==================== design 1
### src/rtl/chess_input_ctrl_pkg.sv
// Shared definitions for the chess timer input controller: FSM encoding,
// button indices, registered control bundle and debounce defaults.
package chess_pkg;

   typedef enum logic [2:0] {
      SETUP  = 3'd0,
      READY  = 3'd1,
      RUN_P1 = 3'd2,
      RUN_P2 = 3'd3,
      PAUSED = 3'd4,
      FLAG   = 3'd5
   } state_e;

   localparam int DEBOUNCE_CYCLES_DEF = 1000000;
   localparam int CNT_W_DEF           = 20;

   localparam int NUM_BTN   = 5;
   localparam int BTN_P1    = 0;
   localparam int BTN_P2    = 1;
   localparam int BTN_SET   = 2;
   localparam int BTN_MIN   = 3;
   localparam int BTN_PAUSE = 4;

   typedef struct packed {
      logic enable;
      logic sw0;
      logic sw1;
      logic set;
   } ctrl_t;

   // Moore decode; PAUSED and FLAG keep showing the side that was running.
   function automatic ctrl_t decode(state_e st, logic last_p2);
      ctrl_t c;
      c = '0;
      case (st)
         READY:  ;
         RUN_P1: begin c.enable = 1'b1; c.sw0 = 1'b1; end
         RUN_P2: begin c.enable = 1'b1; c.sw1 = 1'b1; end
         PAUSED, FLAG: begin c.sw0 = ~last_p2; c.sw1 = last_p2; end
         default: c.set = 1'b1;
      endcase
      return c;
   endfunction

endpackage

### src/rtl/chess_input_ctrl_if.sv
// Button/flag inputs and control outputs between the user panel side and
// the input controller.
interface chess_input_if;
   logic btn_p1;
   logic btn_p2;
   logic btn_set;
   logic btn_min;
   logic btn_pause;
   logic time_up;
   logic enable;
   logic sw0;
   logic sw1;
   logic set;
   logic min;

   modport master (
      output btn_p1, btn_p2, btn_set, btn_min, btn_pause, time_up,
      input  enable, sw0, sw1, set, min
   );

   modport slave (
      input  btn_p1, btn_p2, btn_set, btn_min, btn_pause, time_up,
      output enable, sw0, sw1, set, min
   );
endinterface

### src/rtl/chess_input_ctrl_debounce.sv
// One button: 2-FF synchroniser, stability counter, registered press pulse
// on the accepted 0->1 transition.
module debounce #(
   parameter int DEBOUNCE_CYCLES = 1000000,
   parameter int CNT_W           = 20
) (
   input  logic clk,
   input  logic reset,
   input  logic btn_i,
   output logic level_o,
   output logic press_o
);

   localparam logic [CNT_W-1:0] CNT_MAX = CNT_W'(DEBOUNCE_CYCLES);

   logic             sync1_q, sync2_q;
   logic             stable_q, stable_d, stable_dly_q;
   logic             press_q;
   logic [CNT_W-1:0] cnt_q, cnt_d;

   // Any cycle where the synced input agrees with the stable level restarts the count.
   always_comb begin
      stable_d = stable_q;
      cnt_d    = '0;
      if (sync2_q != stable_q) begin
         if (cnt_q == CNT_MAX) stable_d = ~stable_q;
         else                  cnt_d    = cnt_q + CNT_W'(1);
      end
   end

   always_ff @(posedge clk) begin
      if (reset) begin
         sync1_q      <= 1'b0;
         sync2_q      <= 1'b0;
         stable_q     <= 1'b0;
         stable_dly_q <= 1'b0;
         press_q      <= 1'b0;
         cnt_q        <= '0;
      end else begin
         sync1_q      <= btn_i;
         sync2_q      <= sync1_q;
         stable_q     <= stable_d;
         stable_dly_q <= stable_q;
         press_q      <= stable_q & ~stable_dly_q;
         cnt_q        <= cnt_d;
      end
   end

   assign level_o = stable_q;
   assign press_o = press_q;

endmodule

### src/rtl/chess_input_ctrl.sv
// Chess timer front end: debounces the five buttons and runs the game-flow
// FSM driving enable/sw0/sw1/set/min to the counter block.
module chess_input_ctrl
   import chess_pkg::*;
#(
   parameter int DEBOUNCE_CYCLES = DEBOUNCE_CYCLES_DEF,
   parameter int CNT_W           = CNT_W_DEF
) (
   input logic           clk,
   input logic           reset,
   chess_input_if.slave  bus
);

   logic [NUM_BTN-1:0] btn_raw;
   logic [NUM_BTN-1:0] press;
   logic [NUM_BTN-1:0] level_unused;

   assign btn_raw = {bus.btn_pause, bus.btn_min, bus.btn_set, bus.btn_p2, bus.btn_p1};

   for (genvar i = 0; i < NUM_BTN; i++) begin : g_db
      debounce #(
         .DEBOUNCE_CYCLES(DEBOUNCE_CYCLES),
         .CNT_W          (CNT_W)
      ) u_db (
         .clk    (clk),
         .reset  (reset),
         .btn_i  (btn_raw[i]),
         .level_o(level_unused[i]),
         .press_o(press[i])
      );
   end

   state_e state_q, state_d;
   logic   last_p2_q, last_p2_d;
   ctrl_t  ctrl_q, ctrl_d;
   logic   min_q, min_d;

   always_comb begin
      state_d   = state_q;
      last_p2_d = last_p2_q;
      case (state_q)
         SETUP:  if (press[BTN_SET]) state_d = READY;
         // Pressing your own button hands the move to the opponent.
         READY: begin
            if (press[BTN_P1] && !press[BTN_P2])      state_d = RUN_P2;
            else if (press[BTN_P2] && !press[BTN_P1]) state_d = RUN_P1;
         end
         RUN_P1: begin
            if (bus.time_up)           state_d = FLAG;
            else if (press[BTN_PAUSE]) state_d = PAUSED;
            else if (press[BTN_P1])    state_d = RUN_P2;
         end
         RUN_P2: begin
            if (bus.time_up)           state_d = FLAG;
            else if (press[BTN_PAUSE]) state_d = PAUSED;
            else if (press[BTN_P2])    state_d = RUN_P1;
         end
         PAUSED: begin
            if (bus.time_up)           state_d = FLAG;
            else if (press[BTN_SET])   state_d = SETUP;
            else if (press[BTN_PAUSE]) state_d = last_p2_q ? RUN_P2 : RUN_P1;
         end
         FLAG:   if (press[BTN_SET]) state_d = SETUP;
         default: state_d = SETUP;
      endcase
      if (state_d == RUN_P1)      last_p2_d = 1'b0;
      else if (state_d == RUN_P2) last_p2_d = 1'b1;
      ctrl_d = decode(state_d, last_p2_d);
      min_d  = (state_q == SETUP) && press[BTN_MIN];
   end

   always_ff @(posedge clk) begin
      if (reset) begin
         state_q   <= SETUP;
         last_p2_q <= 1'b0;
         ctrl_q    <= '{enable: 1'b0, sw0: 1'b0, sw1: 1'b0, set: 1'b1};
         min_q     <= 1'b0;
      end else begin
         state_q   <= state_d;
         last_p2_q <= last_p2_d;
         ctrl_q    <= ctrl_d;
         min_q     <= min_d;
      end
   end

   assign bus.enable = ctrl_q.enable;
   assign bus.sw0    = ctrl_q.sw0;
   assign bus.sw1    = ctrl_q.sw1;
   assign bus.set    = ctrl_q.set;
   assign bus.min    = min_q;

endmodule

### src/flat_wrapper.sv
// flat-port wrapper written by rule: the top's interface ports become plain ports
module chess_input_ctrl_flat import chess_pkg::*;
#(
   parameter int DEBOUNCE_CYCLES = DEBOUNCE_CYCLES_DEF,
   parameter int CNT_W           = CNT_W_DEF
)
  (clk, reset, bus_btn_p1, bus_btn_p2, bus_btn_set, bus_btn_min, bus_btn_pause, bus_time_up, bus_enable, bus_sw0, bus_sw1, bus_set, bus_min);
  chess_input_if bus_i ();
  input logic clk;
  input logic reset;
  input wire logic [$bits(bus_i.btn_p1)-1:0] bus_btn_p1;
  input wire logic [$bits(bus_i.btn_p2)-1:0] bus_btn_p2;
  input wire logic [$bits(bus_i.btn_set)-1:0] bus_btn_set;
  input wire logic [$bits(bus_i.btn_min)-1:0] bus_btn_min;
  input wire logic [$bits(bus_i.btn_pause)-1:0] bus_btn_pause;
  input wire logic [$bits(bus_i.time_up)-1:0] bus_time_up;
  output wire logic [$bits(bus_i.enable)-1:0] bus_enable;
  output wire logic [$bits(bus_i.sw0)-1:0] bus_sw0;
  output wire logic [$bits(bus_i.sw1)-1:0] bus_sw1;
  output wire logic [$bits(bus_i.set)-1:0] bus_set;
  output wire logic [$bits(bus_i.min)-1:0] bus_min;
  assign bus_i.btn_p1 = bus_btn_p1;
  assign bus_i.btn_p2 = bus_btn_p2;
  assign bus_i.btn_set = bus_btn_set;
  assign bus_i.btn_min = bus_btn_min;
  assign bus_i.btn_pause = bus_btn_pause;
  assign bus_i.time_up = bus_time_up;
  assign bus_enable = bus_i.enable;
  assign bus_sw0 = bus_i.sw0;
  assign bus_sw1 = bus_i.sw1;
  assign bus_set = bus_i.set;
  assign bus_min = bus_i.min;
  chess_input_ctrl #(.DEBOUNCE_CYCLES(DEBOUNCE_CYCLES), .CNT_W(CNT_W)) u_core (.clk(clk), .reset(reset), .bus(bus_i));
endmodule
### config.mk
export PLATFORM = sky130hd
export DESIGN_NAME = chess_input_ctrl_flat
export DESIGN_NICKNAME = d
export VERILOG_FILES = /design/src/rtl/chess_input_ctrl_pkg.sv /design/src/rtl/chess_input_ctrl_if.sv /design/src/rtl/chess_input_ctrl_debounce.sv /design/src/rtl/chess_input_ctrl.sv /design/src/flat_wrapper.sv
export SDC_FILE = /design/constraint.sdc
export NUM_CORES = 1
export LEC_CHECK = 0
export CAP_MARGIN = 20
export CORE_AREA = 2 2 125 140
export CTS_CLUSTER_DIAMETER = 40
export DETAILED_ROUTE_END_ITERATION = 6
export DIE_AREA = 0 0 127 142
export GPL_TIMING_DRIVEN = 0
export PLACE_DENSITY = 0.56
export RECOVER_POWER = 25
export SLEW_MARGIN = 40
export SYNTH_ARGS = -nofsm -noshare
export SYNTH_HDL_FRONTEND = slang
export SYNTH_SLANG_ARGS = --single-unit
### constraint.sdc
create_clock -name clk -period 2.4 [get_ports clk]
set_clock_uncertainty 0.2 [all_clocks]
set_input_delay 0.24 -clock clk [delete_from_list [all_inputs] [get_ports clk]]
set_output_delay 0.24 -clock clk [all_outputs]
set_load 0.005 [all_outputs]
**Design 1: sequential cells coloured by netlist name**

Other sequential cells in the stronger grey, the rest of the logic in the fainter grey.
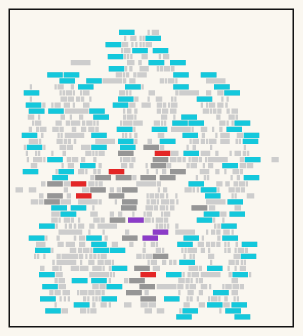
colour	netlist name	placed flops
red	u_core.g_db.u_db.sync2_q	5
cyan	u_core.g_db.u_db.cnt_q	100
purple	u_core.state_q	3
not coloured	26

==> impl_table.tex <==
% Table of physical implementation metrics
\begin{tabular}{lr}
\hline
Metric & Value \\
\hline
\multicolumn{2}{l}{\textbf{Clock network}} \\
Cts bufs inserted & 17 \\
Late-Pin Clk Latency & 420 ps \\
\multicolumn{2}{l}{\textbf{Floorplan}} \\
Total die size & 18000 um2 \\
\multicolumn{2}{l}{\textbf{Synth}} \\
Register bit total from synthesis & 134 \\
Number of flops mapped to enable cells by yosys & 0 \\
Synthesized net count & 649 \\
Top cell type by total area after synthesis & sky130\_fd\_sc\_hd\_\_dfxtp\_1 \\
Largest cells by area & sky130\_fd\_sc\_hd\_\_dfxtp\_1 47\%, sky130\_fd\_sc\_hd\_\_nor2\_1 8.7\%, sky130\_fd\_sc\_hd\_\_xor2\_1 8.1\% \\
\multicolumn{2}{l}{\textbf{Power and ir drop}} \\
Sequential group power & 2.24 mW \\
Net Switching & 0.949 mW \\
\multicolumn{2}{l}{\textbf{Finish}} \\
Top Layout Cells & 134 x sky130\_fd\_sc\_hd\_\_dfxtp\_1, 133 x sky130\_fd\_sc\_hd\_\_nor2\_1, 53 x sky130\_fd\_sc\_hd\_\_xor2\_1 \\
Post-Layout Inst Area & 6660 um2 \\
\multicolumn{2}{l}{\textbf{Global route}} \\
GR Layer Usage met3 & 0.0395 \\
Met2 Track Usage GR & 0.224 \\
Via count of the first global-routing pass & 4211 \\
\multicolumn{2}{l}{\textbf{Hold path}} \\
Cell depth of the worst hold path & 2 \\
\multicolumn{2}{l}{\textbf{Outcome}} \\
Run status & complete, no violations \\
\hline
\end{tabular}
## per-stage QoR
stage	std cells	setup WS (ps)	utilization	hold WS (ps)
CTS	881	267	0.400	154
finish	881	348	0.400	172
floorplan	631	570	-	167
global route	881	111	0.400	179
global placement	851	52.5	0.366	172
detailed placement	851	-0.766	0.366	172
## cells by family (layout without fill, tap and decap cells)
family,count (synthesis),count (layout),synth area share
AND-OR/OR-AND,14,14,0.0177
adder cells (fa/ha/maj),10,10,0.0219
AND/OR/NAND/NOR,325,325,0.301
flip-flops,134,134,0.469
multiplexers,6,6,0.0105
XOR/XNOR,95,95,0.146
buffers and inverters,47,89,0.0341
## routing by layer
layer  vias up  share of wire  wire length, um
li1       2176              -                -
met1      1940           0.45             4700
met2        35           0.50             5220
met3        17          0.027              287
met4         0          0.023              236
met5         -              0                0
## area by class of cell
| type | instances | area [um2] |
|---|---|---|
| plain buffers | 19 | 90.1 |
| clock buffers | 20 | 447 |
| clock inverters | 10 | 108 |
| fillers | 1644 | 9980 |
| inverters | 28 | 105 |
| multi-input cells | 450 | 2850 |
| flip-flops and latches | 134 | 2680 |
| well taps | 208 | 260 |
| repair buffers | 12 | 120 |

==================== design 2
**config.mk**
```make
export PLATFORM = sky130hd
export DESIGN_NAME = mem_arbiter_flat
export DESIGN_NICKNAME = d
export VERILOG_FILES = /design/src/rtl/mem_arbiter_if.sv /design/src/rtl/mem_arbiter.sv /design/src/flat_wrapper.sv
export SDC_FILE = /design/constraint.sdc
export NUM_CORES = 1
export LEC_CHECK = 0
export CAP_MARGIN = 10
export CORE_ASPECT_RATIO = 1.4
export CORE_MARGIN = 5
export CORE_UTILIZATION = 38
export CTS_CLUSTER_SIZE = 10
export DETAILED_ROUTE_END_ITERATION = 10
export PLACE_DENSITY = 0.85
export SLEW_MARGIN = 20
export SYNTH_ARGS = -nofsm -noshare
export SYNTH_HDL_FRONTEND = slang
export SYNTH_SLANG_ARGS = --single-unit
```
**constraint.sdc**
```tcl
create_clock -name clk -period 1.7 [get_ports clk]
set_input_delay 0.34 -clock clk [delete_from_list [all_inputs] [get_ports clk]]
set_output_delay 0.34 -clock clk [all_outputs]
set_load 0.01 [all_outputs]
```
**src/rtl/mem_arbiter_if.sv**
```systemverilog
// mem_arbiter_if: client (fetch / memory stage) and backing-memory signals
// of the memory arbiter, bundled into one interface.
//   slave  : the arbiter's view (requests and memory responses in, readies and memory commands out)
//   master : the environment's view (pipeline stages plus memory model)
interface mem_arbiter_if;
  // Fetch (I) client
  logic        i_req;
  logic [15:0] i_addr;
  logic        i_ready;
  logic [15:0] i_rdata;
  // Memory-stage (D) client
  logic        d_rd;
  logic        d_wr;
  logic [15:0] d_addr;
  logic [15:0] d_wdata;
  logic        d_ready;
  logic [15:0] d_rdata;
  // Backing memory
  logic        mem_req;
  logic        mem_wr;
  logic [15:0] mem_addr;
  logic [15:0] mem_wdata;
  logic [15:0] mem_rdata;
  logic        mem_done;
  // Sticky error flag
  logic        err;

  modport slave (
    input  i_req, i_addr, d_rd, d_wr, d_addr, d_wdata, mem_rdata, mem_done,
    output i_ready, i_rdata, d_ready, d_rdata, mem_req, mem_wr, mem_addr, mem_wdata, err
  );

  modport master (
    output i_req, i_addr, d_rd, d_wr, d_addr, d_wdata, mem_rdata, mem_done,
    input  i_ready, i_rdata, d_ready, d_rdata, mem_req, mem_wr, mem_addr, mem_wdata, err
  );
endinterface

```
**src/rtl/mem_arbiter.sv**
```systemverilog
// mem_arbiter: shares one single-ported multi-cycle memory between the fetch
// (I) and memory (D) pipeline stages. D has priority; a starvation counter
// forces an I grant after STARVE_LIMIT consecutive D grants while I waits.
// Each served client gets a one-cycle registered ready pulse with its data.
//
// Optional feature macro: MEMARB_TIMEOUT_EN
//   defined   : a 6-bit wait counter aborts an access after WAIT_MAX cycles
//               without mem_done, sets err and returns 16'hFFFF.
//   undefined : the arbiter waits for mem_done indefinitely.
module mem_arbiter #(
  parameter int unsigned STARVE_LIMIT = 4
`ifdef MEMARB_TIMEOUT_EN
  ,
  parameter int unsigned WAIT_MAX     = 63
`endif
) (
  input  logic          clk,
  input  logic          rst,
  mem_arbiter_if.slave  bus
);

  typedef enum logic [1:0] {
    ST_IDLE    = 2'd0,
    ST_GRANT_I = 2'd1,
    ST_GRANT_D = 2'd2,
    ST_RESP    = 2'd3
  } state_e;

  localparam logic [2:0] STARVE_MAX = 3'(STARVE_LIMIT);
`ifdef MEMARB_TIMEOUT_EN
  localparam logic [5:0] WAIT_LAST  = 6'(WAIT_MAX - 1);
`endif

  state_e      state_q, state_d;
  logic [2:0]  starve_q, starve_d;
  logic        mem_req_q, mem_req_d;
  logic        mem_wr_q, mem_wr_d;
  logic [15:0] mem_addr_q, mem_addr_d;
  logic [15:0] mem_wdata_q, mem_wdata_d;
  logic        i_ready_q, i_ready_d;
  logic        d_ready_q, d_ready_d;
  logic [15:0] i_rdata_q, i_rdata_d;
  logic [15:0] d_rdata_q, d_rdata_d;
  logic        err_q, err_d;
  logic        drop_q, drop_d;
`ifdef MEMARB_TIMEOUT_EN
  logic [5:0]  wait_q, wait_d;
`endif

  logic        d_req_s;
  logic        d_win_s;
  logic        owner_req_s;
  logic        owner_ok_s;
  logic        grant_i_s;
  logic        grant_d_s;
  logic        finish_s;
  logic [15:0] finish_data_s;

  // D wins unless I has already waited through STARVE_LIMIT D grants.
  assign d_req_s     = bus.d_rd | bus.d_wr;
  assign d_win_s     = d_req_s && ((starve_q < STARVE_MAX) || !bus.i_req);
  assign owner_req_s = (state_q == ST_GRANT_I) ? bus.i_req : d_req_s;
  // A client that dropped its request at any point of the access gets no ready.
  assign owner_ok_s  = owner_req_s && !drop_q;

  // Next-state, grant and response logic. RESP arbitrates like IDLE so that
  // back-to-back accesses need no idle cycle; a request still high during a
  // ready cycle is taken as the client's next request.
  always_comb begin
    state_d       = state_q;
    starve_d      = starve_q;
    mem_req_d     = mem_req_q;
    mem_wr_d      = mem_wr_q;
    mem_addr_d    = mem_addr_q;
    mem_wdata_d   = mem_wdata_q;
    i_ready_d     = 1'b0;
    d_ready_d     = 1'b0;
    i_rdata_d     = i_rdata_q;
    d_rdata_d     = d_rdata_q;
    err_d         = err_q;
    drop_d        = drop_q;
    grant_i_s     = 1'b0;
    grant_d_s     = 1'b0;
    finish_s      = 1'b0;
    finish_data_s = 16'h0000;
`ifdef MEMARB_TIMEOUT_EN
    wait_d        = wait_q;
`endif

    case (state_q)
      ST_IDLE, ST_RESP: begin
        state_d = ST_IDLE;
        drop_d  = 1'b0;
`ifdef MEMARB_TIMEOUT_EN
        wait_d  = 6'd0;
`endif
        if (d_win_s) begin
          grant_d_s = 1'b1;
          if (bus.d_addr[0]) begin
            // Misaligned: no memory access, answer straight away with zero data.
            state_d   = ST_RESP;
            d_ready_d = 1'b1;
            d_rdata_d = 16'h0000;
            err_d     = 1'b1;
            mem_req_d = 1'b0;
          end else begin
            state_d     = ST_GRANT_D;
            mem_req_d   = 1'b1;
            mem_wr_d    = bus.d_wr;
            mem_addr_d  = bus.d_addr;
            mem_wdata_d = bus.d_wdata;
          end
        end else if (bus.i_req) begin
          grant_i_s   = 1'b1;
          state_d     = ST_GRANT_I;
          mem_req_d   = 1'b1;
          mem_wr_d    = 1'b0;
          mem_addr_d  = bus.i_addr;
          mem_wdata_d = 16'h0000;
        end else begin
          mem_req_d = 1'b0;
        end
      end

      ST_GRANT_I, ST_GRANT_D: begin
        if (!owner_req_s) begin
          drop_d = 1'b1;
        end else begin
          drop_d = drop_q;
        end

        if (bus.mem_done) begin
          finish_s      = 1'b1;
          finish_data_s = bus.mem_rdata;
`ifdef MEMARB_TIMEOUT_EN
        end else if (wait_q == WAIT_LAST) begin
          finish_s      = 1'b1;
          finish_data_s = 16'hFFFF;
          err_d         = 1'b1;
        end else begin
          wait_d = wait_q + 6'd1;
`else
        end else begin
          finish_s = 1'b0;
`endif
        end

        if (finish_s) begin
          state_d   = ST_RESP;
          mem_req_d = 1'b0;
          if (state_q == ST_GRANT_I) begin
            i_ready_d = owner_ok_s;
            i_rdata_d = finish_data_s;
          end else begin
            d_ready_d = owner_ok_s;
            d_rdata_d = finish_data_s;
          end
        end else begin
          mem_req_d = 1'b1;
        end
      end

      default: begin
        state_d   = ST_IDLE;
        mem_req_d = 1'b0;
      end
    endcase

    // Starvation count: D grants while I waits; cleared by an I grant or idle I.
    if (!bus.i_req) begin
      starve_d = 3'd0;
    end else if (grant_i_s) begin
      starve_d = 3'd0;
    end else if (grant_d_s && (starve_q < STARVE_MAX)) begin
      starve_d = starve_q + 3'd1;
    end else begin
      starve_d = starve_q;
    end
  end

  // State and output registers; asynchronous reset aborts any access in flight.
  always_ff @(posedge clk or negedge rst) begin
    if (!rst) begin
      state_q     <= ST_IDLE;
      starve_q    <= 3'd0;
      mem_req_q   <= 1'b0;
      mem_wr_q    <= 1'b0;
      mem_addr_q  <= 16'h0000;
      mem_wdata_q <= 16'h0000;
      i_ready_q   <= 1'b0;
      d_ready_q   <= 1'b0;
      i_rdata_q   <= 16'h0000;
      d_rdata_q   <= 16'h0000;
      err_q       <= 1'b0;
      drop_q      <= 1'b0;
`ifdef MEMARB_TIMEOUT_EN
      wait_q      <= 6'd0;
`endif
    end else begin
      state_q     <= state_d;
      starve_q    <= starve_d;
      mem_req_q   <= mem_req_d;
      mem_wr_q    <= mem_wr_d;
      mem_addr_q  <= mem_addr_d;
      mem_wdata_q <= mem_wdata_d;
      i_ready_q   <= i_ready_d;
      d_ready_q   <= d_ready_d;
      i_rdata_q   <= i_rdata_d;
      d_rdata_q   <= d_rdata_d;
      err_q       <= err_d;
      drop_q      <= drop_d;
`ifdef MEMARB_TIMEOUT_EN
      wait_q      <= wait_d;
`endif
    end
  end

  assign bus.mem_req   = mem_req_q;
  assign bus.mem_wr    = mem_wr_q;
  assign bus.mem_addr  = mem_addr_q;
  assign bus.mem_wdata = mem_wdata_q;
  assign bus.i_ready   = i_ready_q;
  assign bus.d_ready   = d_ready_q;
  assign bus.i_rdata   = i_rdata_q;
  assign bus.d_rdata   = d_rdata_q;
  assign bus.err       = err_q;

endmodule
```
**src/flat_wrapper.sv**
```systemverilog
// flat-port wrapper written by rule: the top's interface ports become plain ports
module mem_arbiter_flat 
#(
  parameter int unsigned STARVE_LIMIT = 4

)
  (clk, rst, bus_i_req, bus_i_addr, bus_d_rd, bus_d_wr, bus_d_addr, bus_d_wdata, bus_mem_rdata, bus_mem_done, bus_i_ready, bus_i_rdata, bus_d_ready, bus_d_rdata, bus_mem_req, bus_mem_wr, bus_mem_addr, bus_mem_wdata, bus_err);
  mem_arbiter_if bus_i ();
  input  logic clk;
  input  logic rst;
  input wire logic [$bits(bus_i.i_req)-1:0] bus_i_req;
  input wire logic [$bits(bus_i.i_addr)-1:0] bus_i_addr;
  input wire logic [$bits(bus_i.d_rd)-1:0] bus_d_rd;
  input wire logic [$bits(bus_i.d_wr)-1:0] bus_d_wr;
  input wire logic [$bits(bus_i.d_addr)-1:0] bus_d_addr;
  input wire logic [$bits(bus_i.d_wdata)-1:0] bus_d_wdata;
  input wire logic [$bits(bus_i.mem_rdata)-1:0] bus_mem_rdata;
  input wire logic [$bits(bus_i.mem_done)-1:0] bus_mem_done;
  output wire logic [$bits(bus_i.i_ready)-1:0] bus_i_ready;
  output wire logic [$bits(bus_i.i_rdata)-1:0] bus_i_rdata;
  output wire logic [$bits(bus_i.d_ready)-1:0] bus_d_ready;
  output wire logic [$bits(bus_i.d_rdata)-1:0] bus_d_rdata;
  output wire logic [$bits(bus_i.mem_req)-1:0] bus_mem_req;
  output wire logic [$bits(bus_i.mem_wr)-1:0] bus_mem_wr;
  output wire logic [$bits(bus_i.mem_addr)-1:0] bus_mem_addr;
  output wire logic [$bits(bus_i.mem_wdata)-1:0] bus_mem_wdata;
  output wire logic [$bits(bus_i.err)-1:0] bus_err;
  assign bus_i.i_req = bus_i_req;
  assign bus_i.i_addr = bus_i_addr;
  assign bus_i.d_rd = bus_d_rd;
  assign bus_i.d_wr = bus_d_wr;
  assign bus_i.d_addr = bus_d_addr;
  assign bus_i.d_wdata = bus_d_wdata;
  assign bus_i.mem_rdata = bus_mem_rdata;
  assign bus_i.mem_done = bus_mem_done;
  assign bus_i_ready = bus_i.i_ready;
  assign bus_i_rdata = bus_i.i_rdata;
  assign bus_d_ready = bus_i.d_ready;
  assign bus_d_rdata = bus_i.d_rdata;
  assign bus_mem_req = bus_i.mem_req;
  assign bus_mem_wr = bus_i.mem_wr;
  assign bus_mem_addr = bus_i.mem_addr;
  assign bus_mem_wdata = bus_i.mem_wdata;
  assign bus_err = bus_i.err;
  mem_arbiter #(.STARVE_LIMIT(STARVE_LIMIT)) u_core (.clk(clk), .rst(rst), .bus(bus_i));
endmodule
```
**Design 2: track usage over the die**

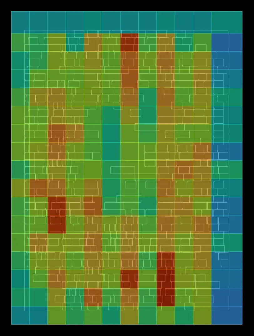
routed len/inst: 16.4 um
GR Layer Usage met3: 0.0411
Tot GR Track Use: 0.169

==> impl_table.tex <==
% Table of physical implementation metrics
\begin{tabular}{lr}
\hline
Metric & Value \\
\hline
\multicolumn{2}{l}{\textbf{Synth}} \\
Total cells reported by yosys after synthesis & 242 \\
AND-OR/OR-AND share of the synthesized area & 0.0865 \\
Netlist Area Pre-Place & 3210 um2 \\
Average cell area after synthesis & 13.3 um2 \\
Library cell with the highest instance count after synthesis & sky130\_fd\_sc\_hd\_\_dfrtp\_1 \\
Area share of the largest cell type after synthesis & 0.585 \\
\multicolumn{2}{l}{\textbf{Outcome}} \\
Run status & finished, violations left \\
Violated checks & setup timing \\
\multicolumn{2}{l}{\textbf{Finish}} \\
Area added between synthesis and finish & 64.8\% \\
Multi-input combinational gate total & 135 \\
Flop count & 75 \\
Clock-cell share of area & 0.0461 \\
Fraction of final layout cells with drive strength greater than 1 & 0.237 \\
Top Layout Cells & 135 x sky130\_fd\_sc\_hd\_\_clkdlybuf4s50\_1, 75 x sky130\_fd\_sc\_hd\_\_dfrtp\_1, 45 x sky130\_fd\_sc\_hd\_\_mux2\_2 \\
Cell class with the largest area share & sequential cells \\
\multicolumn{2}{l}{\textbf{Clock network}} \\
Resized cells post-CTS & 7 \\
Clock-pin slew of the registers on the worst-case setup and hold paths & 50 ps \\
\multicolumn{2}{l}{\textbf{Worst setup path}} \\
Max incr delay on CP & 410 ps \\
\multicolumn{2}{l}{\textbf{Run}} \\
Tally of OpenROAD warnings & 29 \\
\multicolumn{2}{l}{\textbf{STA}} \\
Final setup vio count & 9 \\
Minimum setup slack in the final design & -13.0 ps \\
Pins Over Slew Limit & 0 \\
Unrepaired setup endpoints after global routing & yes \\
Skew final & 4.71 ps \\
Maximum frequency from static timing analysis & 584 MHz \\
\multicolumn{2}{l}{\textbf{Floorplan}} \\
Die span in x & 87.7 um \\
Row cnt & 39 \\
Ports & 139 \\
\multicolumn{2}{l}{\textbf{Drt}} \\
Residual DRC & 0 \\
Routed length on met3 & 687 um \\
Wire length reported by the detailed router & 8.39 mm \\
\multicolumn{2}{l}{\textbf{Power and ir drop}} \\
Net Switching & 2.75 mW \\
Share of total power in combinational logic & 0.493 \\
\multicolumn{2}{l}{\textbf{Global route}} \\
Wire length of the first global-routing pass & 13.8 mm \\
\hline
\end{tabular}
**Design 2: I/O pins on the die edge**

Pins as bars across the die edge, other pins in grey.
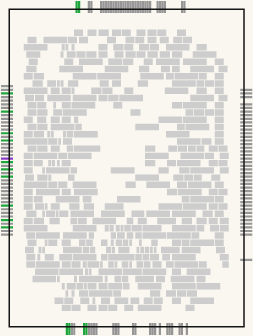
colour	port	pins	direction	edge
green	bus_d_wdata	16	input	10 left, 4 bottom, 2 top
purple	bus_mem_wr	1	output	left

## power by group through the flow
| stage | registers, mW | clock network [mW] | logic [mW] |
|---|---|---|---|
| 2_1_floorplan | 3.35 | 0 | 1.61 |
| 3_3_place_gp | 3.00 | 0 | 4.13 |
| 3_5_place_dp | 3.02 | 0 | 4.24 |
| 4_1_cts | 3.03 | 1.66 | 4.49 |
| 5_1_grt | 3.14 | 1.72 | 4.81 |
| 6_report | 3.02 | 1.60 | 4.49 |
## cells by family (layout without fill, tap and decap cells)
| group | after synthesis | count (layout) |
|---|---|---|
| DFF | 75 | 75 |
| muxes | 64 | 64 |
| adders and majority gates | 2 | 2 |
| and+or+nand+nor | 37 | 37 |
| buffers and inverters | 32 | 200 |
| AOI/OAI and AO/OA | 32 | 32 |
## how the worst min path moves through the flow
stage          slack, ps  startpoint                       to  cells after the start
3_3_place_gp         220         rst   u_core.bus.d_rdata[14]                      1
3_5_place_dp         230         rst   u_core.bus.d_rdata[14]                      1
4_1_cts              420         rst   u_core.bus.d_rdata[14]                      2
6_report             430         rst  u_core.bus.mem_wdata[0]                      2
5_1_grt              440         rst   u_core.bus.d_rdata[14]                      2
2_1_floorplan         40         rst    u_core.bus.d_rdata[0]                      0

==================== design 3
**Design 3: sequential cells coloured by netlist name**

Other sequential cells in the stronger grey, the rest of the logic in the fainter grey.
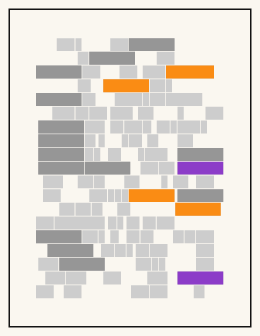
**Design 3: I/O pins on the die edge**

Pins as bars across the die edge, other pins in grey.
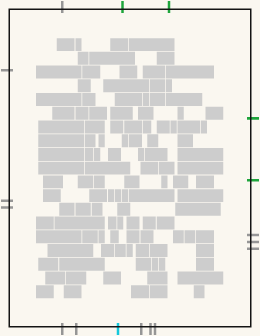
**src/rtl/fib_seq_ctrl.sv**
```systemverilog
// Fibonacci sequencing controller: steps a/b term registers per accepted
// beat, streams F(0)..F(n) on valid/ready and flags WIDTH-bit overflow.
module fib_seq_ctrl #(
  parameter int WIDTH = 4
) (
  input  logic             clk,
  input  logic             reset,
  input  logic             start,
  input  logic [WIDTH-1:0] n,
  input  logic             abort,
  input  logic             out_ready,
  output logic [WIDTH-1:0] fib_out,
  output logic             out_valid,
  output logic             busy,
  output logic             done,
  output logic             overflow
);

  typedef enum logic [1:0] {
    IDLE = 2'd0,
    RUN  = 2'd1,
    DONE = 2'd2
  } state_t;

  state_t           state;
  logic [WIDTH-1:0] a;
  logic [WIDTH-1:0] b;
  logic [WIDTH-1:0] idx;
  logic [WIDTH-1:0] n_reg;
  logic             b_ovf;
  logic             ovf_q;

  logic             xfer;
  logic [WIDTH:0]   sum;

  // A beat moves only while streaming and the sink is ready.
  assign xfer = (state == RUN) && out_ready;

  // Extra bit of the next-term sum is the overflow carry.
  assign sum = {1'b0, a} + {1'b0, b};

  // Sequencer state, term registers and sticky overflow.
  always_ff @(posedge clk or posedge reset) begin
    if (reset) begin
      state <= IDLE;
      a     <= '0;
      b     <= WIDTH'(1);
      idx   <= '0;
      n_reg <= '0;
      b_ovf <= 1'b0;
      ovf_q <= 1'b0;
    end else if (abort) begin
      state <= IDLE;
      a     <= '0;
      b     <= WIDTH'(1);
      idx   <= '0;
      b_ovf <= 1'b0;
      ovf_q <= 1'b0;
    end else begin
      unique case (state)
        IDLE: begin
          if (start) begin
            state <= RUN;
            n_reg <= n;
            a     <= '0;
            b     <= WIDTH'(1);
            idx   <= '0;
            b_ovf <= 1'b0;
            ovf_q <= 1'b0;
          end
        end
        RUN: begin
          if (xfer) begin
            if (idx == n_reg) begin
              state <= DONE;
              ovf_q <= 1'b0;
            end else if (b_ovf) begin
              state <= DONE;
              ovf_q <= 1'b1;
            end else begin
              a     <= b;
              b     <= sum[WIDTH-1:0];
              b_ovf <= b_ovf | sum[WIDTH];
              idx   <= idx + WIDTH'(1);
            end
          end
        end
        DONE: begin
          state <= IDLE;
        end
        default: begin
          state <= IDLE;
        end
      endcase
    end
  end

  // Outputs decode registered state only.
  assign fib_out   = a;
  assign out_valid = (state == RUN);
  assign busy      = (state != IDLE);
  assign done      = (state == DONE);
  assign overflow  = ovf_q;

endmodule
```
**config.mk**
```make
export PLATFORM = sky130hd
export DESIGN_NAME = fib_seq_ctrl
export DESIGN_NICKNAME = d
export VERILOG_FILES = /design/src/rtl/fib_seq_ctrl.sv
export SDC_FILE = /design/constraint.sdc
export NUM_CORES = 1
export LEC_CHECK = 0
export CORE_ASPECT_RATIO = 1.4
export CORE_MARGIN = 5
export CORE_UTILIZATION = 56
export CTS_CLUSTER_SIZE = 40
export DETAILED_ROUTE_END_ITERATION = 7
export GPL_ROUTABILITY_DRIVEN = 0
export PLACE_DENSITY_LB_ADDON = 0.1
export SYNTH_ARGS = -nofsm -noshare
export SYNTH_HDL_FRONTEND = slang
export SYNTH_SLANG_ARGS = --single-unit
```
**constraint.sdc**
```tcl
create_clock -name clk -period 3.4 [get_ports clk]
set_clock_uncertainty 0.05 [all_clocks]
set_input_delay 0.85 -clock clk [delete_from_list [all_inputs] [get_ports clk]]
set_output_delay 0.85 -clock clk [all_outputs]
set_load 0.03 [all_outputs]
```
==> impl_table.tex <==
% Table of physical implementation metrics
\begin{tabular}{lr}
\hline
Metric & Value \\
\hline
\multicolumn{2}{l}{\textbf{Global route}} \\
GR Layer Usage met3 & 0.0548 \\
Wire length of the first global-routing pass & 3.68 mm \\
GRT met1 Usage & 0.189 \\
Antenna violations before repair & 0 \\
\multicolumn{2}{l}{\textbf{Drt}} \\
Initial DRC count & 15 \\
Routed len/inst & 15.0 um \\
Wire length the detailed router placed on met1 & 766 um \\
Remaining antenna violation count after routing & 0 \\
Via count & 799 \\
Routed length on met3 & 111 um \\
\multicolumn{2}{l}{\textbf{Outcome}} \\
Run status & complete, no violations \\
\multicolumn{2}{l}{\textbf{Finish}} \\
Most common library cell in the layout ignoring fill and taps & sky130\_fd\_sc\_hd\_\_dfrtp\_1 \\
Flop count & 20 \\
Fraction of final layout cells with drive strength greater than 1 & 0.130 \\
Filler cell count in the final layout & 143 \\
Diodes inserted & 0 \\
Clock-cell share of area & 0.0201 \\
Fraction of cell area in non-clock buffers & 0.128 \\
Multi-input combinational gate total & 66 \\
\multicolumn{2}{l}{\textbf{Worst setup path}} \\
Worst r2r path cells & 4 \\
Kind of cell adding the most delay to the critical path & buffers and inverters \\
Total number of cells along the worst setup path & 2 \\
Count of buffer and inverter cells on the critical path & 1 \\
Reg2reg setup slack & 1340 ps \\
Reg-to-reg critical path endpoint & idx[0] \\
Worst-path cell chain & or2\_2 > clkdlybuf4s50\_1 \\
\multicolumn{2}{l}{\textbf{Clock network}} \\
Clock-pin slew of the registers on the worst-case setup and hold paths & 110 ps \\
H-tree lvl count & 1 \\
Number of post-CTS setup repair buffers & 0 \\
\multicolumn{2}{l}{\textbf{Power and ir drop}} \\
Switching share of power & 0.281 \\
Share of total power in combinational logic & 0.202 \\
LEAKAGE & 0.604 nW \\
Ratio of total power to cell area & 367 nW/um2 \\
\multicolumn{2}{l}{\textbf{Floorplan}} \\
Ports & 17 \\
Row cnt & 19 \\
\multicolumn{2}{l}{\textbf{Synth}} \\
Synth Flop Type & sky130\_fd\_sc\_hd\_\_dfrtp\_1 \\
Synthesized net count & 111 \\
Largest cells by area & sky130\_fd\_sc\_hd\_\_dfrtp\_1 43\%, sky130\_fd\_sc\_hd\_\_ha\_1 5.6\%, sky130\_fd\_sc\_hd\_\_mux2\_2 5.1\% \\
\multicolumn{2}{l}{\textbf{STA}} \\
Setup TNS after final layout & 0 ps \\
Unrepaired setup endpoints after global routing & no \\
\multicolumn{2}{l}{\textbf{Run}} \\
Max-capacitance violation count & 0 \\
\hline
\end{tabular}
Notes on 'sequential cells coloured by netlist name' of design 3 above:
colour	netlist name	placed flops
purple	state	2
orange	b	4
not coloured	14

Notes on 'I/O pins on the die edge' of design 3 above:
colour	port	pins	direction	edge
green	fib_out	4	output	2 top, 2 right
cyan	overflow	1	output	bottom

cells by family after synthesis:
family          after synthesis  share of synthesized area
simple gates                 25                      0.124
flops                        20                      0.453
mux                           9                     0.0915
fa+ha+maj                     6                     0.0746
compound gates               21                      0.173
xor+xnor                      5                     0.0395
buf+inv                      10                     0.0441
through the flow:
stage | utilization | instances | area (um2)
after floorplan | - | 96 | 1110
after global placement | 0.666 | 132 | 1280
after detailed placement | 0.666 | 132 | 1280
after CTS | 0.680 | 136 | 1310
after global routing | 0.680 | 136 | 1310
final | 0.680 | 136 | 1310
Yosys cell counts, drive strengths merged (2+ instances only):
library cell / number
a21o: 2
a21oi: 3
a32o: 2
and2b: 2
buf: 2
dfrtp: 19
ha: 5
inv: 8
mux2: 6
mux2i: 3
nand2: 6
nand4: 2
nor2: 4
nor2b: 4
o2bb2ai: 4
xnor2: 5
power groups by stage:
stage                     Clock, mW  Sequential (mW)  Combinational [mW]
after floorplan                   0            0.267              0.0732
after global placement            0            0.270              0.0954
after detailed placement          0            0.272              0.0983
after CTS                     0.119            0.267              0.0984
after global routing          0.133            0.269               0.107
final                         0.116            0.267              0.0970

==================== design 4
## src/rtl/instr_fetch_queue.sv

```systemverilog
// Instruction fetch queue: issues sequential instruction-memory reads and buffers
// the returned words with their PCs in a circular buffer for the dispatch stage.
module instr_fetch_queue #(
  parameter int          DEPTH    = 4,
  parameter logic [31:0] PC_RESET = 32'h0000_0000
) (
  input  logic        clk,
  input  logic        rst,
  output logic        imem_rd_en,
  output logic [31:0] imem_addr,
  input  logic [31:0] imem_rdata,
  input  logic        jump_en,
  input  logic [31:0] jump_addr,
  input  logic        deq_en,
  output logic [31:0] icode_out,
  output logic [31:0] pc_out,
  output logic        empty,
  output logic        full
);

  localparam int AW = $clog2(DEPTH);
  localparam int CW = AW + 1;
  localparam logic [CW-1:0] DEPTH_C = CW'(DEPTH);

  logic [31:0] icode_mem [DEPTH];
  logic [31:0] pc_mem    [DEPTH];

  logic [31:0]   fetch_pc_q, fetch_pc_d;
  logic [AW-1:0] head_q, head_d;
  logic [AW-1:0] tail_q, tail_d;
  logic [CW-1:0] count_q, count_d;
  logic          inflight_q, inflight_d;
  logic [31:0]   inflight_pc_q, inflight_pc_d;

  logic          deq_ok;
  logic          wr_en;
  logic          rd_en;
  logic [CW-1:0] occupancy;

  // Reads are throttled so that queued entries plus the outstanding response
  // never exceed DEPTH, crediting the slot freed by a same-cycle dequeue.
  always_comb begin
    deq_ok    = deq_en && (count_q != '0);
    wr_en     = inflight_q && !jump_en;
    occupancy = count_q + CW'(inflight_q) - CW'(deq_ok);
    rd_en     = !rst && !jump_en && (occupancy < DEPTH_C);
  end

  always_comb begin
    fetch_pc_d    = fetch_pc_q;
    head_d        = head_q;
    tail_d        = tail_q;
    count_d       = count_q;
    inflight_d    = inflight_q;
    inflight_pc_d = inflight_pc_q;
    if (jump_en) begin
      // Redirect discards everything, including a response arriving this cycle.
      fetch_pc_d = jump_addr;
      head_d     = '0;
      tail_d     = '0;
      count_d    = '0;
      inflight_d = 1'b0;
    end else begin
      if (rd_en) begin
        fetch_pc_d    = fetch_pc_q + 32'd4;
        inflight_pc_d = fetch_pc_q;
      end
      if (wr_en) begin
        tail_d = tail_q + AW'(1);
      end
      if (deq_ok) begin
        head_d = head_q + AW'(1);
      end
      inflight_d = rd_en;
      count_d    = count_q + CW'(wr_en) - CW'(deq_ok);
    end
  end

  always_ff @(posedge clk or posedge rst) begin
    if (rst) begin
      fetch_pc_q    <= PC_RESET;
      head_q        <= '0;
      tail_q        <= '0;
      count_q       <= '0;
      inflight_q    <= 1'b0;
      inflight_pc_q <= '0;
    end else begin
      fetch_pc_q    <= fetch_pc_d;
      head_q        <= head_d;
      tail_q        <= tail_d;
      count_q       <= count_d;
      inflight_q    <= inflight_d;
      inflight_pc_q <= inflight_pc_d;
    end
  end

  // Storage needs no reset; only entries between head and tail are ever observed.
  always_ff @(posedge clk) begin
    if (wr_en) begin
      icode_mem[tail_q] <= imem_rdata;
      pc_mem[tail_q]    <= inflight_pc_q;
    end
  end

  assign imem_rd_en = rd_en;
  assign imem_addr  = fetch_pc_q;
  assign empty      = (count_q == '0);
  assign full       = (count_q == DEPTH_C);
  assign icode_out  = empty ? 32'h0000_0000 : icode_mem[head_q];
  assign pc_out     = empty ? 32'h0000_0000 : pc_mem[head_q];

endmodule
```

## config.mk

```make
export PLATFORM = sky130hd
export DESIGN_NAME = instr_fetch_queue
export DESIGN_NICKNAME = d
export VERILOG_FILES = /design/src/rtl/instr_fetch_queue.sv
export SDC_FILE = /design/constraint.sdc
export NUM_CORES = 1
export LEC_CHECK = 0
export CAP_MARGIN = 20
export CORE_ASPECT_RATIO = 2
export CORE_MARGIN = 2
export CORE_UTILIZATION = 50
export CTS_CLUSTER_DIAMETER = 80
export DETAILED_ROUTE_END_ITERATION = 16
export GPL_ROUTABILITY_DRIVEN = 1
export PLACE_DENSITY = 0.83
export SLEW_MARGIN = 25
export SYNTH_ARGS = -nofsm -noshare
export SYNTH_HDL_FRONTEND = slang
export SYNTH_SLANG_ARGS = --single-unit
export TNS_END_PERCENT = 50
```

## constraint.sdc

```tcl
create_clock -name clk -period 8.8 [get_ports clk]
set_input_delay 2.64 -clock clk [delete_from_list [all_inputs] [get_ports clk]]
set_output_delay 2.64 -clock clk [all_outputs]
set_load 0.01 [all_outputs]
```

**Design 4: I/O pins on the die edge**

Pins as bars across the die edge, other pins in grey.
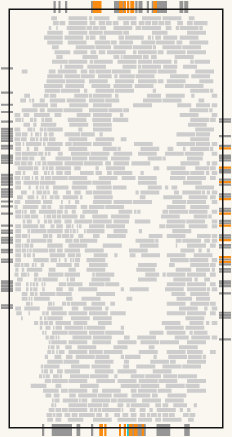
colour	port	pins	direction	edge
cyan	empty	1	output	bottom
orange	pc_out	32	output	13 top, 10 bottom, 9 right
all pins by edge	46 left, 43 bottom, 42 right, 36 top

==> impl_table.tex <==
% Table of physical implementation metrics
\begin{tabular}{lr}
\hline
Metric & Value \\
\hline
\multicolumn{2}{l}{\textbf{Outcome}} \\
Run status & complete, no violations \\
\multicolumn{2}{l}{\textbf{Finish}} \\
Largest registers & icode\_mem x128, pc\_mem x128 \\
Multi-input combinational gate total & 369 \\
Seq/total area & 0.587 \\
Footprint of the multi-input gates & 3610 um2 \\
Fraction of final layout cells with drive strength greater than 1 & 0.181 \\
Final nets & 982 \\
Count of placed standard cells in the final layout, fillers left out & 1270 \\
Flop count & 328 \\
\multicolumn{2}{l}{\textbf{Synth}} \\
Instance tally after logic synthesis & 740 \\
Top cell type by total area after synthesis & sky130\_fd\_sc\_hd\_\_edfxtp\_1 \\
Area share of the largest cell type after synthesis & 0.579 \\
AND-OR/OR-AND share of the synthesized area & 0.0304 \\
\multicolumn{2}{l}{\textbf{Clock network}} \\
CTS Sinks & 328 \\
\multicolumn{2}{l}{\textbf{Global route}} \\
Pin count of the biggest net entering global routing & 68 \\
GRT met1 Usage & 0.217 \\
Final global-route overflow total & 0 \\
Wire length of the first global-routing pass & 40.5 mm \\
\multicolumn{2}{l}{\textbf{Worst setup path}} \\
Reg-to-reg critical path endpoint & inflight\_pc\_q[31] \\
Type of destination of the critical path & output pin \\
Worst r2r path cells & 10 \\
\multicolumn{2}{l}{\textbf{Place}} \\
Placed inst area & 15300 um2 \\
\multicolumn{2}{l}{\textbf{STA}} \\
Final setup vio count & 0 \\
Unrepaired setup endpoints after global routing & no \\
\multicolumn{2}{l}{\textbf{Floorplan}} \\
Initial core utilization & 0.508 \\
Core Region & 26200 um2 \\
Number of well taps & 344 \\
Y dimension of the die & 235 um \\
\multicolumn{2}{l}{\textbf{Drt}} \\
Residual DRC & 0 \\
Remaining antenna violation count after routing & 0 \\
\hline
\end{tabular}
**Design 4: wiring by layer**

Only two layers are drawn.
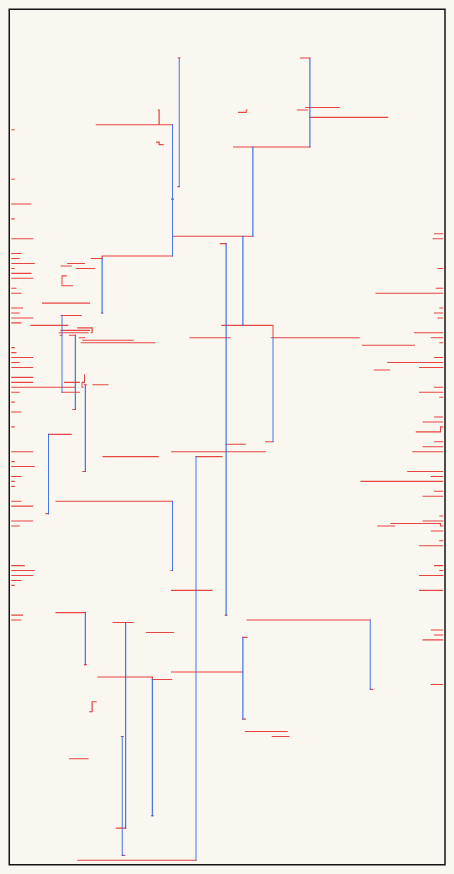
colour	layer	wire length
blue	met4	690 um
red	met3	973 um

[through the flow]
step	total power, mW	worst slack (ps)
2_1_floorplan	2.85	2020
3_3_place_gp	3.42	879
3_5_place_dp	3.47	816
4_1_cts	4.66	806
5_1_grt	4.82	715
6_report	4.60	822
[power by group]
part,switching (mW),internal (mW)
Sequential,0.220,1.91
Clock,0.533,0.658
Combinational,0.536,0.741
[cells in the mapped netlist, types with 7 or more instances]
| library cell | number |
|---|---|
| sky130_fd_sc_hd__mux4_2 | 64 |
| sky130_fd_sc_hd__and2_1 | 70 |
| sky130_fd_sc_hd__xor2_1 | 9 |
| sky130_fd_sc_hd__nor2b_1 | 7 |
| sky130_fd_sc_hd__nand3_1 | 18 |
| sky130_fd_sc_hd__dfrtp_1 | 72 |
| sky130_fd_sc_hd__edfxtp_1 | 256 |
| sky130_fd_sc_hd__clkbuf_1 | 22 |
| sky130_fd_sc_hd__mux2_2 | 37 |
| sky130_fd_sc_hd__o21ai_0 | 18 |
| sky130_fd_sc_hd__nor2_1 | 16 |
| sky130_fd_sc_hd__xnor2_1 | 11 |
| sky130_fd_sc_hd__ha_1 | 7 |
| sky130_fd_sc_hd__nand2_1 | 34 |

==================== design 5
**Design 5: wiring by layer**

Only two layers are drawn.
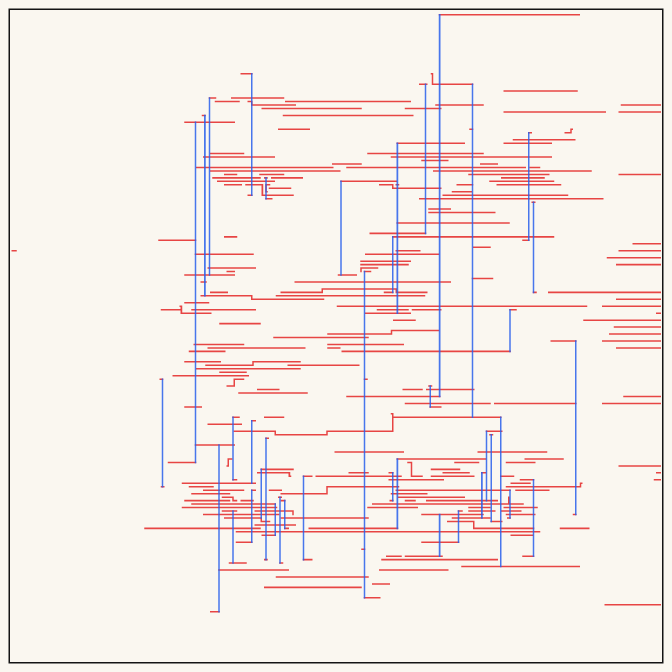
**Design 5: I/O pins on the die edge**

Pins as bars across the die edge, other pins in grey.
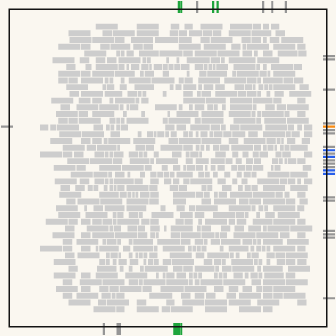
## src/rtl/gb_wave_ram.sv

```systemverilog
// gb_wave_ram: channel 3 wave pattern RAM with CPU access redirected or blocked while the channel is playing
module gb_wave_ram #(
    parameter int FETCH_WINDOW = 2
) (
    input  logic       clk,
    input  logic       reset,
    input  logic       cpu_req,
    input  logic       cpu_we,
    input  logic [3:0] cpu_addr,
    input  logic [7:0] cpu_wdata,
    output logic [7:0] cpu_rdata,
    output logic       cpu_ack,
    input  logic       on,
    input  logic [3:0] wave_addr,
    output logic [7:0] wave_data
);
    typedef enum logic {IDLE, ACK} state_t;
    state_t state;
    logic [7:0] mem [16];
    logic [3:0] prev_addr;
    logic       on_d;
    logic [2:0] win_cnt;
    logic       fetch;
    logic       accept;
    logic       blocked;
    logic       wr;
    logic [3:0] eff_addr;

    assign fetch    = on & ((wave_addr != prev_addr) | ~on_d);
    assign accept   = (state == IDLE) & cpu_req;
    assign blocked  = on & (win_cnt == 3'd0);
    assign eff_addr = on ? wave_addr : cpu_addr;
    assign wr       = accept & cpu_we & ~blocked;

    // Track the channel address and on flag to spot fetches, and run the post-fetch window
    always_ff @(posedge clk or negedge reset) begin
        if (!reset) begin
            prev_addr <= 4'd0;
            on_d      <= 1'b0;
            win_cnt   <= 3'd0;
        end else begin
            prev_addr <= wave_addr;
            on_d      <= on;
            win_cnt   <= !on ? 3'd0 : fetch ? 3'(FETCH_WINDOW) : (win_cnt != 3'd0) ? win_cnt - 3'd1 : 3'd0;
        end
    end

    // Commit CPU writes that were not blocked
    always_ff @(posedge clk or negedge reset) begin
        if (!reset) begin
            for (int i = 0; i < 16; i++) mem[i] <= 8'h00;
        end else if (wr) begin
            mem[eff_addr] <= cpu_wdata;
        end
    end

    // Channel read port; a same-edge write to the fetched byte is passed straight through
    always_ff @(posedge clk or negedge reset) begin
        if (!reset) begin
            wave_data <= 8'h00;
        end else if (!on || fetch) begin
            wave_data <= (wr && eff_addr == wave_addr) ? cpu_wdata : mem[wave_addr];
        end
    end

    // CPU handshake: accept in IDLE, ack for exactly one cycle, ignore requests while acking
    always_ff @(posedge clk or negedge reset) begin
        if (!reset) begin
            state     <= IDLE;
            cpu_ack   <= 1'b0;
            cpu_rdata <= 8'hFF;
        end else if (state == IDLE) begin
            state   <= cpu_req ? ACK : IDLE;
            cpu_ack <= cpu_req;
            if (accept && !cpu_we) cpu_rdata <= blocked ? 8'hFF : mem[eff_addr];
        end else begin
            state   <= IDLE;
            cpu_ack <= 1'b0;
        end
    end
endmodule

```

## config.mk

```make
export PLATFORM = sky130hd
export DESIGN_NAME = gb_wave_ram
export DESIGN_NICKNAME = d
export VERILOG_FILES = /design/src/rtl/gb_wave_ram.sv
export SDC_FILE = /design/constraint.sdc
export NUM_CORES = 1
export LEC_CHECK = 0
export CAP_MARGIN = 25
export CORE_MARGIN = 5
export CORE_UTILIZATION = 60
export DETAILED_ROUTE_END_ITERATION = 6
export PLACE_DENSITY = 0.79
export SYNTH_ARGS = -nofsm -noshare
export SYNTH_HDL_FRONTEND = slang
export SYNTH_SLANG_ARGS = --single-unit
```

## constraint.sdc

```tcl
create_clock -name clk -period 3.45 [get_ports clk]
set_input_delay 0.69 -clock clk [delete_from_list [all_inputs] [get_ports clk]]
set_output_delay 0.69 -clock clk [all_outputs]
set_load 0.005 [all_outputs]
```

==> impl_table.tex <==
% Table of physical implementation metrics
\begin{tabular}{lr}
\hline
Metric & Value \\
\hline
\multicolumn{2}{l}{\textbf{Finish}} \\
End-of-flow core utilization & 0.693 \\
Non-clk bufs & 67 \\
Largest registers & mem x128, cpu\_rdata x8, wave\_data x8 \\
Flip-flop count of the largest register, all copies and words added & 128 \\
Fraction of cell area in non-clock buffers & 0.0675 \\
Most common library cell in the layout ignoring fill and taps & sky130\_fd\_sc\_hd\_\_dfrtp\_1 \\
Fraction of final layout cells with drive strength greater than 1 & 0.376 \\
Final nets & 720 \\
Footprint of the multi-input gates & 4170 um2 \\
Multi-input combinational gate total & 443 \\
\multicolumn{2}{l}{\textbf{Synth}} \\
Post-synth mux share & 0.314 \\
Synthesized net count & 688 \\
Total cell area reported by yosys after synthesis & 8320 um2 \\
Yosys warns & 0 \\
Total cells reported by yosys after synthesis & 667 \\
Share of synthesized cell area in and, or, nand and nor gates & 0.0502 \\
Netlist Area Pre-Place & 8320 um2 \\
\multicolumn{2}{l}{\textbf{Power and ir drop}} \\
Int Power & 3.65 mW \\
Sequential group share of total power & 0.459 \\
Highest ir drop seen on vdd & 0.403 mV \\
\multicolumn{2}{l}{\textbf{Outcome}} \\
Run status & complete, no violations \\
\multicolumn{2}{l}{\textbf{Clock network}} \\
H-tree lvl count & 4 \\
Resized cells post-CTS & 0 \\
TritonCTS clock tree & done \\
Root buffer cell & sky130\_fd\_sc\_hd\_\_clkbuf\_16 \\
Clock-pin slew of the registers on the worst-case setup and hold paths & 60 ps \\
Number of post-CTS setup repair buffers & 0 \\
\multicolumn{2}{l}{\textbf{Worst setup path}} \\
End point of the critical path & wave\_data[7] \\
Count of buffer and inverter cells on the critical path & 2 \\
Reg2reg setup slack & 1190 ps \\
Worst r2r path cells & 6 \\
Endpoint required time on the critical path & 3770 ps \\
First element of the critical path & wave\_addr[3] \\
Crit path arrival time & 2870 ps \\
\multicolumn{2}{l}{\textbf{Global route}} \\
GR Layer Usage met3 & 0.0804 \\
GRT met1 Usage & 0.405 \\
Pin count of the biggest net entering global routing & 95 \\
\multicolumn{2}{l}{\textbf{Floorplan}} \\
Ports & 38 \\
Total die size & 16300 um2 \\
Number of well taps & 180 \\
\multicolumn{2}{l}{\textbf{STA}} \\
Maximum frequency from static timing analysis & 392 MHz \\
Max\_slew headroom & 0.423 \\
\hline
\end{tabular}
Notes on 'wiring by layer' of design 5 above:
colour	layer	wire length
red	met3	2390 um
blue	met4	841 um

Notes on 'I/O pins on the die edge' of design 5 above:
colour	port	pins	direction	edge
green	cpu_rdata	8	output	4 top, 4 bottom
orange	cpu_ack	1	output	right
blue	wave_addr	4	input	right

logic make-up (layout without fill, tap and decap cells):
group,after synthesis,after routing
and+or+nand+nor,62,62
muxes,200,200
AOI/OAI and AO/OA,173,173
buffers and inverters,71,116
xor gates and xnor gates,8,8
DFF,153,153
synthesized netlist by cell type (all sizes together):
master   instances  area, um2
clkbuf          33        124
o2111a           5       56.3
o21a             1       7.51
nor4             2       12.5
and3             2       12.5
nor2            15       63.8
inv             17       63.8
nand2b           1       6.26
o2111ai         11       96.3
a31oi            8       50.1
or4b             1       10.0
mux4            32        721
dfrtp          145       3630
o21ai          115        591
nor2b            5       31.3
a41oi            8       70.1
nand4            8       50.1
or2              3       18.8
a32oi            1       8.76
and2             1       6.26
xnor2            1       8.76
a21oi            9       45.0
o2bb2ai          1       15.0
a22o             1       8.76
buf             21        133
a2bb2oi          5       43.8
mux2i           24        240
nor3             2       15.0
mux2           144       1650
a21boi           1       7.51
a32o             1       10.0
o2bb2a           2       20.0
xor2             7       61.3
and3b            3       26.3
nor3b            4       45.1
nand2            6       30.0
a22oi            4       30.0
dfstp            8        210
nand3            9       90.1

==================== design 6
**Design 6: sequential cells coloured by netlist name**

Other sequential cells in the stronger grey, the rest of the logic in the fainter grey.
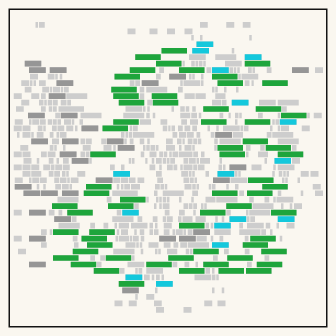
**Design 6: the metal 3 layer**

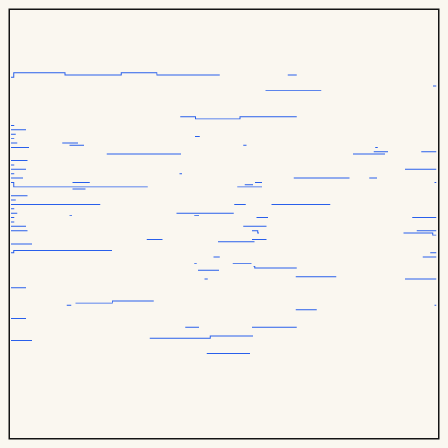
**Design 6: I/O pins on the die edge**

Pins as bars across the die edge, other pins in grey.
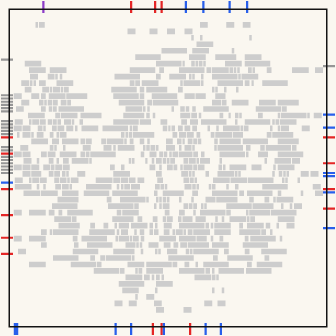
--- config.mk ---
export PLATFORM = sky130hd
export DESIGN_NAME = fir4_inverse
export DESIGN_NICKNAME = d
export VERILOG_FILES = /design/src/rtl/fir4_pkg.sv /design/src/rtl/fir4inv_hist.sv /design/src/rtl/fir4_inverse.sv
export SDC_FILE = /design/constraint.sdc
export NUM_CORES = 1
export LEC_CHECK = 0
export CORE_UTILIZATION = 32
export CTS_CLUSTER_DIAMETER = 60
export DETAILED_ROUTE_END_ITERATION = 7
export GPL_ROUTABILITY_DRIVEN = 0
export GPL_TIMING_DRIVEN = 0
export MAX_ROUTING_LAYER = met4
export SYNTH_ARGS = -nofsm -noshare
export SYNTH_HDL_FRONTEND = slang
export SYNTH_SLANG_ARGS = --single-unit
--- constraint.sdc ---
create_clock -name clk -period 3.3 [get_ports clk]
set_input_delay 0.66 -clock clk [delete_from_list [all_inputs] [get_ports clk]]
set_output_delay 0.66 -clock clk [all_outputs]
set_load 0.1 [all_outputs]
--- src/rtl/fir4_pkg.sv ---
// Shared types and width helpers for the fir4 inverse decoder.
package fir4_pkg;

    localparam int FIR4_TAPS = 4;

    typedef enum logic [1:0] {
        SYNC  = 2'd0,
        RUN   = 2'd1,
        FAULT = 2'd2
    } fir4inv_state_t;

    function automatic int SUM_W(input int w);
        return w + 2;
    endfunction

    function automatic int DIFF_W(input int w);
        return w + 3;
    endfunction

endpackage

--- src/rtl/fir4inv_hist.sv ---
// Four-deep decoded-sample shift register; oldest entry is x[n-4].
module fir4inv_hist
    import fir4_pkg::*;
#(
    parameter int W = 16
) (
    input  logic         clk,
    input  logic         rst,
    input  logic         clr,
    input  logic         en,
    input  logic [W-1:0] din,
    output logic [W-1:0] xh3
);

    logic [W-1:0] xh [FIR4_TAPS];

    // NOTE: non-blocking assignments let every tap read its neighbour's old value in the same edge.
    always_ff @(posedge clk) begin
        if (rst || clr) begin
            for (int i = 0; i < FIR4_TAPS; i++) xh[i] <= '0;
        end else if (en) begin
            xh[0] <= din;
            for (int i = 1; i < FIR4_TAPS; i++) xh[i] <= xh[i-1];
        end
    end

    assign xh3 = xh[FIR4_TAPS-1];

endmodule

--- src/rtl/fir4_inverse.sv ---
// Streaming inverse of the 4-tap moving-sum filter: x[n] = s[n] - s[n-1] + x[n-4].
// Define FIR4INV_RANGE_CHK_EN to build the range check, FAULT state and sticky err flag.
module fir4_inverse
    import fir4_pkg::*;
#(
    parameter int W = 16
) (
    input  logic                 clk,
    input  logic                 rst,
    input  logic                 in_valid,
    input  logic [SUM_W(W)-1:0]  s_in,
    input  logic                 clr,
    output logic                 out_valid,
    output logic [W-1:0]         x_out,
    output logic                 err,
    output logic [15:0]          n_samples
);

    localparam int SW = SUM_W(W);
    localparam int DW = DIFF_W(W);

    fir4inv_state_t state;
    logic [SW-1:0]  s_prev;
    logic [W-1:0]   xh3;
    logic [DW-1:0]  d;
    logic           accept;
    logic           legal;
    logic           decode;

    assign d      = DW'(s_in) - DW'(s_prev) + DW'(xh3);
    assign accept = in_valid && !clr && (state != FAULT);
    assign decode = accept && legal;

`ifdef FIR4INV_RANGE_CHK_EN
    // Legal only when the two's-complement result lies in [0, 2^W-1].
    assign legal = (d[DW-1:W] == '0);

    always_ff @(posedge clk) begin
        if (rst || clr)             err <= 1'b0;
        else if (accept && !legal)  err <= 1'b1;
    end
`else
    logic unused_d_hi;
    assign unused_d_hi = ^d[DW-1:W];
    assign legal       = 1'b1;
    assign err         = 1'b0;
`endif

    fir4inv_hist #(.W(W)) u_hist (
        .clk (clk),
        .rst (rst),
        .clr (clr),
        .en  (decode),
        .din (d[W-1:0]),
        .xh3 (xh3)
    );

    always_ff @(posedge clk) begin
        if (rst) begin
            state     <= SYNC;
            s_prev    <= '0;
            out_valid <= 1'b0;
            x_out     <= '0;
            n_samples <= '0;
        end else if (clr) begin
            // Counter survives a clear; everything else restarts.
            state     <= SYNC;
            s_prev    <= '0;
            out_valid <= 1'b0;
            x_out     <= '0;
        end else if (decode) begin
            state     <= RUN;
            s_prev    <= s_in;
            out_valid <= 1'b1;
            x_out     <= d[W-1:0];
            if (n_samples != 16'hFFFF) n_samples <= n_samples + 16'd1;
`ifdef FIR4INV_RANGE_CHK_EN
        end else if (accept) begin
            state     <= FAULT;
            out_valid <= 1'b0;
`endif
        end else begin
            out_valid <= 1'b0;
        end
    end

endmodule

==> impl_table.tex <==
% Table of physical implementation metrics
\begin{tabular}{lr}
\hline
Metric & Value \\
\hline
\multicolumn{2}{l}{\textbf{Worst setup path}} \\
Endpoint required time on the critical path & 3580 ps \\
Worst-path cell chain & clkdlybuf4s50\_1 > inv\_1 > fa\_1 > inv\_1 > ha\_1 > buf\_2 > and4\_1 > buf\_6 > a41oi\_2 > o211ai\_1 > or4\_4 > nand2\_1 \\
\multicolumn{2}{l}{\textbf{STA}} \\
Skew final & 6.11 ps \\
Actual transition at the worst max-transition pin & 1020 ps \\
Final setup vio count & 0 \\
Final hold slack & 467 ps \\
Final critical-path required period & 3170 ps \\
\multicolumn{2}{l}{\textbf{Drt}} \\
Remaining antenna violation count after routing & 0 \\
\multicolumn{2}{l}{\textbf{Outcome}} \\
Run status & complete, no violations \\
\multicolumn{2}{l}{\textbf{Synth}} \\
Post-synthesis async set-or-reset flop share & 0 \\
Yosys warns & 0 \\
\multicolumn{2}{l}{\textbf{Finish}} \\
Final nets & 644 \\
Area added between synthesis and finish & 26.2\% \\
\multicolumn{2}{l}{\textbf{Global route}} \\
Tot GR Track Use & 0.156 \\
Antenna violations before repair & 0 \\
\hline
\end{tabular}
About 'sequential cells coloured by netlist name' of design 6:
colour	netlist name	placed flops
green	u_hist.xh	64
cyan	s_prev	16

About 'the metal 3 layer' of design 6:
longest straight run	41.4 um
nets with wire on the layer	62
wire length on this layer	642 um
main direction	horizontal
share of all routed wire	5.3%

About 'I/O pins on the die edge' of design 6:
colour	port	pins	direction	edge
purple	err	1	output	top
blue	s_in	18	input	7 bottom, 6 right, 4 top, 1 left
red	x_out	16	output	6 left, 4 right, 3 top, 3 bottom

[metrics by stage]
step,power [mW],setup WS [ps],std cells,utilization,TNS [ps]
final,4.10,130,823,0.415,0
after global routing,4.27,-20.9,823,0.415,-20.9
after global placement,2.23,-1110,790,0.376,-73170
after detailed placement,2.24,-327,791,0.377,-12230
after floorplan,2.06,360,519,-,0
after CTS,4.13,110,823,0.414,0
[power by group]
part | leakage (nW) | total (mW) | internal [mW] | switching [mW]
logic | 1.44 | 0.626 | 0.207 | 0.419
clock network | 0.312 | 1.88 | 1.26 | 0.626
registers | 1.14 | 1.59 | 1.56 | 0.0273
total | 2.90 | 4.10 | 3.02 | 1.07
[per-layer routing]
layer,GRT usage,up-vias
met5,-,-
met4,0.0760,0
met3,0.0510,25
met2,0.225,106
met1,0.195,1849
li1,-,1908
[kinds of logic (layout without fill, tap and decap cells)]
group           Yosys count  after routing  synth area share
buf+inv                  85            169            0.0634
compound gates           85             85             0.104
mux                       1              1           0.00183
simple gates            182            182             0.173
fa+ha+maj                32             32            0.0938
other cells               1              1          0.000686
xor+xnor                 20             20            0.0320
flops                   113            113             0.531

==================== design 7
===== src/rtl/demo_pkg.sv =====
// Shared constants and types for the VGA demo scene sequencer.
// The phase encoding is visible on the phase output, so downstream logic can rely on it.
package demo_pkg;

  localparam int FRAME_CNT_W = 12;
  localparam int LEVEL_W     = 8;

  localparam logic [1:0] PH_FADE_IN  = 2'd0;
  localparam logic [1:0] PH_HOLD     = 2'd1;
  localparam logic [1:0] PH_FADE_OUT = 2'd2;
  localparam logic [1:0] PH_SWITCH   = 2'd3;

  localparam logic [LEVEL_W-1:0] LEVEL_MAX = '1;

  typedef enum logic [1:0] {
    ST_FADE_IN  = PH_FADE_IN,
    ST_HOLD     = PH_HOLD,
    ST_FADE_OUT = PH_FADE_OUT,
    ST_SWITCH   = PH_SWITCH
  } phase_e;

endpackage


===== src/rtl/btn_debounce.sv =====
// Button conditioner: 2-flop synchroniser, frame-rate debounce, rising-edge event.
// The debounced value flips after DEBOUNCE_FRAMES consecutive differing samples.
module btn_debounce #(
  parameter int DEBOUNCE_FRAMES = 3
) (
  input  logic clk,
  input  logic rst_n,
  input  logic btn_raw,
  input  logic sample_en,
  output logic btn_rise
);

  localparam int CNT_W = (DEBOUNCE_FRAMES > 1) ? $clog2(DEBOUNCE_FRAMES) : 1;
  localparam logic [CNT_W-1:0] CNT_RELOAD = CNT_W'(DEBOUNCE_FRAMES - 1);

  logic             sync1_q, sync1_d;
  logic             sync2_q, sync2_d;
  logic             db_q, db_d;
  logic [CNT_W-1:0] cnt_q, cnt_d;

  // Down-counter of remaining differing samples; terminal count at zero flips the output.
  always_comb begin
    sync1_d  = btn_raw;
    sync2_d  = sync1_q;
    db_d     = db_q;
    cnt_d    = cnt_q;
    btn_rise = 1'b0;
    if (sample_en) begin
      if (sync2_q != db_q) begin
        if (cnt_q == '0) begin
          db_d     = ~db_q;
          cnt_d    = CNT_RELOAD;
          btn_rise = ~db_q;
        end else begin
          cnt_d = cnt_q - CNT_W'(1);
        end
      end else begin
        cnt_d = CNT_RELOAD;
      end
    end
  end

  always_ff @(posedge clk or negedge rst_n) begin
    if (!rst_n) begin
      sync1_q <= 1'b0;
      sync2_q <= 1'b0;
      db_q    <= 1'b0;
      cnt_q   <= CNT_RELOAD;
    end else begin
      sync1_q <= sync1_d;
      sync2_q <= sync2_d;
      db_q    <= db_d;
      cnt_q   <= cnt_d;
    end
  end

endmodule


===== src/rtl/demo_scene_sequencer.sv =====
// Frame-level scene sequencer: sync strobes, frame counter, fade envelope and scene stepping.
//   state       | meaning
//   ST_FADE_IN  | level rises by FADE_STEP per frame until 255
//   ST_HOLD     | level at 255 for HOLD_FRAMES frames
//   ST_FADE_OUT | level falls by FADE_STEP per frame until 0
//   ST_SWITCH   | advance scene, pulse scene_start, back to fade-in
module demo_scene_sequencer
  import demo_pkg::*;
#(
  parameter int NUM_SCENES      = 4,
  parameter int HOLD_FRAMES     = 240,
  parameter int FADE_STEP       = 8,
  parameter int DEBOUNCE_FRAMES = 3,
  localparam int SCENE_W        = (NUM_SCENES > 1) ? $clog2(NUM_SCENES) : 1
) (
  input  logic                   clk,
  input  logic                   rst_n,
  input  logic                   hsync,
  input  logic                   vsync,
  input  logic                   btn_next,
  input  logic                   btn_pause,
  output logic                   frame_tick,
  output logic                   line_tick,
  output logic [FRAME_CNT_W-1:0] frame_cnt,
  output logic [SCENE_W-1:0]     scene,
  output logic [LEVEL_W-1:0]     level,
  output logic [1:0]             phase,
  output logic                   scene_start,
  output logic                   paused
);

  localparam int HOLD_W = (HOLD_FRAMES > 1) ? $clog2(HOLD_FRAMES) : 1;
  localparam logic [HOLD_W-1:0]  HOLD_LAST  = HOLD_W'(HOLD_FRAMES - 1);
  localparam logic [SCENE_W-1:0] SCENE_LAST = SCENE_W'(NUM_SCENES - 1);
  localparam logic [LEVEL_W:0]   STEP       = (LEVEL_W + 1)'(FADE_STEP);

  phase_e                 state_q, state_d;
  logic                   vsync_q, vsync_d, hsync_q, hsync_d;
  logic                   frame_tick_q, frame_tick_d, line_tick_q, line_tick_d;
  logic [FRAME_CNT_W-1:0] frame_cnt_q, frame_cnt_d;
  logic [SCENE_W-1:0]     scene_q, scene_d;
  logic [LEVEL_W-1:0]     level_q, level_d;
  logic [HOLD_W-1:0]      hold_q, hold_d;
  logic                   scene_start_q, scene_start_d;
  logic                   paused_q, paused_d;

  logic               next_evt, pause_evt, run;
  logic [LEVEL_W:0]   level_up;
  logic [LEVEL_W-1:0] level_inc, level_dec;

  btn_debounce #(.DEBOUNCE_FRAMES(DEBOUNCE_FRAMES)) u_db_next (
    .clk      (clk),
    .rst_n    (rst_n),
    .btn_raw  (btn_next),
    .sample_en(frame_tick_q),
    .btn_rise (next_evt)
  );

  btn_debounce #(.DEBOUNCE_FRAMES(DEBOUNCE_FRAMES)) u_db_pause (
    .clk      (clk),
    .rst_n    (rst_n),
    .btn_raw  (btn_pause),
    .sample_en(frame_tick_q),
    .btn_rise (pause_evt)
  );

  // Saturating envelope arithmetic: 9-bit add for fade-in, compare-before-subtract for fade-out.
  assign level_up  = {1'b0, level_q} + STEP;
  assign level_inc = level_up[LEVEL_W] ? LEVEL_MAX : level_up[LEVEL_W-1:0];
  assign level_dec = ({1'b0, level_q} <= STEP) ? '0 : level_q - STEP[LEVEL_W-1:0];

  // A pause event consumes its tick, so neither the frame nor a coincident next event advances.
  assign run = frame_tick_q & ~paused_q & ~pause_evt;

  always_comb begin
    vsync_d       = vsync;
    hsync_d       = hsync;
    frame_tick_d  = vsync & ~vsync_q;
    line_tick_d   = hsync & ~hsync_q;
    state_d       = state_q;
    frame_cnt_d   = frame_cnt_q;
    scene_d       = scene_q;
    level_d       = level_q;
    hold_d        = hold_q;
    scene_start_d = 1'b0;
    paused_d      = paused_q;

    if (frame_tick_q && pause_evt) paused_d = ~paused_q;

    if (run) begin
      frame_cnt_d = frame_cnt_q + FRAME_CNT_W'(1);
      case (state_q)
        ST_FADE_IN: begin
          if (next_evt) begin
            state_d = ST_FADE_OUT;
          end else begin
            level_d = level_inc;
            if (level_inc == LEVEL_MAX) begin
              state_d = ST_HOLD;
              hold_d  = '0;
            end
          end
        end
        ST_HOLD: begin
          if (next_evt) begin
            state_d = ST_FADE_OUT;
          end else begin
            hold_d = hold_q + HOLD_W'(1);
            if (hold_q == HOLD_LAST) state_d = ST_FADE_OUT;
          end
        end
        ST_FADE_OUT: begin
          level_d = level_dec;
          if (level_dec == '0) state_d = ST_SWITCH;
        end
        ST_SWITCH: begin
          level_d       = '0;
          scene_d       = (scene_q == SCENE_LAST) ? '0 : scene_q + SCENE_W'(1);
          scene_start_d = 1'b1;
          state_d       = ST_FADE_IN;
        end
        default: state_d = ST_FADE_IN;
      endcase
    end
  end

  always_ff @(posedge clk or negedge rst_n) begin
    if (!rst_n) begin
      state_q       <= ST_FADE_IN;
      vsync_q       <= 1'b0;
      hsync_q       <= 1'b0;
      frame_tick_q  <= 1'b0;
      line_tick_q   <= 1'b0;
      frame_cnt_q   <= '0;
      scene_q       <= '0;
      level_q       <= '0;
      hold_q        <= '0;
      scene_start_q <= 1'b0;
      paused_q      <= 1'b0;
    end else begin
      state_q       <= state_d;
      vsync_q       <= vsync_d;
      hsync_q       <= hsync_d;
      frame_tick_q  <= frame_tick_d;
      line_tick_q   <= line_tick_d;
      frame_cnt_q   <= frame_cnt_d;
      scene_q       <= scene_d;
      level_q       <= level_d;
      hold_q        <= hold_d;
      scene_start_q <= scene_start_d;
      paused_q      <= paused_d;
    end
  end

  assign frame_tick  = frame_tick_q;
  assign line_tick   = line_tick_q;
  assign frame_cnt   = frame_cnt_q;
  assign scene       = scene_q;
  assign level       = level_q;
  assign phase       = state_q;
  assign scene_start = scene_start_q;
  assign paused      = paused_q;

endmodule

===== config.mk =====
export PLATFORM = sky130hd
export DESIGN_NAME = demo_scene_sequencer
export DESIGN_NICKNAME = d
export VERILOG_FILES = /design/src/rtl/demo_pkg.sv /design/src/rtl/btn_debounce.sv /design/src/rtl/demo_scene_sequencer.sv
export SDC_FILE = /design/constraint.sdc
export NUM_CORES = 1
export LEC_CHECK = 0
export CAP_MARGIN = 20
export CORE_ASPECT_RATIO = 0.8
export CORE_MARGIN = 8
export CORE_UTILIZATION = 50
export DETAILED_ROUTE_END_ITERATION = 12
export PLACE_DENSITY_LB_ADDON = 0.3
export SYNTH_ARGS = -nofsm -noshare
export SYNTH_HDL_FRONTEND = slang
export SYNTH_SLANG_ARGS = --single-unit

===== constraint.sdc =====
create_clock -name clk -period 2.5 [get_ports clk]
set_clock_uncertainty 0.15 [all_clocks]
set_input_delay 0.5 -clock clk [delete_from_list [all_inputs] [get_ports clk]]
set_output_delay 0.5 -clock clk [all_outputs]
set_load 0.05 [all_outputs]

==> impl_table.tex <==
% Table of physical implementation metrics
\begin{tabular}{lr}
\hline
Metric & Value \\
\hline
\multicolumn{2}{l}{\textbf{Worst setup path}} \\
First element of the critical path & level[7] \\
CP max-delay cell & sky130\_fd\_sc\_hd\_\_clkdlybuf4s50\_1 \\
Kind of cell adding the most delay to the critical path & buffers and inverters \\
Max FO, Critical Path & 12 \\
Crit path arrival time & 1780 ps \\
Worst-path cell chain & clkdlybuf4s50\_1 \\
\multicolumn{2}{l}{\textbf{Synth}} \\
Netlist cell types & 58 \\
Sequential area share after synthesis & 0.444 \\
Library cell with the highest instance count after synthesis & sky130\_fd\_sc\_hd\_\_dfrtp\_1 \\
Total cells reported by yosys after synthesis & 274 \\
Synth Flop Type & sky130\_fd\_sc\_hd\_\_dfrtp\_1 \\
Synthesized net count & 294 \\
\multicolumn{2}{l}{\textbf{Finish}} \\
Footprint of the multi-input gates & 1380 um2 \\
Flip-flop count of the largest register, all copies and words added & 12 \\
Inverters & 14 \\
Diodes inserted & 0 \\
Clock-cell share of area & 0.0354 \\
Non-clk bufs & 48 \\
Top Layout Cells & 44 x sky130\_fd\_sc\_hd\_\_dfrtp\_1, 30 x sky130\_fd\_sc\_hd\_\_clkdlybuf4s50\_1, 29 x sky130\_fd\_sc\_hd\_\_nand2\_1 \\
Sequential cell area & 1210 um2 \\
\multicolumn{2}{l}{\textbf{STA}} \\
Final critical-path required period & 2430 ps \\
Final Hold Viols & 0 \\
Final hold slack & 207 ps \\
Actual transition at the worst max-transition pin & 581 ps \\
\multicolumn{2}{l}{\textbf{Hold path}} \\
Hold\_sp & u\_db\_next.sync1\_q \\
\multicolumn{2}{l}{\textbf{Clock network}} \\
CTS Sinks & 48 \\
Root buffer cell & sky130\_fd\_sc\_hd\_\_clkbuf\_8 \\
Cts bufs inserted & 5 \\
H-tree lvl count & 2 \\
\multicolumn{2}{l}{\textbf{Run}} \\
Tally of OpenROAD warnings & 33 \\
\multicolumn{2}{l}{\textbf{Drt}} \\
DR top layer & met4 \\
Via count & 2177 \\
Number of vias per cell & 5.68 \\
\multicolumn{2}{l}{\textbf{Place}} \\
Placed inst area & 3130 um2 \\
\multicolumn{2}{l}{\textbf{Power and ir drop}} \\
Highest ir drop seen on vdd & 0.703 mV \\
Total Power Consumption & 3.54 mW \\
Ratio of total power to cell area & 1080 nW/um2 \\
\multicolumn{2}{l}{\textbf{Floorplan}} \\
Total die size & 8050 um2 \\
Die span in x & 98.3 um \\
\multicolumn{2}{l}{\textbf{Global route}} \\
GR Layer Usage met3 & 0.0390 \\
Wire length of the first global-routing pass & 9.53 mm \\
Via count of the first global-routing pass & 1998 \\
\multicolumn{2}{l}{\textbf{Outcome}} \\
Run status & complete, no violations \\
\hline
\end{tabular}
## final timing paths
| kind | endpoint | slack, ps | depth (start not counted) |
|---|---|---|---|
| min in group asynchronous | frame_cnt[5] | 520 | 2 |
| max in group asynchronous | u_db_next.cnt_q[1] | 1050 | 3 |
| worst max-delay path | level[7] | 70 | 1 |
| worst min register to register | u_db_next.sync2_q | 210 | 0 |
| worst max register to register | phase[0] | 100 | 7 |
| worst min-delay path | u_db_next.sync2_q | 210 | 0 |
## where the power goes
part | internal [mW] | switching [mW] | leakage [nW] | total (mW)
clock network | 0.301 | 0.274 | 0.0583 | 0.575
logic | 0.685 | 1.04 | 0.769 | 1.73
registers | 0.970 | 0.271 | 0.611 | 1.24
total | 1.96 | 1.59 | 1.44 | 3.54
## logic make-up (layout without fill, tap and decap cells)
group / count (synthesis) / in the layout / synth area share
AOI/OAI and AO/OA: 62 / 62 / 0.165
xor gates and xnor gates: 15 / 15 / 0.0485
adders and majority gates: 14 / 14 / 0.0646
buffers and inverters: 26 / 70 / 0.0512
DFF: 48 / 48 / 0.444
muxes: 9 / 9 / 0.0355
and+or+nand+nor: 100 / 100 / 0.192
**Design 7: wiring by layer**

Only two layers are drawn.
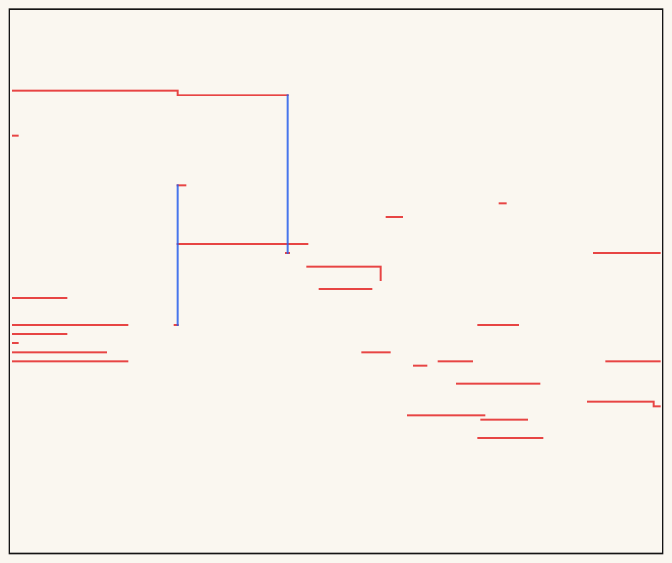
colour	layer	wire length
blue	met4	44.9 um
red	met3	240 um

**Design 7: the metal 3 layer**

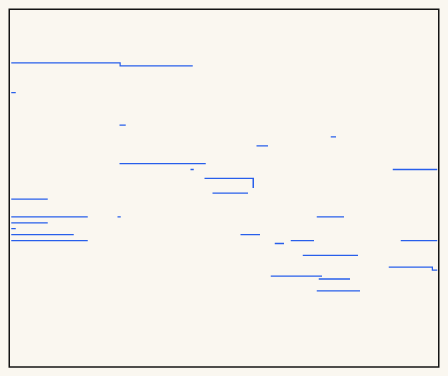
main direction	horizontal
longest straight run	24.8 um
wire length on this layer	240 um
nets with wire on the layer	21
share of all routed wire	4.2%


==================== design 8
## config.mk

```make
export PLATFORM = sky130hd
export DESIGN_NAME = qpsk_symbol_feeder
export DESIGN_NICKNAME = d
export VERILOG_FILES = /design/src/rtl/qpsk_tx_pkg.sv /design/src/rtl/qpsk_byte_fifo.sv /design/src/rtl/qpsk_symbol_feeder.sv
export SDC_FILE = /design/constraint.sdc
export NUM_CORES = 1
export LEC_CHECK = 0
export ABC_AREA = 1
export CELL_PAD_IN_SITES_DETAIL_PLACEMENT = 0
export CELL_PAD_IN_SITES_GLOBAL_PLACEMENT = 1
export CORE_ASPECT_RATIO = 0.6
export CORE_MARGIN = 4
export CORE_UTILIZATION = 50
export DETAILED_ROUTE_END_ITERATION = 10
export PLACE_DENSITY = 0.88
export SKIP_LAST_GASP = 1
export SYNTH_ARGS = -nofsm -noshare
export SYNTH_HDL_FRONTEND = slang
export SYNTH_SLANG_ARGS = --single-unit
```

## constraint.sdc

```tcl
create_clock -name clk -period 4.23 [get_ports clk]
set_clock_uncertainty 0.2 [all_clocks]
set_input_delay 0.6345 -clock clk [delete_from_list [all_inputs] [get_ports clk]]
set_output_delay 0.6345 -clock clk [all_outputs]
set_load 0.01 [all_outputs]
```

## src/rtl/qpsk_tx_pkg.sv

```systemverilog
// Shared QPSK transmit definitions: feeder FSM states, the Gray-coded
// differential dibit-to-phase-delta map and the preamble phase step.
// Also intended for use by the demodulator side.
package qpsk_tx_pkg;

    typedef enum logic [1:0] {
        IDLE,
        PREAMBLE,
        DATA
    } tx_state_t;

    // Preamble alternates the carrier by 180 degrees each symbol.
    localparam logic [1:0] PREAMBLE_DELTA = 2'd2;

    // Gray map: 00 -> +0, 01 -> +1, 11 -> +2, 10 -> +3 (quarter turns).
    function automatic logic [1:0] dibit_to_delta(input logic [1:0] dibit);
        logic [1:0] delta;
        unique case (dibit)
            2'b00:   delta = 2'd0;
            2'b01:   delta = 2'd1;
            2'b11:   delta = 2'd2;
            default: delta = 2'd3;
        endcase
        return delta;
    endfunction

endpackage

```

## src/rtl/qpsk_byte_fifo.sv

```systemverilog
// Synchronous first-word-fall-through byte FIFO, depth 2**AW.
// Ports:
//   clk, reset  - clock and synchronous active-high reset (flushes contents)
//   wr_en       - push wr_data (ignored when full)
//   wr_data     - byte to push
//   rd_en       - pop head (ignored when empty)
//   rd_data     - current head byte, valid whenever empty=0
//   empty, full - occupancy flags derived from the registered level
//   level       - number of bytes held
module qpsk_byte_fifo #(
    parameter int unsigned AW = 4
) (
    input  logic          clk,
    input  logic          reset,
    input  logic          wr_en,
    input  logic [7:0]    wr_data,
    input  logic          rd_en,
    output logic [7:0]    rd_data,
    output logic          empty,
    output logic          full,
    output logic [AW:0]   level
);

    localparam int unsigned DEPTH = 1 << AW;

    logic [7:0]    mem [DEPTH];
    logic [AW-1:0] wr_ptr;
    logic [AW-1:0] rd_ptr;
    logic          do_wr;
    logic          do_rd;

    // Flags come from the registered level only, so a write in the same
    // cycle is never visible to a read on an empty FIFO.
    assign empty   = (level == '0);
    assign full    = (level == (AW + 1)'(DEPTH));
    assign do_wr   = wr_en && !full;
    assign do_rd   = rd_en && !empty;
    assign rd_data = mem[rd_ptr];

    always_ff @(posedge clk) begin
        if (do_wr) begin
            mem[wr_ptr] <= wr_data;
        end
    end

    always_ff @(posedge clk) begin
        if (reset) begin
            wr_ptr <= '0;
            rd_ptr <= '0;
            level  <= '0;
        end else begin
            if (do_wr) begin
                wr_ptr <= wr_ptr + 1'b1;
            end
            if (do_rd) begin
                rd_ptr <= rd_ptr + 1'b1;
            end
            unique case ({do_wr, do_rd})
                2'b10:   level <= level + 1'b1;
                2'b01:   level <= level - 1'b1;
                default: level <= level;
            endcase
        end
    end

endmodule

```

## src/rtl/qpsk_symbol_feeder.sv

```systemverilog
// QPSK symbol feeder: buffers payload bytes, sends a fixed 180-degree
// alternating preamble, then splits bytes into dibits (MSB first) and
// differentially encodes them into a 2-bit carrier phase index.
// Ports:
//   clk, reset   - system clock, synchronous active-high reset
//   s_data       - payload byte; s_valid qualifies it, s_ready accepts it
//   next_output  - one-cycle symbol strobe from timing control
//   qpsk_go      - transmit enable from timing control
//   phase        - differential carrier phase index (0..3 quarter turns)
//   sym_valid    - one-cycle pulse when phase is updated
//   tx_active    - high while in PREAMBLE or DATA
//   underrun     - one-cycle pulse when a DATA strobe found no data
//   fifo_level   - bytes held in the input FIFO
module qpsk_symbol_feeder
    import qpsk_tx_pkg::*;
#(
    parameter int unsigned FIFO_AW       = 4,
    parameter int unsigned PREAMBLE_SYMS = 16
) (
    input  logic             clk,
    input  logic             reset,
    input  logic [7:0]       s_data,
    input  logic             s_valid,
    output logic             s_ready,
    input  logic             next_output,
    input  logic             qpsk_go,
    output logic [1:0]       phase,
    output logic             sym_valid,
    output logic             tx_active,
    output logic             underrun,
    output logic [FIFO_AW:0] fifo_level
);

    tx_state_t  state, state_n;
    logic [7:0] pre_cnt, pre_cnt_n;
    logic [5:0] shreg, shreg_n;     // remaining dibits, next one in [5:4]
    logic [1:0] cnt, cnt_n;         // dibits left in shreg
    logic [1:0] phase_n;
    logic       sym_valid_n;
    logic       underrun_n;
    logic       pop;
    logic [7:0] head;
    logic       fifo_empty;
    logic       fifo_full;

    assign s_ready   = !reset && !fifo_full;
    assign tx_active = (state != IDLE);

    qpsk_byte_fifo #(
        .AW (FIFO_AW)
    ) u_fifo (
        .clk     (clk),
        .reset   (reset),
        .wr_en   (s_valid && s_ready),
        .wr_data (s_data),
        .rd_en   (pop),
        .rd_data (head),
        .empty   (fifo_empty),
        .full    (fifo_full),
        .level   (fifo_level)
    );

    always_ff @(posedge clk) begin
        if (reset) begin
            state     <= IDLE;
            pre_cnt   <= '0;
            shreg     <= '0;
            cnt       <= '0;
            phase     <= '0;
            sym_valid <= 1'b0;
            underrun  <= 1'b0;
        end else begin
            state     <= state_n;
            pre_cnt   <= pre_cnt_n;
            shreg     <= shreg_n;
            cnt       <= cnt_n;
            phase     <= phase_n;
            sym_valid <= sym_valid_n;
            underrun  <= underrun_n;
        end
    end

    always_comb begin
        state_n     = state;
        pre_cnt_n   = pre_cnt;
        shreg_n     = shreg;
        cnt_n       = cnt;
        phase_n     = phase;
        sym_valid_n = 1'b0;
        underrun_n  = 1'b0;
        pop         = 1'b0;

        unique case (state)
            IDLE: begin
                // A strobe coinciding with qpsk_go is deliberately ignored.
                if (qpsk_go) begin
                    state_n   = PREAMBLE;
                    pre_cnt_n = 8'(PREAMBLE_SYMS);
                end
            end

            PREAMBLE: begin
                if (next_output) begin
                    if (!qpsk_go) begin
                        state_n = IDLE;
                        cnt_n   = '0;
                    end else begin
                        phase_n     = phase + PREAMBLE_DELTA;
                        pre_cnt_n   = pre_cnt - 8'd1;
                        sym_valid_n = 1'b1;
                        if (pre_cnt == 8'd1) begin
                            state_n = DATA;
                        end
                    end
                end
            end

            DATA: begin
                if (next_output) begin
                    if (!qpsk_go) begin
                        // Stop on a symbol boundary; partial byte is dropped.
                        state_n = IDLE;
                        cnt_n   = '0;
                    end else if (cnt != '0) begin
                        phase_n     = phase + dibit_to_delta(shreg[5:4]);
                        shreg_n     = {shreg[3:0], 2'b00};
                        cnt_n       = cnt - 2'd1;
                        sym_valid_n = 1'b1;
                    end else if (!fifo_empty) begin
                        pop         = 1'b1;
                        phase_n     = phase + dibit_to_delta(head[7:6]);
                        shreg_n     = head[5:0];
                        cnt_n       = 2'd3;
                        sym_valid_n = 1'b1;
                    end else begin
                        underrun_n  = 1'b1;
                        sym_valid_n = 1'b1;
                    end
                end
            end

            default: begin
                state_n = IDLE;
            end
        endcase
    end

endmodule

```

**Design 8: sequential cells coloured by netlist name**

Other sequential cells in the stronger grey, the rest of the logic in the fainter grey.
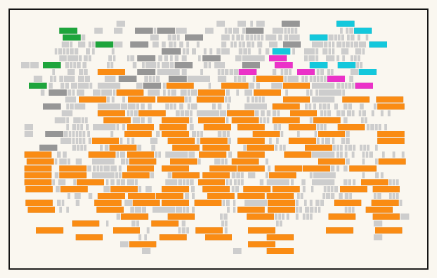
colour	netlist name	placed flops
magenta	shreg	6
cyan	pre_cnt	8
green	u_fifo.level	5
orange	u_fifo.mem	128
not coloured	20

**Design 8: I/O pins on the die edge**

Pins as bars across the die edge, other pins in grey.
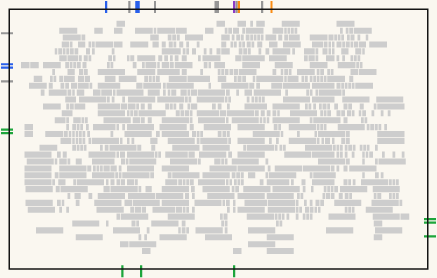
colour	port	pins	direction	edge
orange	phase	2	output	top
green	s_data	8	input	3 bottom, 3 right, 2 left
blue	fifo_level	5	output	3 top, 2 left
purple	next_output	1	input	top
all pins by edge	12 top, 6 left, 3 bottom, 3 right

==> impl_table.tex <==
% Table of physical implementation metrics
\begin{tabular}{lr}
\hline
Metric & Value \\
\hline
\multicolumn{2}{l}{\textbf{STA}} \\
Max\_slew headroom & 0.406 \\
Pins Over Slew Limit & 0 \\
Unrepaired setup endpoints after global routing & no \\
Actual transition at the worst max-transition pin & 887 ps \\
Final Hold Viols & 0 \\
Maximum frequency from static timing analysis & 324 MHz \\
\multicolumn{2}{l}{\textbf{Floorplan}} \\
Initial core utilization & 0.509 \\
Number of well taps & 198 \\
Total die size & 16800 um2 \\
\multicolumn{2}{l}{\textbf{Clock network}} \\
Number of buffers added to fix hold violations after cts & 0 \\
TritonCTS clock tree & done \\
Number of buffers between clock root and the deepest sink & 2 \\
\multicolumn{2}{l}{\textbf{Hold path}} \\
Hold\_sp & shreg[2] \\
\multicolumn{2}{l}{\textbf{Synth}} \\
Sequential area share after synthesis & 0.628 \\
Instance tally after logic synthesis & 739 \\
Fraction of synthesized cell area in xor and xnor cells & 0.0119 \\
Largest cells by area & sky130\_fd\_sc\_hd\_\_edfxtp\_1 52\%, sky130\_fd\_sc\_hd\_\_dfxtp\_1 11\%, sky130\_fd\_sc\_hd\_\_nand2\_1 8.1\% \\
Synthesized net count & 772 \\
Share of synthesized cell area in and, or, nand and nor gates & 0.183 \\
Synth Flop Type & sky130\_fd\_sc\_hd\_\_edfxtp\_1 \\
\multicolumn{2}{l}{\textbf{Drt}} \\
Initial DRC count & 603 \\
First drt pass iteration count & 6 \\
\multicolumn{2}{l}{\textbf{Worst setup path}} \\
Endpoint required time on the critical path & 4390 ps \\
Total number of cells along the worst setup path & 16 \\
Type of destination of the critical path & register \\
\multicolumn{2}{l}{\textbf{Finish}} \\
Cell class with the largest area share & sequential cells \\
Diodes inserted & 0 \\
Non-clk bufs & 33 \\
Multi-input combinational gate total & 454 \\
Most common library cell in the layout ignoring fill and taps & sky130\_fd\_sc\_hd\_\_nand2\_1 \\
\multicolumn{2}{l}{\textbf{Global route}} \\
Pin count of the biggest net entering global routing & 37 \\
\multicolumn{2}{l}{\textbf{Power and ir drop}} \\
Sequential group power & 1.86 mW \\
\multicolumn{2}{l}{\textbf{Outcome}} \\
Run status & complete, no violations \\
\multicolumn{2}{l}{\textbf{Place}} \\
Global placement routability congestion & 0.844 \\
\hline
\end{tabular}
## sequential cells by signal (all words and copies together) (netlist names), named ones only
| register | flops |
|---|---|
| u_fifo.mem | 128 |
| pre_cnt | 8 |
| shreg | 6 |
| u_fifo.level | 5 |
| u_fifo.rd_ptr | 4 |
| u_fifo.wr_ptr | 4 |
| cnt | 2 |
| phase | 2 |
| state | 2 |
| sym_valid | 1 |
| underrun | 1 |
## metal layers
layer,part of all wire,wire [um],global-route usage
met5,0,0,0
met4,0.0088,143,0.0633
met3,0.069,1110,0.0383
met2,0.44,7090,0.302
met1,0.49,7900,0.303
## stage by stage
step                instances  worst slack, ps   util  cell area [um2]  power (mW)
floorplan                 739             1660      -             7360        2.29
global placement          940              915  0.535             7740        2.44
detailed placement        940              750  0.535             7740        2.45
CTS                       972             1170  0.576             8340        3.97
global route              972              898  0.576             8340        4.14
finish                    972             1150  0.576             8340        3.96
## worst register-to-register path, delay by kind of cell (launching register included)
| family | cells | cell delay, ps |
|---|---|---|
| fa+ha+maj | 3 | 970 |
| simple gates | 5 | 510 |
| xor+xnor | 2 | 390 |
| buf+inv | 3 | 350 |
| flops | 1 | 310 |
| compound gates | 2 | 230 |

==================== design 9
===== src/rtl/control_sequencer_if.sv =====
// Coprocessor start/ready/abort handshake bundle shared by the sequencer and its channels.
// The sequencer takes the master side; coprocessor channels take the slave side.
interface control_sequencer_if #(
   parameter int unsigned NUM_COP = 3
) ();

   logic [NUM_COP-1:0] cop_start;
   logic [NUM_COP-1:0] cop_abort;
   logic [NUM_COP-1:0] cop_ready;

   modport master (
      output cop_start,
      output cop_abort,
      input  cop_ready
   );

   modport slave (
      input  cop_start,
      input  cop_abort,
      output cop_ready
   );

endinterface


===== src/rtl/control_sequencer.sv =====
// Fetch/execute phase sequencer and datapath control-word decoder, with a watchdog-guarded
// coprocessor start/ready handshake, memory stall and halt/resume.
module control_sequencer #(
   parameter int unsigned        OP_W    = 4,
   parameter int unsigned        NUM_COP = 3,
   parameter int unsigned        TO_W    = 8,
   parameter logic [NUM_COP-1:0] COP_WB  = NUM_COP'(3'b110)
) (
   input  logic                       clk,
   input  logic                       rst_n,
   input  logic [OP_W-1:0]            op,
   input  logic                       eq,
   input  logic                       mi,
   input  logic                       stall,
   input  logic                       resume,
   control_sequencer_if.master        cop,
   output logic [11:0]                control_port,
   output logic                       fetch,
   output logic                       exec1,
   output logic                       exec2,
   output logic                       waiting,
   output logic                       halted,
   output logic                       err_timeout,
   output logic                       illegal_op
);

   localparam int unsigned OpLda   = 0;
   localparam int unsigned OpSta   = 1;
   localparam int unsigned OpAdd   = 2;
   localparam int unsigned OpSub   = 3;
   localparam int unsigned OpJmp   = 4;
   localparam int unsigned OpJmi   = 5;
   localparam int unsigned OpJeq   = 6;
   localparam int unsigned OpStp   = 7;
   localparam int unsigned OpLdi   = 8;
   localparam int unsigned OpLsl   = 9;
   localparam int unsigned OpLsr   = 10;
   localparam int unsigned CopBase = 11;

   localparam logic [TO_W-1:0] WdMax = '1;

   typedef enum logic [2:0] {
      StFetch,
      StExec1,
      StExec2,
      StWait,
      StHalt
   } state_e;

   state_e            state_q, state_d;
   logic [TO_W-1:0]   wd_q, wd_d;
   logic              err_q, err_d;
   // Remembers that the current COP instruction left WAIT by timeout, to drop its writeback.
   logic              to_q, to_d;

   int unsigned        op_val;
   logic               is_lda, is_sta, is_add, is_sub, is_jmp, is_jmi, is_jeq, is_stp;
   logic               is_ldi, is_lsl, is_lsr, is_cop, is_ill;
   logic [NUM_COP-1:0] cop_hit;
   logic               ready_sel, wb_sel, expire;
   logic [NUM_COP-1:0] cop_start_w, cop_abort_w;

   // Opcode decode; cop_hit is the one-hot channel selected by a COP_k opcode.
   always_comb begin
      op_val = 32'(op);
      is_lda = (op_val == OpLda);
      is_sta = (op_val == OpSta);
      is_add = (op_val == OpAdd);
      is_sub = (op_val == OpSub);
      is_jmp = (op_val == OpJmp);
      is_jmi = (op_val == OpJmi);
      is_jeq = (op_val == OpJeq);
      is_stp = (op_val == OpStp);
      is_ldi = (op_val == OpLdi);
      is_lsl = (op_val == OpLsl);
      is_lsr = (op_val == OpLsr);
      cop_hit = '0;
      for (int unsigned k = 0; k < NUM_COP; k++) begin
         cop_hit[k] = (op_val == CopBase + k);
      end
      is_cop    = |cop_hit;
      is_ill    = (op_val >= CopBase + NUM_COP);
      ready_sel = |(cop.cop_ready & cop_hit);
      wb_sel    = |(COP_WB & cop_hit);
   end

   // Ready wins over expiry when both happen in the same WAIT cycle.
   assign expire = (state_q == StWait) && !ready_sel && (wd_q == WdMax);

   always_ff @(posedge clk or negedge rst_n) begin
      if (!rst_n) begin
         state_q <= StFetch;
         wd_q    <= '0;
         err_q   <= 1'b0;
         to_q    <= 1'b0;
      end else begin
         state_q <= state_d;
         wd_q    <= wd_d;
         err_q   <= err_d;
         to_q    <= to_d;
      end
   end

   always_comb begin
      state_d = state_q;
      wd_d    = wd_q;
      err_d   = err_q;
      to_d    = to_q;
      if (!stall) begin
         unique case (state_q)
            StFetch: state_d = StExec1;
            StExec1: begin
               if (is_lda || is_add || is_sub) begin
                  state_d = StExec2;
               end else if (is_cop) begin
                  state_d = StWait;
                  wd_d    = '0;
                  to_d    = 1'b0;
               end else if (is_stp) begin
                  state_d = StHalt;
               end else begin
                  state_d = StFetch;
               end
            end
            StExec2: state_d = StFetch;
            StWait: begin
               if (ready_sel) begin
                  state_d = StExec2;
               end else if (wd_q == WdMax) begin
                  state_d = StExec2;
                  to_d    = 1'b1;
                  err_d   = 1'b1;
               end else begin
                  wd_d = wd_q + TO_W'(1);
               end
            end
            StHalt: begin
               if (resume) begin
                  state_d = StFetch;
               end
            end
            default: state_d = StFetch;
         endcase
      end
   end

   always_comb begin
      logic fe, e1, e2, ha;
      logic acc_wr;
      logic [11:0] ctl;

      fe = (state_q == StFetch);
      e1 = (state_q == StExec1);
      e2 = (state_q == StExec2);
      ha = (state_q == StHalt);

      acc_wr = (e2 && (is_lda || is_add || is_sub || (is_cop && wb_sel && !to_q)))
            || (e1 && (is_ldi || is_lsl || is_lsr));

      ctl     = '0;
      ctl[0]  = e1 && is_sta;
      ctl[1]  = fe;
      ctl[2]  = (e1 && (is_sta || (is_jmi && !mi) || (is_jeq && !eq) || is_ldi || is_lsl
                        || is_lsr || is_ill))
             || (e2 && (is_lda || is_add || is_sub || is_cop))
             || (ha && resume);
      ctl[3]  = e1 && (is_jmp || (is_jmi && mi) || (is_jeq && eq));
      ctl[4]  = (e2 && is_add) || (e1 && is_lsl);
      ctl[5]  = acc_wr;
      ctl[6]  = 1'b0;
      ctl[7]  = acc_wr && !(e1 && is_lsr);
      ctl[8]  = e1 && (is_lda || is_sta || is_add || is_sub || is_jmp || (is_jmi && mi)
                       || (is_jeq && eq) || is_cop);
      ctl[9]  = e1 && is_lsl;
      ctl[10] = (e2 && is_lda) || (e1 && is_ldi);
      ctl[11] = e2 && is_lda;

      control_port = stall ? 12'h000 : ctl;
      cop_start_w  = (e1 && !stall) ? cop_hit : '0;
      cop_abort_w  = (expire && !stall) ? cop_hit : '0;
      illegal_op   = e1 && is_ill && !stall;

      fetch   = fe;
      exec1   = e1;
      exec2   = e2;
      waiting = (state_q == StWait);
      halted  = ha;
   end

   assign cop.cop_start = cop_start_w;
   assign cop.cop_abort = cop_abort_w;
   assign err_timeout   = err_q;

endmodule


===== src/flat_wrapper.sv =====
// flat-port wrapper written by rule: the top's interface ports become plain ports
module control_sequencer_flat 
#(
   parameter int unsigned        OP_W    = 4,
   parameter int unsigned        NUM_COP = 3,
   parameter int unsigned        TO_W    = 8,
   parameter logic [NUM_COP-1:0] COP_WB  = NUM_COP'(3'b110)
)
  (clk, rst_n, op, eq, mi, stall, resume, control_port, fetch, exec1, exec2, waiting, halted, err_timeout, illegal_op, cop_cop_start, cop_cop_abort, cop_cop_ready);
  control_sequencer_if #(.NUM_COP(NUM_COP)) cop_i ();
  input  logic clk;
  input  logic rst_n;
  input  logic [OP_W-1:0] op;
  input  logic eq;
  input  logic mi;
  input  logic stall;
  input  logic resume;
  output logic [11:0] control_port;
  output logic fetch;
  output logic exec1;
  output logic exec2;
  output logic waiting;
  output logic halted;
  output logic err_timeout;
  output logic illegal_op;
  output wire logic [$bits(cop_i.cop_start)-1:0] cop_cop_start;
  output wire logic [$bits(cop_i.cop_abort)-1:0] cop_cop_abort;
  input wire logic [$bits(cop_i.cop_ready)-1:0] cop_cop_ready;
  assign cop_cop_start = cop_i.cop_start;
  assign cop_cop_abort = cop_i.cop_abort;
  assign cop_i.cop_ready = cop_cop_ready;
  control_sequencer #(.OP_W(OP_W), .NUM_COP(NUM_COP), .TO_W(TO_W), .COP_WB(COP_WB)) u_core (.clk(clk), .rst_n(rst_n), .op(op), .eq(eq), .mi(mi), .stall(stall), .resume(resume), .cop(cop_i), .control_port(control_port), .fetch(fetch), .exec1(exec1), .exec2(exec2), .waiting(waiting), .halted(halted), .err_timeout(err_timeout), .illegal_op(illegal_op));
endmodule

===== config.mk =====
export PLATFORM = sky130hd
export DESIGN_NAME = control_sequencer_flat
export DESIGN_NICKNAME = d
export VERILOG_FILES = /design/src/rtl/control_sequencer_if.sv /design/src/rtl/control_sequencer.sv /design/src/flat_wrapper.sv
export SDC_FILE = /design/constraint.sdc
export NUM_CORES = 1
export LEC_CHECK = 0
export CORE_UTILIZATION = 50
export DETAILED_ROUTE_END_ITERATION = 12
export PLACE_DENSITY_LB_ADDON = 0.05
export SYNTH_ARGS = -nofsm -noshare
export SYNTH_HDL_FRONTEND = slang
export SYNTH_SLANG_ARGS = --single-unit

===== constraint.sdc =====
create_clock -name clk -period 3.83 [get_ports clk]
set_input_delay 0.766 -clock clk [delete_from_list [all_inputs] [get_ports clk]]
set_output_delay 0.766 -clock clk [all_outputs]
set_load 0.02 [all_outputs]

**Design 9: I/O pins on the die edge**

Pins as bars across the die edge, other pins in grey.
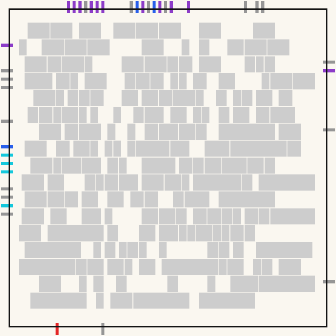
colour	port	pins	direction	edge
cyan	op	4	input	left
purple	control_port	12	output	10 top, 1 right, 1 left
red	err_timeout	1	output	bottom
blue	cop_cop_abort	3	output	2 top, 1 left
all pins by edge	19 top, 13 left, 4 right, 2 bottom

**Design 9: track usage over the die**

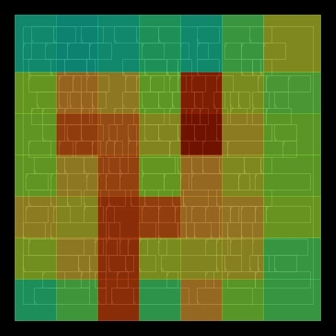
GR Layer Usage met3: 0.0595
GRT met1 Usage: 0.355
end-of-flow core utilization: 0.725
routed len/inst: 14.8 um
global routing's busiest layer: met2

-- through the flow --
stage | util | setup WS, ps
2_1_floorplan | - | 929
3_3_place_gp | 0.712 | 193
3_5_place_dp | 0.712 | 154
4_1_cts | 0.724 | 144
5_1_grt | 0.725 | 51.7
6_report | 0.725 | 170
-- flip-flops by register name, indices dropped and copies added, names as in the netlist --
register / cells
u_core.err_timeout: 1
u_core.state_q: 3
u_core.to_q: 1
u_core.wd_q: 8
-- power by group through the flow --
stage | sequential, mW | combinational, mW | clock [mW]
after floorplan | 0.194 | 0.245 | 0
after global placement | 0.212 | 0.335 | 0
after detailed placement | 0.215 | 0.343 | 0
after CTS | 0.212 | 0.344 | 0.0853
after global routing | 0.219 | 0.376 | 0.0911
final | 0.213 | 0.346 | 0.0858
-- layout make-up --
type                       instances  area, um2  share of cell area
clock buffer                       4       26.3              0.0162
multi-input combinational        126        777               0.480
inverter                           8       32.5              0.0201
timing repair buffer              44        423               0.261
tap                               28       35.0              0.0216
sequential                        13        325               0.201
-- critical path, delay by kind of cell --
family | cells | cell delay [ps]
buffers and inverters | 2 | 1140
AND-OR/OR-AND | 1 | 280
AND/OR/NAND/NOR | 3 | 690
==> impl_table.tex <==
% Table of physical implementation metrics
\begin{tabular}{lr}
\hline
Metric & Value \\
\hline
\multicolumn{2}{l}{\textbf{Global route}} \\
Met2 Track Usage GR & 0.439 \\
Wire length of the first global-routing pass & 5.40 mm \\
\multicolumn{2}{l}{\textbf{Finish}} \\
Fraction of final layout cells with drive strength greater than 1 & 0.133 \\
Final nets & 210 \\
\multicolumn{2}{l}{\textbf{Worst setup path}} \\
Max incr delay on CP & 650 ps \\
\multicolumn{2}{l}{\textbf{Synth}} \\
Post-synthesis async set-or-reset flop share & 1.00 \\
Post-synth mux share & 0.0188 \\
Total cell area reported by yosys after synthesis & 1200 um2 \\
Sequential area share after synthesis & 0.272 \\
Area share of the largest cell type after synthesis & 0.272 \\
\multicolumn{2}{l}{\textbf{Clock network}} \\
TritonCTS clock tree & done \\
Cts bufs inserted & 3 \\
\multicolumn{2}{l}{\textbf{Drt}} \\
Residual DRC & 0 \\
Routed length on met2 & 1.54 mm \\
Number of vias per cell & 6.17 \\
\multicolumn{2}{l}{\textbf{Hold path}} \\
Cell depth of the worst hold path & 1 \\
\multicolumn{2}{l}{\textbf{STA}} \\
Final setup vio count & 0 \\
\multicolumn{2}{l}{\textbf{Run}} \\
Max-capacitance violation count & 0 \\
\multicolumn{2}{l}{\textbf{Place}} \\
Placed wire-length estimate after detailed placement & 2.57 mm \\
Port buffer count & 36 \\
\multicolumn{2}{l}{\textbf{Outcome}} \\
Run status & complete, no violations \\
\hline
\end{tabular}

==================== design 10
**Design 10: track usage over the die**

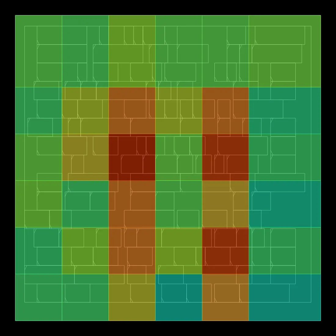
**Design 10: I/O pins on the die edge**

Pins as bars across the die edge, other pins in grey.
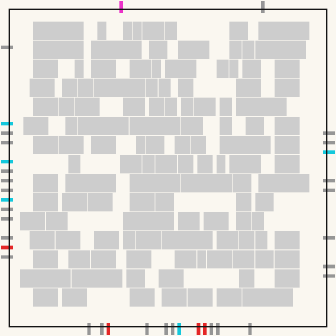
### src/rtl/regfile_wr_arbiter_pkg.sv
// rtl/regfile_wr_arbiter_pkg.sv - shared state type, default sizes and pick helper for the write-port controller
package regfile_ctrl_pkg;

  localparam int DEF_DATA_W = 4;
  localparam int DEF_ADDR_W = 5;
  localparam int DEF_DEPTH  = 32;

  typedef enum logic {
    ST_CLEAR = 1'b0,
    ST_ARB   = 1'b1
  } ctrl_state_e;

  // One-hot pick between two requesters; on contention the one not served last wins.
  function automatic logic [1:0] rr_pick(input logic [1:0] valid, input logic last);
    logic [1:0] g;
    g = 2'b00;
    case (valid)
      2'b01:   g = 2'b01;
      2'b10:   g = 2'b10;
      2'b11:   g = last ? 2'b01 : 2'b10;
      default: g = 2'b00;
    endcase
    return g;
  endfunction

endpackage

### src/rtl/regfile_wr_arbiter_if.sv
// rtl/regfile_wr_arbiter_if.sv - requester handshakes and register-file write port bundle
interface regfile_wr_arbiter_if
  import regfile_ctrl_pkg::*;
#(
  parameter int DATA_W = DEF_DATA_W,
  parameter int ADDR_W = DEF_ADDR_W
);

  logic              req0_valid;
  logic              req0_ready;
  logic [ADDR_W-1:0] req0_adr;
  logic [DATA_W-1:0] req0_data;

  logic              req1_valid;
  logic              req1_ready;
  logic [ADDR_W-1:0] req1_adr;
  logic [DATA_W-1:0] req1_data;

  logic [ADDR_W-1:0] W_ADR;
  logic [DATA_W-1:0] D;
  logic              W_en;

  modport master (
    output req0_valid, req0_adr, req0_data,
    output req1_valid, req1_adr, req1_data,
    input  req0_ready, req1_ready,
    input  W_ADR, D, W_en
  );

  modport slave (
    input  req0_valid, req0_adr, req0_data,
    input  req1_valid, req1_adr, req1_data,
    output req0_ready, req1_ready,
    output W_ADR, D, W_en
  );

endinterface

### src/rtl/regfile_wr_arbiter_rr_arb2.sv
// rtl/regfile_wr_arbiter_rr_arb2.sv - two-way round-robin arbiter owning the last-grant history
module rr_arb2
  import regfile_ctrl_pkg::*;
(
  input  logic       UserCLK,
  input  logic       resetn,
  input  logic [1:0] valid,
  input  logic       advance,
  output logic [1:0] grant
);

  logic last_grant_q;

  assign grant = rr_pick(valid, last_grant_q);

  // History only moves on an actual transfer so a stalled grant keeps its priority.
  always_ff @(posedge UserCLK) begin
    if (!resetn) begin
      last_grant_q <= 1'b1;
    end else if (advance && (grant != 2'b00)) begin
      last_grant_q <= grant[1];
    end
  end

endmodule

### src/rtl/regfile_wr_arbiter.sv
// rtl/regfile_wr_arbiter.sv - shares the register-file write port between two requesters and sequences array clears
module regfile_wr_arbiter
  import regfile_ctrl_pkg::*;
#(
  parameter int DATA_W         = DEF_DATA_W,
  parameter int ADDR_W         = DEF_ADDR_W,
  parameter int DEPTH          = DEF_DEPTH,
  parameter bit CLEAR_ON_RESET = 1'b1
) (
  input  logic                 UserCLK,
  input  logic                 resetn,
  input  logic                 clr_req,
  output logic                 clr_busy,
  regfile_wr_arbiter_if.slave  bus
);

  localparam ctrl_state_e      RESET_STATE = CLEAR_ON_RESET ? ST_CLEAR : ST_ARB;
  localparam logic [ADDR_W-1:0] CNT_LAST   = ADDR_W'(DEPTH - 1);

  ctrl_state_e       state_q, state_d;
  logic [ADDR_W-1:0] clr_cnt_q, clr_cnt_d;
  logic              w_en_q, w_en_d;
  logic [ADDR_W-1:0] w_adr_q, w_adr_d;
  logic [DATA_W-1:0] d_q, d_d;

  logic              arb_en;
  logic [1:0]        arb_valid;
  logic [1:0]        grant;

  // A clear request suppresses arbitration in the same cycle it is seen.
  assign arb_en    = (state_q == ST_ARB) && !clr_req;
  assign arb_valid = arb_en ? {bus.req1_valid, bus.req0_valid} : 2'b00;

  rr_arb2 u_rr_arb2 (
    .UserCLK (UserCLK),
    .resetn  (resetn),
    .valid   (arb_valid),
    .advance (grant != 2'b00),
    .grant   (grant)
  );

  assign bus.req0_ready = grant[0];
  assign bus.req1_ready = grant[1];
  assign clr_busy       = (state_q == ST_CLEAR);

  assign bus.W_en  = w_en_q;
  assign bus.W_ADR = w_adr_q;
  assign bus.D     = d_q;

  always_comb begin
    state_d   = state_q;
    clr_cnt_d = clr_cnt_q;
    w_en_d    = 1'b0;
    w_adr_d   = w_adr_q;
    d_d       = d_q;

    case (state_q)
      ST_CLEAR: begin
        w_en_d  = 1'b1;
        w_adr_d = clr_cnt_q;
        d_d     = '0;
        if (clr_cnt_q == CNT_LAST) begin
          state_d   = ST_ARB;
          clr_cnt_d = '0;
        end else begin
          clr_cnt_d = clr_cnt_q + ADDR_W'(1);
        end
      end

      ST_ARB: begin
        if (clr_req) begin
          state_d   = ST_CLEAR;
          clr_cnt_d = '0;
        end else if (grant[0]) begin
          w_en_d  = 1'b1;
          w_adr_d = bus.req0_adr;
          d_d     = bus.req0_data;
        end else if (grant[1]) begin
          w_en_d  = 1'b1;
          w_adr_d = bus.req1_adr;
          d_d     = bus.req1_data;
        end
      end

      default: begin
        state_d = RESET_STATE;
      end
    endcase
  end

  always_ff @(posedge UserCLK) begin
    if (!resetn) begin
      state_q   <= RESET_STATE;
      clr_cnt_q <= '0;
      w_en_q    <= 1'b0;
      w_adr_q   <= '0;
      d_q       <= '0;
    end else begin
      state_q   <= state_d;
      clr_cnt_q <= clr_cnt_d;
      w_en_q    <= w_en_d;
      w_adr_q   <= w_adr_d;
      d_q       <= d_d;
    end
  end

endmodule

### src/flat_wrapper.sv
// flat-port wrapper written by rule: the top's interface ports become plain ports
module regfile_wr_arbiter_flat import regfile_ctrl_pkg::*;
#(
  parameter int DATA_W         = DEF_DATA_W,
  parameter int ADDR_W         = DEF_ADDR_W,
  parameter int DEPTH          = DEF_DEPTH,
  parameter bit CLEAR_ON_RESET = 1'b1
)
  (UserCLK, resetn, clr_req, clr_busy, bus_req0_valid, bus_req0_adr, bus_req0_data, bus_req1_valid, bus_req1_adr, bus_req1_data, bus_req0_ready, bus_req1_ready, bus_W_ADR, bus_D, bus_W_en);
  regfile_wr_arbiter_if #(.DATA_W(DATA_W), .ADDR_W(ADDR_W)) bus_i ();
  input  logic UserCLK;
  input  logic resetn;
  input  logic clr_req;
  output logic clr_busy;
  input wire logic [$bits(bus_i.req0_valid)-1:0] bus_req0_valid;
  input wire logic [$bits(bus_i.req0_adr)-1:0] bus_req0_adr;
  input wire logic [$bits(bus_i.req0_data)-1:0] bus_req0_data;
  input wire logic [$bits(bus_i.req1_valid)-1:0] bus_req1_valid;
  input wire logic [$bits(bus_i.req1_adr)-1:0] bus_req1_adr;
  input wire logic [$bits(bus_i.req1_data)-1:0] bus_req1_data;
  output wire logic [$bits(bus_i.req0_ready)-1:0] bus_req0_ready;
  output wire logic [$bits(bus_i.req1_ready)-1:0] bus_req1_ready;
  output wire logic [$bits(bus_i.W_ADR)-1:0] bus_W_ADR;
  output wire logic [$bits(bus_i.D)-1:0] bus_D;
  output wire logic [$bits(bus_i.W_en)-1:0] bus_W_en;
  assign bus_i.req0_valid = bus_req0_valid;
  assign bus_i.req0_adr = bus_req0_adr;
  assign bus_i.req0_data = bus_req0_data;
  assign bus_i.req1_valid = bus_req1_valid;
  assign bus_i.req1_adr = bus_req1_adr;
  assign bus_i.req1_data = bus_req1_data;
  assign bus_req0_ready = bus_i.req0_ready;
  assign bus_req1_ready = bus_i.req1_ready;
  assign bus_W_ADR = bus_i.W_ADR;
  assign bus_D = bus_i.D;
  assign bus_W_en = bus_i.W_en;
  regfile_wr_arbiter #(.DATA_W(DATA_W), .ADDR_W(ADDR_W), .DEPTH(DEPTH), .CLEAR_ON_RESET(CLEAR_ON_RESET)) u_core (.UserCLK(UserCLK), .resetn(resetn), .clr_req(clr_req), .clr_busy(clr_busy), .bus(bus_i));
endmodule
### config.mk
export PLATFORM = sky130hd
export DESIGN_NAME = regfile_wr_arbiter_flat
export DESIGN_NICKNAME = d
export VERILOG_FILES = /design/src/rtl/regfile_wr_arbiter_pkg.sv /design/src/rtl/regfile_wr_arbiter_if.sv /design/src/rtl/regfile_wr_arbiter_rr_arb2.sv /design/src/rtl/regfile_wr_arbiter.sv /design/src/flat_wrapper.sv
export SDC_FILE = /design/constraint.sdc
export NUM_CORES = 1
export LEC_CHECK = 0
export CORE_UTILIZATION = 43
export DETAILED_ROUTE_END_ITERATION = 12
export PLACE_DENSITY_LB_ADDON = 0.05
export REMOVE_ABC_BUFFERS = 1
export SLEW_MARGIN = 5
export SYNTH_ARGS = -nofsm -noshare
export SYNTH_HDL_FRONTEND = slang
export SYNTH_SLANG_ARGS = --single-unit
### constraint.sdc
create_clock -name UserCLK -period 2.4 [get_ports UserCLK]
set_input_delay 0.48 -clock UserCLK [delete_from_list [all_inputs] [get_ports UserCLK]]
set_output_delay 0.48 -clock UserCLK [all_outputs]
set_load 0.05 [all_outputs]
==> impl_table.tex <==
% Table of physical implementation metrics
\begin{tabular}{lr}
\hline
Metric & Value \\
\hline
\multicolumn{2}{l}{\textbf{Drt}} \\
Routed len/inst & 13.6 um \\
Via count & 807 \\
Wire length reported by the detailed router & 2.02 mm \\
\multicolumn{2}{l}{\textbf{Outcome}} \\
Run status & complete, no violations \\
\multicolumn{2}{l}{\textbf{Synth}} \\
Total cell area reported by yosys after synthesis & 800 um2 \\
Top cell type by total area after synthesis & sky130\_fd\_sc\_hd\_\_dfxtp\_1 \\
Instance tally after logic synthesis & 84 \\
Register bit total from synthesis & 17 \\
Netlist cell types & 28 \\
Library cell with the highest instance count after synthesis & sky130\_fd\_sc\_hd\_\_dfxtp\_1 \\
Yosys warns & 0 \\
\multicolumn{2}{l}{\textbf{Finish}} \\
Final nets & 149 \\
Fraction of final layout cells with drive strength greater than 1 & 0.0813 \\
Filler cell count in the final layout & 159 \\
Clock-cell share of area & 0.0223 \\
Diodes inserted & 0 \\
Fraction of cell area in non-clock buffers & 0.318 \\
Clock buffer count & 3 \\
\multicolumn{2}{l}{\textbf{Floorplan}} \\
Core Region & 1730 um2 \\
\multicolumn{2}{l}{\textbf{Global route}} \\
Pin count of the biggest net entering global routing & 11 \\
Wire length of the first global-routing pass & 3.18 mm \\
Global routing's busiest layer & met2 \\
\multicolumn{2}{l}{\textbf{Run}} \\
Tally of OpenROAD warnings & 25 \\
Max-capacitance violation count & 0 \\
\multicolumn{2}{l}{\textbf{STA}} \\
Final Hold Viols & 0 \\
Share of the cycle needed by the critical path after routing & 0.939 \\
Minimum setup slack in the final design & 146 ps \\
\multicolumn{2}{l}{\textbf{Worst setup path}} \\
Type of destination of the critical path & output pin \\
Kind of critical path & in2out \\
\multicolumn{2}{l}{\textbf{Clock network}} \\
Cts bufs inserted & 3 \\
\multicolumn{2}{l}{\textbf{Power and ir drop}} \\
Highest ir drop seen on vdd & 0.364 mV \\
Total Power Consumption & 0.553 mW \\
\hline
\end{tabular}
Notes on 'track usage over the die' of design 10 above:
met2 Track Usage GR: 0.342
end-of-flow core utilization: 0.714

Notes on 'I/O pins on the die edge' of design 10 above:
colour	port	pins	direction	edge
red	bus_req1_data	4	input	3 bottom, 1 left
cyan	bus_W_ADR	5	output	3 left, 1 bottom, 1 right
magenta	clr_busy	1	output	top

==> state kept, by name, summed over array words and instances, names as in the netlist <==
register and cells:
u_core.bus.W_ADR 5, u_core.clr_cnt_q 5, u_core.bus.D 4, u_core.bus.W_en 1
u_core.state_q 1, u_core.u_rr_arb2.last_grant_q 1
==> worst paths after layout <==
check / startpoint / to / slack [ps]
worst min-delay path: u_core.bus.D[0] / u_core.bus.D[0] / 470
worst max-delay path: clr_req / bus_req0_ready / 150
worst max register to register: u_core.state_q / u_core.bus.W_ADR[4] / 830
worst min register to register: u_core.bus.D[0] / u_core.bus.D[0] / 470
==> metrics by stage <==
stage | area (um2) | utilization
floorplan | 782 | -
global placement | 1210 | 0.699
detailed placement | 1210 | 0.699
CTS | 1230 | 0.714
global route | 1230 | 0.714
finish | 1230 | 0.714
==> logic make-up after synthesis <==
family | synth area share
buffers and inverters | 0.0313
muxes | 0.0876
adders and majority gates | 0.0313
AOI/OAI and AO/OA | 0.277
and+or+nand+nor | 0.147
DFF | 0.426
==> power breakdown <==
group          internal [mW]  total, mW  switching (mW)
Combinational         0.0542     0.0963          0.0422
Sequential             0.290      0.298         0.00806
Clock                 0.0622      0.158          0.0959
Total                  0.406      0.553           0.146

==================== design 11
**Design 11: track usage over the die**

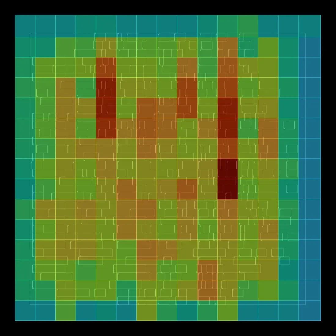
**Design 11: sequential cells coloured by netlist name**

Other sequential cells in the stronger grey, the rest of the logic in the fainter grey.
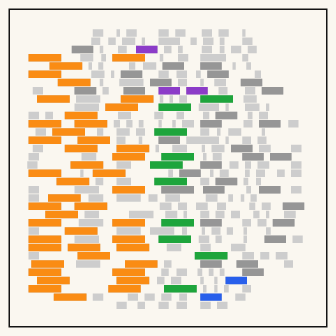
**Design 11: the metal 3 layer**

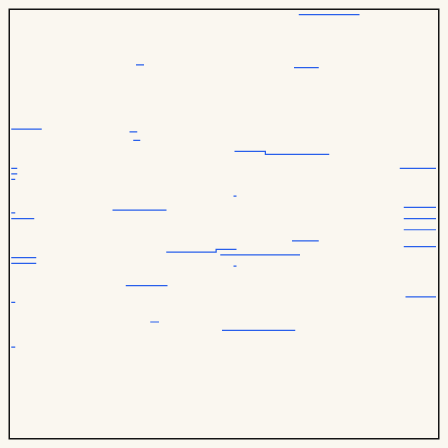
**config.mk**
```make
export PLATFORM = sky130hd
export DESIGN_NAME = pht_update_controller
export DESIGN_NICKNAME = d
export VERILOG_FILES = /design/src/rtl/pht_pkg.sv /design/src/rtl/pht_update_fifo.sv /design/src/rtl/pht_update_controller.sv
export SDC_FILE = /design/constraint.sdc
export NUM_CORES = 1
export LEC_CHECK = 0
export CELL_PAD_IN_SITES_DETAIL_PLACEMENT = 2
export CELL_PAD_IN_SITES_GLOBAL_PLACEMENT = 2
export CORE_MARGIN = 5
export CORE_UTILIZATION = 40
export DETAILED_ROUTE_END_ITERATION = 12
export GPL_TIMING_DRIVEN = 0
export PLACE_DENSITY = 0.89
export SLEW_MARGIN = 25
export SYNTH_ARGS = -nofsm -noshare
export SYNTH_HDL_FRONTEND = slang
export SYNTH_SLANG_ARGS = --single-unit
```
**constraint.sdc**
```tcl
create_clock -name i_clock -period 4.8 [get_ports i_clock]
set_clock_uncertainty 0.15 [all_clocks]
set_input_delay 0.96 -clock i_clock [delete_from_list [all_inputs] [get_ports i_clock]]
set_output_delay 0.96 -clock i_clock [all_outputs]
set_load 0.05 [all_outputs]
```
**src/rtl/pht_pkg.sv**
```systemverilog
// Shared PHT types: 2-bit counter encoding and saturating update rule.
// Also used by the PHT storage model.
package pht_pkg;

  typedef logic [1:0] ctr_t;

  localparam ctr_t SNT = 2'b00;
  localparam ctr_t WNT = 2'b01;
  localparam ctr_t WT  = 2'b10;
  localparam ctr_t ST  = 2'b11;

  localparam ctr_t PHT_INIT_VALUE = WNT;

  typedef enum logic {
    S_INIT,
    S_RUN
  } state_t;

  function automatic ctr_t pht_sat_next(input ctr_t cur, input logic taken);
    if (taken) return (cur == ST) ? ST : cur + 2'd1;
    else       return (cur == SNT) ? SNT : cur - 2'd1;
  endfunction

endpackage

```
**src/rtl/pht_update_fifo.sv**
```systemverilog
// Pending branch-update queue holding {index,taken}.
// Cleared synchronously on reset or flush.
module pht_update_fifo
  import pht_pkg::*;
#(
  parameter int W     = 11,
  parameter int DEPTH = 4,
  localparam int AW   = $clog2(DEPTH)
) (
  input  logic          i_clk,
  input  logic          i_clr,
  input  logic          i_push,
  input  logic [W-1:0]  i_din,
  input  logic          i_pop,
  output logic [W-1:0]  o_dout,
  output logic [AW:0]   o_count,
  output logic          o_empty
);

  logic [W-1:0]  r_mem [DEPTH];
  logic [AW-1:0] r_wp;
  logic [AW-1:0] r_rp;
  logic [AW:0]   r_cnt;
  logic          w_full;
  logic          w_push;
  logic          w_pop;

  assign w_full  = (r_cnt == (AW+1)'(DEPTH));
  assign o_empty = (r_cnt == '0);
  assign o_count = r_cnt;
  assign o_dout  = r_mem[r_rp];
  assign w_push  = i_push & ~w_full;
  assign w_pop   = i_pop & ~o_empty;

  always_ff @(posedge i_clk) begin
    if (i_clr) begin
      r_wp  <= '0;
      r_rp  <= '0;
      r_cnt <= '0;
    end else begin
      if (w_push) r_wp <= r_wp + 1'b1;
      if (w_pop)  r_rp <= r_rp + 1'b1;
      r_cnt <= r_cnt + {{AW{1'b0}}, w_push}
                     - {{AW{1'b0}}, w_pop};
    end
  end

  always_ff @(posedge i_clk) begin
    if (w_push && !i_clr) r_mem[r_wp] <= i_din;
  end

endmodule

```
**src/rtl/pht_update_controller.sv**
```systemverilog
// Owns every PHT counter write: init sweep after reset/flush,
// then queued read-modify-write updates with same-index bypass.
module pht_update_controller
  import pht_pkg::*;
#(
  parameter int   INDEX_BITS = 10,
  parameter int   TABLE_SIZE = 1024,
  parameter int   FIFO_DEPTH = 4,
  parameter ctr_t INIT_VALUE = PHT_INIT_VALUE
) (
  input  logic                  i_clock,
  input  logic                  i_reset,
  input  logic                  i_flush_req,
  output logic                  o_busy,
  input  logic                  i_upd_valid,
  output logic                  o_upd_ready,
  input  logic [INDEX_BITS-1:0] i_upd_index,
  input  logic                  i_upd_taken,
  output logic                  o_mem_rd_en,
  output logic [INDEX_BITS-1:0] o_mem_rd_index,
  input  logic [1:0]            i_mem_rd_data,
  output logic                  o_mem_wr_en,
  output logic [INDEX_BITS-1:0] o_mem_wr_index,
  output logic [1:0]            o_mem_wr_data
);

  localparam int CW = $clog2(FIFO_DEPTH) + 1;
  localparam int FW = INDEX_BITS + 1;
  localparam logic [INDEX_BITS-1:0] LAST = INDEX_BITS'(TABLE_SIZE - 1);

  state_t                r_state;
  state_t                w_state_nx;
  logic [INDEX_BITS-1:0] r_ptr;
  logic [INDEX_BITS-1:0] w_ptr_nx;

  logic                  r_s1_valid;
  logic [INDEX_BITS-1:0] r_s1_index;
  logic                  r_s1_taken;

  logic                  r_prev_wr_en;
  logic [INDEX_BITS-1:0] r_prev_wr_index;
  ctr_t                  r_prev_wr_data;

  logic                  w_run;
  logic                  w_push;
  logic                  w_pop;
  logic                  w_clr;
  logic [FW-1:0]         w_head;
  logic [CW-1:0]         w_count;
  logic                  w_empty;
  logic                  w_bypass;
  ctr_t                  w_cur;

  assign w_run  = (r_state == S_RUN) & ~i_reset;
  assign w_clr  = i_reset | i_flush_req;

  assign o_upd_ready = w_run & ~i_flush_req
                     & (w_count < CW'(FIFO_DEPTH));
  assign w_push = i_upd_valid & o_upd_ready;
  assign w_pop  = w_run & ~i_flush_req & ~w_empty;

  assign o_mem_rd_en    = w_pop;
  assign o_mem_rd_index = w_head[FW-1:1];

  pht_update_fifo #(
    .W     (FW),
    .DEPTH (FIFO_DEPTH)
  ) u_fifo (
    .i_clk   (i_clock),
    .i_clr   (w_clr),
    .i_push  (w_push),
    .i_din   ({i_upd_index, i_upd_taken}),
    .i_pop   (w_pop),
    .o_dout  (w_head),
    .o_count (w_count),
    .o_empty (w_empty)
  );

  // Read-first storage misses the write issued in the same cycle as our read.
  assign w_bypass = r_prev_wr_en & (r_prev_wr_index == r_s1_index);
  assign w_cur    = w_bypass ? r_prev_wr_data : i_mem_rd_data;

  always_comb begin
    w_state_nx     = r_state;
    w_ptr_nx       = r_ptr;
    o_busy         = 1'b1;
    o_mem_wr_en    = 1'b0;
    o_mem_wr_index = r_ptr;
    o_mem_wr_data  = INIT_VALUE;
    unique case (r_state)
      S_INIT: begin
        o_mem_wr_en = 1'b1;
        w_ptr_nx    = r_ptr + 1'b1;
        if (r_ptr == LAST) w_state_nx = S_RUN;
        if (i_flush_req) begin
          w_ptr_nx   = '0;
          w_state_nx = S_INIT;
        end
      end
      S_RUN: begin
        o_busy = 1'b0;
        if (r_s1_valid) begin
          o_mem_wr_en    = 1'b1;
          o_mem_wr_index = r_s1_index;
          o_mem_wr_data  = pht_sat_next(w_cur, r_s1_taken);
        end
        if (i_flush_req) begin
          w_ptr_nx   = '0;
          w_state_nx = S_INIT;
        end
      end
      default: ;
    endcase
    if (i_reset) begin
      o_busy      = 1'b1;
      o_mem_wr_en = 1'b0;
    end
  end

  always_ff @(posedge i_clock) begin
    if (i_reset) begin
      r_state      <= S_INIT;
      r_ptr        <= '0;
      r_s1_valid   <= 1'b0;
      r_prev_wr_en <= 1'b0;
    end else begin
      r_state      <= w_state_nx;
      r_ptr        <= w_ptr_nx;
      r_s1_valid   <= w_pop;
      r_prev_wr_en <= o_mem_wr_en;
    end
  end

  always_ff @(posedge i_clock) begin
    if (w_pop) begin
      r_s1_index <= w_head[FW-1:1];
      r_s1_taken <= w_head[0];
    end
    r_prev_wr_index <= o_mem_wr_index;
    r_prev_wr_data  <= o_mem_wr_data;
  end

endmodule

```
==> impl_table.tex <==
% Table of physical implementation metrics
\begin{tabular}{lr}
\hline
Metric & Value \\
\hline
\multicolumn{2}{l}{\textbf{Worst setup path}} \\
Count of buffer and inverter cells on the critical path & 2 \\
Most used cell, CP & sky130\_fd\_sc\_hd\_\_clkdlybuf4s50\_1 \\
Kind of cell adding the most delay to the critical path & buffers and inverters \\
\multicolumn{2}{l}{\textbf{Power and ir drop}} \\
Ratio of total power to cell area & 324 nW/um2 \\
Int Power & 1.09 mW \\
\multicolumn{2}{l}{\textbf{Synth}} \\
Sequential area share after synthesis & 0.658 \\
Instance tally after logic synthesis & 234 \\
Netlist cell types & 40 \\
Synthesized net count & 259 \\
Number of flops mapped to enable cells by yosys & 55 \\
AND-OR/OR-AND share of the synthesized area & 0.0272 \\
Register bit total from synthesis & 89 \\
Top cell type by total area after synthesis & sky130\_fd\_sc\_hd\_\_edfxtp\_1 \\
\multicolumn{2}{l}{\textbf{Finish}} \\
Diodes inserted & 0 \\
Most common library cell in the layout ignoring fill and taps & sky130\_fd\_sc\_hd\_\_edfxtp\_1 \\
Top Layout Cells & 55 x sky130\_fd\_sc\_hd\_\_edfxtp\_1, 42 x sky130\_fd\_sc\_hd\_\_clkdlybuf4s50\_1, 34 x sky130\_fd\_sc\_hd\_\_dfxtp\_1 \\
Flop count & 89 \\
Fraction of cell area in non-clock buffers & 0.122 \\
Multi-input combinational gate total & 122 \\
Inverters & 7 \\
Count of placed standard cells in the final layout, fillers left out & 400 \\
\multicolumn{2}{l}{\textbf{Drt}} \\
Wire length the detailed router placed on met1 & 3.51 mm \\
Initial DRC count & 60 \\
Residual DRC & 0 \\
\multicolumn{2}{l}{\textbf{Clock network}} \\
TritonCTS clock tree & done \\
Number of post-CTS setup repair buffers & 0 \\
\multicolumn{2}{l}{\textbf{Global route}} \\
Antenna violations before repair & 0 \\
Pin count of the biggest net entering global routing & 17 \\
Via count of the first global-routing pass & 2388 \\
\multicolumn{2}{l}{\textbf{STA}} \\
Pins Over Slew Limit & 0 \\
Final Hold Viols & 0 \\
\multicolumn{2}{l}{\textbf{Run}} \\
Tally of OpenROAD warnings & 29 \\
\multicolumn{2}{l}{\textbf{Floorplan}} \\
Die span in x & 104 um \\
\multicolumn{2}{l}{\textbf{Outcome}} \\
Run status & complete, no violations \\
\hline
\end{tabular}
Notes on 'track usage over the die' of design 11 above:
end-of-flow core utilization: 0.497
GR Layer Usage met3: 0.0422
met2 Track Usage GR: 0.306
global routing's busiest layer: met2
Tot GR Track Use: 0.170

Notes on 'sequential cells coloured by netlist name' of design 11 above:
colour	netlist name	placed flops
orange	u_fifo.r_mem	44
purple	u_fifo.o_count	3
green	r_s1_index	10
blue	r_prev_wr_data	2

Notes on 'the metal 3 layer' of design 11 above:
wire length on this layer	209 um
longest straight run	19.1 um
share of all routed wire	2.4%
nets with wire on the layer	22

synthesized netlist by cell type (all sizes together) (2+ instances only):
library cell and n:
mux4 11, dfxtp 34, xor2 12, buf 15
nand4 2, nor3b 3, and3 5, or2 2
o21ai 5, ha 7, a21oi 8, mux2 10
nand2 8, xnor2 10, inv 7, and2 2
nor2 18, edfxtp 55, nor3 3, or3 2
a41oi 2
path summary, 6_finish.rpt:
path,start,to,slack (ps),cells past startpoint
setup / recovery,i_reset,o_mem_rd_en,300,4
hold / removal,r_ptr[7],r_ptr[7],390,2
hold reg to reg,r_ptr[7],r_ptr[7],390,2
setup reg to reg,r_state,u_fifo.o_count[2],1840,10
state kept, by name, indices dropped and copies added, names as in the netlist, named ones only:
register	cells
r_prev_wr_data	2
r_ptr	10
r_s1_taken	1
r_state	1
r_s1_index	10
r_s1_valid	1
r_prev_wr_index	10
u_fifo.o_count	3
u_fifo.r_rp	2
u_fifo.r_wp	2
r_prev_wr_en	1
u_fifo.r_mem	44
kinds of logic after synthesis:
family / Yosys count
AOI/OAI and AO/OA: 17
xor gates and xnor gates: 22
adders and majority gates: 8
buffers and inverters: 23
DFF: 89
muxes: 22
and+or+nand+nor: 53

==================== design 12
File: src/rtl/vram_arbiter_if.sv
// Bundles the scan-out, GPU write, clear and RAM signals of the VRAM arbiter.
// The slave modport is the arbiter's view. The master modport is the view of
// the surrounding logic: vga_ctrl, the GPU raster back-end and the RAM.
interface vram_arbiter_if #(
  parameter int X_WIDTH    = 7,
  parameter int Y_WIDTH    = 7,
  parameter int DATA_WIDTH = 3
);
  // Scan-out side (vga_ctrl)
  logic                        iDisplay;
  logic [X_WIDTH-1:0]          iVideoMemCol;
  logic [Y_WIDTH-1:0]          iVideoMemRow;
  logic [DATA_WIDTH-1:0]       oPixel;
  logic                        oPixelValid;
  // GPU write side
  logic                        iWrValid;
  logic                        oWrReady;
  logic [X_WIDTH-1:0]          iWrCol;
  logic [Y_WIDTH-1:0]          iWrRow;
  logic [DATA_WIDTH-1:0]       iWrData;
  // Clear engine control
  logic                        iClearReq;
  logic [DATA_WIDTH-1:0]       iClearData;
  logic                        oClearBusy;
  // Single-port RAM
  logic [X_WIDTH+Y_WIDTH-1:0]  oMemAddr;
  logic                        oMemWrEn;
  logic [DATA_WIDTH-1:0]       oMemWrData;
  logic [DATA_WIDTH-1:0]       iMemRdData;

  modport slave (
    input  iDisplay, iVideoMemCol, iVideoMemRow,
    input  iWrValid, iWrCol, iWrRow, iWrData,
    input  iClearReq, iClearData,
    input  iMemRdData,
    output oPixel, oPixelValid, oWrReady, oClearBusy,
    output oMemAddr, oMemWrEn, oMemWrData
  );

  modport master (
    output iDisplay, iVideoMemCol, iVideoMemRow,
    output iWrValid, iWrCol, iWrRow, iWrData,
    output iClearReq, iClearData,
    output iMemRdData,
    input  oPixel, oPixelValid, oWrReady, oClearBusy,
    input  oMemAddr, oMemWrEn, oMemWrData
  );
endinterface

File: src/rtl/vram_arbiter.sv
// VRAM arbiter: scan-out reads own the RAM during the display window.
// GPU writes are queued in a small FIFO and retired during blanking.
// The full-screen clear engine also writes only during blanking.
module vram_arbiter #(
  parameter int X_WIDTH    = 7,
  parameter int Y_WIDTH    = 7,
  parameter int DATA_WIDTH = 3,
  parameter int H_ACTIVE   = 120,
  parameter int V_ACTIVE   = 120,
  parameter int FIFO_DEPTH = 4
) (
  input  logic           iClock,
  input  logic           iReset,
  vram_arbiter_if.slave  bus
);

  localparam int PTR_W   = $clog2(FIFO_DEPTH);
  localparam int ADDR_W  = X_WIDTH + Y_WIDTH;
  localparam int ENTRY_W = Y_WIDTH + X_WIDTH + DATA_WIDTH;

  localparam logic [X_WIDTH-1:0] COL_LAST  = X_WIDTH'(H_ACTIVE - 1);
  localparam logic [Y_WIDTH-1:0] ROW_LAST  = Y_WIDTH'(V_ACTIVE - 1);
  // One bit wider than the coordinates so that a limit of 2**WIDTH still fits.
  localparam logic [X_WIDTH:0]   COL_LIMIT = (X_WIDTH + 1)'(H_ACTIVE);
  localparam logic [Y_WIDTH:0]   ROW_LIMIT = (Y_WIDTH + 1)'(V_ACTIVE);
  localparam logic [PTR_W:0]     CNT_ONE   = (PTR_W + 1)'(1);

  typedef enum logic [1:0] {
    ST_IDLE  = 2'd0,
    ST_DRAIN = 2'd1,
    ST_CLEAR = 2'd2
  } state_t;

  state_t state_q, state_d;

  // Write FIFO: pointers carry one extra wrap bit to tell full from empty.
  logic [ENTRY_W-1:0]    fifo_q [FIFO_DEPTH];
  logic [PTR_W:0]        wr_ptr_q, rd_ptr_q;
  logic [PTR_W:0]        fifo_count;
  logic                  fifo_full, fifo_empty;
  logic                  push, pop, drain_done;
  logic [ENTRY_W-1:0]    head;
  logic [Y_WIDTH-1:0]    head_row;
  logic [X_WIDTH-1:0]    head_col;
  logic [DATA_WIDTH-1:0] head_data;
  logic                  head_in_range;

  // Clear engine
  logic                  clear_busy_q;
  logic [DATA_WIDTH-1:0] clear_color_q;
  logic [X_WIDTH-1:0]    col_cnt_q;
  logic [Y_WIDTH-1:0]    row_cnt_q;
  logic                  clear_accept, clear_pending, clear_wr, clear_last;

  // Scan-out pipeline
  logic                  disp_d1_q, disp_d2_q;
  logic [DATA_WIDTH-1:0] pixel_q;

  // RAM port
  logic [ADDR_W-1:0]     mem_addr;
  logic                  mem_wr_en;
  logic [DATA_WIDTH-1:0] mem_wr_data;

  assign fifo_count = wr_ptr_q - rd_ptr_q;
  assign fifo_empty = (wr_ptr_q == rd_ptr_q);
  assign fifo_full  = (wr_ptr_q[PTR_W] != rd_ptr_q[PTR_W]) &&
                      (wr_ptr_q[PTR_W-1:0] == rd_ptr_q[PTR_W-1:0]);

  assign head = fifo_q[rd_ptr_q[PTR_W-1:0]];
  assign {head_row, head_col, head_data} = head;
  assign head_in_range = ({1'b0, head_col} < COL_LIMIT) &&
                         ({1'b0, head_row} < ROW_LIMIT);

  assign push = bus.iWrValid && !fifo_full;
  // An out-of-range head is still popped; it only skips the RAM strobe.
  assign pop  = (state_q == ST_DRAIN) && !bus.iDisplay && !fifo_empty;
  assign drain_done = pop && !push && (fifo_count == CNT_ONE);

  assign clear_accept  = bus.iClearReq && !clear_busy_q;
  assign clear_pending = clear_busy_q && (state_q != ST_CLEAR);
  assign clear_wr      = (state_q == ST_CLEAR) && !bus.iDisplay;
  assign clear_last    = clear_wr && (col_cnt_q == COL_LAST) &&
                         (row_cnt_q == ROW_LAST);

  // FIFO storage: capture accepted GPU writes as {row, col, data}.
  always_ff @(posedge iClock or posedge iReset) begin
    if (iReset) begin
      for (int i = 0; i < FIFO_DEPTH; i++) begin
        fifo_q[i] <= {ENTRY_W{1'b0}};
      end
    end else if (push) begin
      fifo_q[wr_ptr_q[PTR_W-1:0]] <= {bus.iWrRow, bus.iWrCol, bus.iWrData};
    end
  end

  // FIFO pointers; reset discards everything still queued.
  always_ff @(posedge iClock or posedge iReset) begin
    if (iReset) begin
      wr_ptr_q <= {(PTR_W + 1){1'b0}};
      rd_ptr_q <= {(PTR_W + 1){1'b0}};
    end else begin
      if (push) begin
        wr_ptr_q <= wr_ptr_q + CNT_ONE;
      end
      if (pop) begin
        rd_ptr_q <= rd_ptr_q + CNT_ONE;
      end
    end
  end

  // Clear request latch: the colour is taken only when no clear is in flight.
  always_ff @(posedge iClock or posedge iReset) begin
    if (iReset) begin
      clear_busy_q  <= 1'b0;
      clear_color_q <= {DATA_WIDTH{1'b0}};
    end else if (clear_accept) begin
      clear_busy_q  <= 1'b1;
      clear_color_q <= bus.iClearData;
    end else if (clear_last) begin
      clear_busy_q  <= 1'b0;
    end
  end

  // Clear walk: column inner, row outer; back to (0,0) after the last pixel.
  always_ff @(posedge iClock or posedge iReset) begin
    if (iReset) begin
      col_cnt_q <= {X_WIDTH{1'b0}};
      row_cnt_q <= {Y_WIDTH{1'b0}};
    end else if (clear_wr) begin
      if (col_cnt_q == COL_LAST) begin
        col_cnt_q <= {X_WIDTH{1'b0}};
        if (row_cnt_q == ROW_LAST) begin
          row_cnt_q <= {Y_WIDTH{1'b0}};
        end else begin
          row_cnt_q <= row_cnt_q + Y_WIDTH'(1);
        end
      end else begin
        col_cnt_q <= col_cnt_q + X_WIDTH'(1);
      end
    end
  end

  // FSM state register.
  always_ff @(posedge iClock or posedge iReset) begin
    if (iReset) begin
      state_q <= ST_IDLE;
    end else begin
      state_q <= state_d;
    end
  end

  // FSM next state: a pending clear wins over draining, but never splits a pop.
  always_comb begin
    state_d = state_q;
    case (state_q)
      ST_IDLE: begin
        if (clear_pending) begin
          state_d = ST_CLEAR;
        end else if (!fifo_empty) begin
          state_d = ST_DRAIN;
        end else begin
          state_d = ST_IDLE;
        end
      end
      ST_DRAIN: begin
        if (pop && clear_pending) begin
          state_d = ST_CLEAR;
        end else if (fifo_empty || drain_done) begin
          state_d = ST_IDLE;
        end else begin
          state_d = ST_DRAIN;
        end
      end
      ST_CLEAR: begin
        if (clear_last) begin
          state_d = ST_IDLE;
        end else begin
          state_d = ST_CLEAR;
        end
      end
      default: begin
        state_d = ST_IDLE;
      end
    endcase
  end

  // RAM port mux: scan-out address in the display window, else one write.
  always_comb begin
    mem_addr    = {ADDR_W{1'b0}};
    mem_wr_en   = 1'b0;
    mem_wr_data = {DATA_WIDTH{1'b0}};
    if (bus.iDisplay) begin
      mem_addr = {bus.iVideoMemRow, bus.iVideoMemCol};
    end else if (clear_wr) begin
      mem_addr    = {row_cnt_q, col_cnt_q};
      mem_wr_en   = 1'b1;
      mem_wr_data = clear_color_q;
    end else if (pop && head_in_range) begin
      mem_addr    = {head_row, head_col};
      mem_wr_en   = 1'b1;
      mem_wr_data = head_data;
    end else begin
      mem_addr = {ADDR_W{1'b0}};
    end
  end

  // Scan-out pipeline: RAM data arrives one cycle after the address and is
  // registered once more, so the pixel trails iDisplay by two cycles.
  always_ff @(posedge iClock or posedge iReset) begin
    if (iReset) begin
      disp_d1_q <= 1'b0;
      disp_d2_q <= 1'b0;
      pixel_q   <= {DATA_WIDTH{1'b0}};
    end else begin
      disp_d1_q <= bus.iDisplay;
      disp_d2_q <= disp_d1_q;
      pixel_q   <= disp_d1_q ? bus.iMemRdData : {DATA_WIDTH{1'b0}};
    end
  end

  assign bus.oPixel      = pixel_q;
  assign bus.oPixelValid = disp_d2_q;
  assign bus.oWrReady    = !fifo_full;
  assign bus.oClearBusy  = clear_busy_q;
  assign bus.oMemAddr    = mem_addr;
  assign bus.oMemWrEn    = mem_wr_en;
  assign bus.oMemWrData  = mem_wr_data;

endmodule
File: src/flat_wrapper.sv
// flat-port wrapper written by rule: the top's interface ports become plain ports
module vram_arbiter_flat 
#(
  parameter int X_WIDTH    = 7,
  parameter int Y_WIDTH    = 7,
  parameter int DATA_WIDTH = 3,
  parameter int H_ACTIVE   = 120,
  parameter int V_ACTIVE   = 120,
  parameter int FIFO_DEPTH = 4
)
  (iClock, iReset, bus_iDisplay, bus_iVideoMemCol, bus_iVideoMemRow, bus_iWrValid, bus_iWrCol, bus_iWrRow, bus_iWrData, bus_iClearReq, bus_iClearData, bus_iMemRdData, bus_oPixel, bus_oPixelValid, bus_oWrReady, bus_oClearBusy, bus_oMemAddr, bus_oMemWrEn, bus_oMemWrData);
  vram_arbiter_if #(.X_WIDTH(X_WIDTH), .Y_WIDTH(Y_WIDTH), .DATA_WIDTH(DATA_WIDTH)) bus_i ();
  input  logic iClock;
  input  logic iReset;
  input wire logic [$bits(bus_i.iDisplay)-1:0] bus_iDisplay;
  input wire logic [$bits(bus_i.iVideoMemCol)-1:0] bus_iVideoMemCol;
  input wire logic [$bits(bus_i.iVideoMemRow)-1:0] bus_iVideoMemRow;
  input wire logic [$bits(bus_i.iWrValid)-1:0] bus_iWrValid;
  input wire logic [$bits(bus_i.iWrCol)-1:0] bus_iWrCol;
  input wire logic [$bits(bus_i.iWrRow)-1:0] bus_iWrRow;
  input wire logic [$bits(bus_i.iWrData)-1:0] bus_iWrData;
  input wire logic [$bits(bus_i.iClearReq)-1:0] bus_iClearReq;
  input wire logic [$bits(bus_i.iClearData)-1:0] bus_iClearData;
  input wire logic [$bits(bus_i.iMemRdData)-1:0] bus_iMemRdData;
  output wire logic [$bits(bus_i.oPixel)-1:0] bus_oPixel;
  output wire logic [$bits(bus_i.oPixelValid)-1:0] bus_oPixelValid;
  output wire logic [$bits(bus_i.oWrReady)-1:0] bus_oWrReady;
  output wire logic [$bits(bus_i.oClearBusy)-1:0] bus_oClearBusy;
  output wire logic [$bits(bus_i.oMemAddr)-1:0] bus_oMemAddr;
  output wire logic [$bits(bus_i.oMemWrEn)-1:0] bus_oMemWrEn;
  output wire logic [$bits(bus_i.oMemWrData)-1:0] bus_oMemWrData;
  assign bus_i.iDisplay = bus_iDisplay;
  assign bus_i.iVideoMemCol = bus_iVideoMemCol;
  assign bus_i.iVideoMemRow = bus_iVideoMemRow;
  assign bus_i.iWrValid = bus_iWrValid;
  assign bus_i.iWrCol = bus_iWrCol;
  assign bus_i.iWrRow = bus_iWrRow;
  assign bus_i.iWrData = bus_iWrData;
  assign bus_i.iClearReq = bus_iClearReq;
  assign bus_i.iClearData = bus_iClearData;
  assign bus_i.iMemRdData = bus_iMemRdData;
  assign bus_oPixel = bus_i.oPixel;
  assign bus_oPixelValid = bus_i.oPixelValid;
  assign bus_oWrReady = bus_i.oWrReady;
  assign bus_oClearBusy = bus_i.oClearBusy;
  assign bus_oMemAddr = bus_i.oMemAddr;
  assign bus_oMemWrEn = bus_i.oMemWrEn;
  assign bus_oMemWrData = bus_i.oMemWrData;
  vram_arbiter #(.X_WIDTH(X_WIDTH), .Y_WIDTH(Y_WIDTH), .DATA_WIDTH(DATA_WIDTH), .H_ACTIVE(H_ACTIVE), .V_ACTIVE(V_ACTIVE), .FIFO_DEPTH(FIFO_DEPTH)) u_core (.iClock(iClock), .iReset(iReset), .bus(bus_i));
endmodule
File: config.mk
export PLATFORM = sky130hd
export DESIGN_NAME = vram_arbiter_flat
export DESIGN_NICKNAME = d
export VERILOG_FILES = /design/src/rtl/vram_arbiter_if.sv /design/src/rtl/vram_arbiter.sv /design/src/flat_wrapper.sv
export SDC_FILE = /design/constraint.sdc
export NUM_CORES = 1
export LEC_CHECK = 0
export CAP_MARGIN = 30
export CORE_UTILIZATION = 45
export DETAILED_ROUTE_END_ITERATION = 10
export MAX_ROUTING_LAYER = met4
export PLACE_DENSITY = 0.78
export SYNTH_ARGS = -nofsm -noshare
export SYNTH_HDL_FRONTEND = slang
export SYNTH_SLANG_ARGS = --single-unit
File: constraint.sdc
create_clock -name iClock -period 5 [get_ports iClock]
set_input_delay 1.25 -clock iClock [delete_from_list [all_inputs] [get_ports iClock]]
set_output_delay 1.25 -clock iClock [all_outputs]
set_load 0.03 [all_outputs]
**Design 12: the metal 3 layer**

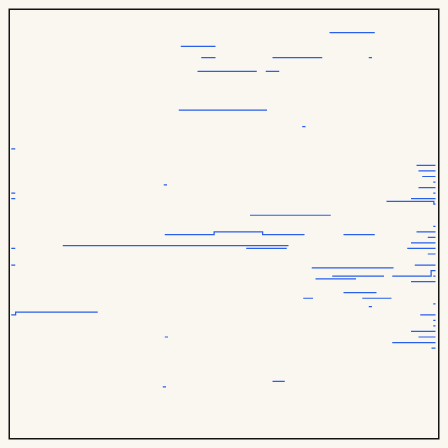
main direction	horizontal
share of all routed wire	3.9%

==> impl_table.tex <==
% Table of physical implementation metrics
\begin{tabular}{lr}
\hline
Metric & Value \\
\hline
\multicolumn{2}{l}{\textbf{Power and ir drop}} \\
Highest ir drop seen on vdd & 0.176 mV \\
\multicolumn{2}{l}{\textbf{Synth}} \\
Share of synthesized cell area in and, or, nand and nor gates & 0.0648 \\
Post-synthesis async set-or-reset flop share & 1.00 \\
Instance tally after logic synthesis & 344 \\
\multicolumn{2}{l}{\textbf{Global route}} \\
Tot GR Track Use & 0.197 \\
Pin count of the biggest net entering global routing & 58 \\
\multicolumn{2}{l}{\textbf{Worst setup path}} \\
Max incr delay on CP & 420 ps \\
Total number of cells along the worst setup path & 7 \\
\multicolumn{2}{l}{\textbf{Finish}} \\
Top Layout Cells & 99 x sky130\_fd\_sc\_hd\_\_dfrtp\_1, 72 x sky130\_fd\_sc\_hd\_\_mux2\_2, 47 x sky130\_fd\_sc\_hd\_\_clkdlybuf4s50\_1 \\
Filler cell count in the final layout & 814 \\
\multicolumn{2}{l}{\textbf{Floorplan}} \\
Die span in x & 105 um \\
\multicolumn{2}{l}{\textbf{STA}} \\
Unrepaired setup endpoints after global routing & no \\
\multicolumn{2}{l}{\textbf{Run}} \\
Max-capacitance violation count & 0 \\
\multicolumn{2}{l}{\textbf{Outcome}} \\
Run status & complete, no violations \\
\multicolumn{2}{l}{\textbf{Hold path}} \\
Hold endpoint & u\_core.bus.oPixelValid \\
\hline
\end{tabular}
[cell type report]
cell class / count / area, um2 / share of cell area
Tap cell: 136 / 170 / 0.0297
Clock inverter: 7 / 57.6 / 0.0100
Multi-Input combinational cell: 223 / 2180 / 0.380
Timing Repair Buffer: 74 / 706 / 0.123
Clock buffer: 9 / 124 / 0.0216
Inverter: 5 / 20.0 / 0.00349
Sequential cell: 99 / 2480 / 0.432
[metal layers]
layer,track usage,part of all wire
met1,0.245,0.43
met2,0.323,0.51
met3,0.0243,0.039
met4,0.0905,0.021
met5,-,0
[stage by stage]
step                      std cells  total power [mW]  instance area, um2  worst slack [ps]
after floorplan                 344              2.03                4790              1050
after global placement          536              2.23                5520               620
after detailed placement        536              2.30                5520               561
after CTS                       552              2.78                5700               563
after global routing            553              2.92                5730               464
final                           553              2.76                5730               573
[registers in the layout, summed over array words and instances (netlist names)]
signal                  cells
u_core.fifo_q              68
u_core.col_cnt_q            7
u_core.row_cnt_q            7
u_core.bus.oPixel           3
u_core.clear_color_q        3
u_core.rd_ptr_q             3
u_core.wr_ptr_q             3
u_core.state_q              2
u_core.bus.oClearBusy       1
u_core.bus.oPixelValid      1
u_core.disp_d1_q            1

==================== design 13
[config.mk]
export PLATFORM = sky130hd
export DESIGN_NAME = axil_reg_master
export DESIGN_NICKNAME = d
export VERILOG_FILES = /design/src/rtl/axil_pkg.sv /design/src/rtl/axil_reg_master.sv
export SDC_FILE = /design/constraint.sdc
export NUM_CORES = 1
export LEC_CHECK = 0
export CAP_MARGIN = 20
export CORE_UTILIZATION = 40
export CTS_BUF_LIST = sky130_fd_sc_hd__clkbuf_16
export DETAILED_ROUTE_END_ITERATION = 6
export GPL_TIMING_DRIVEN = 0
export PLACE_DENSITY = 0.87
export SLEW_MARGIN = 10
export SYNTH_ARGS = -nofsm -noshare
export SYNTH_HDL_FRONTEND = slang
export SYNTH_SLANG_ARGS = --single-unit
[constraint.sdc]
create_clock -name M_AXI_ACLK -period 2.1 [get_ports M_AXI_ACLK]
set_input_delay 0.21 -clock M_AXI_ACLK [delete_from_list [all_inputs] [get_ports M_AXI_ACLK]]
set_output_delay 0.21 -clock M_AXI_ACLK [all_outputs]
set_load 0.005 [all_outputs]
[src/rtl/axil_pkg.sv]
// ---------------------------------------------------------------------------
// axil_pkg
// Shared definitions for the AXI4-Lite register master.
//   - AXI response encodings (OKAY / EXOKAY / SLVERR / DECERR)
//   - state_t : master FSM states
//   - is_aligned() : word-alignment test on the two low byte-address bits
// ---------------------------------------------------------------------------
package axil_pkg;

    localparam logic [1:0] RESP_OKAY   = 2'b00;
    localparam logic [1:0] RESP_EXOKAY = 2'b01;
    localparam logic [1:0] RESP_SLVERR = 2'b10;
    localparam logic [1:0] RESP_DECERR = 2'b11;

    typedef enum logic [2:0] {
        IDLE,
        WR,
        WRESP,
        RD,
        RDATA,
        RSP
    } state_t;

    // A register access is word aligned when the two byte-offset bits are zero.
    function automatic logic is_aligned(input logic [1:0] lowBits);
        return (lowBits == 2'b00);
    endfunction

endpackage

[src/rtl/axil_reg_master.sv]
// ---------------------------------------------------------------------------
// axil_reg_master
// Single-outstanding AXI4-Lite master. Converts a valid/ready command (read or
// write of one 32-bit register) into one AXI-Lite transaction and returns the
// read data / write status on a valid/ready response port. Every VALID and its
// payload are registered and held until the matching READY.
//
// Parameters
//   ADDR_W : AXI byte-address width
//   DATA_W : AXI data width (strobe width DATA_W/8)
//
// Ports
//   M_AXI_ACLK / M_AXI_ARESETN : clock, asynchronous active-low reset
//   cmd_*  : command request (valid/ready, write flag, addr, wdata, wstrb)
//   rsp_*  : response (valid/ready, write flag, rdata, resp)
//   M_AXI_AW*, W*, B*, AR*, R* : AXI4-Lite master channels, PROT tied to 0
//
// Build option
//   AXIL_MASTER_ALIGN_CHECK_EN : when defined, a command whose address is not
//   word aligned is never issued on AXI; it is answered one cycle after accept
//   with SLVERR and zero data. When undefined, the low address bits are passed
//   through unchanged.
// ---------------------------------------------------------------------------
module axil_reg_master
    import axil_pkg::*;
#(
    parameter int ADDR_W = 7,
    parameter int DATA_W = 32
) (
    input  logic                  M_AXI_ACLK,
    input  logic                  M_AXI_ARESETN,

    input  logic                  cmd_valid,
    output logic                  cmd_ready,
    input  logic                  cmd_write,
    input  logic [ADDR_W-1:0]     cmd_addr,
    input  logic [DATA_W-1:0]     cmd_wdata,
    input  logic [DATA_W/8-1:0]   cmd_wstrb,

    output logic                  rsp_valid,
    input  logic                  rsp_ready,
    output logic                  rsp_write,
    output logic [DATA_W-1:0]     rsp_rdata,
    output logic [1:0]            rsp_resp,

    output logic                  M_AXI_AWVALID,
    input  logic                  M_AXI_AWREADY,
    output logic [ADDR_W-1:0]     M_AXI_AWADDR,
    output logic [2:0]            M_AXI_AWPROT,

    output logic                  M_AXI_WVALID,
    input  logic                  M_AXI_WREADY,
    output logic [DATA_W-1:0]     M_AXI_WDATA,
    output logic [DATA_W/8-1:0]   M_AXI_WSTRB,

    input  logic                  M_AXI_BVALID,
    output logic                  M_AXI_BREADY,
    input  logic [1:0]            M_AXI_BRESP,

    output logic                  M_AXI_ARVALID,
    input  logic                  M_AXI_ARREADY,
    output logic [ADDR_W-1:0]     M_AXI_ARADDR,
    output logic [2:0]            M_AXI_ARPROT,

    input  logic                  M_AXI_RVALID,
    output logic                  M_AXI_RREADY,
    input  logic [DATA_W-1:0]     M_AXI_RDATA,
    input  logic [1:0]            M_AXI_RRESP
);

    state_t                state_q, state_d;

    logic                  awValid_q, awValid_d;
    logic                  wValid_q,  wValid_d;
    logic                  arValid_q, arValid_d;

    logic [ADDR_W-1:0]     addr_q,    addr_d;
    logic [DATA_W-1:0]     wData_q,   wData_d;
    logic [DATA_W/8-1:0]   wStrb_q,   wStrb_d;
    logic                  isWrite_q, isWrite_d;
    logic [DATA_W-1:0]     rData_q,   rData_d;
    logic [1:0]            resp_q,    resp_d;

    logic                  cmdAccept;
    logic                  cmdMisaligned;
    logic                  awHs, wHs, arHs;
    logic                  awDone, wDone;

`ifdef AXIL_MASTER_ALIGN_CHECK_EN
    assign cmdMisaligned = !is_aligned(cmd_addr[1:0]);
`else
    assign cmdMisaligned = 1'b0;
`endif

    assign cmdAccept = (state_q == IDLE) && cmd_valid;

    assign awHs = awValid_q && M_AXI_AWREADY;
    assign wHs  = wValid_q  && M_AXI_WREADY;
    assign arHs = arValid_q && M_AXI_ARREADY;

    // A write channel is finished once its VALID has already dropped (handshake
    // in an earlier cycle) or it is handshaking right now; AW and W may complete
    // in either order or together.
    assign awDone = !awValid_q || awHs;
    assign wDone  = !wValid_q  || wHs;

    // State register. Reset forces IDLE, which abandons any transaction in flight.
    always_ff @(posedge M_AXI_ACLK or negedge M_AXI_ARESETN) begin
        if (!M_AXI_ARESETN) begin
            state_q <= IDLE;
        end else begin
            state_q <= state_d;
        end
    end

    // Next-state logic. A misaligned command (only possible with the alignment
    // check built in) skips the AXI phases and goes straight to the response.
    always_comb begin
        state_d = state_q;
        case (state_q)
            IDLE: begin
                if (cmd_valid) begin
                    if (cmdMisaligned) begin
                        state_d = RSP;
                    end else if (cmd_write) begin
                        state_d = WR;
                    end else begin
                        state_d = RD;
                    end
                end
            end
            WR: begin
                if (awDone && wDone) begin
                    state_d = WRESP;
                end
            end
            WRESP: begin
                if (M_AXI_BVALID) begin
                    state_d = RSP;
                end
            end
            RD: begin
                if (arHs) begin
                    state_d = RDATA;
                end
            end
            RDATA: begin
                if (M_AXI_RVALID) begin
                    state_d = RSP;
                end
            end
            RSP: begin
                if (rsp_ready) begin
                    state_d = IDLE;
                end
            end
            default: begin
                state_d = IDLE;
            end
        endcase
    end

    // State-decoded outputs. BREADY/RREADY are only high while the matching
    // response is expected, so stray BVALID/RVALID in other states is ignored.
    always_comb begin
        cmd_ready    = (state_q == IDLE);
        M_AXI_BREADY = (state_q == WRESP);
        M_AXI_RREADY = (state_q == RDATA);
        rsp_valid    = (state_q == RSP);
    end

    // VALID next-state: raised in the cycle after the command is accepted and
    // each one dropped only after its own handshake.
    always_comb begin
        awValid_d = awValid_q;
        wValid_d  = wValid_q;
        arValid_d = arValid_q;
        if (cmdAccept && !cmdMisaligned) begin
            awValid_d = cmd_write;
            wValid_d  = cmd_write;
            arValid_d = !cmd_write;
        end
        if (awHs) begin
            awValid_d = 1'b0;
        end
        if (wHs) begin
            wValid_d = 1'b0;
        end
        if (arHs) begin
            arValid_d = 1'b0;
        end
    end

    // Payload and response next-state. The command is latched on accept; the
    // response fields are overwritten by B or R, and read data stays zero for
    // writes and for rejected misaligned commands.
    always_comb begin
        addr_d    = addr_q;
        wData_d   = wData_q;
        wStrb_d   = wStrb_q;
        isWrite_d = isWrite_q;
        rData_d   = rData_q;
        resp_d    = resp_q;
        if (cmdAccept) begin
            addr_d    = cmd_addr;
            wData_d   = cmd_wdata;
            wStrb_d   = cmd_wstrb;
            isWrite_d = cmd_write;
            rData_d   = '0;
            resp_d    = cmdMisaligned ? RESP_SLVERR : RESP_OKAY;
        end
        if ((state_q == WRESP) && M_AXI_BVALID) begin
            rData_d = '0;
            resp_d  = M_AXI_BRESP;
        end
        if ((state_q == RDATA) && M_AXI_RVALID) begin
            rData_d = M_AXI_RDATA;
            resp_d  = M_AXI_RRESP;
        end
    end

    // VALID and payload registers. The asynchronous reset clears every VALID
    // immediately, independent of the clock.
    always_ff @(posedge M_AXI_ACLK or negedge M_AXI_ARESETN) begin
        if (!M_AXI_ARESETN) begin
            awValid_q <= 1'b0;
            wValid_q  <= 1'b0;
            arValid_q <= 1'b0;
            addr_q    <= '0;
            wData_q   <= '0;
            wStrb_q   <= '0;
            isWrite_q <= 1'b0;
            rData_q   <= '0;
            resp_q    <= RESP_OKAY;
        end else begin
            awValid_q <= awValid_d;
            wValid_q  <= wValid_d;
            arValid_q <= arValid_d;
            addr_q    <= addr_d;
            wData_q   <= wData_d;
            wStrb_q   <= wStrb_d;
            isWrite_q <= isWrite_d;
            rData_q   <= rData_d;
            resp_q    <= resp_d;
        end
    end

    assign M_AXI_AWVALID = awValid_q;
    assign M_AXI_AWADDR  = addr_q;
    assign M_AXI_AWPROT  = 3'b000;
    assign M_AXI_WVALID  = wValid_q;
    assign M_AXI_WDATA   = wData_q;
    assign M_AXI_WSTRB   = wStrb_q;
    assign M_AXI_ARVALID = arValid_q;
    assign M_AXI_ARADDR  = addr_q;
    assign M_AXI_ARPROT  = 3'b000;

    assign rsp_write = isWrite_q;
    assign rsp_rdata = rData_q;
    assign rsp_resp  = resp_q;

endmodule

==> impl_table.tex <==
% Table of physical implementation metrics
\begin{tabular}{lr}
\hline
Metric & Value \\
\hline
\multicolumn{2}{l}{\textbf{Place}} \\
Placed inst area & 5630 um2 \\
Placed wire-length estimate after detailed placement & 7.67 mm \\
Total placed cells including tap cells & 686 \\
\multicolumn{2}{l}{\textbf{Synth}} \\
AND-OR/OR-AND share of the synthesized area & 0.142 \\
Dominant non-sequential cell family after synthesis & simple AND/OR/NAND/NOR gates \\
\multicolumn{2}{l}{\textbf{STA}} \\
Final hold slack & 419 ps \\
Final Hold Viols & 0 \\
Skew final & 7.67 ps \\
\multicolumn{2}{l}{\textbf{Clock network}} \\
Late-Pin Clk Latency & 320 ps \\
TritonCTS clock tree & done \\
\multicolumn{2}{l}{\textbf{Global route}} \\
Tot GR Track Use & 0.213 \\
Wire length of the first global-routing pass & 16.5 mm \\
\multicolumn{2}{l}{\textbf{Worst setup path}} \\
Max FO, Critical Path & 10 \\
\multicolumn{2}{l}{\textbf{Drt}} \\
Residual DRC & 0 \\
\multicolumn{2}{l}{\textbf{Outcome}} \\
Run status & complete, no violations \\
\hline
\end{tabular}
## power groups by stage
stage               Clock, mW  Sequential, mW  Combinational (mW)
floorplan                   0            2.97                1.56
global placement            0            2.93                3.76
detailed placement          0            2.97                3.91
CTS                      1.49            2.96                3.93
global route             1.57            3.06                4.30
finish                   1.45            2.96                3.90
## worst max path at each step
stage,start,endpoint,slack [ps],cells after the start
4_1_cts,state_q[1],M_AXI_BREADY,40,4
6_report,state_q[2],rsp_valid,130,4
2_1_floorplan,state_q[0],rsp_write,570,6
5_1_grt,state_q[0],rsp_valid,30,5
3_5_place_dp,cmd_valid,rsp_rdata[24],-100,5
3_3_place_gp,M_AXI_ARESETN,rsp_rdata[27],-2110,1
## worst reg2reg max path, stage by stage, from the launching register on
cell                       delay (ps)
sky130_fd_sc_hd__dfrtp_1          440
sky130_fd_sc_hd__clkbuf_4         220
sky130_fd_sc_hd__nor4b_4          530
sky130_fd_sc_hd__o31ai_1          300
sky130_fd_sc_hd__o211a_1          180
**Design 13: I/O pins on the die edge**

Pins as bars across the die edge, other pins in grey.
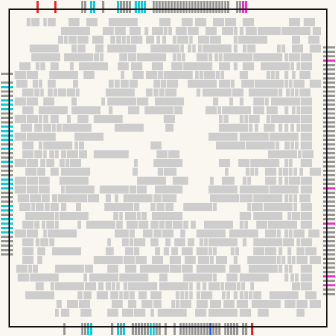
colour	port	pins	direction	edge
red	M_AXI_ARPROT	3	output	2 top, 1 bottom
magenta	M_AXI_AWADDR	7	output	5 right, 2 top
blue	M_AXI_AWVALID	1	output	bottom
cyan	rsp_rdata	32	output	19 left, 7 top, 6 bottom


==================== design 14
**Design 14: track usage over the die**

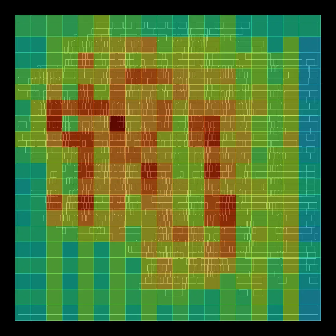
`src/rtl/lcd_timing_pkg.sv`:
```
// rtl/lcd_timing_pkg.sv - shared timing constants, types and helpers for lcd_timing_gen
// Purpose: counter width, standard panel timing sets, the registered video
//          output bundle type and a packed-field extractor for window offsets.
// Ports:   none (package).
package lcd_timing_pkg;

   localparam int CNT_W   = 11;
   localparam int MAX_WIN = 4;
   localparam int PACK_W  = MAX_WIN * CNT_W;

   // 640x480 @ 60 Hz
   localparam int VGA_H_ACTIVE  = 640;
   localparam int VGA_H_FP      = 16;
   localparam int VGA_H_SYNC    = 96;
   localparam int VGA_H_BP      = 48;
   localparam int VGA_V_ACTIVE  = 480;
   localparam int VGA_V_FP      = 10;
   localparam int VGA_V_SYNC    = 2;
   localparam int VGA_V_BP      = 33;

   // 800x480 panel
   localparam int WVGA_H_ACTIVE = 800;
   localparam int WVGA_H_FP     = 40;
   localparam int WVGA_H_SYNC   = 48;
   localparam int WVGA_H_BP     = 40;
   localparam int WVGA_V_ACTIVE = 480;
   localparam int WVGA_V_FP     = 13;
   localparam int WVGA_V_SYNC   = 3;
   localparam int WVGA_V_BP     = 29;

   typedef logic [CNT_W-1:0] cnt_t;

   typedef struct packed {
      logic               hsync;
      logic               vsync;
      logic               de;
      logic [MAX_WIN-1:0] hit;
      cnt_t               px;
      cnt_t               py;
      logic               fs;
   } video_t;

   // Field i of a vector holding 11-bit values packed LSB-first.
   function automatic cnt_t win_field(input logic [PACK_W-1:0] vec, input int i);
      return vec[i*CNT_W +: CNT_W];
   endfunction

endpackage

```
`src/rtl/lcd_timing_gen_if.sv`:
```
// rtl/lcd_timing_gen_if.sv - video timing and framebuffer read bundle
// Purpose: groups the read-address stage and the delayed video outputs.
// Ports (master drives): rd_en, rd_addr, rd_win, lcd_hsync, lcd_vsync,
//          lcd_de, win_hit, px_x, px_y, frame_start.
interface lcd_timing_gen_if import lcd_timing_pkg::*; #(
   parameter int ADDR_W  = 16,
   parameter int NUM_WIN = 2
);
   logic               rd_en;
   logic [ADDR_W-1:0]  rd_addr;
   logic [1:0]         rd_win;
   logic               lcd_hsync;
   logic               lcd_vsync;
   logic               lcd_de;
   logic [NUM_WIN-1:0] win_hit;
   cnt_t               px_x;
   cnt_t               px_y;
   logic               frame_start;

   modport master (output rd_en, rd_addr, rd_win, lcd_hsync, lcd_vsync,
                   lcd_de, win_hit, px_x, px_y, frame_start);
   modport slave  (input  rd_en, rd_addr, rd_win, lcd_hsync, lcd_vsync,
                   lcd_de, win_hit, px_x, px_y, frame_start);
endinterface

```
`src/rtl/lcd_win_addr.sv`:
```
// rtl/lcd_win_addr.sv - one image window: hit decode and line-base address accumulator
// Purpose: flags when the counters sit inside this window's active-area
//          rectangle and forms the local read address without a multiplier.
// Ports:   clk, rest (sync, active-high), en, h_cnt, v_cnt in;
//          hit, addr (combinational from counters and line_base) out.
module lcd_win_addr import lcd_timing_pkg::*; #(
   parameter int X_OFF   = 0,
   parameter int Y_OFF   = 0,
   parameter int IMG_W   = 200,
   parameter int IMG_H   = 164,
   parameter int H_BLANK = 160,
   parameter int V_BLANK = 45,
   parameter int H_TOTAL = 800,
   parameter int ADDR_W  = 16
) (
   input  logic              clk,
   input  logic              rest,
   input  logic              en,
   input  cnt_t              h_cnt,
   input  cnt_t              v_cnt,
   output logic              hit,
   output logic [ADDR_W-1:0] addr
);

   if (X_OFF + IMG_W > (1 << CNT_W) - 1 || Y_OFF + IMG_H > (1 << CNT_W) - 1) begin : g_bad_window
      $error("lcd_win_addr: window does not fit in 11-bit coordinates");
   end

   localparam cnt_t H_BL    = cnt_t'(H_BLANK);
   localparam cnt_t V_BL    = cnt_t'(V_BLANK);
   localparam cnt_t H_LAST  = cnt_t'(H_TOTAL - 1);
   localparam cnt_t X_C     = cnt_t'(X_OFF);
   localparam cnt_t Y_C     = cnt_t'(Y_OFF);
   localparam cnt_t W_C     = cnt_t'(IMG_W);
   localparam cnt_t H_C     = cnt_t'(IMG_H);

   cnt_t              dx;
   cnt_t              dy;
   logic              in_col;
   logic              in_row;
   logic [ADDR_W-1:0] line_base;

   // Offsets into the window wrap to large values when left of / above it,
   // so a single unsigned compare against the size covers both edges.
   assign dx     = h_cnt - H_BL - X_C;
   assign dy     = v_cnt - V_BL - Y_C;
   assign in_col = (h_cnt >= H_BL) && (dx < W_C);
   assign in_row = (v_cnt >= V_BL) && (dy < H_C);
   assign hit    = in_col && in_row;
   assign addr   = line_base + ADDR_W'(dx);

   // Advances on every active row of the window, even when the window's
   // columns are clipped, so each row starts IMG_W past the previous one.
   always_ff @(posedge clk) begin
      if (rest) begin
         line_base <= '0;
      end else if (en) begin
         if (v_cnt == '0)
            line_base <= '0;
         else if (h_cnt == H_LAST && in_row)
            line_base <= line_base + ADDR_W'(IMG_W);
      end
   end

endmodule

```
`src/rtl/lcd_timing_gen.sv`:
```
// rtl/lcd_timing_gen.sv - parametrised LCD sync generator with windowed framebuffer addressing
// Purpose: h/v counters, per-window address generators, lowest-index window
//          select (stage A) and the sync/de decode delayed RD_LAT cycles (stage B).
// Ports:   clk, rest (sync, active-high), en in; vid (master modport) carries
//          rd_en/rd_addr/rd_win and lcd_hsync/lcd_vsync/lcd_de/win_hit/px_x/px_y/frame_start.
module lcd_timing_gen import lcd_timing_pkg::*; #(
   parameter int H_ACTIVE = 640,
   parameter int H_FP     = 16,
   parameter int H_SYNC   = 96,
   parameter int H_BP     = 48,
   parameter int V_ACTIVE = 480,
   parameter int V_FP     = 10,
   parameter int V_SYNC   = 2,
   parameter int V_BP     = 33,
   parameter int HS_POL   = 1,
   parameter int VS_POL   = 1,
   parameter int NUM_WIN  = 2,
   parameter int IMG_W    = 200,
   parameter int IMG_H    = 164,
   parameter logic [11*NUM_WIN-1:0] WIN_X = {11'd0, 11'd0},
   parameter logic [11*NUM_WIN-1:0] WIN_Y = {11'd200, 11'd0},
   parameter int ADDR_W   = 16,
   parameter int RD_LAT   = 1
) (
   input  logic clk,
   input  logic rest,
   input  logic en,
   lcd_timing_gen_if.master vid
);

   if (NUM_WIN < 1 || NUM_WIN > MAX_WIN || RD_LAT < 0 || RD_LAT > 3) begin : g_bad_params
      $error("lcd_timing_gen: NUM_WIN must be 1..4 and RD_LAT 0..3");
   end

   localparam int   H_BLANK = H_FP + H_SYNC + H_BP;
   localparam int   H_TOTAL = H_BLANK + H_ACTIVE;
   localparam int   V_BLANK = V_FP + V_SYNC + V_BP;
   localparam int   V_TOTAL = V_BLANK + V_ACTIVE;
   localparam cnt_t H_BL    = cnt_t'(H_BLANK);
   localparam cnt_t V_BL    = cnt_t'(V_BLANK);
   localparam cnt_t H_LAST  = cnt_t'(H_TOTAL - 1);
   localparam cnt_t V_LAST  = cnt_t'(V_TOTAL - 1);
   localparam cnt_t HFP_C   = cnt_t'(H_FP);
   localparam cnt_t HSY_C   = cnt_t'(H_SYNC);
   localparam cnt_t VFP_C   = cnt_t'(V_FP);
   localparam cnt_t VSY_C   = cnt_t'(V_SYNC);
   localparam logic HS_ACT  = (HS_POL != 0);
   localparam logic VS_ACT  = (VS_POL != 0);
   localparam logic [PACK_W-1:0] WX_ALL = PACK_W'(WIN_X);
   localparam logic [PACK_W-1:0] WY_ALL = PACK_W'(WIN_Y);
   localparam video_t VID_RST = '{hsync: !HS_ACT, vsync: !VS_ACT, default: '0};

   cnt_t              h_cnt;
   cnt_t              v_cnt;
   logic [NUM_WIN-1:0] hit;
   logic [ADDR_W-1:0] waddr [NUM_WIN];
   logic              sel_en;
   logic [ADDR_W-1:0] sel_addr;
   logic [1:0]        sel_win;
   logic              ra_en;
   logic [ADDR_W-1:0] ra_addr;
   logic [1:0]        ra_win;
   video_t            dec;
   video_t            pipe [0:RD_LAT];

   always_ff @(posedge clk) begin
      if (rest) begin
         h_cnt <= '0;
         v_cnt <= '0;
      end else if (en) begin
         if (h_cnt == H_LAST) begin
            h_cnt <= '0;
            v_cnt <= (v_cnt == V_LAST) ? '0 : v_cnt + 1'b1;
         end else begin
            h_cnt <= h_cnt + 1'b1;
         end
      end
   end

   for (genvar w = 0; w < NUM_WIN; w++) begin : g_win
      lcd_win_addr #(
         .X_OFF   (int'(win_field(WX_ALL, w))),
         .Y_OFF   (int'(win_field(WY_ALL, w))),
         .IMG_W   (IMG_W),
         .IMG_H   (IMG_H),
         .H_BLANK (H_BLANK),
         .V_BLANK (V_BLANK),
         .H_TOTAL (H_TOTAL),
         .ADDR_W  (ADDR_W)
      ) u_win (
         .clk   (clk),
         .rest  (rest),
         .en    (en),
         .h_cnt (h_cnt),
         .v_cnt (v_cnt),
         .hit   (hit[w]),
         .addr  (waddr[w])
      );
   end

   // Scan from the top index down so the lowest hitting window wins.
   always_comb begin
      sel_en   = 1'b0;
      sel_addr = '0;
      sel_win  = '0;
      for (int w = NUM_WIN - 1; w >= 0; w--) begin
         if (hit[w]) begin
            sel_en   = 1'b1;
            sel_addr = waddr[w];
            sel_win  = 2'(w);
         end
      end
   end

   always_comb begin
      dec       = '0;
      dec.hsync = ((h_cnt - HFP_C) < HSY_C) ? HS_ACT : !HS_ACT;
      dec.vsync = ((v_cnt - VFP_C) < VSY_C) ? VS_ACT : !VS_ACT;
      dec.de    = (h_cnt >= H_BL) && (v_cnt >= V_BL);
      dec.hit   = MAX_WIN'(hit);
      if (dec.de) begin
         dec.px = h_cnt - H_BL;
         dec.py = v_cnt - V_BL;
      end
      dec.fs    = (h_cnt == H_BL) && (v_cnt == V_BL);
   end

   always_ff @(posedge clk) begin
      if (rest) begin
         ra_en   <= 1'b0;
         ra_addr <= '0;
         ra_win  <= '0;
         for (int i = 0; i <= RD_LAT; i++)
            pipe[i] <= VID_RST;
      end else if (en) begin
         ra_en   <= sel_en;
         ra_addr <= sel_addr;
         ra_win  <= sel_win;
         pipe[0] <= dec;
         for (int i = 1; i <= RD_LAT; i++)
            pipe[i] <= pipe[i-1];
      end
   end

   assign vid.rd_en       = ra_en;
   assign vid.rd_addr     = ra_addr;
   assign vid.rd_win      = ra_win;
   assign vid.lcd_hsync   = pipe[RD_LAT].hsync;
   assign vid.lcd_vsync   = pipe[RD_LAT].vsync;
   assign vid.lcd_de      = pipe[RD_LAT].de;
   assign vid.win_hit     = pipe[RD_LAT].hit[NUM_WIN-1:0];
   assign vid.px_x        = pipe[RD_LAT].px;
   assign vid.px_y        = pipe[RD_LAT].py;
   assign vid.frame_start = pipe[RD_LAT].fs;

endmodule

```
`src/flat_wrapper.sv`:
```
// flat-port wrapper written by rule: the top's interface ports become plain ports
module lcd_timing_gen_flat import lcd_timing_pkg::*;
#(
   parameter int H_ACTIVE = 640,
   parameter int H_FP     = 16,
   parameter int H_SYNC   = 96,
   parameter int H_BP     = 48,
   parameter int V_ACTIVE = 480,
   parameter int V_FP     = 10,
   parameter int V_SYNC   = 2,
   parameter int V_BP     = 33,
   parameter int HS_POL   = 1,
   parameter int VS_POL   = 1,
   parameter int NUM_WIN  = 2,
   parameter int IMG_W    = 200,
   parameter int IMG_H    = 164,
   parameter logic [11*NUM_WIN-1:0] WIN_X = {11'd0, 11'd0},
   parameter logic [11*NUM_WIN-1:0] WIN_Y = {11'd200, 11'd0},
   parameter int ADDR_W   = 16,
   parameter int RD_LAT   = 1
)
  (clk, rest, en, vid_rd_en, vid_rd_addr, vid_rd_win, vid_lcd_hsync, vid_lcd_vsync, vid_lcd_de, vid_win_hit, vid_px_x, vid_px_y, vid_frame_start);
  lcd_timing_gen_if #(.ADDR_W(ADDR_W), .NUM_WIN(NUM_WIN)) vid_i ();
  input  logic clk;
  input  logic rest;
  input  logic en;
  output wire logic [$bits(vid_i.rd_en)-1:0] vid_rd_en;
  output wire logic [$bits(vid_i.rd_addr)-1:0] vid_rd_addr;
  output wire logic [$bits(vid_i.rd_win)-1:0] vid_rd_win;
  output wire logic [$bits(vid_i.lcd_hsync)-1:0] vid_lcd_hsync;
  output wire logic [$bits(vid_i.lcd_vsync)-1:0] vid_lcd_vsync;
  output wire logic [$bits(vid_i.lcd_de)-1:0] vid_lcd_de;
  output wire logic [$bits(vid_i.win_hit)-1:0] vid_win_hit;
  output wire logic [$bits(vid_i.px_x)-1:0] vid_px_x;
  output wire logic [$bits(vid_i.px_y)-1:0] vid_px_y;
  output wire logic [$bits(vid_i.frame_start)-1:0] vid_frame_start;
  assign vid_rd_en = vid_i.rd_en;
  assign vid_rd_addr = vid_i.rd_addr;
  assign vid_rd_win = vid_i.rd_win;
  assign vid_lcd_hsync = vid_i.lcd_hsync;
  assign vid_lcd_vsync = vid_i.lcd_vsync;
  assign vid_lcd_de = vid_i.lcd_de;
  assign vid_win_hit = vid_i.win_hit;
  assign vid_px_x = vid_i.px_x;
  assign vid_px_y = vid_i.px_y;
  assign vid_frame_start = vid_i.frame_start;
  lcd_timing_gen #(.H_ACTIVE(H_ACTIVE), .H_FP(H_FP), .H_SYNC(H_SYNC), .H_BP(H_BP), .V_ACTIVE(V_ACTIVE), .V_FP(V_FP), .V_SYNC(V_SYNC), .V_BP(V_BP), .HS_POL(HS_POL), .VS_POL(VS_POL), .NUM_WIN(NUM_WIN), .IMG_W(IMG_W), .IMG_H(IMG_H), .WIN_X(WIN_X), .WIN_Y(WIN_Y), .ADDR_W(ADDR_W), .RD_LAT(RD_LAT)) u_core (.clk(clk), .rest(rest), .en(en), .vid(vid_i));
endmodule
```
`config.mk`:
```
export PLATFORM = sky130hd
export DESIGN_NAME = lcd_timing_gen_flat
export DESIGN_NICKNAME = d
export VERILOG_FILES = /design/src/rtl/lcd_timing_pkg.sv /design/src/rtl/lcd_timing_gen_if.sv /design/src/rtl/lcd_win_addr.sv /design/src/rtl/lcd_timing_gen.sv /design/src/flat_wrapper.sv
export SDC_FILE = /design/constraint.sdc
export NUM_CORES = 1
export LEC_CHECK = 0
export ABC_AREA = 1
export CORE_UTILIZATION = 40
export CTS_CLUSTER_SIZE = 30
export DETAILED_ROUTE_END_ITERATION = 7
export PLACE_DENSITY = 0.64
export SLEW_MARGIN = 20
export SYNTH_ARGS = -nofsm -noshare
export SYNTH_HDL_FRONTEND = slang
export SYNTH_SLANG_ARGS = --single-unit
```
`constraint.sdc`:
```
create_clock -name clk -period 5.35 [get_ports clk]
set_input_delay 1.07 -clock clk [delete_from_list [all_inputs] [get_ports clk]]
set_output_delay 1.07 -clock clk [all_outputs]
set_load 0.05 [all_outputs]
```
==> impl_table.tex <==
% Table of physical implementation metrics
\begin{tabular}{lr}
\hline
Metric & Value \\
\hline
\multicolumn{2}{l}{\textbf{Outcome}} \\
Run status & complete, no violations \\
\multicolumn{2}{l}{\textbf{Worst setup path}} \\
Worst r2r path cells & 18 \\
Max FO, Critical Path & 7 \\
Element type at the critical path start & register \\
Total number of cells along the worst setup path & 18 \\
Kind of critical path & reg2reg \\
\multicolumn{2}{l}{\textbf{Hold path}} \\
Hold\_sp & u\_core.vid.rd\_addr[0] \\
\multicolumn{2}{l}{\textbf{Synth}} \\
Yosys warns & 0 \\
Number of flops mapped to enable cells by yosys & 56 \\
Instance tally after logic synthesis & 894 \\
Largest cells by area & sky130\_fd\_sc\_hd\_\_edfxtp\_1 24\%, sky130\_fd\_sc\_hd\_\_dfxtp\_1 19\%, sky130\_fd\_sc\_hd\_\_nand2\_1 10\% \\
Fraction of synthesized cell area in xor and xnor cells & 0.0328 \\
Share of synthesized cell area in and, or, nand and nor gates & 0.281 \\
AND-OR/OR-AND share of the synthesized area & 0.0896 \\
Dominant non-sequential cell family after synthesis & simple AND/OR/NAND/NOR gates \\
\multicolumn{2}{l}{\textbf{Clock network}} \\
Clock-pin slew of the registers on the worst-case setup and hold paths & 60 ps \\
TritonCTS clock tree & done \\
Number of post-CTS setup repair buffers & 0 \\
Resized cells post-CTS & 0 \\
Late-Pin Clk Latency & 420 ps \\
\multicolumn{2}{l}{\textbf{Finish}} \\
Most common library cell in the layout ignoring fill and taps & sky130\_fd\_sc\_hd\_\_nand2\_1 \\
Fraction of final layout cells with drive strength greater than 1 & 0.0791 \\
Flop count & 122 \\
Flip-flop count of the largest register, all copies and words added & 56 \\
Final nets & 956 \\
Seq/total area & 0.374 \\
Top Layout Cells & 185 x sky130\_fd\_sc\_hd\_\_nand2\_1, 129 x sky130\_fd\_sc\_hd\_\_nor2\_1, 120 x sky130\_fd\_sc\_hd\_\_inv\_1 \\
\multicolumn{2}{l}{\textbf{STA}} \\
Maximum frequency from static timing analysis & 289 MHz \\
Final setup vio count & 0 \\
\multicolumn{2}{l}{\textbf{Power and ir drop}} \\
Clock network fraction of total power & 0.496 \\
LEAKAGE & 3.46 nW \\
Int Power & 1.71 mW \\
Switching share of power & 0.237 \\
Top Consumer & clock \\
Total Power Consumption & 2.25 mW \\
Sequential group share of total power & 0.447 \\
\multicolumn{2}{l}{\textbf{Global route}} \\
Pin count of the biggest net entering global routing & 37 \\
Via count of the first global-routing pass & 5070 \\
Antenna violations before repair & 0 \\
\multicolumn{2}{l}{\textbf{Drt}} \\
Routed len/inst & 13.5 um \\
\multicolumn{2}{l}{\textbf{Floorplan}} \\
Y dimension of the die & 134 um \\
Row cnt & 47 \\
\multicolumn{2}{l}{\textbf{Place}} \\
Post-Place Setup Slack & 1560 ps \\
\multicolumn{2}{l}{\textbf{Run}} \\
Max-capacitance violation count & 0 \\
\hline
\end{tabular}
About 'track usage over the die' of design 14:
GR Layer Usage met3: 0.0415
Tot GR Track Use: 0.183
end-of-flow core utilization: 0.479

## cells in the mapped netlist (4+ instances only)
cell,number
sky130_fd_sc_hd__a21oi_1,52
sky130_fd_sc_hd__buf_2,4
sky130_fd_sc_hd__buf_4,25
sky130_fd_sc_hd__clkbuf_1,9
sky130_fd_sc_hd__dfxtp_1,66
sky130_fd_sc_hd__edfxtp_1,56
sky130_fd_sc_hd__ha_1,30
sky130_fd_sc_hd__inv_1,121
sky130_fd_sc_hd__inv_2,5
sky130_fd_sc_hd__nand2_1,185
sky130_fd_sc_hd__nand2_2,13
sky130_fd_sc_hd__nand3_1,62
sky130_fd_sc_hd__nand3_2,5
sky130_fd_sc_hd__nand4_1,14
sky130_fd_sc_hd__nor2_1,129
sky130_fd_sc_hd__nor2_4,4
sky130_fd_sc_hd__nor3_1,12
sky130_fd_sc_hd__o211ai_1,6
sky130_fd_sc_hd__o21ai_0,25
sky130_fd_sc_hd__xnor2_1,8
sky130_fd_sc_hd__xor2_1,18
## metal layers
layer,part of all wire,up-vias,GRT usage
li1,-,2939,-
met1,0.48,2581,0.247
met2,0.46,130,0.285
met3,0.043,24,0.0415
met4,0.017,0,0.0657
met5,0,-,0

==================== design 15
<file path="src/rtl/uart_tx_fifo.sv">
// uart_tx_fifo
//   Buffered UART transmitter. Bytes written by the core are queued in a
//   small circular FIFO and serialized onto tx as 8N1 frames (8E1 when
//   UART_TX_PARITY_EN is defined) at a fixed baud divisor. A queued byte
//   follows the previous stop bit with no idle gap.
//
//   Optional feature macro: UART_TX_PARITY_EN
//     Adds an even-parity bit between the data bits and the stop bit.
//
//   Parameters
//     CLKS_PER_BIT  clk cycles per serial bit (>= 2)
//     FIFO_DEPTH    number of byte entries (power of two, >= 2)
//
//   Ports
//     clk         sole clock, rising edge
//     reset       synchronous, active-high reset
//     send_req    one-cycle write strobe
//     tx_data     byte to enqueue, sampled when send_req = 1
//     tx          serial line, idle high, driven from a flop
//     full        FIFO holds FIFO_DEPTH entries
//     busy        frame in flight or FIFO non-empty
//     overflow    sticky: a send_req was dropped because the FIFO was full
//     fifo_count  current FIFO occupancy
module uart_tx_fifo #(
  parameter int CLKS_PER_BIT = 868,
  parameter int FIFO_DEPTH   = 16
) (
  input  logic                          clk,
  input  logic                          reset,
  input  logic                          send_req,
  input  logic [7:0]                    tx_data,
  output logic                          tx,
  output logic                          full,
  output logic                          busy,
  output logic                          overflow,
  output logic [$clog2(FIFO_DEPTH):0]   fifo_count
);

  localparam int PtrW   = $clog2(FIFO_DEPTH);
  localparam int CountW = PtrW + 1;
  localparam int BaudW  = $clog2(CLKS_PER_BIT);

  typedef enum logic [2:0] {
    StIdle,
    StStart,
    StData,
`ifdef UART_TX_PARITY_EN
    StParity,
`endif
    StStop
  } txState_t;

  txState_t            state_q, state_d;
  logic [BaudW-1:0]    baudCnt_q, baudCnt_d;
  logic [2:0]          bitIdx_q, bitIdx_d;
  logic [7:0]          shift_q, shift_d;
  logic                tx_q, tx_d;
`ifdef UART_TX_PARITY_EN
  logic                parity_q, parity_d;
`endif

  logic [7:0]          mem [FIFO_DEPTH];
  logic [PtrW-1:0]     wrPtr_q, rdPtr_q;
  logic [CountW-1:0]   count_q;
  logic                overflow_q;

  logic                push;
  logic                pop;
  logic                baudTerm;
  logic                fifoEmpty;

  // full is the registered occupancy, so a push arriving while full is
  // dropped even when a pop frees a slot in the same cycle.
  assign full       = (count_q == CountW'(FIFO_DEPTH));
  assign fifoEmpty  = (count_q == '0);
  assign push       = send_req & ~full;
  assign baudTerm   = (baudCnt_q == BaudW'(CLKS_PER_BIT - 1));

  assign tx         = tx_q;
  assign overflow   = overflow_q;
  assign fifo_count = count_q;
  assign busy       = (state_q != StIdle) | ~fifoEmpty;

  // Transmit sequencing. tx_d is derived from the next state so that the
  // line flop already holds the right level in the first cycle of a bit.
  always_comb begin
    state_d   = state_q;
    baudCnt_d = baudCnt_q;
    bitIdx_d  = bitIdx_q;
    shift_d   = shift_q;
    pop       = 1'b0;
    tx_d      = 1'b1;
`ifdef UART_TX_PARITY_EN
    parity_d  = parity_q;
`endif

    case (state_q)
      StIdle: begin
        baudCnt_d = '0;
        if (!fifoEmpty) begin
          pop      = 1'b1;
          shift_d  = mem[rdPtr_q];
`ifdef UART_TX_PARITY_EN
          parity_d = ^mem[rdPtr_q];
`endif
          state_d  = StStart;
        end
      end

      StStart: begin
        if (baudTerm) begin
          baudCnt_d = '0;
          bitIdx_d  = 3'd0;
          state_d   = StData;
        end else begin
          baudCnt_d = baudCnt_q + 1'b1;
        end
      end

      StData: begin
        if (baudTerm) begin
          baudCnt_d = '0;
          if (bitIdx_q == 3'd7) begin
`ifdef UART_TX_PARITY_EN
            state_d = StParity;
`else
            state_d = StStop;
`endif
          end else begin
            bitIdx_d = bitIdx_q + 3'd1;
            shift_d  = shift_q >> 1;
          end
        end else begin
          baudCnt_d = baudCnt_q + 1'b1;
        end
      end

`ifdef UART_TX_PARITY_EN
      StParity: begin
        if (baudTerm) begin
          baudCnt_d = '0;
          state_d   = StStop;
        end else begin
          baudCnt_d = baudCnt_q + 1'b1;
        end
      end
`endif

      StStop: begin
        if (baudTerm) begin
          baudCnt_d = '0;
          // Chain straight into the next start bit when a byte is waiting.
          if (!fifoEmpty) begin
            pop      = 1'b1;
            shift_d  = mem[rdPtr_q];
`ifdef UART_TX_PARITY_EN
            parity_d = ^mem[rdPtr_q];
`endif
            state_d  = StStart;
          end else begin
            state_d  = StIdle;
          end
        end else begin
          baudCnt_d = baudCnt_q + 1'b1;
        end
      end

      default: begin
        state_d = StIdle;
      end
    endcase

    case (state_d)
      StStart:  tx_d = 1'b0;
      StData:   tx_d = shift_d[0];
`ifdef UART_TX_PARITY_EN
      StParity: tx_d = parity_d;
`endif
      default:  tx_d = 1'b1;
    endcase
  end

  // Transmitter state and the glitch-free line flop.
  always_ff @(posedge clk) begin
    if (reset) begin
      state_q   <= StIdle;
      baudCnt_q <= '0;
      bitIdx_q  <= 3'd0;
      shift_q   <= 8'h00;
      tx_q      <= 1'b1;
`ifdef UART_TX_PARITY_EN
      parity_q  <= 1'b0;
`endif
    end else begin
      state_q   <= state_d;
      baudCnt_q <= baudCnt_d;
      bitIdx_q  <= bitIdx_d;
      shift_q   <= shift_d;
      tx_q      <= tx_d;
`ifdef UART_TX_PARITY_EN
      parity_q  <= parity_d;
`endif
    end
  end

  // FIFO bookkeeping: pointers wrap naturally, occupancy is a separate
  // counter so full and empty are unambiguous.
  always_ff @(posedge clk) begin
    if (reset) begin
      wrPtr_q    <= '0;
      rdPtr_q    <= '0;
      count_q    <= '0;
      overflow_q <= 1'b0;
    end else begin
      if (push) wrPtr_q <= wrPtr_q + 1'b1;
      if (pop)  rdPtr_q <= rdPtr_q + 1'b1;
      case ({push, pop})
        2'b10:   count_q <= count_q + 1'b1;
        2'b01:   count_q <= count_q - 1'b1;
        default: count_q <= count_q;
      endcase
      if (send_req && full) overflow_q <= 1'b1;
    end
  end

  // Storage array carries no reset; stale entries are never read because
  // the pointers and count are cleared.
  always_ff @(posedge clk) begin
    if (push) mem[wrPtr_q] <= tx_data;
  end

endmodule

</file>
<file path="config.mk">
export PLATFORM = sky130hd
export DESIGN_NAME = uart_tx_fifo
export DESIGN_NICKNAME = d
export VERILOG_FILES = /design/src/rtl/uart_tx_fifo.sv
export SDC_FILE = /design/constraint.sdc
export NUM_CORES = 1
export LEC_CHECK = 0
export CAP_MARGIN = 20
export CORE_ASPECT_RATIO = 0.7
export CORE_UTILIZATION = 40
export CTS_CLUSTER_DIAMETER = 40
export DETAILED_ROUTE_END_ITERATION = 7
export PLACE_DENSITY = 0.65
export SYNTH_ARGS = -nofsm -noshare
export SYNTH_HDL_FRONTEND = slang
export SYNTH_SLANG_ARGS = --single-unit
</file>
<file path="constraint.sdc">
create_clock -name clk -period 3.75 [get_ports clk]
set_input_delay 0.5625 -clock clk [delete_from_list [all_inputs] [get_ports clk]]
set_output_delay 0.5625 -clock clk [all_outputs]
set_load 0.05 [all_outputs]
</file>
**Design 15: sequential cells coloured by netlist name**

Other sequential cells in the stronger grey, the rest of the logic in the fainter grey.
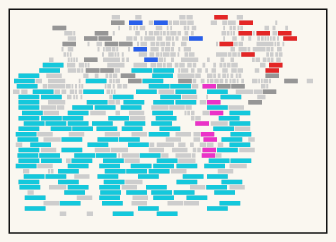
colour	netlist name	placed flops
magenta	shift_q	8
blue	fifo_count	5
cyan	mem	128
red	baudCnt_q	10

**Design 15: the metal 3 layer**

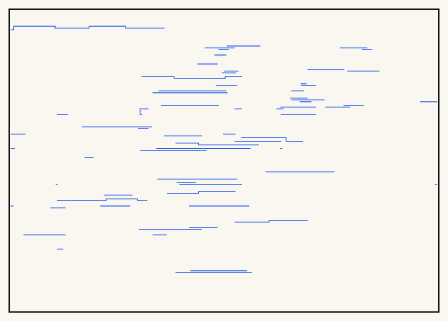
nets with wire on the layer	50
wire length on this layer	895 um
share of all routed wire	6.3%

==> impl_table.tex <==
% Table of physical implementation metrics
\begin{tabular}{lr}
\hline
Metric & Value \\
\hline
\multicolumn{2}{l}{\textbf{Worst setup path}} \\
Type of destination of the critical path & register \\
Reg-to-reg critical path endpoint & fifo\_count[4] \\
\multicolumn{2}{l}{\textbf{Power and ir drop}} \\
Share of total power in combinational logic & 0.214 \\
Clock network fraction of total power & 0.341 \\
\multicolumn{2}{l}{\textbf{Synth}} \\
Top cell type by total area after synthesis & sky130\_fd\_sc\_hd\_\_edfxtp\_1 \\
Netlist cell types & 59 \\
Instance tally after logic synthesis & 475 \\
\multicolumn{2}{l}{\textbf{Drt}} \\
Wire length reported by the detailed router & 14.2 mm \\
\multicolumn{2}{l}{\textbf{Global route}} \\
Antenna violations before repair & 0 \\
\multicolumn{2}{l}{\textbf{Clock network}} \\
Number of buffers added to fix hold violations after cts & 0 \\
\multicolumn{2}{l}{\textbf{Finish}} \\
Filler cell count in the final layout & 1501 \\
End-of-flow core utilization & 0.477 \\
Count of placed standard cells in the final layout, fillers left out & 750 \\
\multicolumn{2}{l}{\textbf{Floorplan}} \\
Initial core utilization & 0.413 \\
\multicolumn{2}{l}{\textbf{Hold path}} \\
Classification of the worst-slack hold path & reg2reg \\
\multicolumn{2}{l}{\textbf{Outcome}} \\
Run status & complete, no violations \\
\hline
\end{tabular}
**Design 15: wiring by layer**

Only two layers are drawn.
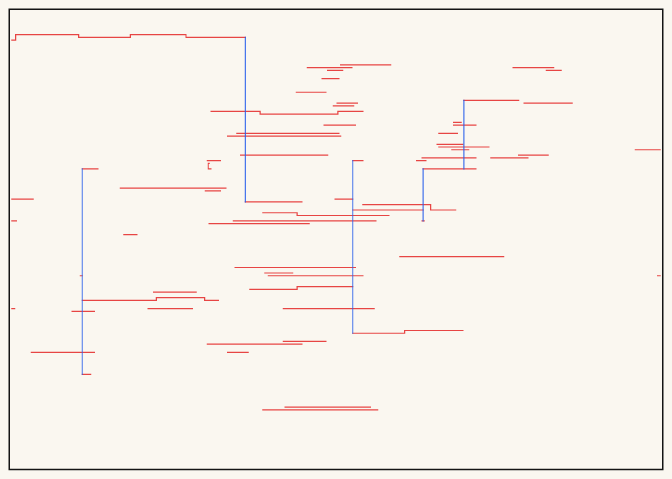
colour	layer	wire length
blue	met4	165 um
red	met3	895 um

==> power by group through the flow <==
stage	sequential, mW	combinational, mW	clock (mW)
floorplan	2.30	0.747	0
global placement	2.27	1.06	0
detailed placement	2.28	1.08	0
CTS	2.24	1.09	1.75
global route	2.25	1.17	1.82
finish	2.24	1.08	1.72
==> final cells by class <==
cell class                      instances  share of cell area
Sequential cell                       171               0.569
Clock buffer                           20              0.0580
Tap cell                              231              0.0350
Clock inverter                         12              0.0121
Multi-Input combinational cell        263               0.275
Timing Repair Buffer                   39              0.0427
Inverter                               14             0.00787
==> worst max-delay path, cell delays in order (launching register included) <==
cell	delay (ps)
sky130_fd_sc_hd__dfxtp_1	370
sky130_fd_sc_hd__ha_1	220
sky130_fd_sc_hd__and4bb_1	270
sky130_fd_sc_hd__a41oi_2	170
sky130_fd_sc_hd__or3_1	550
sky130_fd_sc_hd__clkinv_8	120
sky130_fd_sc_hd__ha_1	210
sky130_fd_sc_hd__xor2_1	170
sky130_fd_sc_hd__ha_1	180
sky130_fd_sc_hd__inv_1	70
sky130_fd_sc_hd__o2111ai_1	190
sky130_fd_sc_hd__a21oi_1	70
sky130_fd_sc_hd__or3_1	380
sky130_fd_sc_hd__a311o_1	320

==================== design 16
**Design 16: wiring by layer**

Only two layers are drawn.
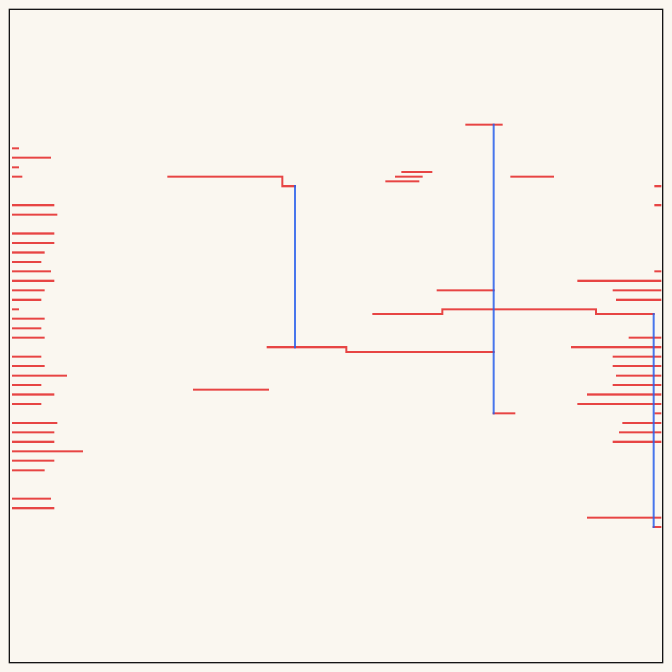
**Design 16: track usage over the die**

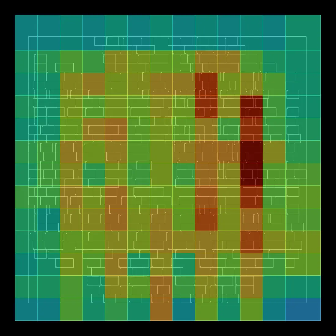
File: config.mk
export PLATFORM = sky130hd
export DESIGN_NAME = adder_sequencer_flat
export DESIGN_NICKNAME = d
export VERILOG_FILES = /design/src/rtl/adder_sequencer_if.sv /design/src/rtl/adder_sequencer.sv /design/src/flat_wrapper.sv
export SDC_FILE = /design/constraint.sdc
export NUM_CORES = 1
export LEC_CHECK = 0
export CAP_MARGIN = 20
export CORE_MARGIN = 4
export CORE_UTILIZATION = 45
export CTS_CLUSTER_SIZE = 25
export DETAILED_ROUTE_END_ITERATION = 16
export GPL_TIMING_DRIVEN = 0
export PLACE_DENSITY = 0.76
export REMOVE_ABC_BUFFERS = 1
export SETUP_SLACK_MARGIN = 0.05
export SKIP_CTS_REPAIR_TIMING = 1
export SLEW_MARGIN = 20
export SYNTH_ARGS = -nofsm -noshare
export SYNTH_HDL_FRONTEND = slang
export SYNTH_SLANG_ARGS = --single-unit
File: constraint.sdc
create_clock -name clk -period 7.4 [get_ports clk]
set_clock_uncertainty 0.05 [all_clocks]
set_input_delay 1.48 -clock clk [delete_from_list [all_inputs] [get_ports clk]]
set_output_delay 1.48 -clock clk [all_outputs]
set_load 0.02 [all_outputs]
File: src/rtl/adder_sequencer_if.sv
// Request/result bus of adder_sequencer: two requesters in, one result channel out.
interface adder_sequencer_if #(
    parameter int unsigned NNIB = 4
);
    localparam int unsigned W = 4 * NNIB;

    logic         r0_valid;
    logic         r1_valid;
    logic [W-1:0] r0_a;
    logic [W-1:0] r0_b;
    logic [W-1:0] r1_a;
    logic [W-1:0] r1_b;
    logic         r0_cin;
    logic         r1_cin;
    logic         r0_ready;
    logic         r1_ready;
    logic         res_valid;
    logic         res_ready;
    logic [W-1:0] res_sum;
    logic         res_cout;
    logic         res_id;
    logic         busy;

    modport master (
        output r0_valid, r1_valid, r0_a, r0_b, r1_a, r1_b, r0_cin, r1_cin, res_ready,
        input  r0_ready, r1_ready, res_valid, res_sum, res_cout, res_id, busy
    );

    modport slave (
        input  r0_valid, r1_valid, r0_a, r0_b, r1_a, r1_b, r0_cin, r1_cin, res_ready,
        output r0_ready, r1_ready, res_valid, res_sum, res_cout, res_id, busy
    );
endinterface

File: src/rtl/adder_sequencer.sv
// Two-requester, round-robin arbitrated W-bit adder that ripples one nibble per
// cycle through a single 4-bit adder_block.
module adder_block (
    input  logic [3:0] a,
    input  logic [3:0] b,
    input  logic       cin,
    output logic [3:0] sum,
    output logic       cout
);
    assign {cout, sum} = 5'(a) + 5'(b) + 5'(cin);
endmodule

module adder_sequencer #(
    parameter int unsigned NNIB = 4
) (
    input logic            clk,
    input logic            rst_n,
    adder_sequencer_if.slave bus
);
    localparam int unsigned W  = 4 * NNIB;
    localparam int unsigned KW = $clog2(NNIB);

    typedef enum logic [1:0] {IDLE, ADD, DONE} state_t;

    state_t        state;
    logic [W-1:0]  a_q;
    logic [W-1:0]  b_q;
    logic [W-1:0]  sum_q;
    logic          carry_q;
    logic          cout_q;
    logic          id_q;
    logic          ptr_q;
    logic          valid_q;
    logic [KW-1:0] k_q;

    logic          any_req;
    logic          gnt_id;
    logic          gnt;
    logic [3:0]    nib_a;
    logic [3:0]    nib_b;
    logic [3:0]    nib_s;
    logic          nib_co;

    // Round-robin: on a tie the requester not granted last wins.
    assign any_req = bus.r0_valid | bus.r1_valid;
    assign gnt_id  = bus.r1_valid & (~bus.r0_valid | ~ptr_q);
    assign gnt     = rst_n & (state == IDLE) & any_req;

    assign bus.r0_ready  = gnt & ~gnt_id;
    assign bus.r1_ready  = gnt & gnt_id;
    assign bus.res_valid = valid_q;
    assign bus.res_sum   = sum_q;
    assign bus.res_cout  = cout_q;
    assign bus.res_id    = id_q;
    assign bus.busy      = (state != IDLE);

    assign nib_a = 4'(a_q >> {k_q, 2'b00});
    assign nib_b = 4'(b_q >> {k_q, 2'b00});

    adder_block u_add (
        .a    (nib_a),
        .b    (nib_b),
        .cin  (carry_q),
        .sum  (nib_s),
        .cout (nib_co)
    );

    always_ff @(posedge clk or negedge rst_n) begin
        if (!rst_n) begin
            state   <= IDLE;
            a_q     <= '0;
            b_q     <= '0;
            sum_q   <= '0;
            carry_q <= 1'b0;
            cout_q  <= 1'b0;
            id_q    <= 1'b0;
            ptr_q   <= 1'b1;
            valid_q <= 1'b0;
            k_q     <= '0;
        end else begin
            case (state)
                IDLE: begin
                    if (any_req) begin
                        a_q     <= gnt_id ? bus.r1_a   : bus.r0_a;
                        b_q     <= gnt_id ? bus.r1_b   : bus.r0_b;
                        carry_q <= gnt_id ? bus.r1_cin : bus.r0_cin;
                        id_q    <= gnt_id;
                        ptr_q   <= gnt_id;
                        k_q     <= '0;
                        state   <= ADD;
                    end
                end
                ADD: begin
                    sum_q[{k_q, 2'b00} +: 4] <= nib_s;
                    carry_q <= nib_co;
                    k_q     <= KW'(k_q + 1'b1);
                    if (k_q == KW'(NNIB - 1)) begin
                        cout_q  <= nib_co;
                        valid_q <= 1'b1;
                        state   <= DONE;
                    end
                end
                DONE: begin
                    if (bus.res_ready) begin
                        valid_q <= 1'b0;
                        state   <= IDLE;
                    end
                end
                default: state <= IDLE;
            endcase
        end
    end
endmodule

File: src/flat_wrapper.sv
// flat-port wrapper written by rule: the top's interface ports become plain ports
module adder_sequencer_flat 
#(
    parameter int unsigned NNIB = 4
)
  (clk, rst_n, bus_r0_valid, bus_r1_valid, bus_r0_a, bus_r0_b, bus_r1_a, bus_r1_b, bus_r0_cin, bus_r1_cin, bus_res_ready, bus_r0_ready, bus_r1_ready, bus_res_valid, bus_res_sum, bus_res_cout, bus_res_id, bus_busy);
  adder_sequencer_if #(.NNIB(NNIB)) bus_i ();
  input logic clk;
  input logic rst_n;
  input wire logic [$bits(bus_i.r0_valid)-1:0] bus_r0_valid;
  input wire logic [$bits(bus_i.r1_valid)-1:0] bus_r1_valid;
  input wire logic [$bits(bus_i.r0_a)-1:0] bus_r0_a;
  input wire logic [$bits(bus_i.r0_b)-1:0] bus_r0_b;
  input wire logic [$bits(bus_i.r1_a)-1:0] bus_r1_a;
  input wire logic [$bits(bus_i.r1_b)-1:0] bus_r1_b;
  input wire logic [$bits(bus_i.r0_cin)-1:0] bus_r0_cin;
  input wire logic [$bits(bus_i.r1_cin)-1:0] bus_r1_cin;
  input wire logic [$bits(bus_i.res_ready)-1:0] bus_res_ready;
  output wire logic [$bits(bus_i.r0_ready)-1:0] bus_r0_ready;
  output wire logic [$bits(bus_i.r1_ready)-1:0] bus_r1_ready;
  output wire logic [$bits(bus_i.res_valid)-1:0] bus_res_valid;
  output wire logic [$bits(bus_i.res_sum)-1:0] bus_res_sum;
  output wire logic [$bits(bus_i.res_cout)-1:0] bus_res_cout;
  output wire logic [$bits(bus_i.res_id)-1:0] bus_res_id;
  output wire logic [$bits(bus_i.busy)-1:0] bus_busy;
  assign bus_i.r0_valid = bus_r0_valid;
  assign bus_i.r1_valid = bus_r1_valid;
  assign bus_i.r0_a = bus_r0_a;
  assign bus_i.r0_b = bus_r0_b;
  assign bus_i.r1_a = bus_r1_a;
  assign bus_i.r1_b = bus_r1_b;
  assign bus_i.r0_cin = bus_r0_cin;
  assign bus_i.r1_cin = bus_r1_cin;
  assign bus_i.res_ready = bus_res_ready;
  assign bus_r0_ready = bus_i.r0_ready;
  assign bus_r1_ready = bus_i.r1_ready;
  assign bus_res_valid = bus_i.res_valid;
  assign bus_res_sum = bus_i.res_sum;
  assign bus_res_cout = bus_i.res_cout;
  assign bus_res_id = bus_i.res_id;
  assign bus_busy = bus_i.busy;
  adder_sequencer #(.NNIB(NNIB)) u_core (.clk(clk), .rst_n(rst_n), .bus(bus_i));
endmodule
==> impl_table.tex <==
% Table of physical implementation metrics
\begin{tabular}{lr}
\hline
Metric & Value \\
\hline
\multicolumn{2}{l}{\textbf{Synth}} \\
Fraction of synthesized cell area in xor and xnor cells & 0.00265 \\
Average cell area after synthesis & 14.6 um2 \\
Netlist Area Pre-Place & 3300 um2 \\
\multicolumn{2}{l}{\textbf{Floorplan}} \\
Initial core utilization & 0.475 \\
Row cnt & 30 \\
\multicolumn{2}{l}{\textbf{Finish}} \\
Final nets & 400 \\
Filler cell count in the final layout & 534 \\
\multicolumn{2}{l}{\textbf{Worst setup path}} \\
First element of the critical path & bus\_r1\_valid \\
Crit path arrival time & 3610 ps \\
\multicolumn{2}{l}{\textbf{Outcome}} \\
Run status & complete, no violations \\
\multicolumn{2}{l}{\textbf{Power and ir drop}} \\
Total Power Consumption & 1.90 mW \\
Power consumed by the clock network & 0.251 mW \\
\multicolumn{2}{l}{\textbf{Drt}} \\
Via count & 2183 \\
Remaining antenna violation count after routing & 0 \\
Initial DRC count & 49 \\
Wire length the detailed router placed on met1 & 2.70 mm \\
\multicolumn{2}{l}{\textbf{Clock network}} \\
Number of buffers between clock root and the deepest sink & 2 \\
H-tree lvl count & 3 \\
\multicolumn{2}{l}{\textbf{STA}} \\
Actual transition at the worst max-transition pin & 857 ps \\
\multicolumn{2}{l}{\textbf{Place}} \\
Post-Place Setup Slack & 2220 ps \\
\hline
\end{tabular}
## Picture notes: 'wiring by layer' of design 16
colour	layer	wire length
blue	met4	95.2 um
red	met3	411 um

## Picture notes: 'track usage over the die' of design 16
routed len/inst: 15.6 um
Tot GR Track Use: 0.158
end-of-flow core utilization: 0.641
GR Layer Usage met3: 0.0451

layout make-up:
cell class,instances,area [um2],share of cell area
Clock buffer,13,159,0.0357
Sequential cell,57,1430,0.321
Tap cell,96,120,0.0270
Inverter,4,15.0,0.00337
Clock inverter,3,15.0,0.00337
Multi-Input combinational cell,152,1740,0.391
Timing Repair Buffer,94,973,0.219
synthesized netlist by cell type, drive strengths merged:
| cell type | count |
|---|---|
| nor2 | 3 |
| clkbuf | 1 |
| dfstp | 1 |
| nand2 | 10 |
| nand3b | 2 |
| xor2 | 1 |
| or3b | 1 |
| o21a | 1 |
| a21oi | 5 |
| o211ai | 1 |
| o21bai | 1 |
| buf | 12 |
| and2 | 1 |
| nand3 | 1 |
| mux4 | 8 |
| ha | 9 |
| fa | 2 |
| a31oi | 2 |
| nand2b | 2 |
| mux2 | 64 |
| nor3 | 2 |
| a31o | 1 |
| a21boi | 1 |
| nor4b | 1 |
| a221oi | 1 |
| nor2b | 1 |
| a32o | 4 |
| a21o | 2 |
| inv | 4 |
| a211oi | 1 |
| and3 | 1 |
| nor3b | 1 |
| nor4 | 3 |
| o21ai | 5 |
| o31ai | 2 |
| dfrtp | 56 |
| a22o | 12 |

==================== design 17
**Design 17: I/O pins on the die edge**

Pins as bars across the die edge, other pins in grey.
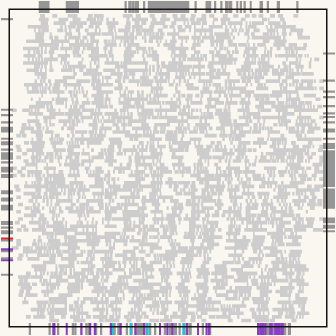
**Design 17: the metal 3 layer**

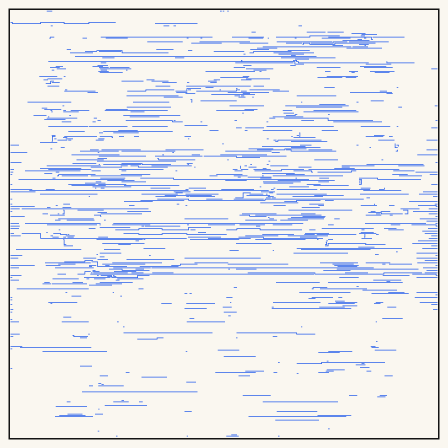
File: src/rtl/load_store_buffer_if.sv
// Issue, CDB and memory-unit bundle for the load/store buffer.
// The buffer takes the slave side; the issue/CDB/memory side is master.
interface load_store_buffer_if #(
    parameter int TAG_W  = 4,
    parameter int DATA_W = 32
);
    logic              issue_valid;
    logic              issue_ready;
    logic              issue_op;
    logic [TAG_W-1:0]  issue_label;
    logic [TAG_W-1:0]  issue_qj;
    logic [DATA_W-1:0] issue_vj;
    logic [TAG_W-1:0]  issue_qk;
    logic [DATA_W-1:0] issue_vk;
    logic [DATA_W-1:0] issue_imm;

    logic              cdb_valid;
    logic [TAG_W-1:0]  cdb_label;
    logic [DATA_W-1:0] cdb_data;

    logic              mem_busy;
    logic              mem_wen;
    logic [DATA_W-1:0] mem_base;
    logic [DATA_W-1:0] mem_offset;
    logic              mem_op;
    logic [DATA_W-1:0] mem_wdata;
    logic [TAG_W-1:0]  mem_label;

    modport master (
        output issue_valid, issue_op, issue_label, issue_qj, issue_vj,
        output issue_qk, issue_vk, issue_imm,
        output cdb_valid, cdb_label, cdb_data, mem_busy,
        input  issue_ready, mem_wen, mem_base, mem_offset, mem_op,
        input  mem_wdata, mem_label
    );

    modport slave (
        input  issue_valid, issue_op, issue_label, issue_qj, issue_vj,
        input  issue_qk, issue_vk, issue_imm,
        input  cdb_valid, cdb_label, cdb_data, mem_busy,
        output issue_ready, mem_wen, mem_base, mem_offset, mem_op,
        output mem_wdata, mem_label
    );
endinterface

File: src/rtl/load_store_buffer.sv
// In-order load/store queue feeding the memory unit, with CDB operand capture.
// Define LSB_STATUS_EN to add the lsb_count / head_stalled status outputs.
module load_store_buffer #(
    parameter int DEPTH  = 4,
    parameter int TAG_W  = 4,
    parameter int DATA_W = 32
) (
    input  logic                    clk,
    input  logic                    rst,
    load_store_buffer_if.slave      bus
`ifdef LSB_STATUS_EN
    ,
    output logic [$clog2(DEPTH):0]  lsb_count,
    output logic                    head_stalled
`endif
);
    localparam int PTR_W = $clog2(DEPTH);
    localparam logic [PTR_W:0] FULL_CNT = (PTR_W + 1)'(DEPTH);

    typedef struct packed {
        logic              op;
        logic [TAG_W-1:0]  label;
        logic [TAG_W-1:0]  qj;
        logic [DATA_W-1:0] vj;
        logic [TAG_W-1:0]  qk;
        logic [DATA_W-1:0] vk;
        logic [DATA_W-1:0] imm;
    } entry_t;

    entry_t           entries [DEPTH];
    entry_t           newEntry;
    entry_t           headEntry;
    logic [PTR_W-1:0] headPtr;
    logic [PTR_W-1:0] tailPtr;
    logic [PTR_W:0]   count;
    logic             cdbLive;
    logic             notEmpty;
    logic             headReady;
    logic             doEnq;
    logic             doDeq;

    assign cdbLive   = bus.cdb_valid && (bus.cdb_label != '0);
    assign notEmpty  = (count != '0);
    assign headEntry = entries[headPtr];
    assign headReady = notEmpty && (headEntry.qj == '0)
                     && (headEntry.op || (headEntry.qk == '0));

    assign bus.issue_ready = (count < FULL_CNT);
    assign bus.mem_wen     = headReady && !bus.mem_busy && !rst;
    assign doEnq           = bus.issue_valid && bus.issue_ready;
    assign doDeq           = bus.mem_wen;

    assign bus.mem_base   = notEmpty ? headEntry.vj    : '0;
    assign bus.mem_offset = notEmpty ? headEntry.imm   : '0;
    assign bus.mem_op     = notEmpty ? headEntry.op    : 1'b0;
    assign bus.mem_wdata  = notEmpty ? headEntry.vk    : '0;
    assign bus.mem_label  = notEmpty ? headEntry.label : '0;

    // An op issued alongside a matching broadcast takes the value directly.
    always_comb begin
        newEntry       = '0;
        newEntry.op    = bus.issue_op;
        newEntry.label = bus.issue_label;
        newEntry.imm   = bus.issue_imm;
        newEntry.qj    = bus.issue_qj;
        newEntry.vj    = bus.issue_vj;
        newEntry.qk    = bus.issue_qk;
        newEntry.vk    = bus.issue_vk;
        if (cdbLive && (bus.issue_qj == bus.cdb_label)) begin
            newEntry.qj = '0;
            newEntry.vj = bus.cdb_data;
        end
        if (bus.issue_op) begin
            newEntry.qk = '0;
        end else if (cdbLive && (bus.issue_qk == bus.cdb_label)) begin
            newEntry.qk = '0;
            newEntry.vk = bus.cdb_data;
        end
    end

    always_ff @(posedge clk or posedge rst) begin
        if (rst) begin
            headPtr <= '0;
            tailPtr <= '0;
            count   <= '0;
            for (int i = 0; i < DEPTH; i++) begin
                entries[i] <= '0;
            end
        end else begin
            if (cdbLive) begin
                for (int i = 0; i < DEPTH; i++) begin
                    if (entries[i].qj == bus.cdb_label) begin
                        entries[i].qj <= '0;
                        entries[i].vj <= bus.cdb_data;
                    end
                    if (entries[i].qk == bus.cdb_label) begin
                        entries[i].qk <= '0;
                        entries[i].vk <= bus.cdb_data;
                    end
                end
            end
            if (doEnq) begin
                entries[tailPtr] <= newEntry;
                tailPtr          <= tailPtr + PTR_W'(1);
            end
            if (doDeq) begin
                headPtr <= headPtr + PTR_W'(1);
            end
            unique case ({doEnq, doDeq})
                2'b10:   count <= count + (PTR_W + 1)'(1);
                2'b01:   count <= count - (PTR_W + 1)'(1);
                default: count <= count;
            endcase
        end
    end

`ifdef LSB_STATUS_EN
    assign lsb_count    = count;
    assign head_stalled = notEmpty && !bus.mem_wen;
`endif

endmodule
File: src/flat_wrapper.sv
// flat-port wrapper written by rule: the top's interface ports become plain ports
module load_store_buffer_flat 
#(
    parameter int DEPTH  = 4,
    parameter int TAG_W  = 4,
    parameter int DATA_W = 32
)
  (clk, rst, bus_issue_valid, bus_issue_op, bus_issue_label, bus_issue_qj, bus_issue_vj, bus_issue_qk, bus_issue_vk, bus_issue_imm, bus_cdb_valid, bus_cdb_label, bus_cdb_data, bus_mem_busy, bus_issue_ready, bus_mem_wen, bus_mem_base, bus_mem_offset, bus_mem_op, bus_mem_wdata, bus_mem_label);
  load_store_buffer_if #(.TAG_W(TAG_W), .DATA_W(DATA_W)) bus_i ();
  input  logic clk;
  input  logic rst;
  input wire logic [$bits(bus_i.issue_valid)-1:0] bus_issue_valid;
  input wire logic [$bits(bus_i.issue_op)-1:0] bus_issue_op;
  input wire logic [$bits(bus_i.issue_label)-1:0] bus_issue_label;
  input wire logic [$bits(bus_i.issue_qj)-1:0] bus_issue_qj;
  input wire logic [$bits(bus_i.issue_vj)-1:0] bus_issue_vj;
  input wire logic [$bits(bus_i.issue_qk)-1:0] bus_issue_qk;
  input wire logic [$bits(bus_i.issue_vk)-1:0] bus_issue_vk;
  input wire logic [$bits(bus_i.issue_imm)-1:0] bus_issue_imm;
  input wire logic [$bits(bus_i.cdb_valid)-1:0] bus_cdb_valid;
  input wire logic [$bits(bus_i.cdb_label)-1:0] bus_cdb_label;
  input wire logic [$bits(bus_i.cdb_data)-1:0] bus_cdb_data;
  input wire logic [$bits(bus_i.mem_busy)-1:0] bus_mem_busy;
  output wire logic [$bits(bus_i.issue_ready)-1:0] bus_issue_ready;
  output wire logic [$bits(bus_i.mem_wen)-1:0] bus_mem_wen;
  output wire logic [$bits(bus_i.mem_base)-1:0] bus_mem_base;
  output wire logic [$bits(bus_i.mem_offset)-1:0] bus_mem_offset;
  output wire logic [$bits(bus_i.mem_op)-1:0] bus_mem_op;
  output wire logic [$bits(bus_i.mem_wdata)-1:0] bus_mem_wdata;
  output wire logic [$bits(bus_i.mem_label)-1:0] bus_mem_label;
  assign bus_i.issue_valid = bus_issue_valid;
  assign bus_i.issue_op = bus_issue_op;
  assign bus_i.issue_label = bus_issue_label;
  assign bus_i.issue_qj = bus_issue_qj;
  assign bus_i.issue_vj = bus_issue_vj;
  assign bus_i.issue_qk = bus_issue_qk;
  assign bus_i.issue_vk = bus_issue_vk;
  assign bus_i.issue_imm = bus_issue_imm;
  assign bus_i.cdb_valid = bus_cdb_valid;
  assign bus_i.cdb_label = bus_cdb_label;
  assign bus_i.cdb_data = bus_cdb_data;
  assign bus_i.mem_busy = bus_mem_busy;
  assign bus_issue_ready = bus_i.issue_ready;
  assign bus_mem_wen = bus_i.mem_wen;
  assign bus_mem_base = bus_i.mem_base;
  assign bus_mem_offset = bus_i.mem_offset;
  assign bus_mem_op = bus_i.mem_op;
  assign bus_mem_wdata = bus_i.mem_wdata;
  assign bus_mem_label = bus_i.mem_label;
  load_store_buffer #(.DEPTH(DEPTH), .TAG_W(TAG_W), .DATA_W(DATA_W)) u_core (.clk(clk), .rst(rst), .bus(bus_i));
endmodule
File: config.mk
export PLATFORM = sky130hd
export DESIGN_NAME = load_store_buffer_flat
export DESIGN_NICKNAME = d
export VERILOG_FILES = /design/src/rtl/load_store_buffer_if.sv /design/src/rtl/load_store_buffer.sv /design/src/flat_wrapper.sv
export SDC_FILE = /design/constraint.sdc
export NUM_CORES = 1
export LEC_CHECK = 0
export ABC_AREA = 1
export CORE_UTILIZATION = 48
export DETAILED_ROUTE_END_ITERATION = 6
export PLACE_DENSITY_LB_ADDON = 0.08
export SYNTH_ARGS = -nofsm -noshare
export SYNTH_HDL_FRONTEND = slang
export SYNTH_SLANG_ARGS = --single-unit
File: constraint.sdc
create_clock -name clk -period 26.5 [get_ports clk]
set_clock_uncertainty 0.15 [all_clocks]
set_input_delay 2.65 -clock clk [delete_from_list [all_inputs] [get_ports clk]]
set_output_delay 2.65 -clock clk [all_outputs]
set_load 0.005 [all_outputs]
==> impl_table.tex <==
% Table of physical implementation metrics
\begin{tabular}{lr}
\hline
Metric & Value \\
\hline
\multicolumn{2}{l}{\textbf{STA}} \\
Unrepaired setup endpoints after global routing & no \\
Maximum frequency from static timing analysis & 138 MHz \\
Share of the cycle needed by the critical path after routing & 0.273 \\
\multicolumn{2}{l}{\textbf{Outcome}} \\
Run status & complete, no violations \\
\multicolumn{2}{l}{\textbf{Place}} \\
Placed wire-length estimate after detailed placement & 53.1 mm \\
Global placement routability congestion & 0.853 \\
\multicolumn{2}{l}{\textbf{Global route}} \\
Tot GR Track Use & 0.344 \\
\multicolumn{2}{l}{\textbf{Synth}} \\
Netlist Area Pre-Place & 26500 um2 \\
Yosys warns & 0 \\
Netlist cell types & 31 \\
Number of flops mapped to enable cells by yosys & 0 \\
\multicolumn{2}{l}{\textbf{Clock network}} \\
H-tree lvl count & 2 \\
\multicolumn{2}{l}{\textbf{Worst setup path}} \\
Worst-path cell chain & clkdlybuf4s50\_1 > nor3\_1 > nand2\_1 > nor2\_1 > nand2\_1 > inv\_1 > clkdlybuf4s50\_1 \\
Endpoint required time on the critical path & 23700 ps \\
Element type at the critical path start & input port \\
\multicolumn{2}{l}{\textbf{Hold path}} \\
Classification of the worst-slack hold path & reg2reg \\
\multicolumn{2}{l}{\textbf{Power and ir drop}} \\
Clock network fraction of total power & 0.194 \\
Highest ir drop seen on vdd & 0.0646 mV \\
Sequential group share of total power & 0.313 \\
Net Switching & 1.63 mW \\
\multicolumn{2}{l}{\textbf{Finish}} \\
Flop count & 443 \\
Sequential cell area & 11100 um2 \\
Filler cell count in the final layout & 5131 \\
\hline
\end{tabular}
Notes on 'I/O pins on the die edge' of design 17 above:
colour	port	pins	direction	edge
purple	bus_mem_offset	32	output	30 bottom, 2 left
red	bus_issue_ready	1	output	left
cyan	bus_mem_label	4	output	bottom

Notes on 'the metal 3 layer' of design 17 above:
share of all routed wire	10%
longest straight run	136 um
wire length on this layer	10200 um

==> registers in the layout (all words and copies together) (netlist names) <==
name	flops
u_core.count	3
u_core.entries	436
u_core.headPtr	2
u_core.tailPtr	2
==> path summary, 6_finish.rpt <==
kind	endpoint	start
max	bus_mem_wen	rst
min	u_core.entries[238]	u_core.entries[238]
max reg2reg	u_core.count[2]	u_core.headPtr[1]
min reg2reg	u_core.entries[238]	u_core.entries[238]
max in group asynchronous	u_core.entries[101]	rst
min in group asynchronous	u_core.entries[11]	rst
==> through the flow <==
stage	cells	worst slack [ps]	hold WS, ps	power, mW
global route	4531	19160	351	4.11
finish	4531	19270	331	3.84
detailed placement	4433	19270	318	3.06
floorplan	3739	11360	298	2.32
CTS	4527	19270	333	3.81
global placement	4433	19220	310	3.01
==> metal layers <==
metal,vias up,track usage
met5,-,0
met4,0,0.156
met1,12831,0.441
met2,1536,0.560
li1,12229,-
met3,266,0.0702
==> power groups by stage <==
stage                     clock (mW)  combinational [mW]  sequential (mW)
final                          0.743                1.89             1.20
after global placement             0                1.82             1.19
after global routing           0.778                2.09             1.24
after CTS                      0.749                1.87             1.19
after floorplan                    0                1.17             1.15
after detailed placement           0                1.86             1.20

==================== design 18
**src/rtl/fetch_unit_pkg.sv**
```systemverilog
// Shared definitions for the MIPS fetch stage: FSM encoding, PC width, bubble word.
package fetch_unit_pkg;

  localparam int PC_W = 32;
  localparam logic [31:0] NOP_INSTR_DEF = 32'h0000_0000;

  typedef enum logic [1:0] {
    S_REQ  = 2'd0,
    S_WAIT = 2'd1,
    S_HOLD = 2'd2
  } fetch_state_e;

endpackage

```
**src/rtl/fetch_unit_ifid_reg.sv**
```systemverilog
// Pipeline register holding instruction word, PC+4 and valid; clr loads a bubble
// (NOP word, valid=0) while keeping the PC field.
module ifid_reg #(
  parameter int          W   = 32,
  parameter logic [W-1:0] NOP = '0
) (
  input  logic         clk,
  input  logic         rst,
  input  logic         en_i,
  input  logic         clr_i,
  input  logic [W-1:0] instr_i,
  input  logic [W-1:0] pc_i,
  output logic [W-1:0] instr_o,
  output logic [W-1:0] pc_o,
  output logic         valid_o
);

  logic [W-1:0] instr_q;
  logic [W-1:0] pc_q;
  logic         valid_q;

  always_ff @(posedge clk) begin
    if (rst) begin
      instr_q <= NOP;
      pc_q    <= '0;
      valid_q <= 1'b0;
    end else if (en_i) begin
      if (clr_i) begin
        instr_q <= NOP;
        valid_q <= 1'b0;
      end else begin
        instr_q <= instr_i;
        pc_q    <= pc_i;
        valid_q <= 1'b1;
      end
    end
  end

  assign instr_o = instr_q;
  assign pc_o    = pc_q;
  assign valid_o = valid_q;

endmodule

```
**src/rtl/fetch_unit.sv**
```systemverilog
// IF stage: owns pcF, fetches over a single-outstanding req/ready/rvalid port,
// and feeds the IF/ID register with instructions or bubbles.
module fetch_unit
  import fetch_unit_pkg::*;
#(
  parameter logic [PC_W-1:0] RESET_PC  = 32'h0000_0000,
  parameter logic [31:0]     NOP_INSTR = NOP_INSTR_DEF
) (
  input  logic            clk,
  input  logic            reset,
  input  logic            stallF,
  input  logic            stallD,
  input  logic            pcsrcD,
  input  logic [PC_W-1:0] pcbranchD,
  output logic            imem_req,
  output logic [PC_W-1:0] imem_addr,
  input  logic            imem_ready,
  input  logic            imem_rvalid,
  input  logic [31:0]     imem_rdata,
  output logic [PC_W-1:0] pcF,
  output logic [31:0]     instrD,
  output logic [PC_W-1:0] pcplus4D,
  output logic            validD
);

  fetch_state_e    state_q, state_d;
  logic            drop_q, drop_d;
  logic [31:0]     hold_q, hold_d;
  logic [PC_W-1:0] pc_q, pc_d;

  logic            redirect;
  logic            accept;
  logic            deliver;
  logic [31:0]     deliver_word;
  logic [PC_W-1:0] pc_plus4;

  assign redirect = pcsrcD & ~stallD;
  assign pc_plus4 = pc_q + 32'd4;
  assign accept   = imem_req & imem_ready;

  always_comb begin
    state_d      = state_q;
    drop_d       = drop_q;
    hold_d       = hold_q;
    pc_d         = pc_q;
    deliver      = 1'b0;
    deliver_word = imem_rdata;
    imem_req     = 1'b0;

    case (state_q)
      S_REQ: begin
        imem_req = ~stallF & ~reset;
        if (accept) begin
          state_d = S_WAIT;
          if (redirect) drop_d = 1'b1;
        end
      end
      S_WAIT: begin
        if (imem_rvalid) begin
          if (drop_q) begin
            drop_d  = 1'b0;
            state_d = S_REQ;
          end else if (redirect) begin
            state_d = S_REQ;
          end else if (!stallD) begin
            deliver = 1'b1;
            pc_d    = pc_plus4;
            state_d = S_REQ;
          end else begin
            hold_d  = imem_rdata;
            state_d = S_HOLD;
          end
        end else if (redirect) begin
          drop_d = 1'b1;
        end
      end
      S_HOLD: begin
        deliver_word = hold_q;
        if (redirect) begin
          state_d = S_REQ;
        end else if (!stallD) begin
          deliver = 1'b1;
          pc_d    = pc_plus4;
          state_d = S_REQ;
        end
      end
      default: state_d = S_REQ;
    endcase

    // Redirect overrides both the sequential advance and stallF.
    if (redirect) pc_d = pcbranchD;
  end

  always_ff @(posedge clk) begin
    if (reset) begin
      state_q <= S_REQ;
      drop_q  <= 1'b0;
      hold_q  <= '0;
      pc_q    <= RESET_PC;
    end else begin
      state_q <= state_d;
      drop_q  <= drop_d;
      hold_q  <= hold_d;
      pc_q    <= pc_d;
    end
  end

  assign imem_addr = pc_q;
  assign pcF       = pc_q;

  ifid_reg #(
    .W   (32),
    .NOP (NOP_INSTR)
  ) u_ifid (
    .clk     (clk),
    .rst     (reset),
    .en_i    (~stallD),
    .clr_i   (~deliver),
    .instr_i (deliver_word),
    .pc_i    (pc_plus4),
    .instr_o (instrD),
    .pc_o    (pcplus4D),
    .valid_o (validD)
  );

endmodule

```
**config.mk**
```make
export PLATFORM = sky130hd
export DESIGN_NAME = fetch_unit
export DESIGN_NICKNAME = d
export VERILOG_FILES = /design/src/rtl/fetch_unit_pkg.sv /design/src/rtl/fetch_unit_ifid_reg.sv /design/src/rtl/fetch_unit.sv
export SDC_FILE = /design/constraint.sdc
export NUM_CORES = 1
export LEC_CHECK = 0
export CAP_MARGIN = 15
export CORE_AREA = 2 2 99 139
export CTS_BUF_LIST = sky130_fd_sc_hd__clkbuf_4 sky130_fd_sc_hd__clkbuf_8
export CTS_CLUSTER_DIAMETER = 200
export DETAILED_ROUTE_END_ITERATION = 10
export DIE_AREA = 0 0 101 141
export PLACE_DENSITY = 0.85
export RECOVER_POWER = 50
export SLEW_MARGIN = 30
export SYNTH_ARGS = -nofsm -noshare
export SYNTH_HDL_FRONTEND = slang
export SYNTH_SLANG_ARGS = --single-unit
```
**constraint.sdc**
```tcl
create_clock -name clk -period 3.42 [get_ports clk]
set_clock_uncertainty 0.05 [all_clocks]
set_input_delay 0.342 -clock clk [delete_from_list [all_inputs] [get_ports clk]]
set_output_delay 0.342 -clock clk [all_outputs]
set_load 0.01 [all_outputs]
```
**Design 18: the metal 3 layer**

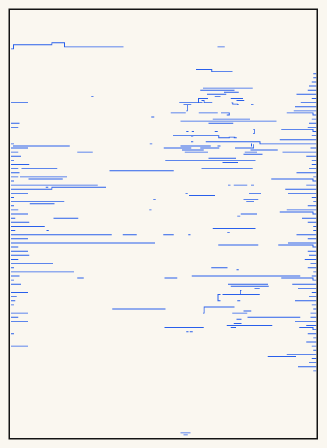
main direction	horizontal
wire length on this layer	1340 um
share of all routed wire	7.3%
longest straight run	47.1 um
nets with wire on the layer	179

**Design 18: track usage over the die**

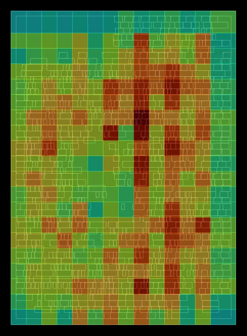
GRT met1 Usage: 0.305
routed len/inst: 16.5 um
end-of-flow core utilization: 0.661
Tot GR Track Use: 0.254
global routing's busiest layer: met2

==> impl_table.tex <==
% Table of physical implementation metrics
\begin{tabular}{lr}
\hline
Metric & Value \\
\hline
\multicolumn{2}{l}{\textbf{Outcome}} \\
Run status & complete, no violations \\
\multicolumn{2}{l}{\textbf{Finish}} \\
Most common library cell in the layout ignoring fill and taps & sky130\_fd\_sc\_hd\_\_dfxtp\_1 \\
Diodes inserted & 0 \\
\multicolumn{2}{l}{\textbf{STA}} \\
Setup TNS after final layout & 0 ps \\
Maximum frequency from static timing analysis & 392 MHz \\
\multicolumn{2}{l}{\textbf{Clock network}} \\
Number of post-CTS setup repair buffers & 0 \\
Late-Pin Clk Latency & 440 ps \\
H-tree lvl count & 4 \\
Root buffer cell & sky130\_fd\_sc\_hd\_\_clkbuf\_8 \\
\multicolumn{2}{l}{\textbf{Floorplan}} \\
Total die size & 14200 um2 \\
Row cnt & 50 \\
\multicolumn{2}{l}{\textbf{Synth}} \\
Register bit total from synthesis & 132 \\
Area share of the largest cell type after synthesis & 0.408 \\
Area share of fa/ha/maj cells after synthesis & 0.00965 \\
\multicolumn{2}{l}{\textbf{Drt}} \\
Initial DRC count & 317 \\
Routed length on met3 & 1.34 mm \\
\multicolumn{2}{l}{\textbf{Place}} \\
Placed wire-length estimate after detailed placement & 12.6 mm \\
\multicolumn{2}{l}{\textbf{Power and ir drop}} \\
LEAKAGE & 3.33 nW \\
\hline
\end{tabular}
**Design 18: sequential cells coloured by netlist name**

Other sequential cells in the stronger grey, the rest of the logic in the fainter grey.
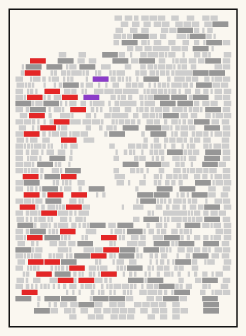
colour	netlist name	placed flops
purple	state_q	2
red	hold_q	32
not coloured	98

-- worst paths after layout --
| check | depth (start not counted) | slack, ps | start | end |
|---|---|---|---|---|
| hold / removal | 2 | 340 | reset | u_ifid.instr_o[31] |
| setup reg to reg | 5 | 870 | imem_addr[10] | imem_addr[21] |
| hold reg to reg | 2 | 410 | hold_q[27] | hold_q[27] |
| setup / recovery | 5 | 870 | imem_addr[10] | imem_addr[21] |
-- flip-flops by register name (all words and copies together), names as in the netlist --
| name | count |
|---|---|
| hold_q | 32 |
| drop_q | 1 |
| u_ifid.valid_o | 1 |
| state_q | 2 |
| u_ifid.instr_o | 32 |
| u_ifid.pc_o | 32 |
| imem_addr | 32 |
-- power by group --
group / switching, mW / internal [mW]
clock network: 0.672 / 0.646
logic: 0.313 / 0.274
registers: 0.0633 / 1.60
total: 1.05 / 2.52
-- area by class of cell --
cell class	instances	area (um2)	share of cell area
sequential	132	2640	0.304
clock inverter	12	120	0.0138
inverter	11	41.3	0.00475
tap	156	195	0.0225
timing repair buffer	215	2120	0.245
clock buffer	20	275	0.0317
multi-input combinational	567	3290	0.378

==================== design 19
**Design 19: I/O pins on the die edge**

Pins as bars across the die edge, other pins in grey.
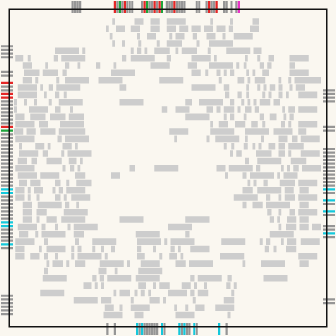
File: src/rtl/cpu_control.sv
// Multi-cycle control unit: fetches into IR, sequences each opcode, drives ALU/regfile/memory controls.
// Latency: ALU/li 4 cycles, ld/st 5 cycles, branch/jump/nop 3 cycles from FETCH to next FETCH.
// Backpressure: FETCH and MEM hold with address/we/wdata stable until mem_ready; each wait cycle adds one.
module cpu_control (
  input  logic        clk,
  input  logic        reset,
  output logic        mem_req,
  output logic        mem_we,
  output logic [15:0] mem_addr,
  output logic [15:0] mem_wdata,
  input  logic        mem_ready,
  input  logic [15:0] mem_rdata,
  output logic [3:0]  ra_sel,
  output logic [3:0]  rb_sel,
  input  logic [15:0] a_data,
  output logic        rf_we,
  output logic [3:0]  rf_waddr,
  output logic [15:0] rf_wdata,
  output logic [3:0]  alu_op,
  output logic [11:0] inst12,
  output logic [15:0] pc,
  input  logic [15:0] alu_out,
  input  logic        alu_neg,
  input  logic        alu_zero,
  output logic        halted,
  output logic        instr_done
);

  typedef enum logic [2:0] {
    S_BOOT,
    S_FETCH,
    S_DECODE,
    S_EXEC,
    S_MEM,
    S_NEXTPC,
    S_HALT
  } state_t;

  localparam logic [3:0] OP_LI   = 4'd7;
  localparam logic [3:0] OP_LD   = 4'd8;
  localparam logic [3:0] OP_ST   = 4'd9;
  localparam logic [3:0] OP_BZ   = 4'd10;
  localparam logic [3:0] OP_BN   = 4'd11;
  localparam logic [3:0] OP_J    = 4'd12;
  localparam logic [3:0] OP_JR   = 4'd13;
  localparam logic [3:0] OP_HALT = 4'd14;

  // ALU op codes used during PC update: 10 = pc+1, 11 = pc+disp, 12 = jump, 13 = register jump
  localparam logic [3:0] ALU_INC = 4'd10;
  localparam logic [3:0] ALU_BR  = 4'd11;
  localparam logic [3:0] ALU_J   = 4'd12;
  localparam logic [3:0] ALU_JR  = 4'd13;

  state_t      state;
  state_t      state_nxt;
  logic [15:0] ir;
  logic [15:0] mar;
  logic [3:0]  opcode;
  logic        ir_ld;
  logic        mar_ld;
  logic        pc_ld;

  assign opcode    = ir[15:12];
  assign ra_sel    = ir[7:4];
  assign rb_sel    = ir[3:0];
  assign rf_waddr  = ir[11:8];
  assign inst12    = ir[11:0];
  assign mem_wdata = a_data;

  // State, IR, MAR and PC registers; reset returns to BOOT with all architectural state cleared
  always_ff @(posedge clk or posedge reset) begin
    if (reset) begin
      state <= S_BOOT;
      ir    <= 16'h0000;
      mar   <= 16'h0000;
      pc    <= 16'h0000;
    end else begin
      state <= state_nxt;
      if (ir_ld)  ir  <= mem_rdata;
      if (mar_ld) mar <= alu_out;
      if (pc_ld)  pc  <= alu_out;
    end
  end

  // Next-state and per-state control outputs; idle defaults keep memory and regfile quiet
  always_comb begin
    state_nxt  = state;
    mem_req    = 1'b0;
    mem_we     = 1'b0;
    mem_addr   = pc;
    rf_we      = 1'b0;
    rf_wdata   = alu_out;
    alu_op     = ALU_INC;
    halted     = 1'b0;
    instr_done = 1'b0;
    ir_ld      = 1'b0;
    mar_ld     = 1'b0;
    pc_ld      = 1'b0;
    case (state)
      S_BOOT: begin
        state_nxt = S_FETCH;
      end
      S_FETCH: begin
        mem_req = 1'b1;
        if (mem_ready) begin
          ir_ld     = 1'b1;
          state_nxt = S_DECODE;
        end
      end
      S_DECODE: begin
        if (opcode == OP_HALT)     state_nxt = S_HALT;
        else if (opcode <= OP_ST)  state_nxt = S_EXEC;
        else                       state_nxt = S_NEXTPC;
      end
      S_EXEC: begin
        alu_op = opcode;
        if (opcode <= OP_LI) begin
          rf_we     = 1'b1;
          state_nxt = S_NEXTPC;
        end else begin
          // ld/st: ALU computed the effective address
          mar_ld    = 1'b1;
          state_nxt = S_MEM;
        end
      end
      S_MEM: begin
        mem_req  = 1'b1;
        mem_addr = mar;
        mem_we   = (opcode == OP_ST);
        if (mem_ready) begin
          if (opcode == OP_LD) begin
            rf_we    = 1'b1;
            rf_wdata = mem_rdata;
          end
          state_nxt = S_NEXTPC;
        end
      end
      S_NEXTPC: begin
        if ((opcode == OP_BZ && alu_zero) || (opcode == OP_BN && alu_neg)) alu_op = ALU_BR;
        else if (opcode == OP_J)                                          alu_op = ALU_J;
        else if (opcode == OP_JR)                                         alu_op = ALU_JR;
        else                                                              alu_op = ALU_INC;
        pc_ld      = 1'b1;
        instr_done = 1'b1;
        state_nxt  = S_FETCH;
      end
      S_HALT: begin
        halted = 1'b1;
      end
      default: begin
        state_nxt = S_BOOT;
      end
    endcase
  end

endmodule

File: config.mk
export PLATFORM = sky130hd
export DESIGN_NAME = cpu_control
export DESIGN_NICKNAME = d
export VERILOG_FILES = /design/src/rtl/cpu_control.sv
export SDC_FILE = /design/constraint.sdc
export NUM_CORES = 1
export LEC_CHECK = 0
export ABC_AREA = 1
export CAP_MARGIN = 25
export CELL_PAD_IN_SITES_DETAIL_PLACEMENT = 1
export CELL_PAD_IN_SITES_GLOBAL_PLACEMENT = 2
export CORE_MARGIN = 1
export CORE_UTILIZATION = 22
export DETAILED_ROUTE_END_ITERATION = 7
export GPL_ROUTABILITY_DRIVEN = 0
export PLACE_DENSITY = 0.9
export RECOVER_POWER = 100
export SYNTH_ARGS = -nofsm -noshare
export SYNTH_HDL_FRONTEND = slang
export SYNTH_SLANG_ARGS = --single-unit
File: constraint.sdc
create_clock -name clk -period 2 [get_ports clk]
set_clock_uncertainty 0.15 [all_clocks]
set_input_delay 0.3 -clock clk [delete_from_list [all_inputs] [get_ports clk]]
set_output_delay 0.3 -clock clk [all_outputs]
set_load 0.05 [all_outputs]
==> impl_table.tex <==
% Table of physical implementation metrics
\begin{tabular}{lr}
\hline
Metric & Value \\
\hline
\multicolumn{2}{l}{\textbf{STA}} \\
Minimum setup slack in the final design & -153 ps \\
Final setup vio count & 35 \\
Unrepaired setup endpoints after global routing & yes \\
Pins Over Slew Limit & 0 \\
Setup TNS after final layout & -4210 ps \\
\multicolumn{2}{l}{\textbf{Outcome}} \\
Violated checks & setup timing \\
Run status & finished, violations left \\
\multicolumn{2}{l}{\textbf{Clock network}} \\
CTS Sinks & 51 \\
TritonCTS clock tree & done \\
\multicolumn{2}{l}{\textbf{Synth}} \\
Area share of fa/ha/maj cells after synthesis & 0 \\
Largest cells by area & sky130\_fd\_sc\_hd\_\_dfrtp\_1 44\%, sky130\_fd\_sc\_hd\_\_nand2\_1 11\%, sky130\_fd\_sc\_hd\_\_buf\_4 11\% \\
Number of flops mapped to enable cells by yosys & 0 \\
Netlist Area Pre-Place & 2920 um2 \\
\multicolumn{2}{l}{\textbf{Global route}} \\
Tot GR Track Use & 0.147 \\
Via count of the first global-routing pass & 2778 \\
\multicolumn{2}{l}{\textbf{Worst setup path}} \\
Count of buffer and inverter cells on the critical path & 2 \\
Kind of critical path & reg2out \\
Worst-path cell chain & nor2\_2 > nand2\_4 > nor2\_4 > nand2\_8 > buf\_12 > o21ai\_4 > buf\_12 \\
\multicolumn{2}{l}{\textbf{Power and ir drop}} \\
Sequential group share of total power & 0.225 \\
Power of the combinational group & 5.78 mW \\
Switching share of power & 0.524 \\
Top Consumer & combinational cells \\
\multicolumn{2}{l}{\textbf{Finish}} \\
Final nets & 480 \\
Count of placed standard cells in the final layout, fillers left out & 600 \\
\multicolumn{2}{l}{\textbf{Place}} \\
Placed inst area & 4390 um2 \\
\hline
\end{tabular}
Notes on 'I/O pins on the die edge' of design 19 above:
colour	port	pins	direction	edge
green	ra_sel	4	output	3 top, 1 left
magenta	alu_neg	1	input	top
cyan	mem_addr	16	output	7 bottom, 5 left, 4 right
red	inst12	12	output	8 top, 4 left
all pins by edge	58 left, 41 top, 29 right, 22 bottom

==> cells in the final DEF, fill, tap and decap left out, types with 7 or more instances in the layout <==
master and instances:
sky130_fd_sc_hd__o21ai_4 15, sky130_fd_sc_hd__clkbuf_1 23, sky130_fd_sc_hd__o21ai_0 41, sky130_fd_sc_hd__buf_4 10, sky130_fd_sc_hd__nand2_2 12, sky130_fd_sc_hd__buf_12 39
sky130_fd_sc_hd__mux2_2 16, sky130_fd_sc_hd__nand3_1 7, sky130_fd_sc_hd__inv_1 39, sky130_fd_sc_hd__clkdlybuf4s50_1 51, sky130_fd_sc_hd__nand2_1 74, sky130_fd_sc_hd__dfrtp_1 51
sky130_fd_sc_hd__o21ai_2 7
==> final timing paths <==
path                          start     endpoint  cells after the start
hold / removal               mar[6]       mar[6]                      2
hold reg to reg              mar[6]       mar[6]                      2
setup reg to reg           state[2]      mar[10]                      5
setup / recovery           state[1]  rf_wdata[9]                      7
max in group asynchronous     reset     state[0]                      3
min in group asynchronous     reset       mar[7]                      3
==> routing by layer <==
metal  global-route usage  vias to the layer above  wire length (um)
met5                    0                        -                 0
met4               0.0371                        0               127
met3               0.0407                       12               586
li1                     -                     1205                 -
met1                0.170                     1237              3800
met2                0.266                       91              5080

==================== design 20
**Design 20: I/O pins on the die edge**

Pins as bars across the die edge, other pins in grey.
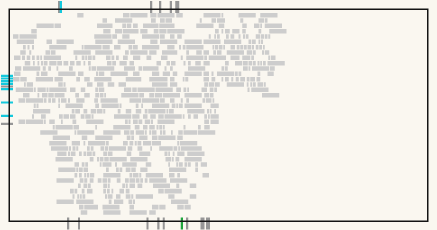
**Design 20: the metal 3 layer**

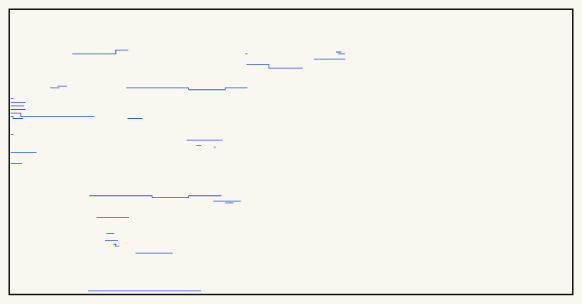
==> src/rtl/uart_cmd_decoder.sv <==
// Command-frame decoder sitting between the UART receiver and the Pong game logic.
// It parses framed commands of the form SYNC, CMD, ARG, CHK, validates them, and
// drives the game-control strobes and the per-player paddle-hold levels.
//   i_Clk, i_Rst_L        clock, asynchronous active-low reset
//   i_RX_DV, i_RX_Byte    received-byte strobe and data
//   o_Game_Start          one-cycle pulse (cmd 0x01)
//   o_Pause               level, toggled by cmd 0x02
//   o_Score_Clear         one-cycle pulse (cmd 0x03)
//   o_Paddle_{Up,Dn}_P1   P1 hold levels (cmd 0x10 / 0x11, ARG units)
//   o_Paddle_{Up,Dn}_P2   P2 hold levels (cmd 0x20 / 0x21, ARG units)
//   o_Frame_DV            one-cycle pulse per accepted frame
//   o_Err_Count           saturating count of rejected or timed-out frames
module uart_cmd_decoder #(
  parameter logic [7:0]  SYNC_BYTE      = 8'hA5,
  parameter int unsigned TIMEOUT_CLKS   = 21700,
  parameter int unsigned HOLD_UNIT_CLKS = 25000
) (
  input  logic       i_Clk,
  input  logic       i_Rst_L,
  input  logic       i_RX_DV,
  input  logic [7:0] i_RX_Byte,
  output logic       o_Game_Start,
  output logic       o_Pause,
  output logic       o_Score_Clear,
  output logic       o_Paddle_Up_P1,
  output logic       o_Paddle_Dn_P1,
  output logic       o_Paddle_Up_P2,
  output logic       o_Paddle_Dn_P2,
  output logic       o_Frame_DV,
  output logic [7:0] o_Err_Count
);

  localparam int unsigned TMR_W = $clog2(TIMEOUT_CLKS + 1);
  localparam int unsigned PRE_W = $clog2(HOLD_UNIT_CLKS + 1);
  localparam logic [TMR_W-1:0] TMR_LAST = TMR_W'(TIMEOUT_CLKS - 1);
  localparam logic [PRE_W-1:0] PRE_LAST = PRE_W'(HOLD_UNIT_CLKS - 1);

  typedef enum logic [1:0] {IDLE, GET_CMD, GET_ARG, GET_CHK} state_t;

  state_t           state_q, state_d;
  logic [7:0]       cmd_q, arg_q;
  logic [TMR_W-1:0] tmr_q;
  logic             timeout_c;

  logic       frame_ok_c, frame_err_c, start_c, pause_c, clear_c;
  logic [1:0] load_c, load_dn_c;

  logic [7:0]       units_q [2];
  logic [PRE_W-1:0] pre_q   [2];
  logic             up_q    [2];
  logic             dn_q    [2];

  // A DV on the expiry cycle wins over the timeout.
  assign timeout_c = (state_q != IDLE) && !i_RX_DV && (tmr_q == TMR_LAST);

  // State register
  always_ff @(posedge i_Clk or negedge i_Rst_L) begin
    if (!i_Rst_L) state_q <= IDLE;
    else          state_q <= state_d;
  end

  // Next-state logic; SYNC inside a frame is plain data (no resync)
  always_comb begin
    state_d = state_q;
    case (state_q)
      IDLE:    if (i_RX_DV && (i_RX_Byte == SYNC_BYTE)) state_d = GET_CMD;
      GET_CMD: if (i_RX_DV) state_d = GET_ARG; else if (timeout_c) state_d = IDLE;
      GET_ARG: if (i_RX_DV) state_d = GET_CHK; else if (timeout_c) state_d = IDLE;
      GET_CHK: if (i_RX_DV || timeout_c) state_d = IDLE;
      default: state_d = IDLE;
    endcase
  end

  // Frame evaluation on the CHK byte's DV; results are registered below
  always_comb begin
    frame_ok_c  = 1'b0;
    frame_err_c = timeout_c;
    start_c     = 1'b0;
    pause_c     = 1'b0;
    clear_c     = 1'b0;
    load_c      = 2'b00;
    load_dn_c   = 2'b00;
    if ((state_q == GET_CHK) && i_RX_DV) begin
      if (i_RX_Byte != (cmd_q ^ arg_q)) begin
        frame_err_c = 1'b1;
      end else begin
        frame_ok_c = 1'b1;
        case (cmd_q)
          8'h01:   start_c = 1'b1;
          8'h02:   pause_c = 1'b1;
          8'h03:   clear_c = 1'b1;
          8'h10:   load_c[0] = 1'b1;
          8'h11:   begin load_c[0] = 1'b1; load_dn_c[0] = 1'b1; end
          8'h20:   load_c[1] = 1'b1;
          8'h21:   begin load_c[1] = 1'b1; load_dn_c[1] = 1'b1; end
          default: begin frame_ok_c = 1'b0; frame_err_c = 1'b1; end
        endcase
      end
    end
  end

  // Byte capture and inter-byte timer
  always_ff @(posedge i_Clk or negedge i_Rst_L) begin
    if (!i_Rst_L) begin
      cmd_q <= 8'd0;
      arg_q <= 8'd0;
      tmr_q <= '0;
    end else begin
      if (i_RX_DV && (state_q == GET_CMD)) cmd_q <= i_RX_Byte;
      if (i_RX_DV && (state_q == GET_ARG)) arg_q <= i_RX_Byte;
      if (i_RX_DV || (state_q == IDLE) || timeout_c) tmr_q <= '0;
      else                                           tmr_q <= tmr_q + TMR_W'(1);
    end
  end

  // Registered strobes, pause level and saturating error counter
  always_ff @(posedge i_Clk or negedge i_Rst_L) begin
    if (!i_Rst_L) begin
      o_Frame_DV    <= 1'b0;
      o_Game_Start  <= 1'b0;
      o_Score_Clear <= 1'b0;
      o_Pause       <= 1'b0;
      o_Err_Count   <= 8'd0;
    end else begin
      o_Frame_DV    <= frame_ok_c;
      o_Game_Start  <= start_c;
      o_Score_Clear <= clear_c;
      if (pause_c) o_Pause <= ~o_Pause;
      if (frame_err_c && (o_Err_Count != 8'hFF)) o_Err_Count <= o_Err_Count + 8'd1;
    end
  end

  // Paddle-hold engines, one per player; a load always replaces the running hold
  always_ff @(posedge i_Clk or negedge i_Rst_L) begin
    if (!i_Rst_L) begin
      for (int p = 0; p < 2; p++) begin
        units_q[p] <= 8'd0;
        pre_q[p]   <= '0;
        up_q[p]    <= 1'b0;
        dn_q[p]    <= 1'b0;
      end
    end else begin
      for (int p = 0; p < 2; p++) begin
        if (load_c[p]) begin
          units_q[p] <= arg_q;
          pre_q[p]   <= '0;
          up_q[p]    <= (arg_q != 8'd0) && !load_dn_c[p];
          dn_q[p]    <= (arg_q != 8'd0) && load_dn_c[p];
        end else if (units_q[p] != 8'd0) begin
          if (pre_q[p] == PRE_LAST) begin
            pre_q[p]   <= '0;
            units_q[p] <= units_q[p] - 8'd1;
            // Last unit expiring: release both levels
            if (units_q[p] == 8'd1) begin
              up_q[p] <= 1'b0;
              dn_q[p] <= 1'b0;
            end
          end else begin
            pre_q[p] <= pre_q[p] + PRE_W'(1);
          end
        end
      end
    end
  end

  assign o_Paddle_Up_P1 = up_q[0];
  assign o_Paddle_Dn_P1 = dn_q[0];
  assign o_Paddle_Up_P2 = up_q[1];
  assign o_Paddle_Dn_P2 = dn_q[1];

endmodule

==> config.mk <==
export PLATFORM = sky130hd
export DESIGN_NAME = uart_cmd_decoder
export DESIGN_NICKNAME = d
export VERILOG_FILES = /design/src/rtl/uart_cmd_decoder.sv
export SDC_FILE = /design/constraint.sdc
export NUM_CORES = 1
export LEC_CHECK = 0
export CAP_MARGIN = 30
export CORE_ASPECT_RATIO = 0.5
export CORE_UTILIZATION = 23
export CTS_CLUSTER_SIZE = 28
export DETAILED_ROUTE_END_ITERATION = 7
export HOLD_SLACK_MARGIN = 0.08
export SLEW_MARGIN = 0
export SYNTH_ARGS = -nofsm -noshare
export SYNTH_HDL_FRONTEND = slang
export SYNTH_SLANG_ARGS = --single-unit
==> constraint.sdc <==
create_clock -name i_Clk -period 2.3 [get_ports i_Clk]
set_input_delay 0.345 -clock i_Clk [delete_from_list [all_inputs] [get_ports i_Clk]]
set_output_delay 0.345 -clock i_Clk [all_outputs]
set_load 0.05 [all_outputs]
==> impl_table.tex <==
% Table of physical implementation metrics
\begin{tabular}{lr}
\hline
Metric & Value \\
\hline
\multicolumn{2}{l}{\textbf{Run}} \\
Tally of OpenROAD warnings & 32 \\
\multicolumn{2}{l}{\textbf{Synth}} \\
Netlist Area Pre-Place & 5110 um2 \\
Sequential area share after synthesis & 0.466 \\
Yosys warns & 0 \\
Post-synthesis async set-or-reset flop share & 1.00 \\
Total cells reported by yosys after synthesis & 522 \\
Synth cell count leaders & 95 x sky130\_fd\_sc\_hd\_\_dfrtp\_1, 65 x sky130\_fd\_sc\_hd\_\_nor2\_1, 37 x sky130\_fd\_sc\_hd\_\_o21ai\_0, 36 x sky130\_fd\_sc\_hd\_\_nand2\_1, 29 x sky130\_fd\_sc\_hd\_\_nand3\_1 \\
\multicolumn{2}{l}{\textbf{Outcome}} \\
Run status & complete, no violations \\
\multicolumn{2}{l}{\textbf{Drt}} \\
Wire length reported by the detailed router & 11.8 mm \\
Number of vias per cell & 4.47 \\
First drt pass iteration count & 4 \\
Residual DRC & 0 \\
Wire length the detailed router placed on met1 & 5.49 mm \\
\multicolumn{2}{l}{\textbf{Finish}} \\
Area added between synthesis and finish & 28.9\% \\
Count of placed standard cells in the final layout, fillers left out & 908 \\
Footprint of the multi-input gates & 2680 um2 \\
\multicolumn{2}{l}{\textbf{Global route}} \\
Global routing's busiest layer & met2 \\
Pin count of the biggest net entering global routing & 43 \\
Final global-route overflow total & 0 \\
\multicolumn{2}{l}{\textbf{Worst setup path}} \\
Crit path arrival time & 2560 ps \\
Reg2reg setup slack & 10 ps \\
Startpoint of the most critical register-to-register path & pre\_q[10] \\
Max FO, Critical Path & 3 \\
\multicolumn{2}{l}{\textbf{STA}} \\
Unrepaired setup endpoints after global routing & yes \\
Share of the cycle needed by the critical path after routing & 0.994 \\
\multicolumn{2}{l}{\textbf{Clock network}} \\
TritonCTS clock tree & done \\
Number of post-CTS setup repair buffers & 1 \\
\multicolumn{2}{l}{\textbf{Power and ir drop}} \\
Sequential group power & 2.21 mW \\
Ratio of total power to cell area & 818 nW/um2 \\
Highest ir drop seen on vdd & 0.596 mV \\
Share of total power in combinational logic & 0.307 \\
LEAKAGE & 2.76 nW \\
Int Power & 3.71 mW \\
\multicolumn{2}{l}{\textbf{Floorplan}} \\
Row cnt & 38 \\
Initial core utilization & 0.235 \\
Ports & 27 \\
\hline
\end{tabular}
Notes on 'I/O pins on the die edge' of design 20 above:
colour	port	pins	direction	edge
cyan	o_Err_Count	8	output	7 left, 1 top
green	o_Game_Start	1	output	bottom

Notes on 'the metal 3 layer' of design 20 above:
nets with wire on the layer	23
share of all routed wire	2.9%

[per-stage QoR]
stage                     setup TNS, ps  utilization
after floorplan                   -1.94            -
after global placement           -11840        0.282
after detailed placement         -11400        0.282
after CTS                             0        0.297
after global routing               -161        0.303
final                                 0        0.303
[flip-flops by register name, indices dropped and copies added, names as in the netlist]
register and cells:
state_q 2, o_Frame_DV 1, o_Score_Clear 1, o_Paddle_Up_P1 1, tmr_q 15, cmd_q 8, o_Paddle_Up_P2 1, o_Pause 1
units_q 16, arg_q 8, pre_q 30, o_Paddle_Dn_P1 1, o_Paddle_Dn_P2 1, o_Err_Count 8, o_Game_Start 1
[worst reg2reg max path, delay by kind of cell (launching register included)]
kind / cells / cell delay [ps]
compound gates: 1 / 130
xor+xnor: 1 / 150
buf+inv: 1 / 190
flops: 1 / 380
simple gates: 4 / 1350
[area by class of cell]
class / instances / area share
clock buffers: 12 / 0.0390
clock inverters: 3 / 0.00646
inverters: 13 / 0.00741
multi-input cells: 394 / 0.407
flip-flops and latches: 95 / 0.361
well taps: 300 / 0.0570
repair buffers: 91 / 0.122

==================== design 21
File: config.mk
export PLATFORM = sky130hd
export DESIGN_NAME = fifo_rr_readout
export DESIGN_NICKNAME = d
export VERILOG_FILES = /design/src/rtl/fifo_arb_pkg.sv /design/src/rtl/rr_select.sv /design/src/rtl/fifo_rr_readout.sv
export SDC_FILE = /design/constraint.sdc
export NUM_CORES = 1
export LEC_CHECK = 0
export CAP_MARGIN = 40
export CORE_MARGIN = 2
export CORE_UTILIZATION = 34
export CTS_CLUSTER_DIAMETER = 40
export DETAILED_ROUTE_END_ITERATION = 8
export GPL_ROUTABILITY_DRIVEN = 1
export PLACE_DENSITY = 0.76
export SYNTH_ARGS = -nofsm -noshare
export SYNTH_HDL_FRONTEND = slang
export SYNTH_SLANG_ARGS = --single-unit
File: constraint.sdc
create_clock -name clk -period 2.6 [get_ports clk]
set_clock_uncertainty 0.05 [all_clocks]
set_input_delay 0.26 -clock clk [delete_from_list [all_inputs] [get_ports clk]]
set_output_delay 0.26 -clock clk [all_outputs]
set_load 0.05 [all_outputs]
File: src/rtl/fifo_arb_pkg.sv
// Shared types and constants for the round-robin FWFT FIFO readout arbiter.
// Holds the FSM state encoding, the burst counter width and a wrap-around helper.
package fifo_arb_pkg;

   typedef enum logic {
      IDLE  = 1'b0,
      BURST = 1'b1
   } arb_state_t;

   localparam int BURST_CNT_W = 4;

   // (base + offs) modulo n, for base < n and offs <= n
   function automatic int wrap_add(input int base, input int offs, input int n);
      int sum;
      sum = base + offs;
      return (sum >= n) ? (sum - n) : sum;
   endfunction

endpackage

File: src/rtl/rr_select.sv
// Rotate-priority search: first set request at or above start, wrapping at N.
// Purely combinational; found is low when no request bit is set.
module rr_select
   import fifo_arb_pkg::*;
#(
   parameter int N  = 4,
   parameter int IW = (N > 1) ? $clog2(N) : 1
) (
   input  logic [N-1:0]  req,
   input  logic [IW-1:0] start,
   output logic          found,
   output logic [IW-1:0] index
);

   logic [2*N-1:0] req_dbl;
   logic [N-1:0]   req_rot;

   // bit k of req_rot is request (start + k) mod N
   assign req_dbl = {req, req} >> start;
   assign req_rot = req_dbl[N-1:0];

   always_comb begin
      found = 1'b0;
      index = '0;
      for (int k = N - 1; k >= 0; k--) begin
         if (req_rot[k]) begin
            found = 1'b1;
            index = IW'(wrap_add(int'(start), k, N));
         end
      end
   end

endmodule

File: src/rtl/fifo_rr_readout.sv
// Round-robin readout of NSRC first-word-fall-through FIFOs into one valid/ready
// stream, taking up to MAX_BURST words from a source per grant.
module fifo_rr_readout
   import fifo_arb_pkg::*;
#(
   parameter int NSRC      = 4,
   parameter int DWIDTH    = 8,
   parameter int MAX_BURST = 4,
   localparam int IW       = $clog2(NSRC)
) (
   input  logic                   clk,
   input  logic                   res,
   input  logic                   enable,
   input  logic [NSRC-1:0]        src_empty,
   input  logic [NSRC*DWIDTH-1:0] src_data,
   output logic [NSRC-1:0]        src_read,
   output logic                   m_valid,
   input  logic                   m_ready,
   output logic [DWIDTH-1:0]      m_data,
   output logic [IW-1:0]          m_src,
   output logic                   busy
);

   arb_state_t             state_reg;
   logic [IW-1:0]          grant_reg;
   logic [IW-1:0]          rr_ptr_reg;
   logic [BURST_CNT_W-1:0] burst_cnt_reg;
   logic                   m_valid_reg;
   logic [DWIDTH-1:0]      m_data_reg;
   logic [IW-1:0]          m_src_reg;

   logic [DWIDTH-1:0]      src_word [NSRC];
   logic [NSRC-1:0]        src_req;
   logic                   sel_found;
   logic [IW-1:0]          sel_index;
   logic                   grant_empty;
   logic                   take;
   logic                   last_word;
   logic [IW-1:0]          ptr_next;

   assign grant_empty = src_empty[grant_reg];
   assign take        = (state_reg == BURST) && !grant_empty && (!m_valid_reg || m_ready);
   assign last_word   = (burst_cnt_reg == BURST_CNT_W'(MAX_BURST - 1));
   assign ptr_next    = IW'(wrap_add(int'(grant_reg), 1, NSRC));
   assign src_req     = ~src_empty;

   genvar gi;
   generate
      for (gi = 0; gi < NSRC; gi++) begin : g_src
         assign src_word[gi] = src_data[gi*DWIDTH +: DWIDTH];
         // only the granted source can ever see its strobe, so this is one-hot or zero
         assign src_read[gi] = take && (grant_reg == IW'(gi));
      end
   endgenerate

   rr_select #(
      .N  (NSRC),
      .IW (IW)
   ) u_rr_select (
      .req   (src_req),
      .start (rr_ptr_reg),
      .found (sel_found),
      .index (sel_index)
   );

   always_ff @(posedge clk or posedge res) begin
      if (res) begin
         state_reg     <= IDLE;
         grant_reg     <= '0;
         rr_ptr_reg    <= '0;
         burst_cnt_reg <= '0;
         m_valid_reg   <= 1'b0;
         m_data_reg    <= '0;
         m_src_reg     <= '0;
      end else begin
         // output register: load on take, otherwise drain when accepted
         if (take) begin
            m_valid_reg <= 1'b1;
            m_data_reg  <= src_word[grant_reg];
            m_src_reg   <= grant_reg;
         end else if (m_ready) begin
            m_valid_reg <= 1'b0;
         end

         if (state_reg == IDLE) begin
            if (enable && sel_found) begin
               grant_reg     <= sel_index;
               burst_cnt_reg <= '0;
               state_reg     <= BURST;
            end
         end else begin
            if (take) begin
               burst_cnt_reg <= burst_cnt_reg + BURST_CNT_W'(1);
            end
            // enable is deliberately ignored here: a running burst always completes
            if ((take && last_word) || grant_empty) begin
               state_reg  <= IDLE;
               rr_ptr_reg <= ptr_next;
            end
         end
      end
   end

   assign m_valid = m_valid_reg;
   assign m_data  = m_data_reg;
   assign m_src   = m_src_reg;
   assign busy    = (state_reg == BURST);

endmodule
**Design 21: sequential cells coloured by netlist name**

Other sequential cells in the stronger grey, the rest of the logic in the fainter grey.
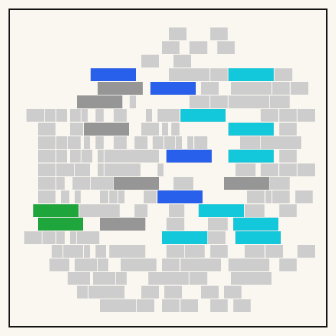
colour	netlist name	placed flops
green	rr_ptr_reg	2
cyan	m_data	8
blue	burst_cnt_reg	4
not coloured	6

**Design 21: wiring by layer**

Only two layers are drawn.
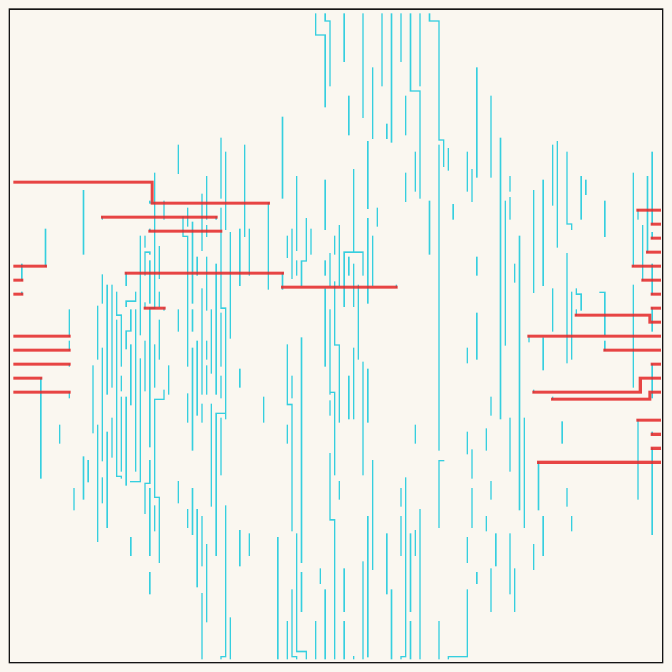
colour	layer	wire length
red	met3	178 um
cyan	met2	1460 um

[area by class of cell]
type	count	area, um2	area share
tap	46	57.6	0.0301
sequential	20	500	0.262
clock inverter	1	30.0	0.0157
timing repair buffer	58	626	0.327
multi-input combinational	66	648	0.339
clock buffer	3	22.5	0.0118
inverter	7	26.3	0.0138
[where the power goes]
| group | leakage, nW | internal (mW) | switching [mW] | total, mW |
|---|---|---|---|---|
| Clock | 0.0279 | 0.156 | 0.0966 | 0.252 |
| Combinational | 0.507 | 0.607 | 0.716 | 1.32 |
| Sequential | 0.246 | 0.453 | 0.0977 | 0.551 |
| Total | 0.781 | 1.22 | 0.910 | 2.13 |
[how the worst max path moves through the flow]
stage	start	endpoint	slack [ps]	depth (start not counted)
floorplan	grant_reg[1]	src_read[0]	540	4
global placement	src_empty[3]	burst_cnt_reg[2]	260	6
detailed placement	src_empty[1]	burst_cnt_reg[2]	180	6
CTS	src_empty[1]	src_read[2]	220	6
global route	src_empty[3]	src_read[0]	150	6
finish	src_empty[1]	src_read[2]	220	6
[critical path, delay by kind of cell]
| family | cells | cell delay [ps] |
|---|---|---|
| buf+inv | 3 | 840 |
| mux | 1 | 540 |
| simple gates | 2 | 420 |
==> impl_table.tex <==
% Table of physical implementation metrics
\begin{tabular}{lr}
\hline
Metric & Value \\
\hline
\multicolumn{2}{l}{\textbf{Clock network}} \\
H-tree lvl count & 1 \\
Number of post-CTS setup repair buffers & 0 \\
Cts bufs inserted & 3 \\
\multicolumn{2}{l}{\textbf{Global route}} \\
GRT met1 Usage & 0.164 \\
\multicolumn{2}{l}{\textbf{STA}} \\
Setup TNS after final layout & 0 ps \\
Share of the cycle needed by the critical path after routing & 0.915 \\
Final Hold Viols & 0 \\
Pins Over Slew Limit & 0 \\
\multicolumn{2}{l}{\textbf{Floorplan}} \\
Row cnt & 21 \\
Y dimension of the die & 63.3 um \\
\multicolumn{2}{l}{\textbf{Synth}} \\
Yosys warns & 0 \\
Average cell area after synthesis & 12.3 um2 \\
AND-OR/OR-AND share of the synthesized area & 0.0743 \\
Share of synthesized cell area in and, or, nand and nor gates & 0.116 \\
Dominant non-sequential cell family after synthesis & multiplexers \\
Netlist Area Pre-Place & 1190 um2 \\
\multicolumn{2}{l}{\textbf{Worst setup path}} \\
Max incr delay on CP & 540 ps \\
Crit path arrival time & 2070 ps \\
\multicolumn{2}{l}{\textbf{Outcome}} \\
Run status & complete, no violations \\
\hline
\end{tabular}


==> notes/layouts.md <==
Pictures saved along the way, in no particular order.

Wiring by layer.
Only two layers are drawn.
(a)
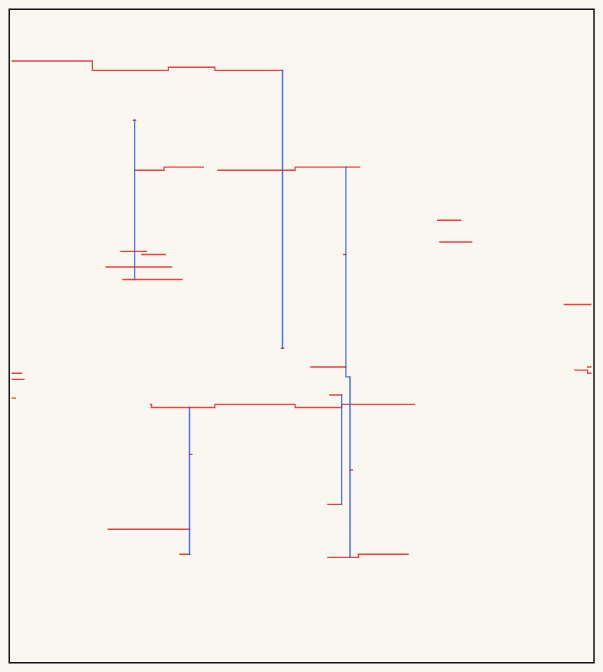
(b)
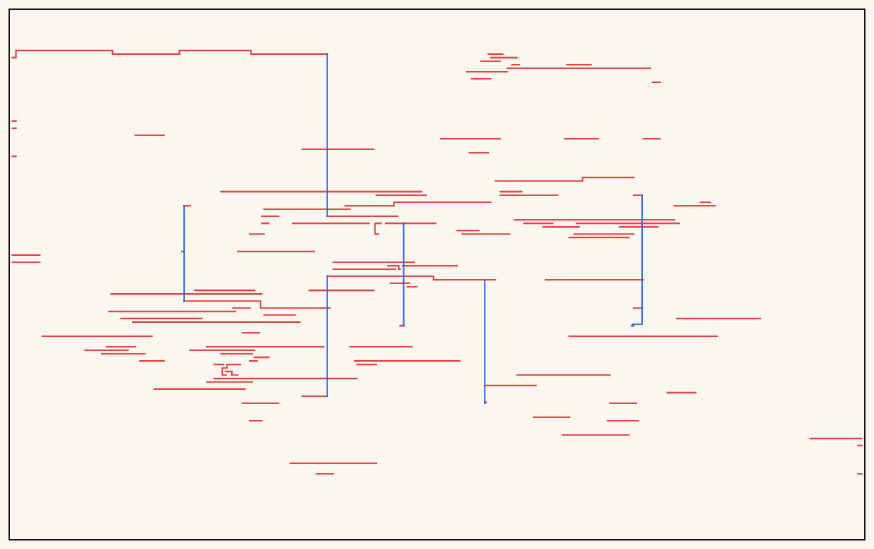
(c)
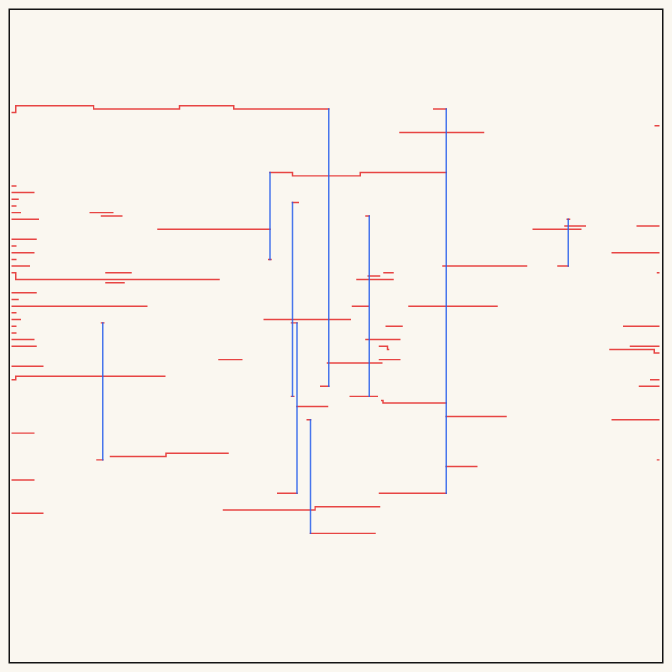
(d)
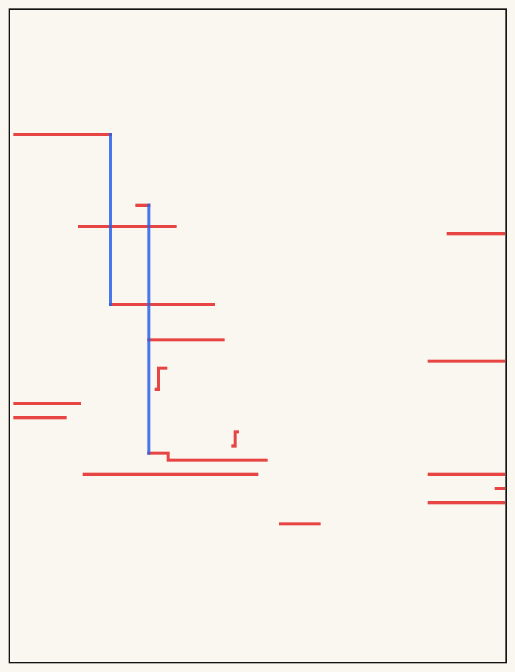
(e)
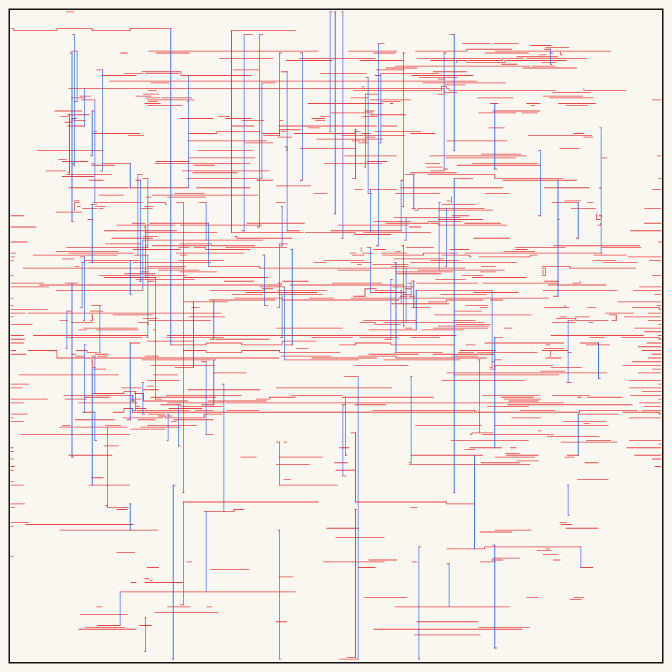
(f)
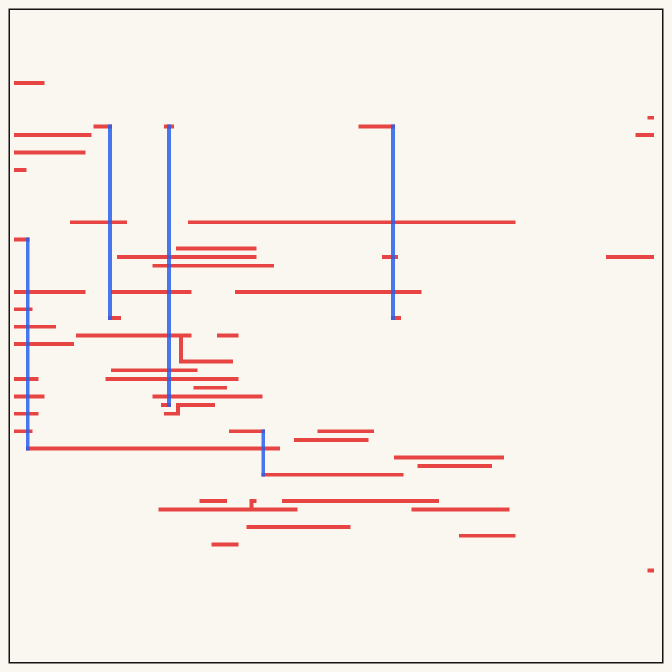
- (d) = design 3
- (c) = design 6
- (b) = design 8
- (a) = design 1
- (e) = design 17
- (f) = design 9
- most wire: (e)
- least wire: (d)


==> gallery <==
Sequential cells coloured by netlist name.
Other sequential cells in the stronger grey, the rest of the logic in the fainter grey.
picture 1
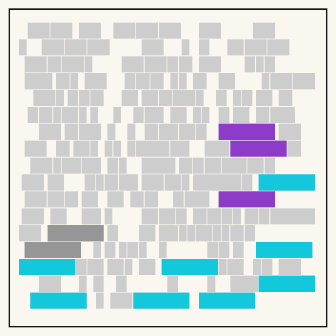
picture 2
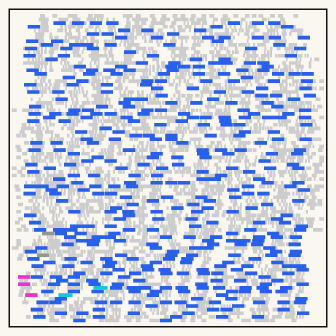
Of these, most cells: picture 2
design 17: picture 2
design 9: picture 1

Key to picture 2:
colour	netlist name	placed flops
blue	u_core.entries	436
magenta	u_core.count	3
cyan	u_core.headPtr	2

No activity file was given, so power comes from the tool's default toggle rates.
